==================== design 1
Figure 1. Zoomed window (design 1).
Window x 31 to 71, y 134 to 174 µm. Cells in gray, sequential cells in the stronger gray; small squares are vias.
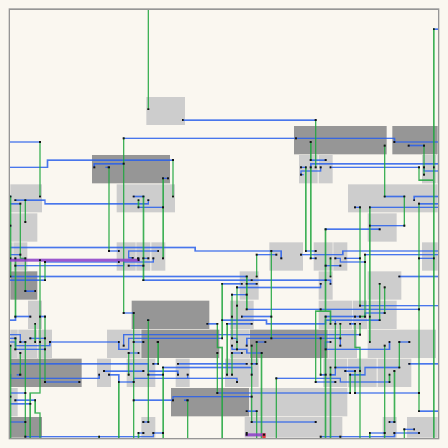

## src/rtl/instr_fetch_unit_if.sv

```systemverilog
// Handshake bundle between the fetch unit, instruction memory and the decode stage.
//   Imem*  : fetch request/acknowledge bus towards instruction memory
//   Id*    : valid/ready handshake plus instruction payload towards decode
// Modports:
//   master : the fetch unit side
//   slave  : the memory/decode environment side
interface instr_fetch_unit_if;
  logic        ImemReq;
  logic [31:0] ImemAddr;
  logic        ImemAck;
  logic [31:0] ImemData;
  logic        IdReady;
  logic        IdValid;
  logic [31:0] Instruction;
  logic [5:0]  OpCode;
  logic [31:0] PCPlus4;

  modport master (
    output ImemReq, ImemAddr, IdValid, Instruction, OpCode, PCPlus4,
    input  ImemAck, ImemData, IdReady
  );

  modport slave (
    input  ImemReq, ImemAddr, IdValid, Instruction, OpCode, PCPlus4,
    output ImemAck, ImemData, IdReady
  );
endinterface

```

## src/rtl/instr_fetch_unit.sv

```systemverilog
// Upstream fetch stage of the single-issue MIPS datapath.
// Holds the PC, fetches words over a req/ack memory handshake and presents a registered
// instruction, OpCode and PC+4 to decode with a valid/ready handshake. A one-entry skid
// buffer absorbs a word returned while decode stalls; branch redirects are honoured even
// while a memory request is in flight (the in-flight word is drained and discarded).
// Ports:
//   Clk, Rst          : clock, synchronous active-high reset
//   Branch            : single-cycle redirect pulse
//   BranchTarget      : redirect address (bits [1:0] forced to 00)
//   bus (master)      : ImemReq/ImemAddr/ImemAck/ImemData memory bus,
//                       IdReady/IdValid/Instruction/OpCode/PCPlus4 decode handshake
//   FetchCount        : (IFU_PERF_CNT_EN only) instructions handed to decode
//   BubbleCount       : (IFU_PERF_CNT_EN only) cycles decode was ready but nothing valid
// Optional feature macro: IFU_PERF_CNT_EN adds the two performance counters.
module instr_fetch_unit #(
  parameter logic [31:0] RESET_PC    = 32'h0000_0000,
  parameter logic [5:0]  IDLE_OPCODE = 6'b111111
) (
  input  logic        Clk,
  input  logic        Rst,
  input  logic        Branch,
  input  logic [31:0] BranchTarget,
  instr_fetch_unit_if.master bus
`ifdef IFU_PERF_CNT_EN
  ,
  output logic [31:0] FetchCount,
  output logic [31:0] BubbleCount
`endif
);

  typedef enum logic [1:0] {StFetch, StStall, StDrain} state_e;

  state_e      state_q, state_d;
  logic [31:0] pc_q, pc_d;
  logic [31:0] drain_addr_q, drain_addr_d;
  logic [31:0] instr_q, instr_d;
  logic [31:0] pcplus4_q, pcplus4_d;
  logic        valid_q, valid_d;
  logic [31:0] skid_q, skid_d;
  logic [31:0] skid_pc4_q, skid_pc4_d;

  logic [31:0] target;
  logic [31:0] pc_inc;
  logic        ack;
  logic        ready;

  assign target = BranchTarget & 32'hFFFF_FFFC;
  assign pc_inc = pc_q + 32'd4;  // wraps mod 2^32
  assign ack    = bus.ImemAck;
  assign ready  = bus.IdReady;

  // Memory-side outputs; request is suppressed while reset is held.
  always_comb begin
    bus.ImemReq  = 1'b0;
    bus.ImemAddr = pc_q;
    unique case (state_q)
      StFetch: begin
        bus.ImemReq  = !Rst;
        bus.ImemAddr = pc_q;
      end
      StDrain: begin
        bus.ImemReq  = !Rst;
        bus.ImemAddr = drain_addr_q;
      end
      StStall: begin
        bus.ImemReq  = 1'b0;
        bus.ImemAddr = pc_q;
      end
      default: begin
        bus.ImemReq  = 1'b0;
        bus.ImemAddr = pc_q;
      end
    endcase
  end

  assign bus.IdValid     = valid_q;
  assign bus.Instruction = instr_q;
  assign bus.OpCode      = valid_q ? instr_q[31:26] : IDLE_OPCODE;
  assign bus.PCPlus4     = pcplus4_q;

  always_comb begin
    state_d      = state_q;
    pc_d         = pc_q;
    drain_addr_d = drain_addr_q;
    instr_d      = instr_q;
    pcplus4_d    = pcplus4_q;
    valid_d      = valid_q;
    skid_d       = skid_q;
    skid_pc4_d   = skid_pc4_q;

    if (Branch) begin
      // Any presented word is consumed or dropped; skid contents are stale.
      valid_d    = 1'b0;
      skid_d     = '0;
      skid_pc4_d = '0;
      pc_d       = target;
      unique case (state_q)
        StFetch: begin
          if (!ack) begin
            drain_addr_d = pc_q;
            state_d      = StDrain;
          end
        end
        StStall: state_d = StFetch;
        // The drained request completing now means nothing is left in flight.
        StDrain: if (ack) state_d = StFetch;
        default: state_d = StFetch;
      endcase
    end else begin
      unique case (state_q)
        StFetch: begin
          if (ack) begin
            pc_d = pc_inc;
            if (!valid_q || ready) begin
              instr_d   = bus.ImemData;
              pcplus4_d = pc_inc;
              valid_d   = 1'b1;
            end else begin
              skid_d     = bus.ImemData;
              skid_pc4_d = pc_inc;
              state_d    = StStall;
            end
          end else if (ready) begin
            valid_d = 1'b0;
          end
        end
        StStall: begin
          if (ready) begin
            instr_d   = skid_q;
            pcplus4_d = skid_pc4_q;
            valid_d   = 1'b1;
            state_d   = StFetch;
          end
        end
        StDrain: begin
          if (ack) state_d = StFetch;
        end
        default: state_d = StFetch;
      endcase
    end
  end

  always_ff @(posedge Clk) begin
    if (Rst) begin
      state_q      <= StFetch;
      pc_q         <= RESET_PC;
      drain_addr_q <= RESET_PC;
      instr_q      <= '0;
      pcplus4_q    <= RESET_PC;
      valid_q      <= 1'b0;
      skid_q       <= '0;
      skid_pc4_q   <= '0;
    end else begin
      state_q      <= state_d;
      pc_q         <= pc_d;
      drain_addr_q <= drain_addr_d;
      instr_q      <= instr_d;
      pcplus4_q    <= pcplus4_d;
      valid_q      <= valid_d;
      skid_q       <= skid_d;
      skid_pc4_q   <= skid_pc4_d;
    end
  end

`ifdef IFU_PERF_CNT_EN
  logic [31:0] fetch_cnt_q, bubble_cnt_q;

  always_ff @(posedge Clk) begin
    if (Rst) begin
      fetch_cnt_q  <= '0;
      bubble_cnt_q <= '0;
    end else begin
      if (valid_q && ready)  fetch_cnt_q  <= fetch_cnt_q + 32'd1;
      if (!valid_q && ready) bubble_cnt_q <= bubble_cnt_q + 32'd1;
    end
  end

  assign FetchCount  = fetch_cnt_q;
  assign BubbleCount = bubble_cnt_q;
`endif

endmodule

```

## src/flat_wrapper.sv

```systemverilog
// flat-port wrapper written by rule: the top's interface ports become plain ports
module instr_fetch_unit_flat 
#(
  parameter logic [31:0] RESET_PC    = 32'h0000_0000,
  parameter logic [5:0]  IDLE_OPCODE = 6'b111111
)
  (Clk, Rst, Branch, BranchTarget, bus_ImemReq, bus_ImemAddr, bus_IdValid, bus_Instruction, bus_OpCode, bus_PCPlus4, bus_ImemAck, bus_ImemData, bus_IdReady);
  instr_fetch_unit_if bus_i ();
  input  logic Clk;
  input  logic Rst;
  input  logic Branch;
  input  logic [31:0] BranchTarget;
  output wire logic [$bits(bus_i.ImemReq)-1:0] bus_ImemReq;
  output wire logic [$bits(bus_i.ImemAddr)-1:0] bus_ImemAddr;
  output wire logic [$bits(bus_i.IdValid)-1:0] bus_IdValid;
  output wire logic [$bits(bus_i.Instruction)-1:0] bus_Instruction;
  output wire logic [$bits(bus_i.OpCode)-1:0] bus_OpCode;
  output wire logic [$bits(bus_i.PCPlus4)-1:0] bus_PCPlus4;
  input wire logic [$bits(bus_i.ImemAck)-1:0] bus_ImemAck;
  input wire logic [$bits(bus_i.ImemData)-1:0] bus_ImemData;
  input wire logic [$bits(bus_i.IdReady)-1:0] bus_IdReady;
  assign bus_ImemReq = bus_i.ImemReq;
  assign bus_ImemAddr = bus_i.ImemAddr;
  assign bus_IdValid = bus_i.IdValid;
  assign bus_Instruction = bus_i.Instruction;
  assign bus_OpCode = bus_i.OpCode;
  assign bus_PCPlus4 = bus_i.PCPlus4;
  assign bus_i.ImemAck = bus_ImemAck;
  assign bus_i.ImemData = bus_ImemData;
  assign bus_i.IdReady = bus_IdReady;
  instr_fetch_unit #(.RESET_PC(RESET_PC), .IDLE_OPCODE(IDLE_OPCODE)) u_core (.Clk(Clk), .Rst(Rst), .Branch(Branch), .BranchTarget(BranchTarget), .bus(bus_i));
endmodule
```

## config.mk

```make
export PLATFORM = sky130hd
export DESIGN_NAME = instr_fetch_unit_flat
export DESIGN_NICKNAME = d
export VERILOG_FILES = /design/src/rtl/instr_fetch_unit_if.sv /design/src/rtl/instr_fetch_unit.sv /design/src/flat_wrapper.sv
export SDC_FILE = /design/constraint.sdc
export NUM_CORES = 1
export LEC_CHECK = 0
export CAP_MARGIN = 10
export CELL_PAD_IN_SITES_DETAIL_PLACEMENT = 0
export CELL_PAD_IN_SITES_GLOBAL_PLACEMENT = 1
export CORE_AREA = 8 8 196 198
export DETAILED_ROUTE_END_ITERATION = 12
export DIE_AREA = 0 0 204 206
export HOLD_SLACK_MARGIN = 0.15
export PLACE_DENSITY = 0.57
export RECOVER_POWER = 25
export SYNTH_ARGS = -nofsm -noshare
export SYNTH_HDL_FRONTEND = slang
export SYNTH_SLANG_ARGS = --single-unit
```

## constraint.sdc

```tcl
create_clock -name Clk -period 2.4 [get_ports Clk]
set_clock_uncertainty 0.1 [all_clocks]
set_input_delay 0.36 -clock Clk [delete_from_list [all_inputs] [get_ports Clk]]
set_output_delay 0.36 -clock Clk [all_outputs]
set_load 0.01 [all_outputs]
```

==================== design 2
--- src/rtl/pulse_gen_multi.sv ---
// rtl/pulse_gen_multi.sv - multi-channel edge-triggered pulse generator
module pulse_gen_multi #(
    parameter int CHANNELS    = 4,
    parameter int LEN_W       = 4,
    parameter int SYNC_STAGES = 2
) (
    input  logic                    clk,
    input  logic                    rst,
    input  logic [CHANNELS-1:0]     level_in,
    input  logic [2*CHANNELS-1:0]   mode,
    input  logic [LEN_W-1:0]        pulse_len,
    input  logic                    retrigger,
    input  logic                    clr_missed,
    output logic [CHANNELS-1:0]     pulse_out,
    output logic [CHANNELS-1:0]     missed
);

    logic [CHANNELS-1:0] s;
    logic [CHANNELS-1:0] h;
    logic [CHANNELS-1:0] qual;
    logic [CHANNELS-1:0] drop;
    logic [LEN_W-1:0]    len_eff;
    logic [LEN_W-1:0]    len_m1;
    logic [LEN_W-1:0]    cnt [CHANNELS];

    generate
        if (SYNC_STAGES == 0) begin : g_nosync
            assign s = level_in;
        end else begin : g_sync
            logic [CHANNELS-1:0] sync_q [SYNC_STAGES];

            always_ff @(posedge clk) begin
                if (rst) begin
                    for (int j = 0; j < SYNC_STAGES; j++) begin
                        sync_q[j] <= '0;
                    end
                end else begin
                    sync_q[0] <= level_in;
                    for (int j = 1; j < SYNC_STAGES; j++) begin
                        sync_q[j] <= sync_q[j-1];
                    end
                end
            end

            assign s = sync_q[SYNC_STAGES-1];
        end
    endgenerate

    // A zero length still yields a one-cycle pulse.
    assign len_eff = (pulse_len == '0) ? LEN_W'(1) : pulse_len;
    assign len_m1  = len_eff - LEN_W'(1);

    always_comb begin
        qual = '0;
        drop = '0;
        for (int i = 0; i < CHANNELS; i++) begin
            qual[i] = (mode[2*i]   &  s[i] & ~h[i]) |
                      (mode[2*i+1] & ~s[i] &  h[i]);
            // Only an edge landing mid-pulse (not on the last cycle) can be lost.
            drop[i] = pulse_out[i] & qual[i] & (cnt[i] != '0) & ~retrigger;
        end
    end

    always_ff @(posedge clk) begin
        if (rst) begin
            h         <= '0;
            pulse_out <= '0;
            missed    <= '0;
            for (int i = 0; i < CHANNELS; i++) begin
                cnt[i] <= '0;
            end
        end else begin
            h      <= s;
            missed <= (missed & ~{CHANNELS{clr_missed}}) | drop;
            for (int i = 0; i < CHANNELS; i++) begin
                if (!pulse_out[i]) begin
                    if (qual[i]) begin
                        pulse_out[i] <= 1'b1;
                        cnt[i]       <= len_m1;
                    end
                end else if (qual[i] && (cnt[i] == '0 || retrigger)) begin
                    cnt[i] <= len_m1;
                end else if (cnt[i] == '0) begin
                    pulse_out[i] <= 1'b0;
                end else begin
                    cnt[i] <= cnt[i] - LEN_W'(1);
                end
            end
        end
    end

endmodule
--- config.mk ---
export PLATFORM = sky130hd
export DESIGN_NAME = pulse_gen_multi
export DESIGN_NICKNAME = d
export VERILOG_FILES = /design/src/rtl/pulse_gen_multi.sv
export SDC_FILE = /design/constraint.sdc
export NUM_CORES = 1
export LEC_CHECK = 0
export ABC_AREA = 1
export CAP_MARGIN = 0
export CORE_MARGIN = 4
export CORE_UTILIZATION = 30
export DETAILED_ROUTE_END_ITERATION = 6
export PLACE_DENSITY = 0.49
export SYNTH_ARGS = -nofsm -noshare
export SYNTH_HDL_FRONTEND = slang
export SYNTH_SLANG_ARGS = --single-unit
--- constraint.sdc ---
create_clock -name clk -period 1.5 [get_ports clk]
set_clock_uncertainty 0.05 [all_clocks]
set_input_delay 0.3 -clock clk [delete_from_list [all_inputs] [get_ports clk]]
set_output_delay 0.3 -clock clk [all_outputs]
set_load 0.01 [all_outputs]
==================== design 3
`src/rtl/tbec_rsc_decoder13_if.sv`:
```
// tbec_rsc_decoder13_if: codeword-in / result-out handshake bundle for the decoder.
//   in_valid, codeword_in[0:31] : producer offers a codeword (bit 0 is the MSB)
//   in_ready                    : decoder can accept a codeword
//   out_valid, data_out[0:15]   : corrected data word, bit 0 is the MSB
//   status[1:0]                 : 00 clean, 01 corrected, 10 check-only error, 11 uncorrectable
//   out_ready                   : consumer takes the result
interface tbec_rsc_decoder13_if;
    logic        in_valid;
    logic        in_ready;
    logic [0:31] codeword_in;
    logic        out_valid;
    logic        out_ready;
    logic [0:15] data_out;
    logic [1:0]  status;

    modport master (
        output in_valid, codeword_in, out_ready,
        input  in_ready, out_valid, data_out, status
    );

    modport slave (
        input  in_valid, codeword_in, out_ready,
        output in_ready, out_valid, data_out, status
    );
endinterface

```
`src/rtl/tbec_rsc_decoder13.sv`:
```
// tbec_rsc_decoder13: 4x4 product-code decoder (row, group and diagonal parity) with error counters.
//   clk, rst_n           : clock, asynchronous active-low reset
//   io (slave)           : codeword in / corrected data and status out handshake
//   cnt_clr              : synchronous clear of both counters
//   corr_cnt, uncorr_cnt : saturating counts of corrected / uncorrectable results
module tbec_rsc_decoder13 (
    input  logic                 clk,
    input  logic                 rst_n,
    tbec_rsc_decoder13_if.slave  io,
    input  logic                 cnt_clr,
    output logic [15:0]          corr_cnt,
    output logic [15:0]          uncorr_cnt
);
    typedef enum logic [2:0] {IDLE, SYND, CORR, CHECK, DONE} state_t;

    state_t      state, state_nx;
    logic [0:31] cw;
    logic [15:0] syn;
    logic [0:15] fixed;
    logic        flipped;
    logic [0:15] dout;
    logic [1:0]  stat, stat_nx;
    logic [0:15] raw, mask;
    logic [15:0] rx, residual;

    // Check vectors are kept internally as {cb[7:0], p[3:0], di[3:0]} with cb index 2*b+k.
    // Data words are row-major: d[4*b+j] = s[b][j].
    function automatic logic [15:0] checks(input logic [0:15] d);
        logic [7:0] cb;
        logic [3:0] p, di;
        cb = '0;
        p  = '0;
        di = '0;
        for (int b = 0; b < 4; b++) begin
            for (int j = 0; j < 4; j++) begin
                cb[2*b+(j%2)]             ^= d[4*b+j];
                p[b/2+2*(j/2)]            ^= d[4*b+j];
                di[2*(j/2)+((j%2)^(b%2))] ^= d[4*b+j];
            end
        end
        return {cb, p, di};
    endfunction

    // Received check bits reordered from the on-wire layout into the internal order.
    function automatic logic [15:0] rx_checks(input logic [0:31] c);
        logic [7:0] cb;
        for (int i = 0; i < 8; i++) cb[i] = c[24+i];
        return {cb, c[21], c[23], c[22], c[20], c[17], c[19], c[18], c[16]};
    endfunction

    // The codeword carries the data column-major; undo the transpose.
    function automatic logic [0:15] extract(input logic [0:31] c);
        logic [0:15] d;
        for (int b = 0; b < 4; b++) begin
            for (int j = 0; j < 4; j++) d[4*b+j] = c[4*j+b];
        end
        return d;
    endfunction

    always_comb begin
        raw  = extract(cw);
        rx   = rx_checks(cw);
        mask = '0;
        // A bit is flipped only when its row, group and diagonal syndromes all fire.
        for (int b = 0; b < 4; b++) begin
            for (int j = 0; j < 4; j++) begin
                mask[4*b+j] = syn[8+2*b+(j%2)] & syn[4+b/2+2*(j/2)] & syn[2*(j/2)+((j%2)^(b%2))];
            end
        end
        residual = rx ^ checks(fixed);
        stat_nx  = (syn == '0) ? 2'b00 : !flipped ? 2'b10 : (residual == '0) ? 2'b01 : 2'b11;
    end

    always_comb begin
        state_nx = state;
        case (state)
            IDLE:    state_nx = io.in_valid ? SYND : IDLE;
            SYND:    state_nx = CORR;
            CORR:    state_nx = CHECK;
            CHECK:   state_nx = DONE;
            DONE:    state_nx = io.out_ready ? IDLE : DONE;
            default: state_nx = IDLE;
        endcase
    end

    always_ff @(posedge clk or negedge rst_n) begin
        if (!rst_n) state <= IDLE;
        else        state <= state_nx;
    end

    always_ff @(posedge clk or negedge rst_n) begin
        if (!rst_n) begin
            cw      <= '0;
            syn     <= '0;
            fixed   <= '0;
            flipped <= 1'b0;
            dout    <= '0;
            stat    <= 2'b00;
        end else begin
            if (state == IDLE && io.in_valid) cw <= io.codeword_in;
            if (state == SYND) syn <= rx ^ checks(raw);
            if (state == CORR) begin
                fixed   <= raw ^ mask;
                flipped <= |mask;
            end
            if (state == CHECK) begin
                dout <= fixed;
                stat <= stat_nx;
            end
        end
    end

    // Counters update on the CHECK->DONE edge using the status being registered there.
    always_ff @(posedge clk or negedge rst_n) begin
        if (!rst_n) begin
            corr_cnt   <= '0;
            uncorr_cnt <= '0;
        end else if (cnt_clr) begin
            corr_cnt   <= '0;
            uncorr_cnt <= '0;
        end else if (state == CHECK) begin
            if (stat_nx == 2'b01 && corr_cnt != 16'hFFFF)   corr_cnt   <= corr_cnt + 16'd1;
            if (stat_nx == 2'b11 && uncorr_cnt != 16'hFFFF) uncorr_cnt <= uncorr_cnt + 16'd1;
        end
    end

    assign io.in_ready  = (state == IDLE);
    assign io.out_valid = (state == DONE);
    assign io.data_out  = dout;
    assign io.status    = stat;
endmodule

```
`src/flat_wrapper.sv`:
```
// flat-port wrapper written by rule: the top's interface ports become plain ports
module tbec_rsc_decoder13_flat 
  (clk, rst_n, cnt_clr, corr_cnt, uncorr_cnt, io_in_valid, io_codeword_in, io_out_ready, io_in_ready, io_out_valid, io_data_out, io_status);
  tbec_rsc_decoder13_if io_i ();
  input  logic clk;
  input  logic rst_n;
  input  logic cnt_clr;
  output logic [15:0] corr_cnt;
  output logic [15:0] uncorr_cnt;
  input wire logic [$bits(io_i.in_valid)-1:0] io_in_valid;
  input wire logic [$bits(io_i.codeword_in)-1:0] io_codeword_in;
  input wire logic [$bits(io_i.out_ready)-1:0] io_out_ready;
  output wire logic [$bits(io_i.in_ready)-1:0] io_in_ready;
  output wire logic [$bits(io_i.out_valid)-1:0] io_out_valid;
  output wire logic [$bits(io_i.data_out)-1:0] io_data_out;
  output wire logic [$bits(io_i.status)-1:0] io_status;
  assign io_i.in_valid = io_in_valid;
  assign io_i.codeword_in = io_codeword_in;
  assign io_i.out_ready = io_out_ready;
  assign io_in_ready = io_i.in_ready;
  assign io_out_valid = io_i.out_valid;
  assign io_data_out = io_i.data_out;
  assign io_status = io_i.status;
  tbec_rsc_decoder13 u_core (.clk(clk), .rst_n(rst_n), .io(io_i), .cnt_clr(cnt_clr), .corr_cnt(corr_cnt), .uncorr_cnt(uncorr_cnt));
endmodule
```
`config.mk`:
```
export PLATFORM = sky130hd
export DESIGN_NAME = tbec_rsc_decoder13_flat
export DESIGN_NICKNAME = d
export VERILOG_FILES = /design/src/rtl/tbec_rsc_decoder13_if.sv /design/src/rtl/tbec_rsc_decoder13.sv /design/src/flat_wrapper.sv
export SDC_FILE = /design/constraint.sdc
export NUM_CORES = 1
export LEC_CHECK = 0
export ABC_AREA = 1
export ABC_CLOCK_PERIOD_IN_PS = 4830
export CORE_MARGIN = 5
export CORE_UTILIZATION = 50
export DETAILED_ROUTE_END_ITERATION = 16
export GPL_TIMING_DRIVEN = 0
export HOLD_SLACK_MARGIN = 0.06
export PLACE_DENSITY_LB_ADDON = 0.15
export SYNTH_ARGS = -nofsm -noshare
export SYNTH_HDL_FRONTEND = slang
export SYNTH_SLANG_ARGS = --single-unit
```
`constraint.sdc`:
```
create_clock -name clk -period 4.83 [get_ports clk]
set_input_delay 1.2075 -clock clk [delete_from_list [all_inputs] [get_ports clk]]
set_output_delay 1.2075 -clock clk [all_outputs]
set_load 0.03 [all_outputs]
```
==================== design 4
[src/rtl/adc_dac_loop_pkg.sv]
// Shared constants for the ADC-to-DAC calibration loop: CFG word map,
// Q16.16 fraction width and GPIO status bit positions.
package adc_dac_loop_pkg;

    localparam int ADC_GAIN_IDX   = 0;
    localparam int ADC_OFFSET_IDX = 1;
    localparam int DAC_GAIN_IDX   = 2;
    localparam int DAC_OFFSET_IDX = 3;
    localparam int CFG_USED_WORDS = 4;

    localparam int FRAC_BITS = 16;

    localparam int GP_RUN_BIT  = 31;
    localparam int GP_SAT_BIT  = 30;
    localparam int GP_DACA_LSB = 16;

endpackage

[src/rtl/adc_dac_loop_scale.sv]
// Signed Q16.16 multiply-add with round-half-up and one register stage.
// The result keeps every integer bit, so chained stages never wrap.
module fp_scale_round
    import adc_dac_loop_pkg::*;
#(
    parameter int IN_WIDTH  = 12,
    parameter int FP_WIDTH  = 32,
    parameter int OUT_WIDTH = IN_WIDTH + FP_WIDTH + 1 - FRAC_BITS
) (
    input  logic                 i_clk,
    input  logic                 i_rstn,
    input  logic                 i_valid,
    input  logic [IN_WIDTH-1:0]  i_data,
    input  logic [FP_WIDTH-1:0]  i_gain,
    input  logic [FP_WIDTH-1:0]  i_offset,
    output logic                 o_valid,
    output logic [OUT_WIDTH-1:0] o_data
);

    localparam int SUM_WIDTH = OUT_WIDTH + FRAC_BITS;
    localparam logic signed [SUM_WIDTH-1:0] ROUND_HALF = SUM_WIDTH'(1) <<< (FRAC_BITS - 1);

    logic signed [SUM_WIDTH-1:0] w_dataExt;
    logic signed [SUM_WIDTH-1:0] w_gainExt;
    logic signed [SUM_WIDTH-1:0] w_offsetExt;
    logic signed [SUM_WIDTH-1:0] w_product;
    logic signed [SUM_WIDTH-1:0] w_sum;
    logic [OUT_WIDTH-1:0]        w_result;
    logic [FRAC_BITS-1:0]        w_unusedFrac;

    logic                 r_valid;
    logic [OUT_WIDTH-1:0] r_data;

    assign w_dataExt   = {{(SUM_WIDTH - IN_WIDTH){i_data[IN_WIDTH-1]}}, i_data};
    assign w_gainExt   = {{(SUM_WIDTH - FP_WIDTH){i_gain[FP_WIDTH-1]}}, i_gain};
    assign w_offsetExt = {{(SUM_WIDTH - FP_WIDTH){i_offset[FP_WIDTH-1]}}, i_offset};

    assign w_product = w_dataExt * w_gainExt;
    assign w_sum     = w_product + w_offsetExt + ROUND_HALF;

    // Dropping the fraction bits is the arithmetic shift right by FRAC_BITS.
    assign {w_result, w_unusedFrac} = w_sum;

    always_ff @(posedge i_clk) begin
        if (!i_rstn) begin
            r_valid <= 1'b0;
            r_data  <= '0;
        end else begin
            r_valid <= i_valid;
            if (i_valid) begin
                r_data <= w_result;
            end
        end
    end

    assign o_valid = r_valid;
    assign o_data  = r_data;

endmodule

[src/rtl/adc_dac_loop.sv]
// Closed-loop ADC block averager with two Q16.16 calibration stages feeding
// DAC A, the raw scaled average on DAC B, and a GPIO status word.
module adc_dac_loop
    import adc_dac_loop_pkg::*;
#(
    parameter int FP_WIDTH   = 32,
    parameter int ADC_WIDTH  = 12,
    parameter int DAC_WIDTH  = 14,
    parameter int GPIO_WIDTH = 32,
    parameter int AVG_LOG2   = 10
) (
    input  logic                  ADC_CLK,
    input  logic                  ADC_RSTN,
    input  logic [1023:0]         CFG_IN,
    input  logic [ADC_WIDTH-1:0]  ADC_DATA_IN,
    input  logic [GPIO_WIDTH-1:0] GP_IN,
    output logic [GPIO_WIDTH-1:0] GP_OUT,
    output logic                  DONE,
    output logic [DAC_WIDTH-1:0]  DACA_CODE_OUT,
    output logic [DAC_WIDTH-1:0]  DACB_CODE_OUT
);

    localparam int ACC_WIDTH = ADC_WIDTH + AVG_LOG2;
    localparam int DAC_SHIFT = DAC_WIDTH - ADC_WIDTH;
    localparam int C_WIDTH   = ADC_WIDTH + FP_WIDTH + 1 - FRAC_BITS;
    localparam int D_WIDTH   = C_WIDTH + FP_WIDTH + 1 - FRAC_BITS;
    localparam int DS_WIDTH  = D_WIDTH + DAC_SHIFT;
    localparam logic signed [DS_WIDTH-1:0] DAC_MAX = (DS_WIDTH'(1) <<< (DAC_WIDTH - 1)) - DS_WIDTH'(1);
    localparam logic signed [DS_WIDTH-1:0] DAC_MIN = ~DAC_MAX;

    logic                       w_run;
    logic                       w_lastSample;
    logic [ACC_WIDTH-1:0]       w_sampleExt;
    logic [ACC_WIDTH-1:0]       w_accNext;
    logic                       w_cValid;
    logic [C_WIDTH-1:0]         w_c;
    logic                       w_dValid;
    logic [D_WIDTH-1:0]         w_d;
    logic signed [DS_WIDTH-1:0] w_dShifted;
    logic [DAC_WIDTH-1:0]       w_dacaNext;
    logic                       w_saturate;
    logic [GP_RUN_BIT-1:0]      w_unusedGp;
    logic [1023:CFG_USED_WORDS*FP_WIDTH] w_unusedCfg;

    logic [ACC_WIDTH-1:0] r_acc;
    logic [AVG_LOG2-1:0]  r_count;
    logic [ADC_WIDTH-1:0] r_avg;
    logic                 r_avgValid;
    logic                 r_run;
    logic                 r_done;
    logic                 r_sat;
    logic [DAC_WIDTH-1:0] r_daca;
    logic [DAC_WIDTH-1:0] r_dacb;
    logic [ADC_WIDTH-1:0] r_gpAvg;

    assign w_run        = GP_IN[GP_RUN_BIT];
    assign w_unusedGp   = GP_IN[GP_RUN_BIT-1:0];
    assign w_unusedCfg  = CFG_IN[1023:CFG_USED_WORDS*FP_WIDTH];
    assign w_sampleExt  = {{AVG_LOG2{ADC_DATA_IN[ADC_WIDTH-1]}}, ADC_DATA_IN};
    assign w_accNext    = r_acc + w_sampleExt;
    assign w_lastSample = (r_count == {AVG_LOG2{1'b1}});

    // The upper ADC_WIDTH bits of the final sum are the floor average; the
    // accumulator restarts empty so the next sample opens the next block.
    always_ff @(posedge ADC_CLK) begin
        if (!ADC_RSTN) begin
            r_acc      <= '0;
            r_count    <= '0;
            r_avg      <= '0;
            r_avgValid <= 1'b0;
            r_run      <= 1'b0;
        end else begin
            r_run      <= w_run;
            r_avgValid <= 1'b0;
            if (!w_run) begin
                r_acc   <= '0;
                r_count <= '0;
            end else if (w_lastSample) begin
                r_acc      <= '0;
                r_count    <= '0;
                r_avg      <= w_accNext[ACC_WIDTH-1:AVG_LOG2];
                r_avgValid <= 1'b1;
            end else begin
                r_acc   <= w_accNext;
                r_count <= r_count + AVG_LOG2'(1);
            end
        end
    end

    // Valids are gated by RUN so dropping RUN flushes any update in flight.
    fp_scale_round #(
        .IN_WIDTH (ADC_WIDTH),
        .FP_WIDTH (FP_WIDTH),
        .OUT_WIDTH(C_WIDTH)
    ) u_adcCal (
        .i_clk   (ADC_CLK),
        .i_rstn  (ADC_RSTN),
        .i_valid (r_avgValid & w_run),
        .i_data  (r_avg),
        .i_gain  (CFG_IN[ADC_GAIN_IDX*FP_WIDTH +: FP_WIDTH]),
        .i_offset(CFG_IN[ADC_OFFSET_IDX*FP_WIDTH +: FP_WIDTH]),
        .o_valid (w_cValid),
        .o_data  (w_c)
    );

    fp_scale_round #(
        .IN_WIDTH (C_WIDTH),
        .FP_WIDTH (FP_WIDTH),
        .OUT_WIDTH(D_WIDTH)
    ) u_dacCal (
        .i_clk   (ADC_CLK),
        .i_rstn  (ADC_RSTN),
        .i_valid (w_cValid & w_run),
        .i_data  (w_c),
        .i_gain  (CFG_IN[DAC_GAIN_IDX*FP_WIDTH +: FP_WIDTH]),
        .i_offset(CFG_IN[DAC_OFFSET_IDX*FP_WIDTH +: FP_WIDTH]),
        .o_valid (w_dValid),
        .o_data  (w_d)
    );

    assign w_dShifted = {w_d, {DAC_SHIFT{1'b0}}};

    always_comb begin
        w_dacaNext = w_dShifted[DAC_WIDTH-1:0];
        w_saturate = 1'b0;
        if (w_dShifted > DAC_MAX) begin
            w_dacaNext = DAC_MAX[DAC_WIDTH-1:0];
            w_saturate = 1'b1;
        end else if (w_dShifted < DAC_MIN) begin
            w_dacaNext = DAC_MIN[DAC_WIDTH-1:0];
            w_saturate = 1'b1;
        end
    end

    // The saturation flag is sticky for the whole run session.
    always_ff @(posedge ADC_CLK) begin
        if (!ADC_RSTN) begin
            r_done  <= 1'b0;
            r_sat   <= 1'b0;
            r_daca  <= '0;
            r_dacb  <= '0;
            r_gpAvg <= '0;
        end else begin
            r_done <= 1'b0;
            if (!w_run) begin
                r_sat <= 1'b0;
            end
            if (w_dValid && w_run) begin
                r_done  <= 1'b1;
                r_daca  <= w_dacaNext;
                r_dacb  <= {r_avg, {DAC_SHIFT{1'b0}}};
                r_gpAvg <= r_avg;
                if (w_saturate) begin
                    r_sat <= 1'b1;
                end
            end
        end
    end

    always_comb begin
        GP_OUT = '0;
        GP_OUT[ADC_WIDTH-1:0] = r_gpAvg;
        GP_OUT[GP_DACA_LSB +: DAC_WIDTH] = r_daca;
        GP_OUT[GP_SAT_BIT] = r_sat;
        GP_OUT[GP_RUN_BIT] = r_run;
    end

    assign DONE          = r_done;
    assign DACA_CODE_OUT = r_daca;
    assign DACB_CODE_OUT = r_dacb;

endmodule

[config.mk]
export PLATFORM = sky130hd
export DESIGN_NAME = adc_dac_loop
export DESIGN_NICKNAME = d
export VERILOG_FILES = /design/src/rtl/adc_dac_loop_pkg.sv /design/src/rtl/adc_dac_loop_scale.sv /design/src/rtl/adc_dac_loop.sv
export SDC_FILE = /design/constraint.sdc
export NUM_CORES = 2
export LEC_CHECK = 0
export ABC_AREA = 1
export ABC_CLOCK_PERIOD_IN_PS = 14870
export CAP_MARGIN = 20
export CELL_PAD_IN_SITES_DETAIL_PLACEMENT = 2
export CELL_PAD_IN_SITES_GLOBAL_PLACEMENT = 2
export CORE_AREA = 2 2 442 444
export DETAILED_ROUTE_END_ITERATION = 10
export DIE_AREA = 0 0 444 446
export GPL_TIMING_DRIVEN = 1
export PLACE_DENSITY = 0.87
export SYNTH_ARGS = -nofsm -noshare
export SYNTH_HDL_FRONTEND = slang
export SYNTH_HIERARCHICAL = 1
export SYNTH_SLANG_ARGS = --single-unit
[constraint.sdc]
create_clock -name ADC_CLK -period 14.87 [get_ports ADC_CLK]
set_clock_uncertainty 0.05 [all_clocks]
set_input_delay 1.487 -clock ADC_CLK [delete_from_list [all_inputs] [get_ports ADC_CLK]]
set_output_delay 1.487 -clock ADC_CLK [all_outputs]
set_load 0.02 [all_outputs]
Figure 2. Nets reached from selected ports (design 4).
Scale bar: 100 µm.
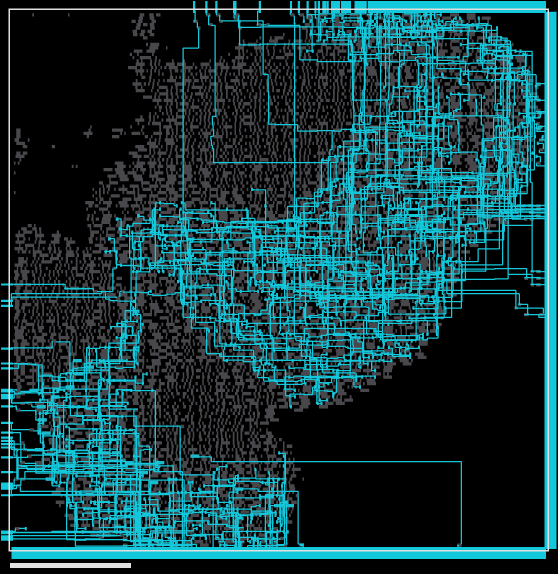
[cyan] CFG_IN | bits: 1024 | direction: input | edge: 479 bottom, 326 right, 189 top, 30 left | end cells: 1382 | buffers: 157 | wire: 39.8 mm

==> reports/results.tsv, design 4 <==
metric	value	unit
status	complete, no violations	
total of max-cap violations	0	
final worst slack	4.24	ns
flop share of the area	0.0476	
Top cell area share	0.481	
cycle use final	0.715	
Multi-In Gates	4915	
post-route insts no fill	10212	
Worst Path Arrival	10.95	ns
Die Footprint	0.198	mm²
worst hold margin	0.404	ns
I/O pins	1131	
Post-synth EDFFs	0	
hold path cells	1	
initial antenna violation count	5	
[design 4: where the power goes]
group	internal, µW	leakage (µW)	switching (µW)
Combinational	129	0.0353	310
Sequential	406	0.00121	1.90
Clock	229	0.000288	237
Total	764	0.0368	550
[design 4: state kept, by name, summed over array words and instances, names as in the netlist]
name / count
u_adcCal/o_data: 29
r_avgValid: 1
r_acc: 22
r_sat: 1
r_count: 10
u_dacCal/o_valid: 1
u_dacCal/o_data: 46
r_gpAvg: 12
DACA_CODE_OUT: 13
r_run: 1
DONE: 1
r_avg: 12
u_adcCal/o_valid: 1
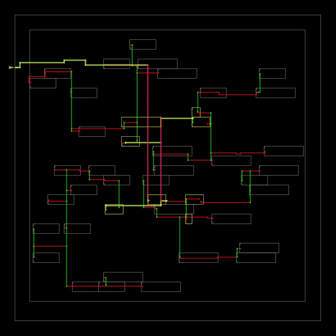
Figure 3: design 2, the clock network.
number of CTS-inserted buffers: 5
Clock group: 867 µW

Figure 4. Metal layers overlaid (design 2).
Two of the layers only.
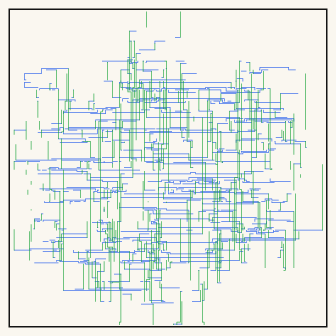
[green] M2 | wire length: 2040 µm
[blue] M1 | wire length: 2160 µm

==> reports/results.tsv, design 2 <==
metric	value	unit
delay-heaviest family, CP	simple AND/OR/NAND/NOR gates	
Top non-seq family	simple AND/OR/NAND/NOR gates	
post-CTS sizing	25	
critical path's largest stage delay	0.35	ns
cell type with the largest total area after synthesis	edfxtp_1	
wire length on met1	2160	µm
Final min period	1.44	ns
Core Region	0.00589	mm²
yosys xor share	0.0434	
critical-path cell list	inv_2, ha_4, nand3_4, nand2_4, nor2_4, nand2_1, nand4_1, buf_6	
Main synth FF type	dfxtp_1	
initial antenna violation count	0	
final setup fails	0	
metal3 WL	208	µm
CP Launch Type	flop	
fa+ha+maj area frac	0.0345	
CP Launch Point	cnt[3][0]$_DFFE_PP_	
global-route usage over all layers	0.133	
P_comb	449	µW
Post-Syn Area	0.00182	mm²
count leader, synth	nand2_1	
CP Depth	8	
Top Layer Used	met4	
Syn Inst Count	230	
Sw Ratio	0.257	
Core Util, Final	0.479	
mean area per synthesized cell	7.89	µm²
Syn. warnings	0	
commonest cells in the netlist	nand2_1, inv_1, nand3_1	
critical setup path kind	reg2reg	
final WL	4470	µm
R2R cell count	8	
Post-synth EDFFs	16	
CTS Hold Buffers Added	0	
status	complete, no violations	
Fmax	0.692	GHz
cycle use final	0.963	
distinct lib cells	22	
hold path cells	2	
largest register by flop count	cnt	
worst path required time	1.46	ns
die width	85.8	µm
1st-iter DRT viols	53	
Simple-Gate Fraction of Synth Area	0.284	
## design 2: final cells by class
cell class	count	area [µm²]
timing repair buffer	75	624
tap	75	93.8
clock inverter	3	41.3
multi-input combinational	146	927
sequential	36	881
timing repair inverter	1	7.51
clock buffer	5	68.8
fill	607	3070
inverter	46	175
## design 2: cell usage in the layout, fill, tap and decap left out, types with 5 or more instances in the layout
cell type,count
buf_4,47
dlygate4sd2_1,12
edfxtp_1,16
inv_2,7
nand2_1,44
nor2_1,14
nand3_1,34
nor2_2,6
inv_1,38
nand2_2,5
clkbuf_8,5
clkdlybuf4s50_1,13
xor2_1,6
dfxtp_1,20
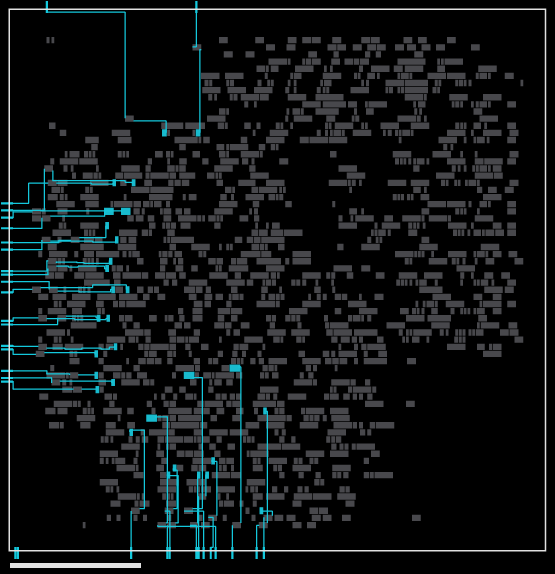
Figure 5: design 1, nets reached from selected ports.
Scale bar: 50 µm.
[cyan] BranchTarget | bits: 32 | direction: input | edge: 17 left, 13 bottom, 2 top | end cells: 30 | buffers: 30 | wire: 1310 µm

About Figure 1:
[green] M2
[red] M4
[purple] M3
[blue] M1
cells with their middle in the window: 51
netlist names of flops here include: u_core.pc_q (6), u_core.drain_addr_q (2)
sequential cells in the window: 8
most frequent: nand2_1 (10), dfxtp_1 (6)

==> reports/results.tsv, design 1 <==
metric	value	unit
Multi-In Gates	785	
Tap Count	461	
number of CTS-inserted buffers	17	
worst path required time	1.94	ns
detailed placer's ending HPWL	21800	µm
buffer share of cell area	0.214	
drt wl/cell	17.8	µm
vertical die size	206	µm
Simple-Gate Fraction of Synth Area	0.245	
yosys xor share	0.0404	
Worst Path Arrival	1.86	ns
RSZ-0062 raised after global routing	false	
die width	204	µm
first-pass GRT wire length	47700	µm
area fraction in mux cells	0.0447	
power per standard cell area	616	mW/mm²
Synth flops	187	
status	complete, no violations	
H-tree Lvls	4	
Final min period	2.32	ns
Post-synth EDFFs	0	
Top cell area share	0.431	
largest net degree at the start of global routing	47	
==> design 1: per-stage QoR <==
stage / setup WS (ns) / hold slack, ns
floorplan: 0.0199 / 0.333
global placement: -0.347 / 0.338
detailed placement: -0.367 / 0.344
CTS: 0.00415 / 0.324
global route: 0.00580 / 0.329
finish: 0.0829 / 0.329
==> design 1: power by group <==
group / switching (µW) / leakage (µW) / internal, µW
clock: 1270 / 0.000300 / 1800
sequential: 81.4 / 0.00152 / 3210
combinational: 547 / 0.00255 / 507
==> design 1: tightest hold or removal path, stage by stage <==
cell and delay [ns]:
buf_4 0.15, buf_4 0.26, a21oi_1 0.06
Figure 6. The clock network (design 3).
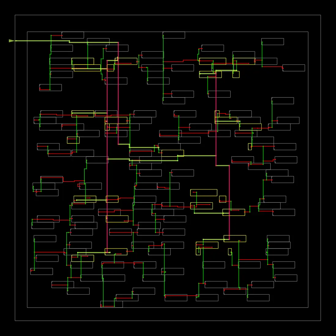
Clock group: 1270 µW
Latency at later pin: 0.42 ns

==> reports/results.tsv, design 3 <==
metric	value	unit
Filler Cells Inserted	1185	
post-CTS sizing	0	
Simple-Gate Fraction of Synth Area	0.297	
critical path's largest stage delay	0.70	ns
number of CTS-inserted buffers	17	
FP Rows	42	
multi-input logic area	0.00339	mm²
DR pass1 iterations	5	
status	complete, no violations	
Core Region	0.0133	mm²
Top Layer Used	met4	
commonest cells in the netlist	nand2_1, dfrtp_1, nor2_1	
final WL	18300	µm
largest net degree at the start of global routing	97	
Root Driver	clkbuf_16	
Tot Pwr	5630	µW
R2R cell count	7	
[design 3: flip-flops by register name, summed over array words and instances (netlist names)]
register,count
u_core.corr_cnt,16
u_core.cw,32
u_core.fixed,16
u_core.flipped,1
u_core.io.data_out,16
u_core.io.status,2
u_core.state,3
u_core.syn,16
u_core.uncorr_cnt,16
[design 3: metrics by stage]
step,utilization,cells
floorplan,-,891
global placement,0.594,1155
detailed placement,0.597,1156
CTS,0.641,1186
global route,0.641,1186
finish,0.641,1186
[design 3: worst max-delay path, delay by kind of cell, from the launching register on]
kind	cells	cell delay, ns
buf+inv	2	0.81
flops	1	0.38
simple gates	2	0.25

==> layout pictures side by side <==
Register map, names as in the netlist.
panel A
Scale bar: 50 µm. Other sequential cells in the stronger gray, the rest of the logic in the fainter gray.
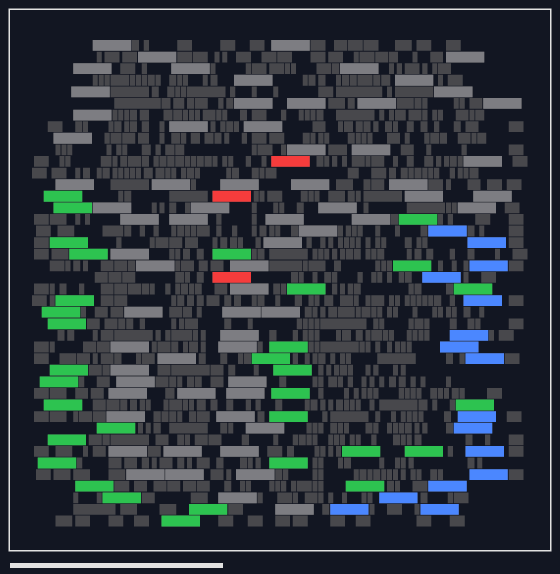
panel B
Scale bar: 20 µm. Other sequential cells in the stronger gray, the rest of the logic in the fainter gray.
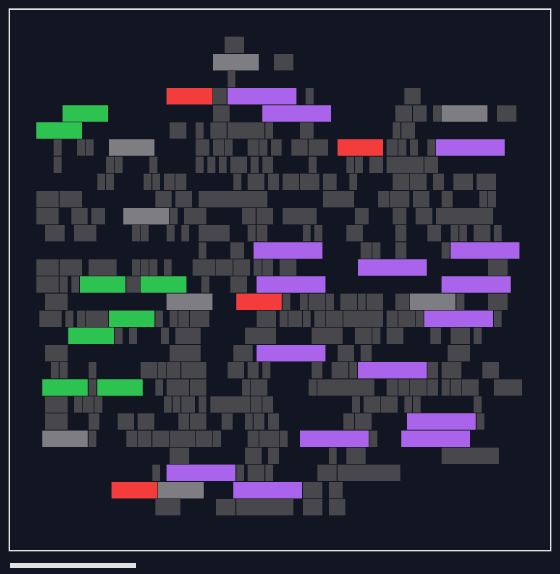
panel C
Scale bar: 100 µm. Other sequential cells in the stronger gray, the rest of the logic in the fainter gray.
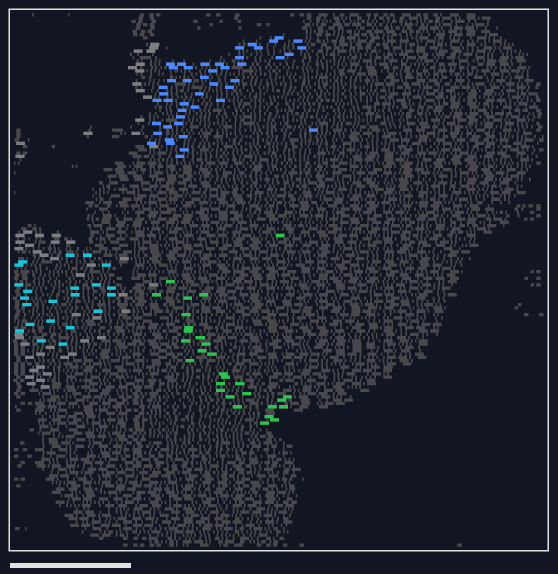
panel D
Scale bar: 50 µm. Other sequential cells in the stronger gray, the rest of the logic in the fainter gray.
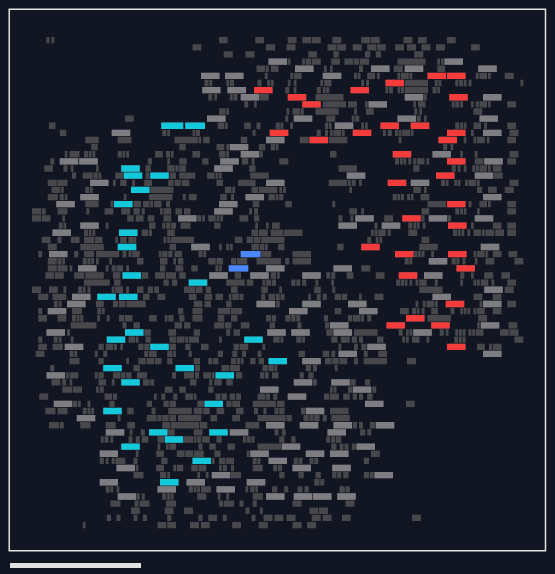
For design 1, see panel D.
For design 3, see panel A.
For design 4, see panel C.
For design 2, see panel B.


==================== design 5
Figure 7. Nets reached from selected ports (design 5).
Scale bar: 20 µm.
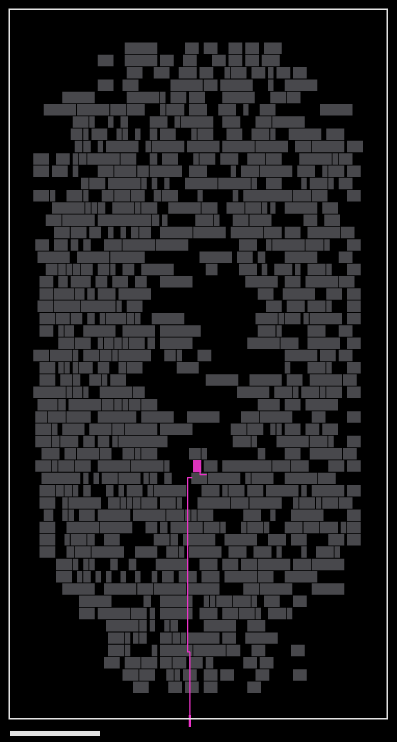

--- src/rtl/nanov_word_serialiser_if.sv ---
// Bus bundle between parallel logic and the bit-serial register-file bridge.
// The master is the parallel-side client; the slave is the serialiser itself.
interface nanov_word_serialiser_if #(
  parameter int WIDTH = 32
);
  localparam int CNT_BITS = $clog2(WIDTH);

  logic                pause;
  logic                in_valid;
  logic                in_ready;
  logic [WIDTH-1:0]    in_data;
  logic                in_wr;
  logic                wr_en;
  logic                wr_bit;
  logic [CNT_BITS-1:0] bit_cnt;
  logic                data_rs1;
  logic                data_rs2;
  logic                out_valid;
  logic                out_ready;
  logic [WIDTH-1:0]    rs1_word;
  logic [WIDTH-1:0]    rs2_word;

  modport master (
    output pause, in_valid, in_data, in_wr, data_rs1, data_rs2, out_ready,
    input  in_ready, wr_en, wr_bit, bit_cnt, out_valid, rs1_word, rs2_word
  );

  modport slave (
    input  pause, in_valid, in_data, in_wr, data_rs1, data_rs2, out_ready,
    output in_ready, wr_en, wr_bit, bit_cnt, out_valid, rs1_word, rs2_word
  );
endinterface

--- src/rtl/nanov_word_serialiser.sv ---
// Parallel <-> bit-serial bridge for the nanoV register file.
// One word is shifted out LSB-first on wr_bit while the rs1/rs2 serial read
// streams are captured into parallel words over the same WIDTH beats.
//
// state | meaning
// IDLE  | waiting for a parallel word, in_ready high
// RUN   | streaming one bit per unpaused cycle, bit_cnt = current bit index
// DONE  | captured words presented on out_valid until out_ready
module nanov_word_serialiser #(
  parameter int WIDTH    = 32,
  parameter int CNT_BITS = $clog2(WIDTH)
) (
  input  logic                  clk,
  input  logic                  rstn,
  nanov_word_serialiser_if.slave bus
);

  typedef enum logic [1:0] {
    IDLE = 2'd0,
    RUN  = 2'd1,
    DONE = 2'd2
  } state_e;

  localparam logic [CNT_BITS-1:0] CNT_LAST = CNT_BITS'(WIDTH - 1);
  localparam logic [CNT_BITS-1:0] CNT_ONE  = CNT_BITS'(1);

  state_e              state_q;
  logic [CNT_BITS-1:0] bit_cnt_q;
  logic [WIDTH-1:0]    shift_q;
  logic [WIDTH-1:0]    rs1_q;
  logic [WIDTH-1:0]    rs2_q;
  logic                wr_mode_q;
  logic                beat;

  // A beat is a RUN cycle that is not stalled; everything serial advances on it.
  assign beat = (state_q == RUN) && !bus.pause;

  // Sequencer, counter, write shifter and read capture in one register block.
  always_ff @(posedge clk) begin
    if (!rstn) begin
      state_q   <= IDLE;
      bit_cnt_q <= '0;
      shift_q   <= '0;
      rs1_q     <= '0;
      rs2_q     <= '0;
      wr_mode_q <= 1'b0;
    end else begin
      case (state_q)
        IDLE: begin
          if (bus.in_valid) begin
            shift_q   <= bus.in_data;
            wr_mode_q <= bus.in_wr;
            bit_cnt_q <= '0;
            rs1_q     <= '0;
            rs2_q     <= '0;
            state_q   <= RUN;
          end
        end
        RUN: begin
          if (!bus.pause) begin
            shift_q <= shift_q >> 1;
            rs1_q   <= {bus.data_rs1, rs1_q[WIDTH-1:1]};
            rs2_q   <= {bus.data_rs2, rs2_q[WIDTH-1:1]};
            if (bit_cnt_q == CNT_LAST) begin
              bit_cnt_q <= '0;
              state_q   <= DONE;
            end else begin
              bit_cnt_q <= bit_cnt_q + CNT_ONE;
            end
          end
        end
        DONE: begin
          if (bus.out_ready) begin
            state_q <= IDLE;
          end
        end
        default: state_q <= IDLE;
      endcase
    end
  end

  // Handshake flags decode straight from the state register; the serial
  // write pins are gated so nothing toggles outside RUN.
  always_comb begin
    bus.in_ready  = (state_q == IDLE);
    bus.out_valid = (state_q == DONE);
    bus.wr_en     = beat && wr_mode_q;
    bus.wr_bit    = (state_q == RUN) && shift_q[0];
    bus.bit_cnt   = bit_cnt_q;
    bus.rs1_word  = rs1_q;
    bus.rs2_word  = rs2_q;
  end

endmodule
--- src/flat_wrapper.sv ---
// flat-port wrapper written by rule: the top's interface ports become plain ports
module nanov_word_serialiser_flat 
#(
  parameter int WIDTH    = 32,
  parameter int CNT_BITS = $clog2(WIDTH)
)
  (clk, rstn, bus_pause, bus_in_valid, bus_in_data, bus_in_wr, bus_data_rs1, bus_data_rs2, bus_out_ready, bus_in_ready, bus_wr_en, bus_wr_bit, bus_bit_cnt, bus_out_valid, bus_rs1_word, bus_rs2_word);
  nanov_word_serialiser_if #(.WIDTH(WIDTH)) bus_i ();
  input  logic clk;
  input  logic rstn;
  input wire logic [$bits(bus_i.pause)-1:0] bus_pause;
  input wire logic [$bits(bus_i.in_valid)-1:0] bus_in_valid;
  input wire logic [$bits(bus_i.in_data)-1:0] bus_in_data;
  input wire logic [$bits(bus_i.in_wr)-1:0] bus_in_wr;
  input wire logic [$bits(bus_i.data_rs1)-1:0] bus_data_rs1;
  input wire logic [$bits(bus_i.data_rs2)-1:0] bus_data_rs2;
  input wire logic [$bits(bus_i.out_ready)-1:0] bus_out_ready;
  output wire logic [$bits(bus_i.in_ready)-1:0] bus_in_ready;
  output wire logic [$bits(bus_i.wr_en)-1:0] bus_wr_en;
  output wire logic [$bits(bus_i.wr_bit)-1:0] bus_wr_bit;
  output wire logic [$bits(bus_i.bit_cnt)-1:0] bus_bit_cnt;
  output wire logic [$bits(bus_i.out_valid)-1:0] bus_out_valid;
  output wire logic [$bits(bus_i.rs1_word)-1:0] bus_rs1_word;
  output wire logic [$bits(bus_i.rs2_word)-1:0] bus_rs2_word;
  assign bus_i.pause = bus_pause;
  assign bus_i.in_valid = bus_in_valid;
  assign bus_i.in_data = bus_in_data;
  assign bus_i.in_wr = bus_in_wr;
  assign bus_i.data_rs1 = bus_data_rs1;
  assign bus_i.data_rs2 = bus_data_rs2;
  assign bus_i.out_ready = bus_out_ready;
  assign bus_in_ready = bus_i.in_ready;
  assign bus_wr_en = bus_i.wr_en;
  assign bus_wr_bit = bus_i.wr_bit;
  assign bus_bit_cnt = bus_i.bit_cnt;
  assign bus_out_valid = bus_i.out_valid;
  assign bus_rs1_word = bus_i.rs1_word;
  assign bus_rs2_word = bus_i.rs2_word;
  nanov_word_serialiser #(.WIDTH(WIDTH), .CNT_BITS(CNT_BITS)) u_core (.clk(clk), .rstn(rstn), .bus(bus_i));
endmodule
--- config.mk ---
export PLATFORM = sky130hd
export DESIGN_NAME = nanov_word_serialiser_flat
export DESIGN_NICKNAME = d
export VERILOG_FILES = /design/src/rtl/nanov_word_serialiser_if.sv /design/src/rtl/nanov_word_serialiser.sv /design/src/flat_wrapper.sv
export SDC_FILE = /design/constraint.sdc
export NUM_CORES = 1
export LEC_CHECK = 0
export CAP_MARGIN = 20
export CORE_ASPECT_RATIO = 2
export CORE_MARGIN = 5
export CORE_UTILIZATION = 47
export CTS_BUF_LIST = sky130_fd_sc_hd__clkbuf_4 sky130_fd_sc_hd__clkbuf_8
export DETAILED_ROUTE_END_ITERATION = 16
export PLACE_DENSITY = 0.78
export SETUP_SLACK_MARGIN = 0.02
export SYNTH_ARGS = -nofsm -noshare
export SYNTH_HDL_FRONTEND = slang
export SYNTH_SLANG_ARGS = --single-unit
--- constraint.sdc ---
create_clock -name clk -period 1.58 [get_ports clk]
set_input_delay 0.237 -clock clk [delete_from_list [all_inputs] [get_ports clk]]
set_output_delay 0.237 -clock clk [all_outputs]
set_load 0.03 [all_outputs]
==================== design 6
$ cat src/rtl/lteq_stream_loader_pkg.sv
// lteq_pkg: shared definitions for the streaming LTEQ loader.
// Holds the loader state encoding plus the default operand/beat widths
// and the beat-count constants derived from them.
package lteq_pkg;

    typedef enum logic [1:0] {
        LOAD,
        DRAIN,
        EVAL,
        OUT
    } state_t;

    localparam int unsigned W_DEF  = 32;
    localparam int unsigned BW_DEF = 8;

    // Beats needed to carry one (A, B) operand pair.
    function automatic int unsigned beats_per_pair(input int unsigned w, input int unsigned bw);
        return (2 * w) / bw;
    endfunction

    localparam int unsigned NB    = beats_per_pair(W_DEF, BW_DEF);
    localparam int unsigned CNT_W = $clog2(NB);

endpackage

$ cat src/rtl/lteq_stream_loader_if.sv
// lteq_stream_loader_if: input beat stream and result handshake.
//   in_valid/in_ready/in_data/in_last : operand beat stream (master -> slave)
//   out_valid/out_ready/out_lteq/out_err : result port (slave -> master)
// The loader uses the slave modport, the stream source/sink the master one.
interface lteq_stream_loader_if #(
    parameter int unsigned BW = 8
);
    logic          in_valid;
    logic          in_ready;
    logic [BW-1:0] in_data;
    logic          in_last;
    logic          out_valid;
    logic          out_ready;
    logic          out_lteq;
    logic          out_err;

    modport slave (
        input  in_valid, in_data, in_last, out_ready,
        output in_ready, out_valid, out_lteq, out_err
    );

    modport master (
        output in_valid, in_data, in_last, out_ready,
        input  in_ready, out_valid, out_lteq, out_err
    );
endinterface

$ cat src/rtl/lteq_stream_loader_core.sv
// cmp_lteq_core: purely combinational unsigned A <= B comparator.
//   a, b : W-bit unsigned operands
//   y    : 1 when a <= b
module cmp_lteq_core #(
    parameter int unsigned W = 32
) (
    input  logic [W-1:0] a,
    input  logic [W-1:0] b,
    output logic         y
);
    assign y = (a <= b);
endmodule

$ cat src/rtl/lteq_stream_loader.sv
// lteq_stream_loader: assembles A and B from a byte stream, evaluates
// A <= B (unsigned) through cmp_lteq_core and presents a registered result.
//   clk  : rising-edge clock
//   rst  : asynchronous active-high reset
//   bus  : slave side of lteq_stream_loader_if (beat input, result output)
module lteq_stream_loader
    import lteq_pkg::*;
#(
    parameter int unsigned W  = W_DEF,
    parameter int unsigned BW = BW_DEF
) (
    input logic                  clk,
    input logic                  rst,
    lteq_stream_loader_if.slave  bus
);
    localparam int unsigned LNB   = beats_per_pair(W, BW);
    localparam int unsigned HALF  = LNB / 2;
    localparam int unsigned LCW   = $clog2(LNB);
    localparam logic [LCW-1:0] LAST_CNT = LCW'(LNB - 1);

    state_t          r_state;
    logic [LCW-1:0]  r_cnt;
    logic            r_err;
    logic [W-1:0]    r_a;
    logic [W-1:0]    r_b;
    logic            r_lteq;
    logic            r_out_err;

    logic            w_accept;
    logic            w_store;
    logic            w_y;

    // Handshake outputs decode registered state only.
    assign bus.in_ready  = (r_state == LOAD) || (r_state == DRAIN);
    assign bus.out_valid = (r_state == OUT);
    assign bus.out_lteq  = r_lteq;
    assign bus.out_err   = r_out_err;

    assign w_accept = bus.in_valid && (r_state == LOAD);
    // An early last is not stored: the pair is already flagged bad.
    assign w_store  = w_accept && ((r_cnt == LAST_CNT) || !bus.in_last);

    cmp_lteq_core #(.W(W)) u_core (
        .a (r_a),
        .b (r_b),
        .y (w_y)
    );

    // Beat k lands in byte slot k: first half fills A, second half fills B.
    always_ff @(posedge clk or posedge rst) begin
        if (rst) begin
            r_a <= '0;
            r_b <= '0;
        end else if (w_store) begin
            for (int unsigned k = 0; k < HALF; k++) begin
                if (r_cnt == LCW'(k))        r_a[k*BW +: BW] <= bus.in_data;
                if (r_cnt == LCW'(k + HALF)) r_b[k*BW +: BW] <= bus.in_data;
            end
        end
    end

    always_ff @(posedge clk or posedge rst) begin
        if (rst) begin
            r_state   <= LOAD;
            r_cnt     <= '0;
            r_err     <= 1'b0;
            r_lteq    <= 1'b0;
            r_out_err <= 1'b0;
        end else begin
            case (r_state)
                LOAD: begin
                    if (w_accept) begin
                        if (r_cnt == LAST_CNT) begin
                            r_err   <= !bus.in_last;
                            r_state <= bus.in_last ? EVAL : DRAIN;
                        end else if (bus.in_last) begin
                            r_err   <= 1'b1;
                            r_state <= EVAL;
                        end else begin
                            r_cnt   <= r_cnt + 1'b1;
                        end
                    end
                end
                DRAIN: begin
                    if (bus.in_valid && bus.in_last) r_state <= EVAL;
                end
                EVAL: begin
                    r_lteq    <= r_err ? 1'b0 : w_y;
                    r_out_err <= r_err;
                    r_state   <= OUT;
                end
                OUT: begin
                    if (bus.out_ready) begin
                        r_cnt   <= '0;
                        r_err   <= 1'b0;
                        r_state <= LOAD;
                    end
                end
                default: r_state <= LOAD;
            endcase
        end
    end
endmodule

$ cat src/flat_wrapper.sv
// flat-port wrapper written by rule: the top's interface ports become plain ports
module lteq_stream_loader_flat import lteq_pkg::*;
#(
    parameter int unsigned W  = W_DEF,
    parameter int unsigned BW = BW_DEF
)
  (clk, rst, bus_in_valid, bus_in_data, bus_in_last, bus_out_ready, bus_in_ready, bus_out_valid, bus_out_lteq, bus_out_err);
  lteq_stream_loader_if #(.BW(BW)) bus_i ();
  input logic clk;
  input logic rst;
  input wire logic [$bits(bus_i.in_valid)-1:0] bus_in_valid;
  input wire logic [$bits(bus_i.in_data)-1:0] bus_in_data;
  input wire logic [$bits(bus_i.in_last)-1:0] bus_in_last;
  input wire logic [$bits(bus_i.out_ready)-1:0] bus_out_ready;
  output wire logic [$bits(bus_i.in_ready)-1:0] bus_in_ready;
  output wire logic [$bits(bus_i.out_valid)-1:0] bus_out_valid;
  output wire logic [$bits(bus_i.out_lteq)-1:0] bus_out_lteq;
  output wire logic [$bits(bus_i.out_err)-1:0] bus_out_err;
  assign bus_i.in_valid = bus_in_valid;
  assign bus_i.in_data = bus_in_data;
  assign bus_i.in_last = bus_in_last;
  assign bus_i.out_ready = bus_out_ready;
  assign bus_in_ready = bus_i.in_ready;
  assign bus_out_valid = bus_i.out_valid;
  assign bus_out_lteq = bus_i.out_lteq;
  assign bus_out_err = bus_i.out_err;
  lteq_stream_loader #(.W(W), .BW(BW)) u_core (.clk(clk), .rst(rst), .bus(bus_i));
endmodule
$ cat config.mk
export PLATFORM = sky130hd
export DESIGN_NAME = lteq_stream_loader_flat
export DESIGN_NICKNAME = d
export VERILOG_FILES = /design/src/rtl/lteq_stream_loader_pkg.sv /design/src/rtl/lteq_stream_loader_if.sv /design/src/rtl/lteq_stream_loader_core.sv /design/src/rtl/lteq_stream_loader.sv /design/src/flat_wrapper.sv
export SDC_FILE = /design/constraint.sdc
export NUM_CORES = 1
export LEC_CHECK = 0
export CAP_MARGIN = 5
export CORE_AREA = 2 2 80 82
export CTS_BUF_LIST = sky130_fd_sc_hd__clkbuf_16
export DETAILED_ROUTE_END_ITERATION = 7
export DIE_AREA = 0 0 82 84
export HOLD_SLACK_MARGIN = 0.1
export PLACE_DENSITY = 0.86
export SYNTH_ARGS = -nofsm -noshare
export SYNTH_HDL_FRONTEND = slang
export SYNTH_SLANG_ARGS = --single-unit
$ cat constraint.sdc
create_clock -name clk -period 6.2 [get_ports clk]
set_input_delay 1.24 -clock clk [delete_from_list [all_inputs] [get_ports clk]]
set_output_delay 1.24 -clock clk [all_outputs]
set_load 0.02 [all_outputs]
==================== design 7
`src/rtl/jpeg_quantizer.sv`:
```
// JPEG coefficient quantizer: multiply by a per-position reciprocal, round half away
// from zero, saturate. Two-stage pipeline that stalls as a whole on output back-pressure.
module jpeg_quantizer #(
    parameter int IN_W    = 11,
    parameter int OUT_W   = 11,
    parameter int RECIP_W = 12
)(
    input  logic               clk,
    input  logic               rst,
    input  logic               in_valid,
    output logic               in_ready,
    input  logic [IN_W-1:0]    in_coeff,
    input  logic [1:0]         chan_sel,
    input  logic               tbl_we,
    input  logic               tbl_sel,
    input  logic [5:0]         tbl_addr,
    input  logic [RECIP_W:0]   tbl_data,
    output logic               tbl_err,
    output logic               out_valid,
    input  logic               out_ready,
    output logic [OUT_W-1:0]   out_coeff,
    output logic               out_last,
    output logic [1:0]         out_chan
);
    localparam int P_W = IN_W + RECIP_W + 2;
    localparam logic [RECIP_W:0] RECIP_ONE = {1'b1, {RECIP_W{1'b0}}};
    localparam logic [P_W:0] HALF    = {{(P_W+1-RECIP_W){1'b0}}, 1'b1, {(RECIP_W-1){1'b0}}};
    localparam logic [P_W:0] POS_MAX = {{(P_W+2-OUT_W){1'b0}}, {(OUT_W-1){1'b1}}};
    localparam logic [P_W:0] NEG_MAG = {{(P_W+1-OUT_W){1'b0}}, 1'b1, {(OUT_W-1){1'b0}}};

    logic [RECIP_W:0]        r_tbl [0:1][0:63];
    logic [5:0]              r_idx;
    logic [1:0]              r_chan;
    logic                    r_s1_vld;
    logic signed [P_W-1:0]   r_s1_prod;
    logic                    r_s1_last;
    logic [1:0]              r_s1_chan;
    logic                    r_s2_vld;
    logic [OUT_W-1:0]        r_s2_coeff;
    logic                    r_s2_last;
    logic [1:0]              r_s2_chan;
    logic                    r_tbl_err;

    logic                    w_adv;
    logic                    w_in_fire;
    logic                    w_tbl_ok;
    logic                    w_neg;
    logic [1:0]              w_chan;
    logic [RECIP_W:0]        w_recip;
    logic signed [P_W-1:0]   w_a;
    logic signed [P_W-1:0]   w_b;
    logic signed [P_W-1:0]   w_prod;
    logic [P_W-1:0]          w_mag;
    logic [P_W:0]            w_rnd;
    logic [P_W:0]            w_sh;
    logic [OUT_W-1:0]        w_q;

    assign w_adv     = !(r_s2_vld && !out_ready);
    assign w_in_fire = in_valid && w_adv;
    assign in_ready  = w_adv;

    // Component is taken live on coefficient 0 and held from the latched copy afterwards
    assign w_chan  = (r_idx == 6'd0) ? chan_sel : r_chan;
    assign w_recip = r_tbl[w_chan != 2'd0][r_idx];

    assign w_a    = P_W'($signed(in_coeff));
    assign w_b    = P_W'($signed({1'b0, w_recip}));
    assign w_prod = w_a * w_b;

    assign w_tbl_ok = tbl_we && (r_idx == 6'd0) && !r_s1_vld && !r_s2_vld;

    assign w_neg = r_s1_prod[P_W-1];
    assign w_mag = w_neg ? -r_s1_prod : r_s1_prod;
    assign w_rnd = {1'b0, w_mag} + HALF;
    assign w_sh  = w_rnd >> RECIP_W;

    always_comb begin
        w_q = w_sh[OUT_W-1:0];
        if (w_neg) begin
            if (w_sh > NEG_MAG) w_q = {1'b1, {(OUT_W-1){1'b0}}};
            else                w_q = -w_sh[OUT_W-1:0];
        end else if (w_sh > POS_MAX) begin
            w_q = {1'b0, {(OUT_W-1){1'b1}}};
        end
    end

    always_ff @(posedge clk or posedge rst) begin
        if (rst) begin
            for (int s = 0; s < 2; s++)
                for (int a = 0; a < 64; a++)
                    r_tbl[s][a] <= RECIP_ONE;
        end else if (w_tbl_ok) begin
            r_tbl[tbl_sel][tbl_addr] <= tbl_data;
        end
    end

    always_ff @(posedge clk or posedge rst) begin
        if (rst) begin
            r_idx      <= '0;
            r_chan     <= '0;
            r_s1_vld   <= 1'b0;
            r_s1_prod  <= '0;
            r_s1_last  <= 1'b0;
            r_s1_chan  <= '0;
            r_s2_vld   <= 1'b0;
            r_s2_coeff <= '0;
            r_s2_last  <= 1'b0;
            r_s2_chan  <= '0;
            r_tbl_err  <= 1'b0;
        end else begin
            r_tbl_err <= tbl_we && !w_tbl_ok;
            if (w_in_fire) begin
                r_idx <= r_idx + 6'd1;
                if (r_idx == 6'd0) r_chan <= chan_sel;
            end
            if (w_adv) begin
                r_s1_vld <= w_in_fire;
                if (w_in_fire) begin
                    r_s1_prod <= w_prod;
                    r_s1_last <= (r_idx == 6'd63);
                    r_s1_chan <= w_chan;
                end
                r_s2_vld <= r_s1_vld;
                if (r_s1_vld) begin
                    r_s2_coeff <= w_q;
                    r_s2_last  <= r_s1_last;
                    r_s2_chan  <= r_s1_chan;
                end
            end
        end
    end

    assign out_valid = r_s2_vld;
    assign out_coeff = r_s2_coeff;
    assign out_last  = r_s2_last;
    assign out_chan  = r_s2_chan;
    assign tbl_err   = r_tbl_err;

endmodule

```
`config.mk`:
```
export PLATFORM = sky130hd
export DESIGN_NAME = jpeg_quantizer
export DESIGN_NICKNAME = d
export VERILOG_FILES = /design/src/rtl/jpeg_quantizer.sv
export SDC_FILE = /design/constraint.sdc
export NUM_CORES = 2
export LEC_CHECK = 0
export CORE_ASPECT_RATIO = 1.5
export CORE_MARGIN = 5
export CORE_UTILIZATION = 57
export DETAILED_ROUTE_END_ITERATION = 8
export PLACE_DENSITY = 0.79
export SETUP_SLACK_MARGIN = 0.4
export SYNTH_ARGS = -nofsm -noshare
export SYNTH_HDL_FRONTEND = slang
export SYNTH_SLANG_ARGS = --single-unit
export TNS_END_PERCENT = 10
```
`constraint.sdc`:
```
create_clock -name clk -period 73 [get_ports clk]
set_input_delay 14.6 -clock clk [delete_from_list [all_inputs] [get_ports clk]]
set_output_delay 14.6 -clock clk [all_outputs]
set_load 0.005 [all_outputs]
```

==> layout pictures side by side <==
Zoomed window.
shot_01.png
Window x 1 to 41, y 98 to 138 µm. Cells in gray, sequential cells in the stronger gray; small squares are vias.
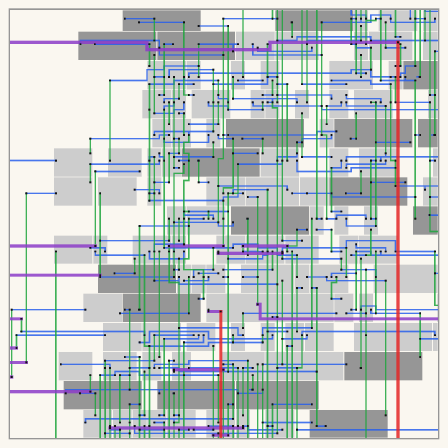
shot_02.png
Window x 61 to 101, y 340 to 380 µm. Cells in gray, sequential cells in the stronger gray; small squares are vias.
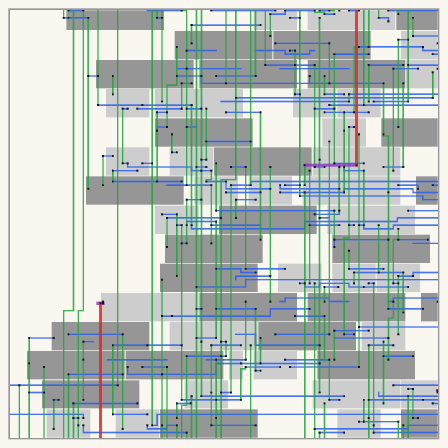
shot_03.png
Window x 0 to 40, y 43 to 83 µm. Cells in gray, sequential cells in the stronger gray; small squares are vias.
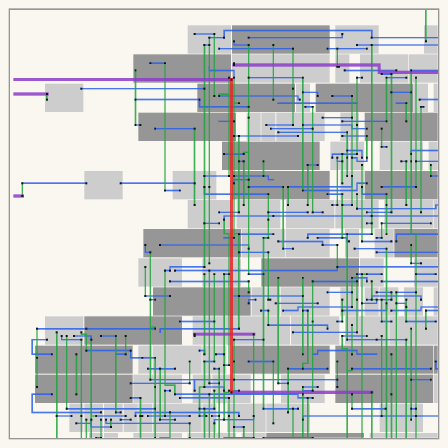
| picture | from |
|---|---|
| shot_01.png | design 5 |
| shot_02.png | design 7 |
| shot_03.png | design 6 |

Figure 8. Metal layers overlaid (design 6).
Two of the layers only.
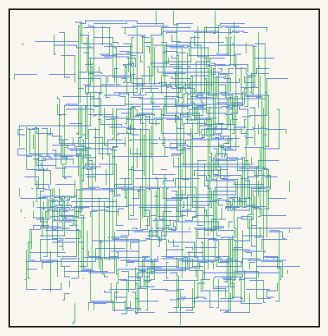
[blue] M1 | wire length: 2990 µm
[green] M2 | wire length: 3400 µm

Figure 9. Register map, names as in the netlist (design 6).
Scale bar: 20 µm. Other sequential cells in the stronger gray, the rest of the logic in the fainter gray.
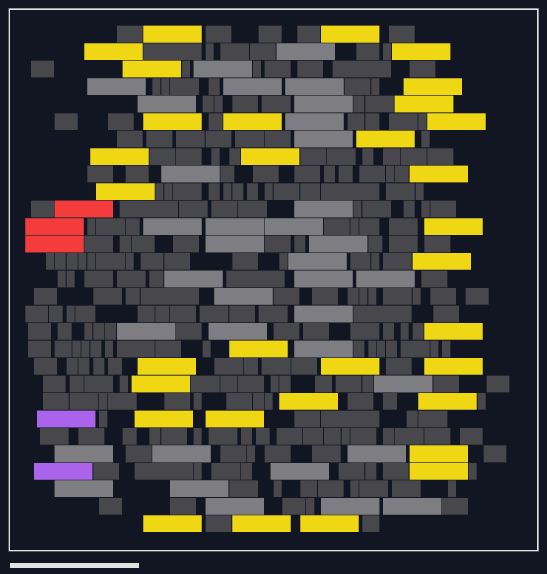
[purple] u_core.r_state | flops: 2
[yellow] u_core.r_b | flops: 32
[red] u_core.r_cnt | flops: 3

==> reports/results.tsv, design 6 <==
metric	value	unit
Filler Cells Inserted	435	
R2R cell count	6	
Simple-Gate Fraction of Synth Area	0.0602	
Syn Inst Count	310	
Placer Congestion	0.823	
CP Depth	4	
Top non-seq family	multiplexers	
Post-synth EDFFs	0	
worst hold margin	0.503	ns
Psw	696	µW
status	complete, no violations	
RSZ-0062 raised after global routing	false	
Die Footprint	0.00689	mm²
final WL	6810	µm
NumNets Final	388	
fin area	0.00426	mm²
clk_skew	0.00470	ns
distinct lib cells	37	
Synth flops	72	
commonest cells in the netlist	dfrtp_1, mux2_2, ha_1	
Area after DPL	0.00399	mm²
Core Util, Final	0.698	
Worst Setup End Kind	output port	
area fraction in mux cells	0.200	
[design 6: through the flow]
stage | std cells | power, µW | setup slack (ns)
global route | 415 | 2140 | 2.92
finish | 415 | 1990 | 3.00
detailed placement | 399 | 1520 | 3.14
global placement | 399 | 1470 | 3.18
CTS | 415 | 2000 | 2.98
floorplan | 310 | 1320 | 3.14
[design 6: power groups by stage]
stage / combinational (µW) / clock [µW] / sequential, µW
2_1_floorplan: 598 / 0 / 718
3_3_place_gp: 734 / 0 / 736
3_5_place_dp: 779 / 0 / 745
4_1_cts: 801 / 461 / 738
5_1_grt: 898 / 486 / 759
6_report: 798 / 455 / 738
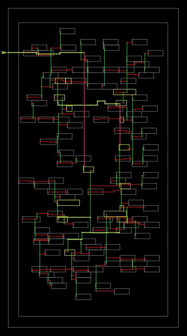
Figure 10: design 5, the clock network.
flop count: 104
clk sinks: 104
Latency at later pin: 0.36 ns
clk_skew: 0.00596 ns
Clock group: 1960 µW

## Picture notes: Figure 7
[magenta] bus_data_rs2 | bits: 1 | direction: input | edge: bottom | end cells: 1 | buffers: 1 | wire: 57.3 µm

==> reports/results.tsv, design 5 <==
metric	value	unit
share of cells above drive strength 1	0.302	
Tool Warnings	27	
power per standard cell area	838	mW/mm²
most frequent cells in the layout	nand2_1, dfxtp_1, dlygate4sd2_1	
cycle use final	0.953	
mean area per synthesized cell	9.73	µm²
Worst Path Arrival	1.27	ns
Die Footprint	0.0131	mm²
Worst setup endpoint	bus_wr_bit	
vertical die size	157	µm
# diodes	0	
commonest cells in the netlist	nand2_1, dfxtp_1, a21boi_2, nand3_2, nand3_1	
fa+ha+maj area frac	0.00495	
Top cell area share	0.412	
yosys xor share	0	
status	complete, no violations	
placed cells	745	
Top power group	registers	
die width	83.4	µm
hold path cells	3	
Max clock buf depth	2	
Core Region	0.0105	mm²
Fmax	0.664	GHz
FP Rows	53	
dominant kind of cell	combinational gates	
Multi-In Gates	363	
total of max-cap violations	0	
most frequent logic cell in the layout	nand2_1	
largest net degree at the start of global routing	65	
Worst path slowest cell	dfxtp_4	
multi-input logic area	0.00264	mm²
ClkCell Share	0.0361	
Reg clk slew, reported paths	0.09	ns
nonclk buf count	145	
Tap Count	137	
## design 5: logic make-up after synthesis
group | count (synthesis)
AND-OR/OR-AND | 111
flip-flops | 104
adder cells (fa/ha/maj) | 2
buffers and inverters | 53
AND/OR/NAND/NOR | 250
## design 5: critical path: cells and delay by family, from the launching register on
family / cells / cell delay [ns]
flops: 1 / 0.42
simple gates: 2 / 0.38
buf+inv: 1 / 0.11
## design 5: repair_timing
action / 4_1_cts / 5_1_grt
gates cloned: 1 / 0
gates resized: 83 / 8
setup endpoints to repair: 82 / 8
pin swaps: 0 / 1
buffers inserted: 5 / 2
Figure 11. Register map, names as in the netlist (design 7).
Scale bar: 100 µm. Other sequential cells in the stronger gray, the rest of the logic in the fainter gray.
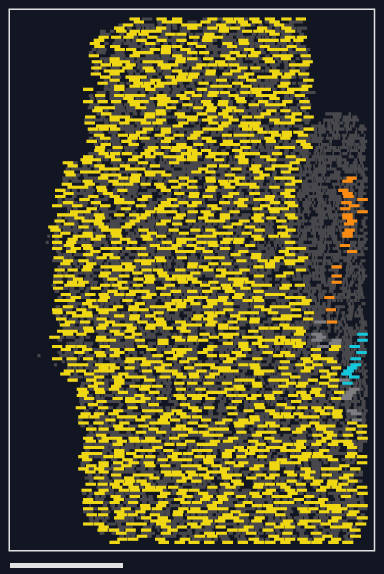
[yellow] r_tbl | flops: 1664
[orange] r_s1_prod | flops: 25 | where: right middle
[cyan] out_coeff | flops: 11

Figure 12. The clock network (design 7).
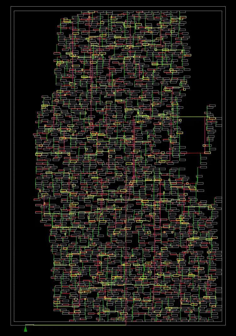
clk_skew: 0.0359 ns
flop count: 1715
Clock group: 809 µW

==> reports/results.tsv, design 7 <==
metric	value	unit
Top Layer Used	met5	
critical-path cell list	clkdlybuf4s50_1, nand2b_1, clkdlybuf4s50_1	
worst hold margin	0.486	ns
post-CTS sizing	0	
dpl ws	42.60	ns
mean area per synthesized cell	15.1	µm²
worst path required time	58.40	ns
H-tree Lvls	4	
Tool Warnings	42	
drt wl/cell	27.6	µm
status	complete, no violations	
DR pass1 iterations	7	
Root Driver	clkbuf_16	
distinct lib cells	79	
wire length on met1	78500	µm
Worst setup endpoint	in_ready	
via count of the first global-routing pass	52088	
Worst path slowest cell	clkdlybuf4s50_1	
Synth flops	1715	
==> design 7: flip-flops by register name, indices dropped and copies added (netlist names) <==
name,flops
out_chan,2
r_idx,6
out_coeff,11
r_s1_prod,25
tbl_err,1
out_valid,1
r_s1_last,1
r_chan,2
r_tbl,1664
r_s1_vld,1
out_last,1
==> design 7: final cells by class <==
class,count,area [µm²]
diodes,6,15.0
clock buffers,233,4540
clock inverters,47,452
fillers,10456,55400
inverters,133,514
multi-input cells,3188,38400
flip-flops and latches,1715,43100
well taps,1914,2390
repair buffers,179,1550

==================== design 8
`config.mk`:
```
export PLATFORM = sky130hd
export DESIGN_NAME = led_frame_sequencer
export DESIGN_NICKNAME = d
export VERILOG_FILES = /design/src/rtl/led_frame_sequencer.sv
export SDC_FILE = /design/constraint.sdc
export NUM_CORES = 1
export LEC_CHECK = 0
export ABC_AREA = 1
export ABC_CLOCK_PERIOD_IN_PS = 1500
export CAP_MARGIN = 20
export CORE_MARGIN = 3
export CORE_UTILIZATION = 35
export CTS_CLUSTER_SIZE = 30
export DETAILED_ROUTE_END_ITERATION = 8
export PLACE_DENSITY = 0.65
export SLEW_MARGIN = 20
export SYNTH_ARGS = -nofsm -noshare
export SYNTH_HDL_FRONTEND = slang
export SYNTH_SLANG_ARGS = --single-unit
```
`constraint.sdc`:
```
create_clock -name clk -period 1.5 [get_ports clk]
set_input_delay 0.3 -clock clk [delete_from_list [all_inputs] [get_ports clk]]
set_output_delay 0.3 -clock clk [all_outputs]
set_load 0.03 [all_outputs]
```
`src/rtl/led_frame_sequencer.sv`:
```
// LED driver frame sequencer: shifts one frame out MSB first, latches it
// into one of four driver banks, and runs a free grayscale clock with blanking.
module led_frame_sequencer #(
    parameter int DATA_W    = 32,
    parameter int SCLK_DIV  = 2,
    parameter int LAT_TICKS = 3
) (
    input  logic              clk,
    input  logic              rst_n,
    input  logic              start,
    input  logic [1:0]        chan,
    input  logic [DATA_W-1:0] data,
    input  logic              gs_en,
    input  logic [7:0]        gs_psc,
    output logic              ready,
    output logic              done,
    output logic              serial,
    output logic              sclk,
    output logic [3:0]        lat,
    output logic              gsclk,
    output logic              blank
);

    localparam int DIV_W = $clog2(SCLK_DIV + 1);
    localparam int BIT_W = $clog2(DATA_W + 1);
    localparam int LAT_W = $clog2(LAT_TICKS + 1);

    localparam logic [DIV_W-1:0] DIV_LAST = DIV_W'(SCLK_DIV - 1);
    localparam logic [BIT_W-1:0] BIT_LAST = BIT_W'(DATA_W - 1);
    localparam logic [LAT_W-1:0] LAT_LAST = LAT_W'(LAT_TICKS - 1);

    localparam logic [1:0] S_IDLE  = 2'd0;
    localparam logic [1:0] S_SHIFT = 2'd1;
    localparam logic [1:0] S_LATCH = 2'd2;

    logic [1:0]        r_state;
    logic [DATA_W-1:0] r_shreg;
    logic [1:0]        r_chan;
    logic [DIV_W-1:0]  r_div;
    logic [BIT_W-1:0]  r_bit;
    logic [LAT_W-1:0]  r_lcnt;
    logic              r_sclk;
    logic [3:0]        r_lat;
    logic              r_done;

    logic [7:0]        r_psc;
    logic [7:0]        r_lim;
    logic [11:0]       r_gscnt;
    logic              r_gsclk;
    logic              r_blank;

    logic              w_half_end;
    logic              w_bit_end;

    assign w_half_end = (r_div == DIV_LAST);
    assign w_bit_end  = w_half_end && r_sclk;

    // Serial is the MSB of the shift register, so it only moves when the
    // register shifts, which happens solely as sclk returns low.
    always_ff @(posedge clk or negedge rst_n) begin
        if (!rst_n) begin
            r_state <= S_IDLE;
            r_shreg <= '0;
            r_chan  <= 2'd0;
            r_div   <= '0;
            r_bit   <= '0;
            r_lcnt  <= '0;
            r_sclk  <= 1'b0;
            r_lat   <= 4'd0;
            r_done  <= 1'b0;
        end else begin
            r_done <= 1'b0;
            case (r_state)
                S_IDLE: begin
                    if (start) begin
                        r_shreg <= data;
                        r_chan  <= chan;
                        r_sclk  <= 1'b0;
                        r_div   <= '0;
                        r_bit   <= '0;
                        r_state <= S_SHIFT;
                    end
                end
                S_SHIFT: begin
                    if (!w_half_end) begin
                        r_div <= r_div + DIV_W'(1);
                    end else if (!r_sclk) begin
                        r_div  <= '0;
                        r_sclk <= 1'b1;
                    end else if (r_bit == BIT_LAST) begin
                        r_div   <= '0;
                        r_sclk  <= 1'b0;
                        r_lat   <= 4'b0001 << r_chan;
                        r_lcnt  <= '0;
                        r_state <= S_LATCH;
                    end else begin
                        r_div   <= '0;
                        r_sclk  <= 1'b0;
                        r_bit   <= r_bit + BIT_W'(1);
                        r_shreg <= r_shreg << 1;
                    end
                end
                S_LATCH: begin
                    if (r_lcnt == LAT_LAST) begin
                        r_lat   <= 4'd0;
                        r_done  <= 1'b1;
                        r_state <= S_IDLE;
                    end else begin
                        r_lcnt <= r_lcnt + LAT_W'(1);
                    end
                end
                default: begin
                    r_lat   <= 4'd0;
                    r_sclk  <= 1'b0;
                    r_state <= S_IDLE;
                end
            endcase
        end
    end

    // The half-period limit is re-sampled only at a toggle, so a prescaler
    // change never cuts short the half-period already in progress.
    always_ff @(posedge clk or negedge rst_n) begin
        if (!rst_n) begin
            r_psc   <= 8'd0;
            r_lim   <= 8'd0;
            r_gscnt <= 12'd0;
            r_gsclk <= 1'b0;
            r_blank <= 1'b0;
        end else if (!gs_en) begin
            r_psc   <= 8'd0;
            r_lim   <= gs_psc;
            r_gscnt <= 12'd0;
            r_gsclk <= 1'b0;
            r_blank <= 1'b0;
        end else begin
            r_blank <= 1'b0;
            if (r_psc == r_lim) begin
                r_psc   <= 8'd0;
                r_lim   <= gs_psc;
                r_gsclk <= ~r_gsclk;
                if (!r_gsclk) begin
                    r_gscnt <= r_gscnt + 12'd1;
                    r_blank <= (r_gscnt == 12'hFFF);
                end
            end else begin
                r_psc <= r_psc + 8'd1;
            end
        end
    end

    assign ready  = (r_state == S_IDLE);
    assign done   = r_done;
    assign serial = r_shreg[DATA_W-1];
    assign sclk   = r_sclk;
    assign lat    = r_lat;
    assign gsclk  = r_gsclk;
    assign blank  = r_blank;

endmodule

```
==================== design 9
[src/rtl/exp2_seq.sv]
// exp2_seq: sequential 2^x unit for Q4.7 log inputs, producing a Q16.8 result.
// The fraction part is rebuilt in a Q1.16 accumulator by multiplying in one
// constant per set fraction bit (MSB first, one bit per cycle). The integer
// part is then applied as a left shift.
module exp2_seq (
  input  logic        clk,
  input  logic        rst,
  input  logic        in_valid,
  output logic        in_ready,
  input  logic [10:0] in_log,
  input  logic        in_zero,
  output logic        out_valid,
  input  logic        out_ready,
  output logic [23:0] out_y,
  output logic        out_zero
);

  localparam logic [1:0] S_IDLE  = 2'd0;
  localparam logic [1:0] S_CALC  = 2'd1;
  localparam logic [1:0] S_FINAL = 2'd2;
  localparam logic [1:0] S_DONE  = 2'd3;

  // 1.0 in Q1.16
  localparam logic [16:0] ACC_ONE = 17'd65536;

  logic [1:0]  state_q, state_d;
  logic [16:0] acc_q, acc_d;
  logic [2:0]  k_q, k_d;
  logic [3:0]  i_q, i_d;
  logic [6:0]  f_q, f_d;
  logic        z_q, z_d;
  logic [23:0] y_q, y_d;
  logic        oz_q, oz_d;
  logic [16:0] coef;

  assign in_ready  = (state_q == S_IDLE);
  assign out_valid = (state_q == S_DONE);
  assign out_y     = y_q;
  assign out_zero  = oz_q;

  // Per-step constant round(2^(2^-(k+1)) * 65536)
  always_comb begin
    coef = ACC_ONE;
    case (k_q)
      3'd0:    coef = 17'd92682;
      3'd1:    coef = 17'd77937;
      3'd2:    coef = 17'd71468;
      3'd3:    coef = 17'd68438;
      3'd4:    coef = 17'd66971;
      3'd5:    coef = 17'd66250;
      3'd6:    coef = 17'd65892;
      default: coef = ACC_ONE;
    endcase
  end

  // Next-state and datapath: accept, per-bit multiply, final shift, hold
  always_comb begin
    state_d = state_q;
    acc_d   = acc_q;
    k_d     = k_q;
    i_d     = i_q;
    f_d     = f_q;
    z_d     = z_q;
    y_d     = y_q;
    oz_d    = oz_q;
    case (state_q)
      S_IDLE: begin
        if (in_valid) begin
          i_d     = in_log[10:7];
          f_d     = in_log[6:0];
          z_d     = in_zero;
          acc_d   = ACC_ONE;
          k_d     = 3'd0;
          state_d = S_CALC;
        end
      end
      S_CALC: begin
        // Truncating 17x17 multiply; the Q1.16 rescale is a plain >> 16
        if (f_q[3'd6 - k_q]) begin
          acc_d = 17'((34'(acc_q) * 34'(coef)) >> 16);
        end
        if (k_q == 3'd6) begin
          state_d = S_FINAL;
        end else begin
          k_d = k_q + 3'd1;
        end
      end
      S_FINAL: begin
        // Q1.16 shifted by I, then >> 8 lands in Q16.8; the low 24 bits always fit
        y_d     = z_q ? '0 : 24'((32'(acc_q) << i_q) >> 8);
        oz_d    = z_q;
        state_d = S_DONE;
      end
      S_DONE: begin
        if (out_ready) begin
          state_d = S_IDLE;
        end
      end
      default: state_d = S_IDLE;
    endcase
  end

  // State registers with asynchronous active-high reset
  always_ff @(posedge clk or posedge rst) begin
    if (rst) begin
      state_q <= S_IDLE;
      acc_q   <= ACC_ONE;
      k_q     <= 3'd0;
      i_q     <= '0;
      f_q     <= '0;
      z_q     <= 1'b0;
      y_q     <= '0;
      oz_q    <= 1'b0;
    end else begin
      state_q <= state_d;
      acc_q   <= acc_d;
      k_q     <= k_d;
      i_q     <= i_d;
      f_q     <= f_d;
      z_q     <= z_d;
      y_q     <= y_d;
      oz_q    <= oz_d;
    end
  end

endmodule

[config.mk]
export PLATFORM = sky130hd
export DESIGN_NAME = exp2_seq
export DESIGN_NICKNAME = d
export VERILOG_FILES = /design/src/rtl/exp2_seq.sv
export SDC_FILE = /design/constraint.sdc
export NUM_CORES = 1
export LEC_CHECK = 0
export CORE_MARGIN = 3
export CORE_UTILIZATION = 40
export DETAILED_ROUTE_END_ITERATION = 12
export PLACE_DENSITY = 0.52
export SETUP_SLACK_MARGIN = 0.1
export SLEW_MARGIN = 0
export SYNTH_ARGS = -nofsm -noshare
export SYNTH_HDL_FRONTEND = slang
export SYNTH_SLANG_ARGS = --single-unit
[constraint.sdc]
create_clock -name clk -period 8.7 [get_ports clk]
set_input_delay 0.87 -clock clk [delete_from_list [all_inputs] [get_ports clk]]
set_output_delay 0.87 -clock clk [all_outputs]
set_load 0.02 [all_outputs]
Figure 13. Metal layers overlaid (design 9).
Two of the layers only.
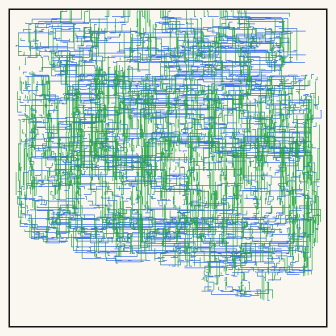
[blue] M1 | wire length: 14900 µm
[green] M2 | wire length: 15900 µm

==> reports/results.tsv, design 9 <==
metric	value	unit
status	complete, no violations	
Post-synth EDFFs	0	
final setup fails	0	
H-tree Lvls	3	
metal2 WL	15900	µm
# diodes	0	
Worst Setup End Kind	flop	
via count of the first global-routing pass	9576	
CP Launch Type	flop	
DR pass1 iterations	5	
Max clock buf depth	2	
placed cells	1747	
number of CTS-inserted buffers	9	
Tap Count	390	
CTS Hold Buffers Added	0	
post-route insts no fill	1763	
grt met3 use	0.0139	
Hold Path Origin	out_y[8]$_DFFE_PP0P_	
vertical die size	180	µm
cell count in the Yosys report	1363	
Post-CTS Setup Inserts	0	
logic share of the area	0.701	
Worst Path Arrival	7.94	ns
drt wl/cell	18.3	µm
R2R cell count	23	
Area after DPL	0.0129	mm²
Filler Cells Inserted	3046	
Syn Inst Count	1363	
Die Footprint	0.0324	mm²
## design 9: worst max-delay path, cell delays in order, from the launching register on
cell	delay [ns]
dfrtp_1	0.68
inv_1	0.25
ha_1	0.31
o21ai_0	0.22
nand3_1	0.58
and2_1	0.43
fa_1	0.52
inv_1	0.05
fa_1	0.45
fa_1	0.51
inv_1	0.05
fa_1	0.49
fa_1	0.49
inv_1	0.05
fa_1	0.47
inv_1	0.04
ha_1	0.36
and3_1	0.26
nand4_1	0.14
or2_2	0.30
o221ai_2	0.32
a31oi_1	0.17
xnor2_1	0.15
a311oi_1	0.28
Figure 14. Nets reached from selected ports (design 8).
Scale bar: 20 µm.
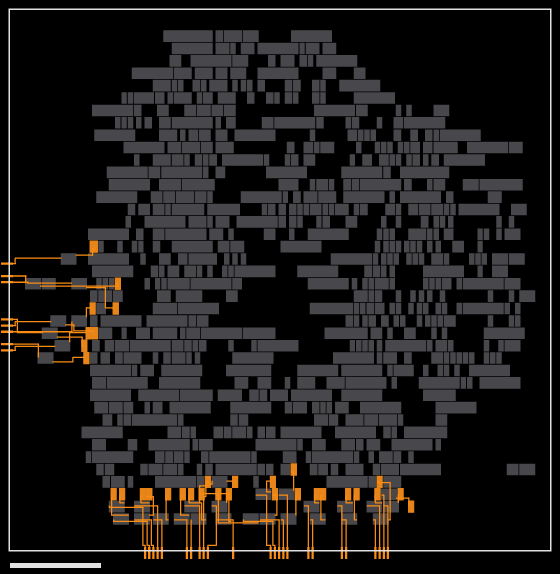
[orange] data | bits: 32 | direction: input | edge: 24 bottom, 8 left | end cells: 32 | buffers: 32 | wire: 554 µm

==> reports/results.tsv, design 8 <==
metric	value	unit
final worst slack	-0.0324	ns
failing checks	negative setup slack	
share of cells above drive strength 1	0.244	
Non-clk invs	77	
FP Util	0.364	
status	finished, violations left	
Post-synth seq share	0.462	
logic share of the area	0.342	
CP Launch Point	r_state[1]$_DFFE_PN0P_	
dpl ws	-0.146	ns
met1 Track Usage GR	0.191	
final setup fails	7	
fa+ha+maj area frac	0.0113	
worst hold margin	0.445	ns
Tap Count	168	
design 8: timing repair:
action | CTS | global route
cloned | 1 | 4
endpoints found under the setup margin | 51 | 73
hold buffers | 1 | 0
endpoints found under the hold margin | 26 | 0
buffers inserted | 4 | 6
pin swaps | 5 | 7
gates resized | 23 | 48

==================== design 10
Figure 15. Zoomed window (design 10).
Window x 5 to 45, y 69 to 109 µm. Cells in gray, sequential cells in the stronger gray; small squares are vias.
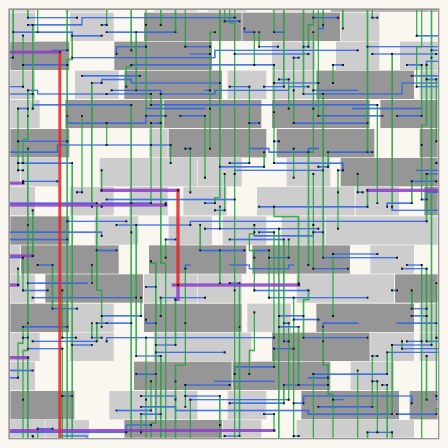

$ cat src/rtl/tri_frame_sequencer.sv
// tri_frame_sequencer: packs six serial W-bit coordinate words into one
// parallel a..f frame for the triangle-compare core. It waits CORE_LAT
// cycles, captures the core's out/max result, and returns it over a
// valid/ready result port.
// Optional feature macro: TRI_FRAME_PEAK_EN adds peak_out/peak_idx tracking
// of the largest result seen so far. Ties keep the earlier frame.
module tri_frame_sequencer #(
    parameter int unsigned W        = 9,
    parameter int unsigned OW       = 17,
    parameter int unsigned CORE_LAT = 0
) (
    input  logic          clk,
    input  logic          rst,
    input  logic          in_valid,
    output logic          in_ready,
    input  logic [W-1:0]  in_data,
    output logic [W-1:0]  a,
    output logic [W-1:0]  b,
    output logic [W-1:0]  c,
    output logic [W-1:0]  d,
    output logic [W-1:0]  e,
    output logic [W-1:0]  f,
    input  logic [OW-1:0] core_out,
    input  logic [W-1:0]  core_max,
    output logic          res_valid,
    input  logic          res_ready,
    output logic [OW-1:0] res_out,
    output logic [W-1:0]  res_max,
    output logic [10:0]   frame_cnt,
    output logic          busy
`ifdef TRI_FRAME_PEAK_EN
    ,
    output logic [OW-1:0] peak_out,
    output logic [10:0]   peak_idx
`endif
);

    typedef enum logic [1:0] {
        ST_COLLECT = 2'd0,
        ST_WAIT    = 2'd1,
        ST_HOLD    = 2'd2
    } state_t;

    localparam logic [3:0] LAT = 4'(CORE_LAT);

    state_t       state;
    logic [2:0]   idx;
    logic [3:0]   wait_cnt;
    logic [W-1:0] shadow [0:4];

    // Frame collection, core-latency wait, and result hand-off. Every output is registered.
    always_ff @(posedge clk or posedge rst) begin
        if (rst) begin
            state     <= ST_COLLECT;
            idx       <= '0;
            wait_cnt  <= '0;
            for (int unsigned i = 0; i < 5; i++) shadow[i] <= '0;
            a         <= '0;
            b         <= '0;
            c         <= '0;
            d         <= '0;
            e         <= '0;
            f         <= '0;
            res_out   <= '0;
            res_max   <= '0;
            res_valid <= 1'b0;
            frame_cnt <= '0;
            busy      <= 1'b0;
            in_ready  <= 1'b1;
`ifdef TRI_FRAME_PEAK_EN
            peak_out  <= '0;
            peak_idx  <= '0;
`endif
        end else begin
            case (state)
                ST_COLLECT: begin
                    if (in_valid && in_ready) begin
                        if (idx == 3'd5) begin
                            // The sixth word bypasses the shadow so all six slots update on the same edge.
                            a        <= shadow[0];
                            b        <= shadow[1];
                            c        <= shadow[2];
                            d        <= shadow[3];
                            e        <= shadow[4];
                            f        <= in_data;
                            idx      <= '0;
                            wait_cnt <= LAT;
                            state    <= ST_WAIT;
                            in_ready <= 1'b0;
                            busy     <= 1'b1;
                        end else begin
                            shadow[idx] <= in_data;
                            idx         <= idx + 3'd1;
                        end
                    end
                end
                ST_WAIT: begin
                    if (wait_cnt != 4'd0) begin
                        wait_cnt <= wait_cnt - 4'd1;
                    end else begin
                        res_out   <= core_out;
                        res_max   <= core_max;
                        res_valid <= 1'b1;
                        state     <= ST_HOLD;
                    end
                end
                ST_HOLD: begin
                    if (res_valid && res_ready) begin
                        res_valid <= 1'b0;
                        frame_cnt <= frame_cnt + 11'd1;
                        state     <= ST_COLLECT;
                        in_ready  <= 1'b1;
                        busy      <= 1'b0;
`ifdef TRI_FRAME_PEAK_EN
                        if (res_out > peak_out) begin
                            peak_out <= res_out;
                            peak_idx <= frame_cnt;
                        end
`endif
                    end
                end
                default: begin
                    state    <= ST_COLLECT;
                    in_ready <= 1'b1;
                    busy     <= 1'b0;
                end
            endcase
        end
    end

endmodule

$ cat config.mk
export PLATFORM = sky130hd
export DESIGN_NAME = tri_frame_sequencer
export DESIGN_NICKNAME = d
export VERILOG_FILES = /design/src/rtl/tri_frame_sequencer.sv
export SDC_FILE = /design/constraint.sdc
export NUM_CORES = 1
export LEC_CHECK = 0
export CAP_MARGIN = 20
export CORE_ASPECT_RATIO = 1.2
export CORE_UTILIZATION = 50
export DETAILED_ROUTE_END_ITERATION = 16
export GPL_TIMING_DRIVEN = 0
export PLACE_DENSITY_LB_ADDON = 0.25
export SKIP_CTS_REPAIR_TIMING = 1
export SYNTH_ARGS = -nofsm -noshare
export SYNTH_HDL_FRONTEND = slang
export SYNTH_SLANG_ARGS = --single-unit
$ cat constraint.sdc
create_clock -name clk -period 5.5 [get_ports clk]
set_clock_uncertainty 0.05 [all_clocks]
set_input_delay 1.1 -clock clk [delete_from_list [all_inputs] [get_ports clk]]
set_output_delay 1.1 -clock clk [all_outputs]
set_load 0.03 [all_outputs]
==================== design 11
$ cat src/rtl/lead_one_normalizer_pkg.sv
// Shared types and sizing helpers for the float normaliser and rounder.
// Holds clog2, index-width derivation and the normalised beat bundle.
package fc_norm_pkg;

   function automatic int clog2(input int n);
      int r;
      int v;
      r = 0;
      v = n - 1;
      while (v > 0) begin
         r = r + 1;
         v = v >> 1;
      end
      return r;
   endfunction

   // An index bus is never narrower than one bit.
   function automatic int idx_width(input int w);
      return (clog2(w) < 1) ? 1 : clog2(w);
   endfunction

   localparam int NORM_MANT_W = 16;
   localparam int NORM_EXP_W  = 8;
   localparam int NORM_IDX_W  = idx_width(NORM_MANT_W);

   typedef struct packed {
      logic [NORM_MANT_W-1:0] mant;
      logic [NORM_EXP_W-1:0]  exp;
      logic [NORM_IDX_W-1:0]  idx;
      logic                   zero;
      logic                   uflow;
   } norm_beat_t;

endpackage

$ cat src/rtl/lead_one_normalizer_prio_enc.sv
// Leading-one priority encoder: highest set bit wins.
// All-zero input reports idx=0 with zero=1.
module prio_enc_param
   import fc_norm_pkg::*;
#(
   parameter  int WIDTH = 16,
   localparam int IDX_W = idx_width(WIDTH)
) (
   input  logic [WIDTH-1:0] mant_i,
   output logic [IDX_W-1:0] idx_o,
   output logic             zero_o
);

   // Scan upward so the last (highest) set bit overrides lower ones.
   always_comb begin
      idx_o  = '0;
      zero_o = 1'b1;
      for (int i = 0; i < WIDTH; i++) begin
         if (mant_i[i]) begin
            idx_o  = IDX_W'(i);
            zero_o = 1'b0;
         end
      end
   end

endmodule

$ cat src/rtl/lead_one_normalizer.sv
// Two-stage pipelined mantissa normaliser with valid/ready on both sides.
// Optional LON_STATS_EN adds saturating output-transfer counters.
module lead_one_normalizer
   import fc_norm_pkg::*;
#(
   parameter  int WIDTH = 16,
   parameter  int EXP_W = 8,
   localparam int IDX_W = idx_width(WIDTH)
) (
   input  logic             clk,
   input  logic             rst_n,
   input  logic             in_valid,
   output logic             in_ready,
   input  logic [WIDTH-1:0] in_mant,
   input  logic [EXP_W-1:0] in_exp,
   output logic             out_valid,
   input  logic             out_ready,
   output logic [WIDTH-1:0] out_mant,
   output logic [EXP_W-1:0] out_exp,
   output logic [IDX_W-1:0] out_idx,
   output logic             out_zero,
   output logic             out_uflow
`ifdef LON_STATS_EN
   ,
   output logic [31:0]      stat_beats,
   output logic [31:0]      stat_zero
`endif
);

   // Compare width wide enough for both the shift and the exponent.
   localparam int CW = ((IDX_W > EXP_W) ? IDX_W : EXP_W) + 1;

   logic             s1_valid_q;
   logic [WIDTH-1:0] s1_mant_q;
   logic [EXP_W-1:0] s1_exp_q;
   logic [IDX_W-1:0] s1_idx_q;
   logic             s1_zero_q;

   logic             s2_valid_q;
   logic [WIDTH-1:0] s2_mant_q;
   logic [EXP_W-1:0] s2_exp_q;
   logic [IDX_W-1:0] s2_idx_q;
   logic             s2_zero_q;
   logic             s2_uflow_q;

   logic [WIDTH-1:0] s2_mant_d;
   logic [EXP_W-1:0] s2_exp_d;
   logic [IDX_W-1:0] s2_idx_d;
   logic             s2_zero_d;
   logic             s2_uflow_d;

   logic [IDX_W-1:0] enc_idx;
   logic             enc_zero;
   logic [CW-1:0]    shift_c;
   logic [CW-1:0]    exp_c;

   logic s2_load;
   logic s1_load;
   logic in_fire;

   assign s2_load  = !s2_valid_q || out_ready;
   assign s1_load  = !s1_valid_q || s2_load;
   assign in_ready = s1_load;
   assign in_fire  = in_valid && in_ready;

   prio_enc_param #(
      .WIDTH (WIDTH)
   ) u_enc (
      .mant_i (in_mant),
      .idx_o  (enc_idx),
      .zero_o (enc_zero)
   );

   // S1: capture the encoded beat; data only moves on a real transfer.
   always_ff @(posedge clk or negedge rst_n) begin
      if (!rst_n) begin
         s1_valid_q <= 1'b0;
         s1_mant_q  <= '0;
         s1_exp_q   <= '0;
         s1_idx_q   <= '0;
         s1_zero_q  <= 1'b0;
      end else begin
         if (s1_load) begin
            s1_valid_q <= in_valid;
         end
         if (in_fire) begin
            s1_mant_q <= in_mant;
            s1_exp_q  <= in_exp;
            s1_idx_q  <= enc_idx;
            s1_zero_q <= enc_zero;
         end
      end
   end

   // S2 datapath: shift toward the MSB as far as the exponent allows.
   always_comb begin
      shift_c    = CW'(WIDTH - 1) - CW'(s1_idx_q);
      exp_c      = CW'(s1_exp_q);
      s2_mant_d  = '0;
      s2_exp_d   = '0;
      s2_idx_d   = '0;
      s2_zero_d  = 1'b0;
      s2_uflow_d = 1'b0;
      if (s1_zero_q) begin
         s2_zero_d = 1'b1;
      end else if (shift_c <= exp_c) begin
         s2_mant_d = s1_mant_q << shift_c;
         s2_exp_d  = s1_exp_q - shift_c[EXP_W-1:0];
         s2_idx_d  = s1_idx_q;
      end else begin
         s2_mant_d  = s1_mant_q << s1_exp_q;
         s2_idx_d   = s1_idx_q;
         s2_uflow_d = 1'b1;
      end
   end

   // S2: output register; refills from S1 whenever it is free.
   always_ff @(posedge clk or negedge rst_n) begin
      if (!rst_n) begin
         s2_valid_q <= 1'b0;
         s2_mant_q  <= '0;
         s2_exp_q   <= '0;
         s2_idx_q   <= '0;
         s2_zero_q  <= 1'b0;
         s2_uflow_q <= 1'b0;
      end else if (s2_load) begin
         s2_valid_q <= s1_valid_q;
         if (s1_valid_q) begin
            s2_mant_q  <= s2_mant_d;
            s2_exp_q   <= s2_exp_d;
            s2_idx_q   <= s2_idx_d;
            s2_zero_q  <= s2_zero_d;
            s2_uflow_q <= s2_uflow_d;
         end
      end
   end

   assign out_valid = s2_valid_q;
   assign out_mant  = s2_mant_q;
   assign out_exp   = s2_exp_q;
   assign out_idx   = s2_idx_q;
   assign out_zero  = s2_zero_q;
   assign out_uflow = s2_uflow_q;

`ifdef LON_STATS_EN
   logic [31:0] beats_q;
   logic [31:0] zeros_q;
   logic        out_fire;

   assign out_fire = s2_valid_q && out_ready;

   // Saturating counters of delivered beats and zero results.
   always_ff @(posedge clk or negedge rst_n) begin
      if (!rst_n) begin
         beats_q <= '0;
         zeros_q <= '0;
      end else if (out_fire) begin
         if (beats_q != 32'hFFFF_FFFF) begin
            beats_q <= beats_q + 32'd1;
         end
         if (s2_zero_q && (zeros_q != 32'hFFFF_FFFF)) begin
            zeros_q <= zeros_q + 32'd1;
         end
      end
   end

   assign stat_beats = beats_q;
   assign stat_zero  = zeros_q;
`endif

endmodule
$ cat config.mk
export PLATFORM = sky130hd
export DESIGN_NAME = lead_one_normalizer
export DESIGN_NICKNAME = d
export VERILOG_FILES = /design/src/rtl/lead_one_normalizer_pkg.sv /design/src/rtl/lead_one_normalizer_prio_enc.sv /design/src/rtl/lead_one_normalizer.sv
export SDC_FILE = /design/constraint.sdc
export NUM_CORES = 1
export LEC_CHECK = 0
export ABC_AREA = 1
export CAP_MARGIN = 15
export CORE_MARGIN = 3
export CORE_UTILIZATION = 53
export DETAILED_ROUTE_END_ITERATION = 8
export MAX_ROUTING_LAYER = met4
export PLACE_DENSITY_LB_ADDON = 0.3
export SYNTH_ARGS = -nofsm -noshare
export SYNTH_HDL_FRONTEND = slang
export SYNTH_SLANG_ARGS = --single-unit
$ cat constraint.sdc
create_clock -name clk -period 3.11 [get_ports clk]
set_clock_uncertainty 0.05 [all_clocks]
set_input_delay 0.311 -clock clk [delete_from_list [all_inputs] [get_ports clk]]
set_output_delay 0.311 -clock clk [all_outputs]
set_load 0.01 [all_outputs]
==================== design 12
$ cat config.mk
export PLATFORM = sky130hd
export DESIGN_NAME = dense_requant_sequencer_flat
export DESIGN_NICKNAME = d
export VERILOG_FILES = /design/src/rtl/dense_requant_sequencer_pkg.sv /design/src/rtl/dense_requant_sequencer_if.sv /design/src/rtl/dense_requant_sequencer_requant.sv /design/src/rtl/dense_requant_sequencer.sv /design/src/flat_wrapper.sv
export SDC_FILE = /design/constraint.sdc
export NUM_CORES = 1
export LEC_CHECK = 0
export ABC_AREA = 1
export CAP_MARGIN = 20
export CORE_AREA = 2 2 191 156
export DETAILED_ROUTE_END_ITERATION = 12
export DIE_AREA = 0 0 193 158
export SLEW_MARGIN = 10
export SYNTH_ARGS = -nofsm -noshare
export SYNTH_HDL_FRONTEND = slang
export SYNTH_SLANG_ARGS = --single-unit
$ cat constraint.sdc
create_clock -name clk -period 6.5 [get_ports clk]
set_clock_uncertainty 0.05 [all_clocks]
set_input_delay 0.65 -clock clk [delete_from_list [all_inputs] [get_ports clk]]
set_output_delay 0.65 -clock clk [all_outputs]
set_load 0.005 [all_outputs]
$ cat src/rtl/dense_requant_sequencer_pkg.sv
// Shared types and constants for the dense-layer BN/ReLU6 requantization sequencer.
package dense_pkg;

  localparam int ACC_W         = 32;   // signed accumulator width
  localparam int ADDR_W        = 8;    // accumulator / shift-ROM address width
  localparam int OUT_W         = 8;    // unsigned activation width
  localparam int SHIFT_W       = 8;    // signed per-neuron shift width
  localparam int NUM_OUT_DEF   = 128;  // default neurons per run
  localparam int RELU6_MAX_Q44 = 96;   // 6.0 in Q4.4, the ReLU6 ceiling
  localparam int MAX_RSHIFT    = 31;   // right shifts are capped here
  localparam int MAX_LSHIFT    = 7;    // left shifts are capped here

  // Sequencer states; exported on the debug port so checkers can follow the FSM.
  typedef enum logic [2:0] {
    S_IDLE  = 3'd0,
    S_FETCH = 3'd1,
    S_WAIT  = 3'd2,
    S_CALC  = 3'd3,
    S_OUT   = 3'd4,
    S_DONE  = 3'd5
  } state_t;

endpackage

$ cat src/rtl/dense_requant_sequencer_if.sv
// Control, memory-read and output-stream bundle of the requant sequencer.
// Output stream handshake: a beat transfers on a rising clk edge where
// out_valid && out_ready. Once out_valid is high, out_data/out_index hold
// until that transfer; out_ready while out_valid is low has no effect.
interface dense_requant_sequencer_if;
  import dense_pkg::*;

  // run control
  logic                      start;
  logic                      busy;
  logic                      done;
  // accumulator buffer (1-cycle read latency)
  logic                      acc_rd_en;
  logic [ADDR_W-1:0]         acc_rd_addr;
  logic signed [ACC_W-1:0]   acc_rd_data;
  // shift ROM (combinational)
  logic [ADDR_W-1:0]         shift_addr;
  logic signed [SHIFT_W-1:0] shift_data;
  // activation stream
  logic                      out_valid;
  logic                      out_ready;
  logic [OUT_W-1:0]          out_data;
  logic [ADDR_W-1:0]         out_index;
  // per-run statistics
  logic [ADDR_W-1:0]         clip_cnt;

  // sequencer side
  modport master (
    input  start, acc_rd_data, shift_data, out_ready,
    output busy, done, acc_rd_en, acc_rd_addr, shift_addr,
           out_valid, out_data, out_index, clip_cnt
  );

  // environment side (buffers, downstream consumer, controller)
  modport slave (
    output start, acc_rd_data, shift_data, out_ready,
    input  busy, done, acc_rd_en, acc_rd_addr, shift_addr,
           out_valid, out_data, out_index, clip_cnt
  );

endinterface

$ cat src/rtl/dense_requant_sequencer_requant.sv
// Combinational requantizer: rounded saturating arithmetic shift, then ReLU6 clamp.
module requant_relu6_unit
  import dense_pkg::*;
(
  input  logic signed [ACC_W-1:0]   i_acc,
  input  logic signed [SHIFT_W-1:0] i_shift,
  output logic [OUT_W-1:0]          o_y,
  output logic                      o_clipped
);

  localparam logic signed [ACC_W+7:0] W_MAX = (ACC_W+8)'(RELU6_MAX_Q44);

  logic [4:0]              w_r;      // right shift amount, 1..31
  logic [SHIFT_W:0]        w_neg;    // magnitude of a negative shift (9 bits so -128 fits)
  logic [2:0]              w_l;      // left shift amount, 1..7
  logic [ACC_W:0]          w_round;  // half-LSB rounding constant
  logic signed [ACC_W:0]   w_sum;    // one extra bit so rounding never wraps
  logic signed [ACC_W:0]   w_shr;
  logic signed [ACC_W+7:0] w_wide;   // common signed result before the clamp

  // Shift/round into a wide signed value, then clamp to [0, RELU6_MAX]
  always_comb begin
    w_r     = (i_shift > SHIFT_W'(MAX_RSHIFT)) ? 5'(MAX_RSHIFT) : i_shift[4:0];
    w_neg   = -{i_shift[SHIFT_W-1], i_shift};
    w_l     = (w_neg > (SHIFT_W+1)'(MAX_LSHIFT)) ? 3'(MAX_LSHIFT) : w_neg[2:0];
    w_round = {{ACC_W{1'b0}}, 1'b1} << (w_r - 5'd1);
    w_sum   = $signed({i_acc[ACC_W-1], i_acc}) + $signed(w_round);
    w_shr   = w_sum >>> w_r;

    if (i_shift > 0) begin
      w_wide = {{7{w_shr[ACC_W]}}, w_shr};
    end else if (i_shift == 0) begin
      w_wide = {{8{i_acc[ACC_W-1]}}, i_acc};
    end else begin
      w_wide = {{8{i_acc[ACC_W-1]}}, i_acc} <<< w_l;
    end

    o_y       = '0;
    o_clipped = 1'b0;
    if (w_wide[ACC_W+7]) begin
      o_y = '0;
    end else if (w_wide > W_MAX) begin
      o_y       = OUT_W'(RELU6_MAX_Q44);
      o_clipped = 1'b1;
    end else begin
      o_y = w_wide[OUT_W-1:0];
    end
  end

endmodule

$ cat src/rtl/dense_requant_sequencer.sv
// Walks NUM_OUT neurons: read accumulator + shift, requantize, stream one activation each.
module dense_requant_sequencer
  import dense_pkg::*;
#(
  parameter int NUM_OUT = NUM_OUT_DEF
) (
  input  logic                      clk,
  input  logic                      rst_n,
  dense_requant_sequencer_if.master bus,
  output state_t                    o_state
);

  localparam logic [ADDR_W-1:0] LAST_IDX = ADDR_W'(NUM_OUT - 1);

  state_t                    r_state;
  logic [ADDR_W-1:0]         r_idx;
  logic [ADDR_W-1:0]         r_acc_addr;
  logic [ADDR_W-1:0]         r_shift_addr;
  logic [ADDR_W-1:0]         r_out_index;
  logic [ADDR_W-1:0]         r_clip_cnt;
  logic [OUT_W-1:0]          r_out_data;
  logic                      r_busy;
  logic                      r_done;
  logic                      r_rd_en;
  logic                      r_out_valid;
  logic signed [ACC_W-1:0]   r_acc;
  logic signed [SHIFT_W-1:0] r_shift;
  logic [OUT_W-1:0]          w_y;
  logic                      w_clipped;

  requant_relu6_unit u_requant (
    .i_acc     (r_acc),
    .i_shift   (r_shift),
    .o_y       (w_y),
    .o_clipped (w_clipped)
  );

  // Sequencer FSM; every output is a register updated on the transition into its state
  always_ff @(posedge clk or negedge rst_n) begin
    if (!rst_n) begin
      r_state      <= S_IDLE;
      r_idx        <= '0;
      r_acc_addr   <= '0;
      r_shift_addr <= '0;
      r_out_index  <= '0;
      r_clip_cnt   <= '0;
      r_out_data   <= '0;
      r_busy       <= 1'b0;
      r_done       <= 1'b0;
      r_rd_en      <= 1'b0;
      r_out_valid  <= 1'b0;
      r_acc        <= '0;
      r_shift      <= '0;
    end else begin
      case (r_state)
        S_IDLE: begin
          if (bus.start) begin
            r_idx        <= '0;
            r_clip_cnt   <= '0;
            r_busy       <= 1'b1;
            r_rd_en      <= 1'b1;
            r_acc_addr   <= '0;
            r_shift_addr <= '0;
            r_state      <= S_FETCH;
          end
        end
        S_FETCH: begin
          r_rd_en <= 1'b0;
          r_state <= S_WAIT;
        end
        S_WAIT: begin
          r_acc   <= bus.acc_rd_data;
          r_shift <= bus.shift_data;
          r_state <= S_CALC;
        end
        S_CALC: begin
          r_out_data  <= w_y;
          r_out_index <= r_idx;
          r_out_valid <= 1'b1;
          if (w_clipped && (r_clip_cnt != '1)) begin
            r_clip_cnt <= r_clip_cnt + 1'b1;
          end
          r_state <= S_OUT;
        end
        S_OUT: begin
          if (bus.out_ready) begin
            r_out_valid <= 1'b0;
            if (r_idx == LAST_IDX) begin
              r_done  <= 1'b1;
              r_state <= S_DONE;
            end else begin
              r_idx        <= r_idx + 1'b1;
              r_acc_addr   <= r_idx + 1'b1;
              r_shift_addr <= r_idx + 1'b1;
              r_rd_en      <= 1'b1;
              r_state      <= S_FETCH;
            end
          end
        end
        S_DONE: begin
          r_done  <= 1'b0;
          r_busy  <= 1'b0;
          r_state <= S_IDLE;
        end
        default: begin
          r_state <= S_IDLE;
        end
      endcase
    end
  end

  assign bus.busy        = r_busy;
  assign bus.done        = r_done;
  assign bus.acc_rd_en   = r_rd_en;
  assign bus.acc_rd_addr = r_acc_addr;
  assign bus.shift_addr  = r_shift_addr;
  assign bus.out_valid   = r_out_valid;
  assign bus.out_data    = r_out_data;
  assign bus.out_index   = r_out_index;
  assign bus.clip_cnt    = r_clip_cnt;
  assign o_state         = r_state;

endmodule

$ cat src/flat_wrapper.sv
// flat-port wrapper written by rule: the top's interface ports become plain ports
module dense_requant_sequencer_flat import dense_pkg::*;
#(
  parameter int NUM_OUT = NUM_OUT_DEF
)
  (clk, rst_n, o_state, bus_start, bus_acc_rd_data, bus_shift_data, bus_out_ready, bus_busy, bus_done, bus_acc_rd_en, bus_acc_rd_addr, bus_shift_addr, bus_out_valid, bus_out_data, bus_out_index, bus_clip_cnt);
  dense_requant_sequencer_if bus_i ();
  input  logic clk;
  input  logic rst_n;
  output state_t o_state;
  input wire logic [$bits(bus_i.start)-1:0] bus_start;
  input wire logic [$bits(bus_i.acc_rd_data)-1:0] bus_acc_rd_data;
  input wire logic [$bits(bus_i.shift_data)-1:0] bus_shift_data;
  input wire logic [$bits(bus_i.out_ready)-1:0] bus_out_ready;
  output wire logic [$bits(bus_i.busy)-1:0] bus_busy;
  output wire logic [$bits(bus_i.done)-1:0] bus_done;
  output wire logic [$bits(bus_i.acc_rd_en)-1:0] bus_acc_rd_en;
  output wire logic [$bits(bus_i.acc_rd_addr)-1:0] bus_acc_rd_addr;
  output wire logic [$bits(bus_i.shift_addr)-1:0] bus_shift_addr;
  output wire logic [$bits(bus_i.out_valid)-1:0] bus_out_valid;
  output wire logic [$bits(bus_i.out_data)-1:0] bus_out_data;
  output wire logic [$bits(bus_i.out_index)-1:0] bus_out_index;
  output wire logic [$bits(bus_i.clip_cnt)-1:0] bus_clip_cnt;
  assign bus_i.start = bus_start;
  assign bus_i.acc_rd_data = bus_acc_rd_data;
  assign bus_i.shift_data = bus_shift_data;
  assign bus_i.out_ready = bus_out_ready;
  assign bus_busy = bus_i.busy;
  assign bus_done = bus_i.done;
  assign bus_acc_rd_en = bus_i.acc_rd_en;
  assign bus_acc_rd_addr = bus_i.acc_rd_addr;
  assign bus_shift_addr = bus_i.shift_addr;
  assign bus_out_valid = bus_i.out_valid;
  assign bus_out_data = bus_i.out_data;
  assign bus_out_index = bus_i.out_index;
  assign bus_clip_cnt = bus_i.clip_cnt;
  dense_requant_sequencer #(.NUM_OUT(NUM_OUT)) u_core (.clk(clk), .rst_n(rst_n), .bus(bus_i), .o_state(o_state));
endmodule
==================== design 13
### src/rtl/gnrc_arb_pkg.sv
// Shared types and helpers for the generic arbiter family.
// Index-width and reset-pointer helpers keep the derived widths consistent across modules.
package gnrc_arb_pkg;

  typedef enum logic {
    LockNone = 1'b0,
    LockIn   = 1'b1
  } lock_mode_e;

  // Index width that never collapses to zero bits for a single requester.
  function automatic int unsigned clog2_min1(input int unsigned n);
    return (n > 1) ? $clog2(n) : 1;
  endfunction

  // Pointer value after reset, chosen so requester 0 wins first.
  function automatic int unsigned rst_ptr(input int unsigned n);
    return n - 1;
  endfunction

endpackage

### src/rtl/gnrc_bin2onehot.sv
// Binary-to-one-hot decoder with enable; OUT_W may be smaller than 2**IN_W.
module gnrc_bin2onehot #(
  parameter int unsigned IN_W  = 2,
  parameter int unsigned OUT_W = 4
) (
  input  logic [IN_W-1:0]  in_i,
  input  logic             en_i,
  output logic [OUT_W-1:0] out_o
);

  always_comb begin
    out_o = '0;
    for (int k = 0; k < int'(OUT_W); k++) begin
      out_o[k] = en_i && (in_i == IN_W'(k));
    end
  end

endmodule

### src/rtl/gnrc_lzc_bin.sv
// Generic zero counter: MODE 0 returns the index of the lowest set bit (trailing zeros),
// MODE 1 returns the leading-zero count. empty_o flags an all-zero input (count is then 0).
module gnrc_lzc_bin
  import gnrc_arb_pkg::*;
#(
  parameter int unsigned WIDTH = 4,
  parameter int unsigned MODE  = 0,
  parameter int unsigned CNT_W = clog2_min1(WIDTH)
) (
  input  logic [WIDTH-1:0] in_i,
  output logic [CNT_W-1:0] cnt_o,
  output logic             empty_o
);

  always_comb begin
    cnt_o   = '0;
    empty_o = ~|in_i;
    if (MODE == 0) begin
      // Scan downwards so the lowest set bit is the last one written.
      for (int i = int'(WIDTH) - 1; i >= 0; i--) begin
        if (in_i[i]) cnt_o = CNT_W'(i);
      end
    end else begin
      for (int i = 0; i < int'(WIDTH); i++) begin
        if (in_i[i]) cnt_o = CNT_W'(int'(WIDTH) - 1 - i);
      end
    end
  end

endmodule

### src/rtl/gnrc_rr_arbiter.sv
// Round-robin arbiter with valid/ready handshake and optional grant lock while stalled.
// Grant is combinational from req_i and state; both index and one-hot forms are provided.
module gnrc_rr_arbiter
  import gnrc_arb_pkg::*;
#(
  parameter int unsigned N       = 4,
  parameter int unsigned LOCK_IN = 1,
  parameter int unsigned IDX_W   = clog2_min1(N)
) (
  input  logic             clk_i,
  input  logic             rst_i,
  input  logic [N-1:0]     req_i,
  output logic [N-1:0]     gnt_o,
  output logic [IDX_W-1:0] idx_o,
  output logic             valid_o,
  input  logic             ready_i
);

  localparam lock_mode_e       LockMode = (LOCK_IN != 0) ? LockIn : LockNone;
  localparam bit               LockEn   = (LockMode == LockIn);
  localparam logic [IDX_W-1:0] PtrRst   = IDX_W'(rst_ptr(N));

  logic [IDX_W-1:0] ptr_q, ptr_d;
  logic             lock_q, lock_d;
  logic [IDX_W-1:0] lock_idx_q, lock_idx_d;

  logic [N-1:0]     mask, hi_req;
  logic [IDX_W-1:0] hi_idx, full_idx;
  logic             hi_empty, full_empty;
  logic             lock_req, lock_hit;
  logic             xfer, stall;

  always_comb begin
    mask     = '0;
    lock_req = 1'b0;
    for (int k = 0; k < int'(N); k++) begin
      mask[k] = (IDX_W'(k) > ptr_q);
      if (lock_idx_q == IDX_W'(k)) lock_req = req_i[k];
    end
  end

  assign hi_req = req_i & mask;

  gnrc_lzc_bin #(
    .WIDTH (N),
    .MODE  (0),
    .CNT_W (IDX_W)
  ) u_lzc_hi (
    .in_i    (hi_req),
    .cnt_o   (hi_idx),
    .empty_o (hi_empty)
  );

  gnrc_lzc_bin #(
    .WIDTH (N),
    .MODE  (0),
    .CNT_W (IDX_W)
  ) u_lzc_full (
    .in_i    (req_i),
    .cnt_o   (full_idx),
    .empty_o (full_empty)
  );

  // A lock whose requester has dropped is ignored and normal arbitration takes over.
  assign lock_hit = LockEn && lock_q && lock_req;
  assign valid_o  = ~full_empty;

  always_comb begin
    idx_o = '0;
    if (valid_o) begin
      if (lock_hit)       idx_o = lock_idx_q;
      else if (!hi_empty) idx_o = hi_idx;
      else                idx_o = full_idx;
    end
  end

  gnrc_bin2onehot #(
    .IN_W  (IDX_W),
    .OUT_W (N)
  ) u_onehot (
    .in_i  (idx_o),
    .en_i  (valid_o),
    .out_o (gnt_o)
  );

  assign xfer  = valid_o && ready_i;
  assign stall = valid_o && !ready_i;

  always_comb begin
    ptr_d      = xfer ? idx_o : ptr_q;
    lock_d     = 1'b0;
    lock_idx_d = lock_idx_q;
    if (LockEn) begin
      // Any stalled grant (fresh, held or re-arbitrated after a drop) is pinned.
      lock_d = stall;
      if (stall) lock_idx_d = idx_o;
    end
  end

  always_ff @(posedge clk_i or posedge rst_i) begin
    if (rst_i) begin
      ptr_q      <= PtrRst;
      lock_q     <= 1'b0;
      lock_idx_q <= '0;
    end else begin
      ptr_q      <= ptr_d;
      lock_q     <= lock_d;
      lock_idx_q <= lock_idx_d;
    end
  end

endmodule

### config.mk
export PLATFORM = sky130hd
export DESIGN_NAME = gnrc_rr_arbiter
export DESIGN_NICKNAME = d
export VERILOG_FILES = /design/src/rtl/gnrc_arb_pkg.sv /design/src/rtl/gnrc_bin2onehot.sv /design/src/rtl/gnrc_lzc_bin.sv /design/src/rtl/gnrc_rr_arbiter.sv
export SDC_FILE = /design/constraint.sdc
export NUM_CORES = 1
export LEC_CHECK = 0
export CORE_AREA = 2 2 39 41
export CTS_CLUSTER_DIAMETER = 50
export DETAILED_ROUTE_END_ITERATION = 10
export DIE_AREA = 0 0 41 43
export PLACE_DENSITY_LB_ADDON = 0.3
export SLEW_MARGIN = 20
export SYNTH_ARGS = -nofsm -noshare
export SYNTH_HDL_FRONTEND = slang
export SYNTH_SLANG_ARGS = --single-unit
### constraint.sdc
create_clock -name clk_i -period 2 [get_ports clk_i]
set_clock_uncertainty 0.1 [all_clocks]
set_input_delay 0.4 -clock clk_i [delete_from_list [all_inputs] [get_ports clk_i]]
set_output_delay 0.4 -clock clk_i [all_outputs]
set_load 0.01 [all_outputs]
Figure 16. Zoomed window (design 12).
Window x 28 to 68, y 98 to 138 µm. Cells in gray, sequential cells in the stronger gray; small squares are vias.
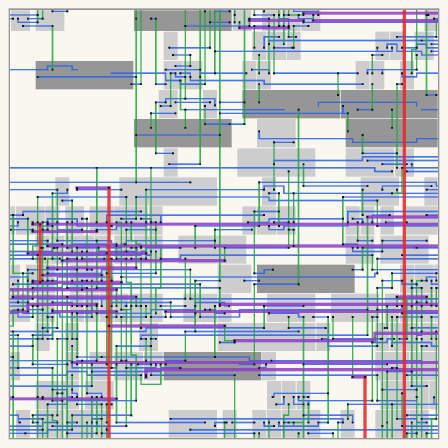
[red] M4
[purple] M3
[blue] M1
[green] M2
most frequent: nand2_1 (25), inv_1 (18), nor2_1 (10)
cells with their middle in the window: 121
netlist names of flops here include: u_core.r_idx (3), u_core.r_shift (2)
sequential cells in the window: 8

==> reports/results.tsv, design 12 <==
metric	value	unit
Post-synth seq share	0.200	
CP Depth	36	
Syn Inst Count	1784	
final setup TNS	0	ns
RSZ-0062 raised after global routing	false	
ys async rst share	1.00	
Area after DPL	0.0110	mm²
first-pass GRT wire length	58200	µm
Final min period	5.62	ns
NumNets Final	1914	
Port Buffers	90	
Clock Power Share	0.085	
initial antenna violation count	0	
number of CTS-inserted buffers	9	
Die Footprint	0.0305	mm²
commonest cells in the netlist	nand2_1, nand3_1, inv_1	
total of max-cap violations	0	
Largest register FFs	32	
H-tree Lvls	3	
status	complete, no violations	
Worst R2R End	u_core.bus.clip_cnt[1]$_DFFE_PN0P_	
fin area	0.0114	mm²
Post-synth EDFFs	0	
detailed placer's ending HPWL	30100	µm
count leader, synth	nand2_1	
Worst path slowest cell	fa_1	
antenna-violating nets left	0	
DR pass1 iterations	7	
Slew @ Worst Pin	0.911	ns
Comb pwr share	0.766	
placed cells	2196	
mean area per synthesized cell	5.54	µm²
DRC Markers	0	
I/O pins	91	
Leakage	0.00610	µW
Psw	3720	µW
critical path's largest stage delay	0.44	ns
critical setup path kind	reg2reg	
design 12: power groups by stage:
stage	registers, µW	clock network [µW]	logic (µW)
5_1_grt	934	545	5260
6_report	912	516	4680
4_1_cts	901	532	4620
3_5_place_dp	908	0	4600
2_1_floorplan	814	0	3350
3_3_place_gp	906	0	4590
design 12: layer usage:
| metal | global-route usage | vias up | part of all wire |
|---|---|---|---|
| met1 | 0.367 | 5378 | 0.48 |
| met2 | 0.351 | 482 | 0.41 |
| li1 | - | 5848 | - |
| met4 | 0.0646 | 0 | 0.020 |
| met3 | 0.0574 | 41 | 0.098 |
| met5 | 0 | - | 0 |
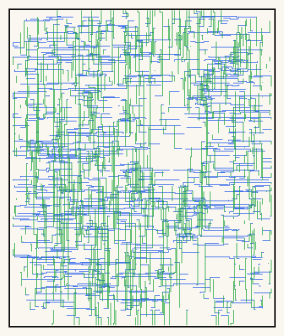
Figure 17: design 10, metal layers overlaid.
Two of the layers only.
[green] M2 | wire length: 5660 µm
[blue] M1 | wire length: 4920 µm

## Picture notes: Figure 15
[green] M2
[red] M4
[purple] M3
[blue] M1
cells with their middle in the window: 75
netlist names of flops here include: shadow (15), e (4), c (3)
sequential cells in the window: 28
most frequent: mux2_2 (29), dfrtp_1 (28), clkdlybuf4s50_1 (10)

==> reports/results.tsv, design 10 <==
metric	value	unit
Multi-In Gates	198	
commonest cells in the netlist	dfrtp_1, mux2_2, nand2_1	
CP Buf/Inv Count	1	
Floorplan Nets	401	
Worst setup endpoint	in_ready	
metal2 WL	5660	µm
CP Launch Point	in_ready$_DFFE_PP1P_	
dpl ws	2.44	ns
Placer Congestion	0.725	
Synth flops	148	
most frequent cells in the layout	dfrtp_1, clkdlybuf4s50_1, mux2_2	
R2R Setup Slk	3.50	ns
status	complete, no violations	
Comb pwr share	0.386	
Port Buffers	132	
Final min period	2.82	ns
Final Max-Slew Violation Tally	0	
Non-clk invs	5	
Tot Pwr	4920	µW
share of cells above drive strength 1	0.335	
biggest area cells	dfrtp_1, mux2_2, xnor2_1	
Top power group	combinational cells	
VDD IR max	0.000364	V
Worst path slowest cell	clkdlybuf4s50_1	
final WL	11400	µm
CP Depth	1	
hold path cells	1	
DR pass1 iterations	4	
Tool Warnings	28	
DRC Markers	0	
distinct lib cells	32	
Seq pwr share	0.371	
logic share of the area	0.245	
Yosys chip area	0.00569	mm²
mean area per synthesized cell	15.8	µm²
most frequent logic cell in the layout	dfrtp_1	
count leader, synth	dfrtp_1	
Syn. warnings	0	
buffer share of cell area	0.178	
multi-input logic area	0.00192	mm²
antenna-violating nets left	0	
CP Launch Type	flop	
placed cells	625	
metal3 WL	699	µm
Critical R2R Launch	state[1]$_DFFE_PP0P_	
[design 10: kinds of logic (layout without fill, tap and decap cells)]
logic type	after synthesis	in the layout	synth area share
DFF	148	148	0.651
muxes	126	126	0.250
and+or+nand+nor	51	51	0.0581
buffers and inverters	14	179	0.0110
xor gates and xnor gates	11	11	0.0169
AOI/OAI and AO/OA	8	8	0.00858
adders and majority gates	2	2	0.00440
[design 10: per-stage QoR]
step                utilization  setup TNS [ns]  instance area (µm²)
floorplan                     -               0                 5690
global placement          0.650         -204.01                 7170
global route              0.710               0                 7840
finish                    0.710               0                 7840
detailed placement        0.653               0                 7210
CTS                       0.710               0                 7840
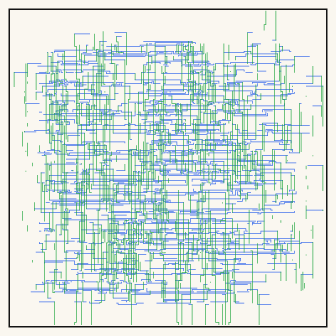
Figure 18: design 11, metal layers overlaid.
Two of the layers only.
[blue] M1 | wire length: 3970 µm
[green] M2 | wire length: 3730 µm

==> reports/results.tsv, design 11 <==
metric	value	unit
Top non-seq family	simple AND/OR/NAND/NOR gates	
most frequent logic cell in the layout	nand2_1	
drt wl/cell	14.1	µm
R2R Setup Slk	0.34	ns
post-route insts no fill	597	
Port Buffers	59	
final WL	8410	µm
count leader, synth	nand2_1	
status	complete, no violations	
Clock Power Share	0.212	
Critical R2R Launch	s1_idx_q[2]$_DFFE_PN0P_	
dominant kind of cell	combinational gates	
min-delay worst type	in2async	
yosys xor share	0.0153	
Psw	1030	µW
DR pass1 iterations	5	
initial antenna violation count	0	
Top cell area share	0.443	
CP Launch Point	s1_idx_q[2]$_DFFE_PN0P_	
final setup TNS	0	ns
fa+ha+maj area frac	0.0349	
Yosys chip area	0.00345	mm²
flop share of the area	0.361	
FP Util	0.565	
worst path required time	3.29	ns
Final min period	2.77	ns
Core Region	0.00610	mm²
largest net degree at the start of global routing	40	
Syn Inst Count	461	
Reg clk slew, reported paths	0.06	ns
-- design 11: per-stage QoR --
step	worst slack (ns)	cell area, µm²
2_1_floorplan	0.878	3450
3_3_place_gp	0.459	4050
3_5_place_dp	0.393	4050
4_1_cts	0.365	4230
5_1_grt	0.0476	4230
6_report	0.344	4230
-- design 11: per-layer routing --
layer / share of wire / GRT usage / up-vias
li1: - / - / 1599
met1: 0.47 / 0.344 / 1485
met2: 0.44 / 0.382 / 121
met3: 0.071 / 0.0409 / 16
met4: 0.015 / 0.0963 / 0
met5: 0 / - / -
Figure 19. Nets reached from selected ports (design 13).
Scale bar: 10 µm.
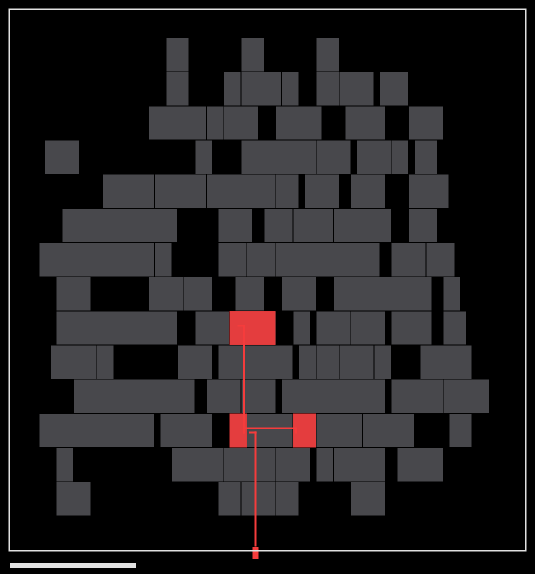
[red] ready_i | bits: 1 | direction: input | edge: bottom | end cells: 3 | buffers: 1 | wire: 23.2 µm

Figure 20. Wiring heat map (design 13).
8 x 9 tiles, from dark blue (low) to red (high), scaled to the fullest tile. Values are wire area over tile area, all layers added.
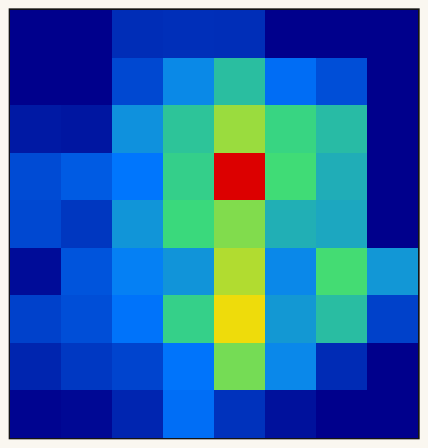
fullest tile: 0.55
nearly empty tiles: 22%
emptiest ninth of the die: top left
mean over tiles: 0.13
densest ninth of the die: middle
tiles over half the peak: 11%

==> reports/results.tsv, design 13 <==
metric	value	unit
status	finished, violations left	
failing checks	negative setup slack	
Die Footprint	0.00176	mm²
number of CTS-inserted buffers	3	
R2R cell count	5	
most frequent cells in the layout	buf_4, buf_2, nand2_1	
Top power group	combinational cells	
yosys xor share	0	
final WL	1420	µm
final worst slack	-0.386	ns
Worst Setup End Kind	output port	
worst path required time	1.50	ns
initial antenna violation count	0	
CP Launch Point	ptr_q[0]$_DFFE_PP1P_	
ys async rst share	1.00	
Area after DPL	769	µm²
Worst path slowest cell	dfstp_2	
post-CTS sizing	47	
Slew @ Worst Pin	0.333	ns
grt peak-use layer	met2	
Multi-In Gates	48	
FP Rows	14	
cycle use final	1.19	
DR pass1 iterations	4	
Top non-seq family	simple AND/OR/NAND/NOR gates	
post-route insts no fill	109	
Tot Pwr	1030	µW
Seq pwr share	0.190	
Port Buffers	13	
vertical die size	43	µm
final setup fails	7	
share of cells above drive strength 1	0.559	
clk sinks	5	
aoi share	0.255	
[design 13: sequential cells by signal, indices dropped and copies added, names as in the netlist]
name,count
lock_q,1
lock_idx_q,2
ptr_q,2
[design 13: cells by family after synthesis]
kind of cell	count (synthesis)
AOI/OAI and AO/OA	16
buffers and inverters	4
DFF	5
muxes	6
and+or+nand+nor	26
[design 13: synth_stat cells (2+ instances only)]
cell type and count:
nor3_1 2, inv_1 3, nand2_1 6, mux2i_1 2
dfstp_2 2, or2_2 2, a21oi_1 4, nor2_1 5
o22ai_1 2, or2b_1 2, o21ai_0 2, dfrtp_1 3
mux2_1 2


==> notes/layouts.md <==
Pictures saved along the way, in no particular order.

Zoomed window.
image #1
Window x 1 to 41, y 44 to 84 µm. Cells in gray, sequential cells in the stronger gray; small squares are vias.
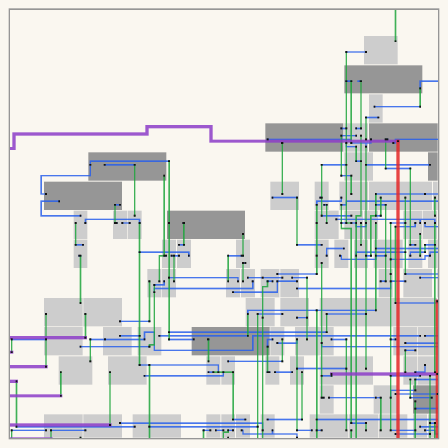
image #2
Window x 2 to 42, y 45 to 85 µm. Cells in gray, sequential cells in the stronger gray; small squares are vias.
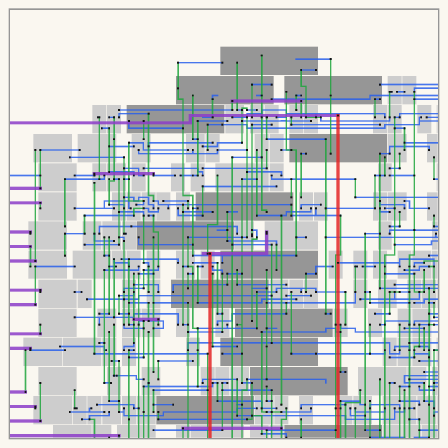
image #3
Window x 25 to 65, y 115 to 155 µm. Cells in gray, sequential cells in the stronger gray; small squares are vias.
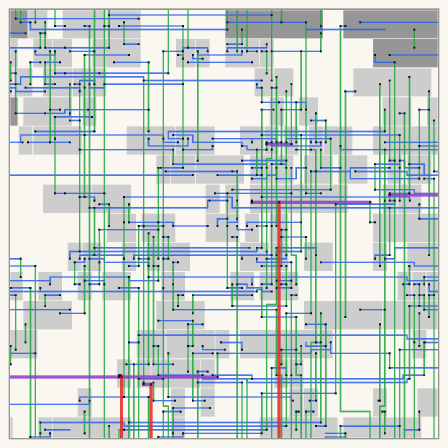
image #4
Window x 12 to 52, y 75 to 115 µm. Cells in gray, sequential cells in the stronger gray; small squares are vias.
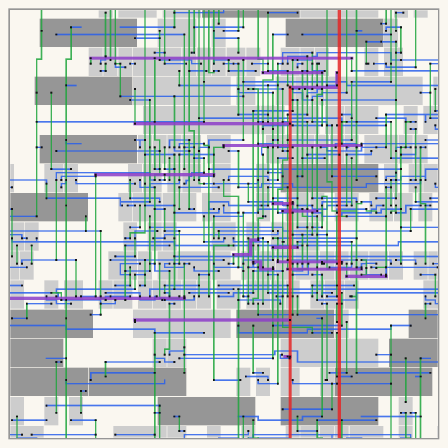
image #5
Window x 91 to 131, y 314 to 354 µm. Cells in gray, sequential cells in the stronger gray; small squares are vias.
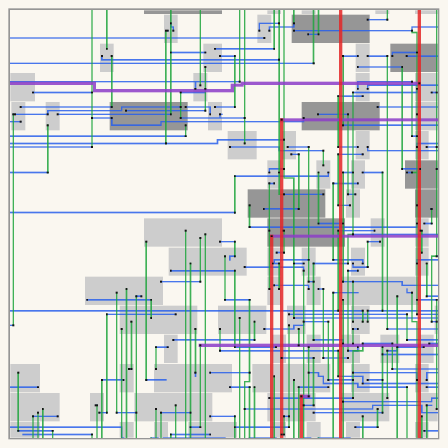
image #6
Window x 10 to 50, y 69 to 109 µm. Cells in gray, sequential cells in the stronger gray; small squares are vias.
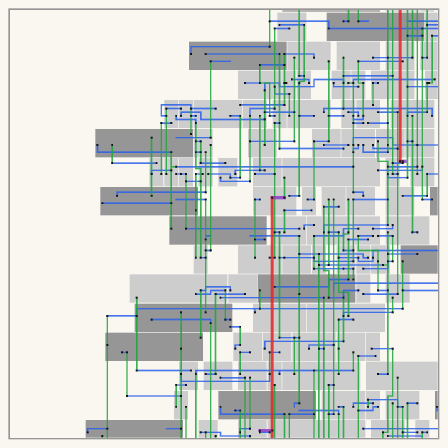
- design 3 = image #4
- design 4 = image #5
- design 11 = image #2
- design 2 = image #1
- design 9 = image #3
- design 8 = image #6


==> notes/layouts.md <==
Pictures saved along the way, in no particular order.

Nets reached from selected ports.
Plate I
Scale bar: 20 µm.
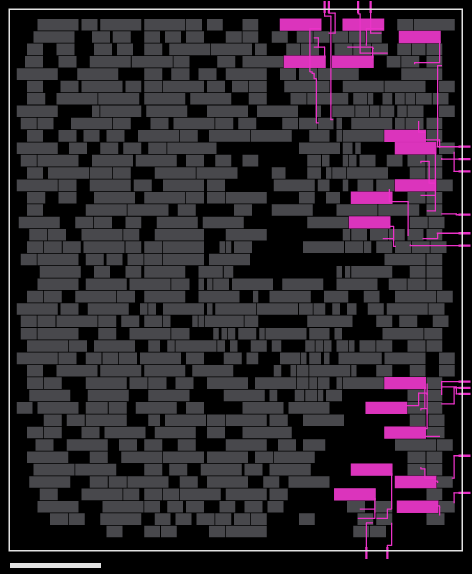
Plate II
Scale bar: 20 µm.
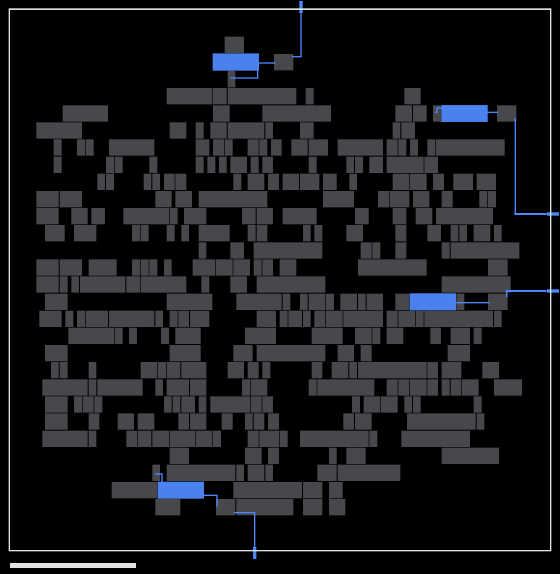
Plate III
Scale bar: 20 µm.
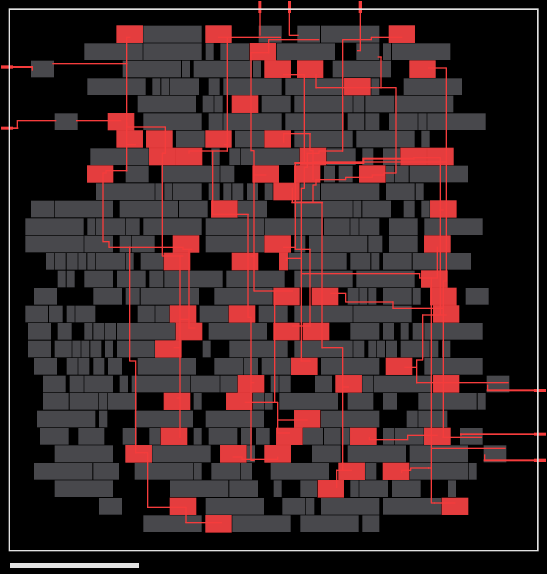
Plate IV
Scale bar: 50 µm.
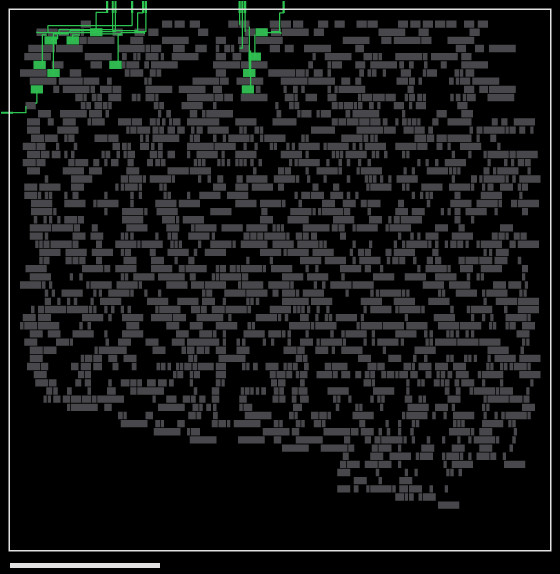
Plate V
Scale bar: 20 µm.
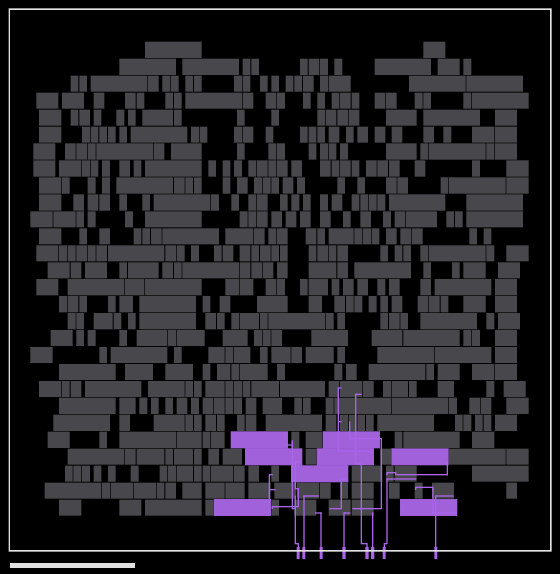
Plate VI
Scale bar: 50 µm.
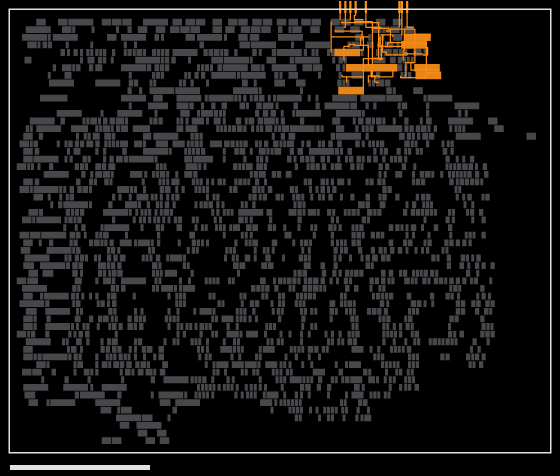
design 12 -> Plate VI
design 10 -> Plate I
design 2 -> Plate II
design 11 -> Plate V
design 9 -> Plate IV
design 6 -> Plate III

Power figures rest on the tool's default switching activity, not on a simulated workload.
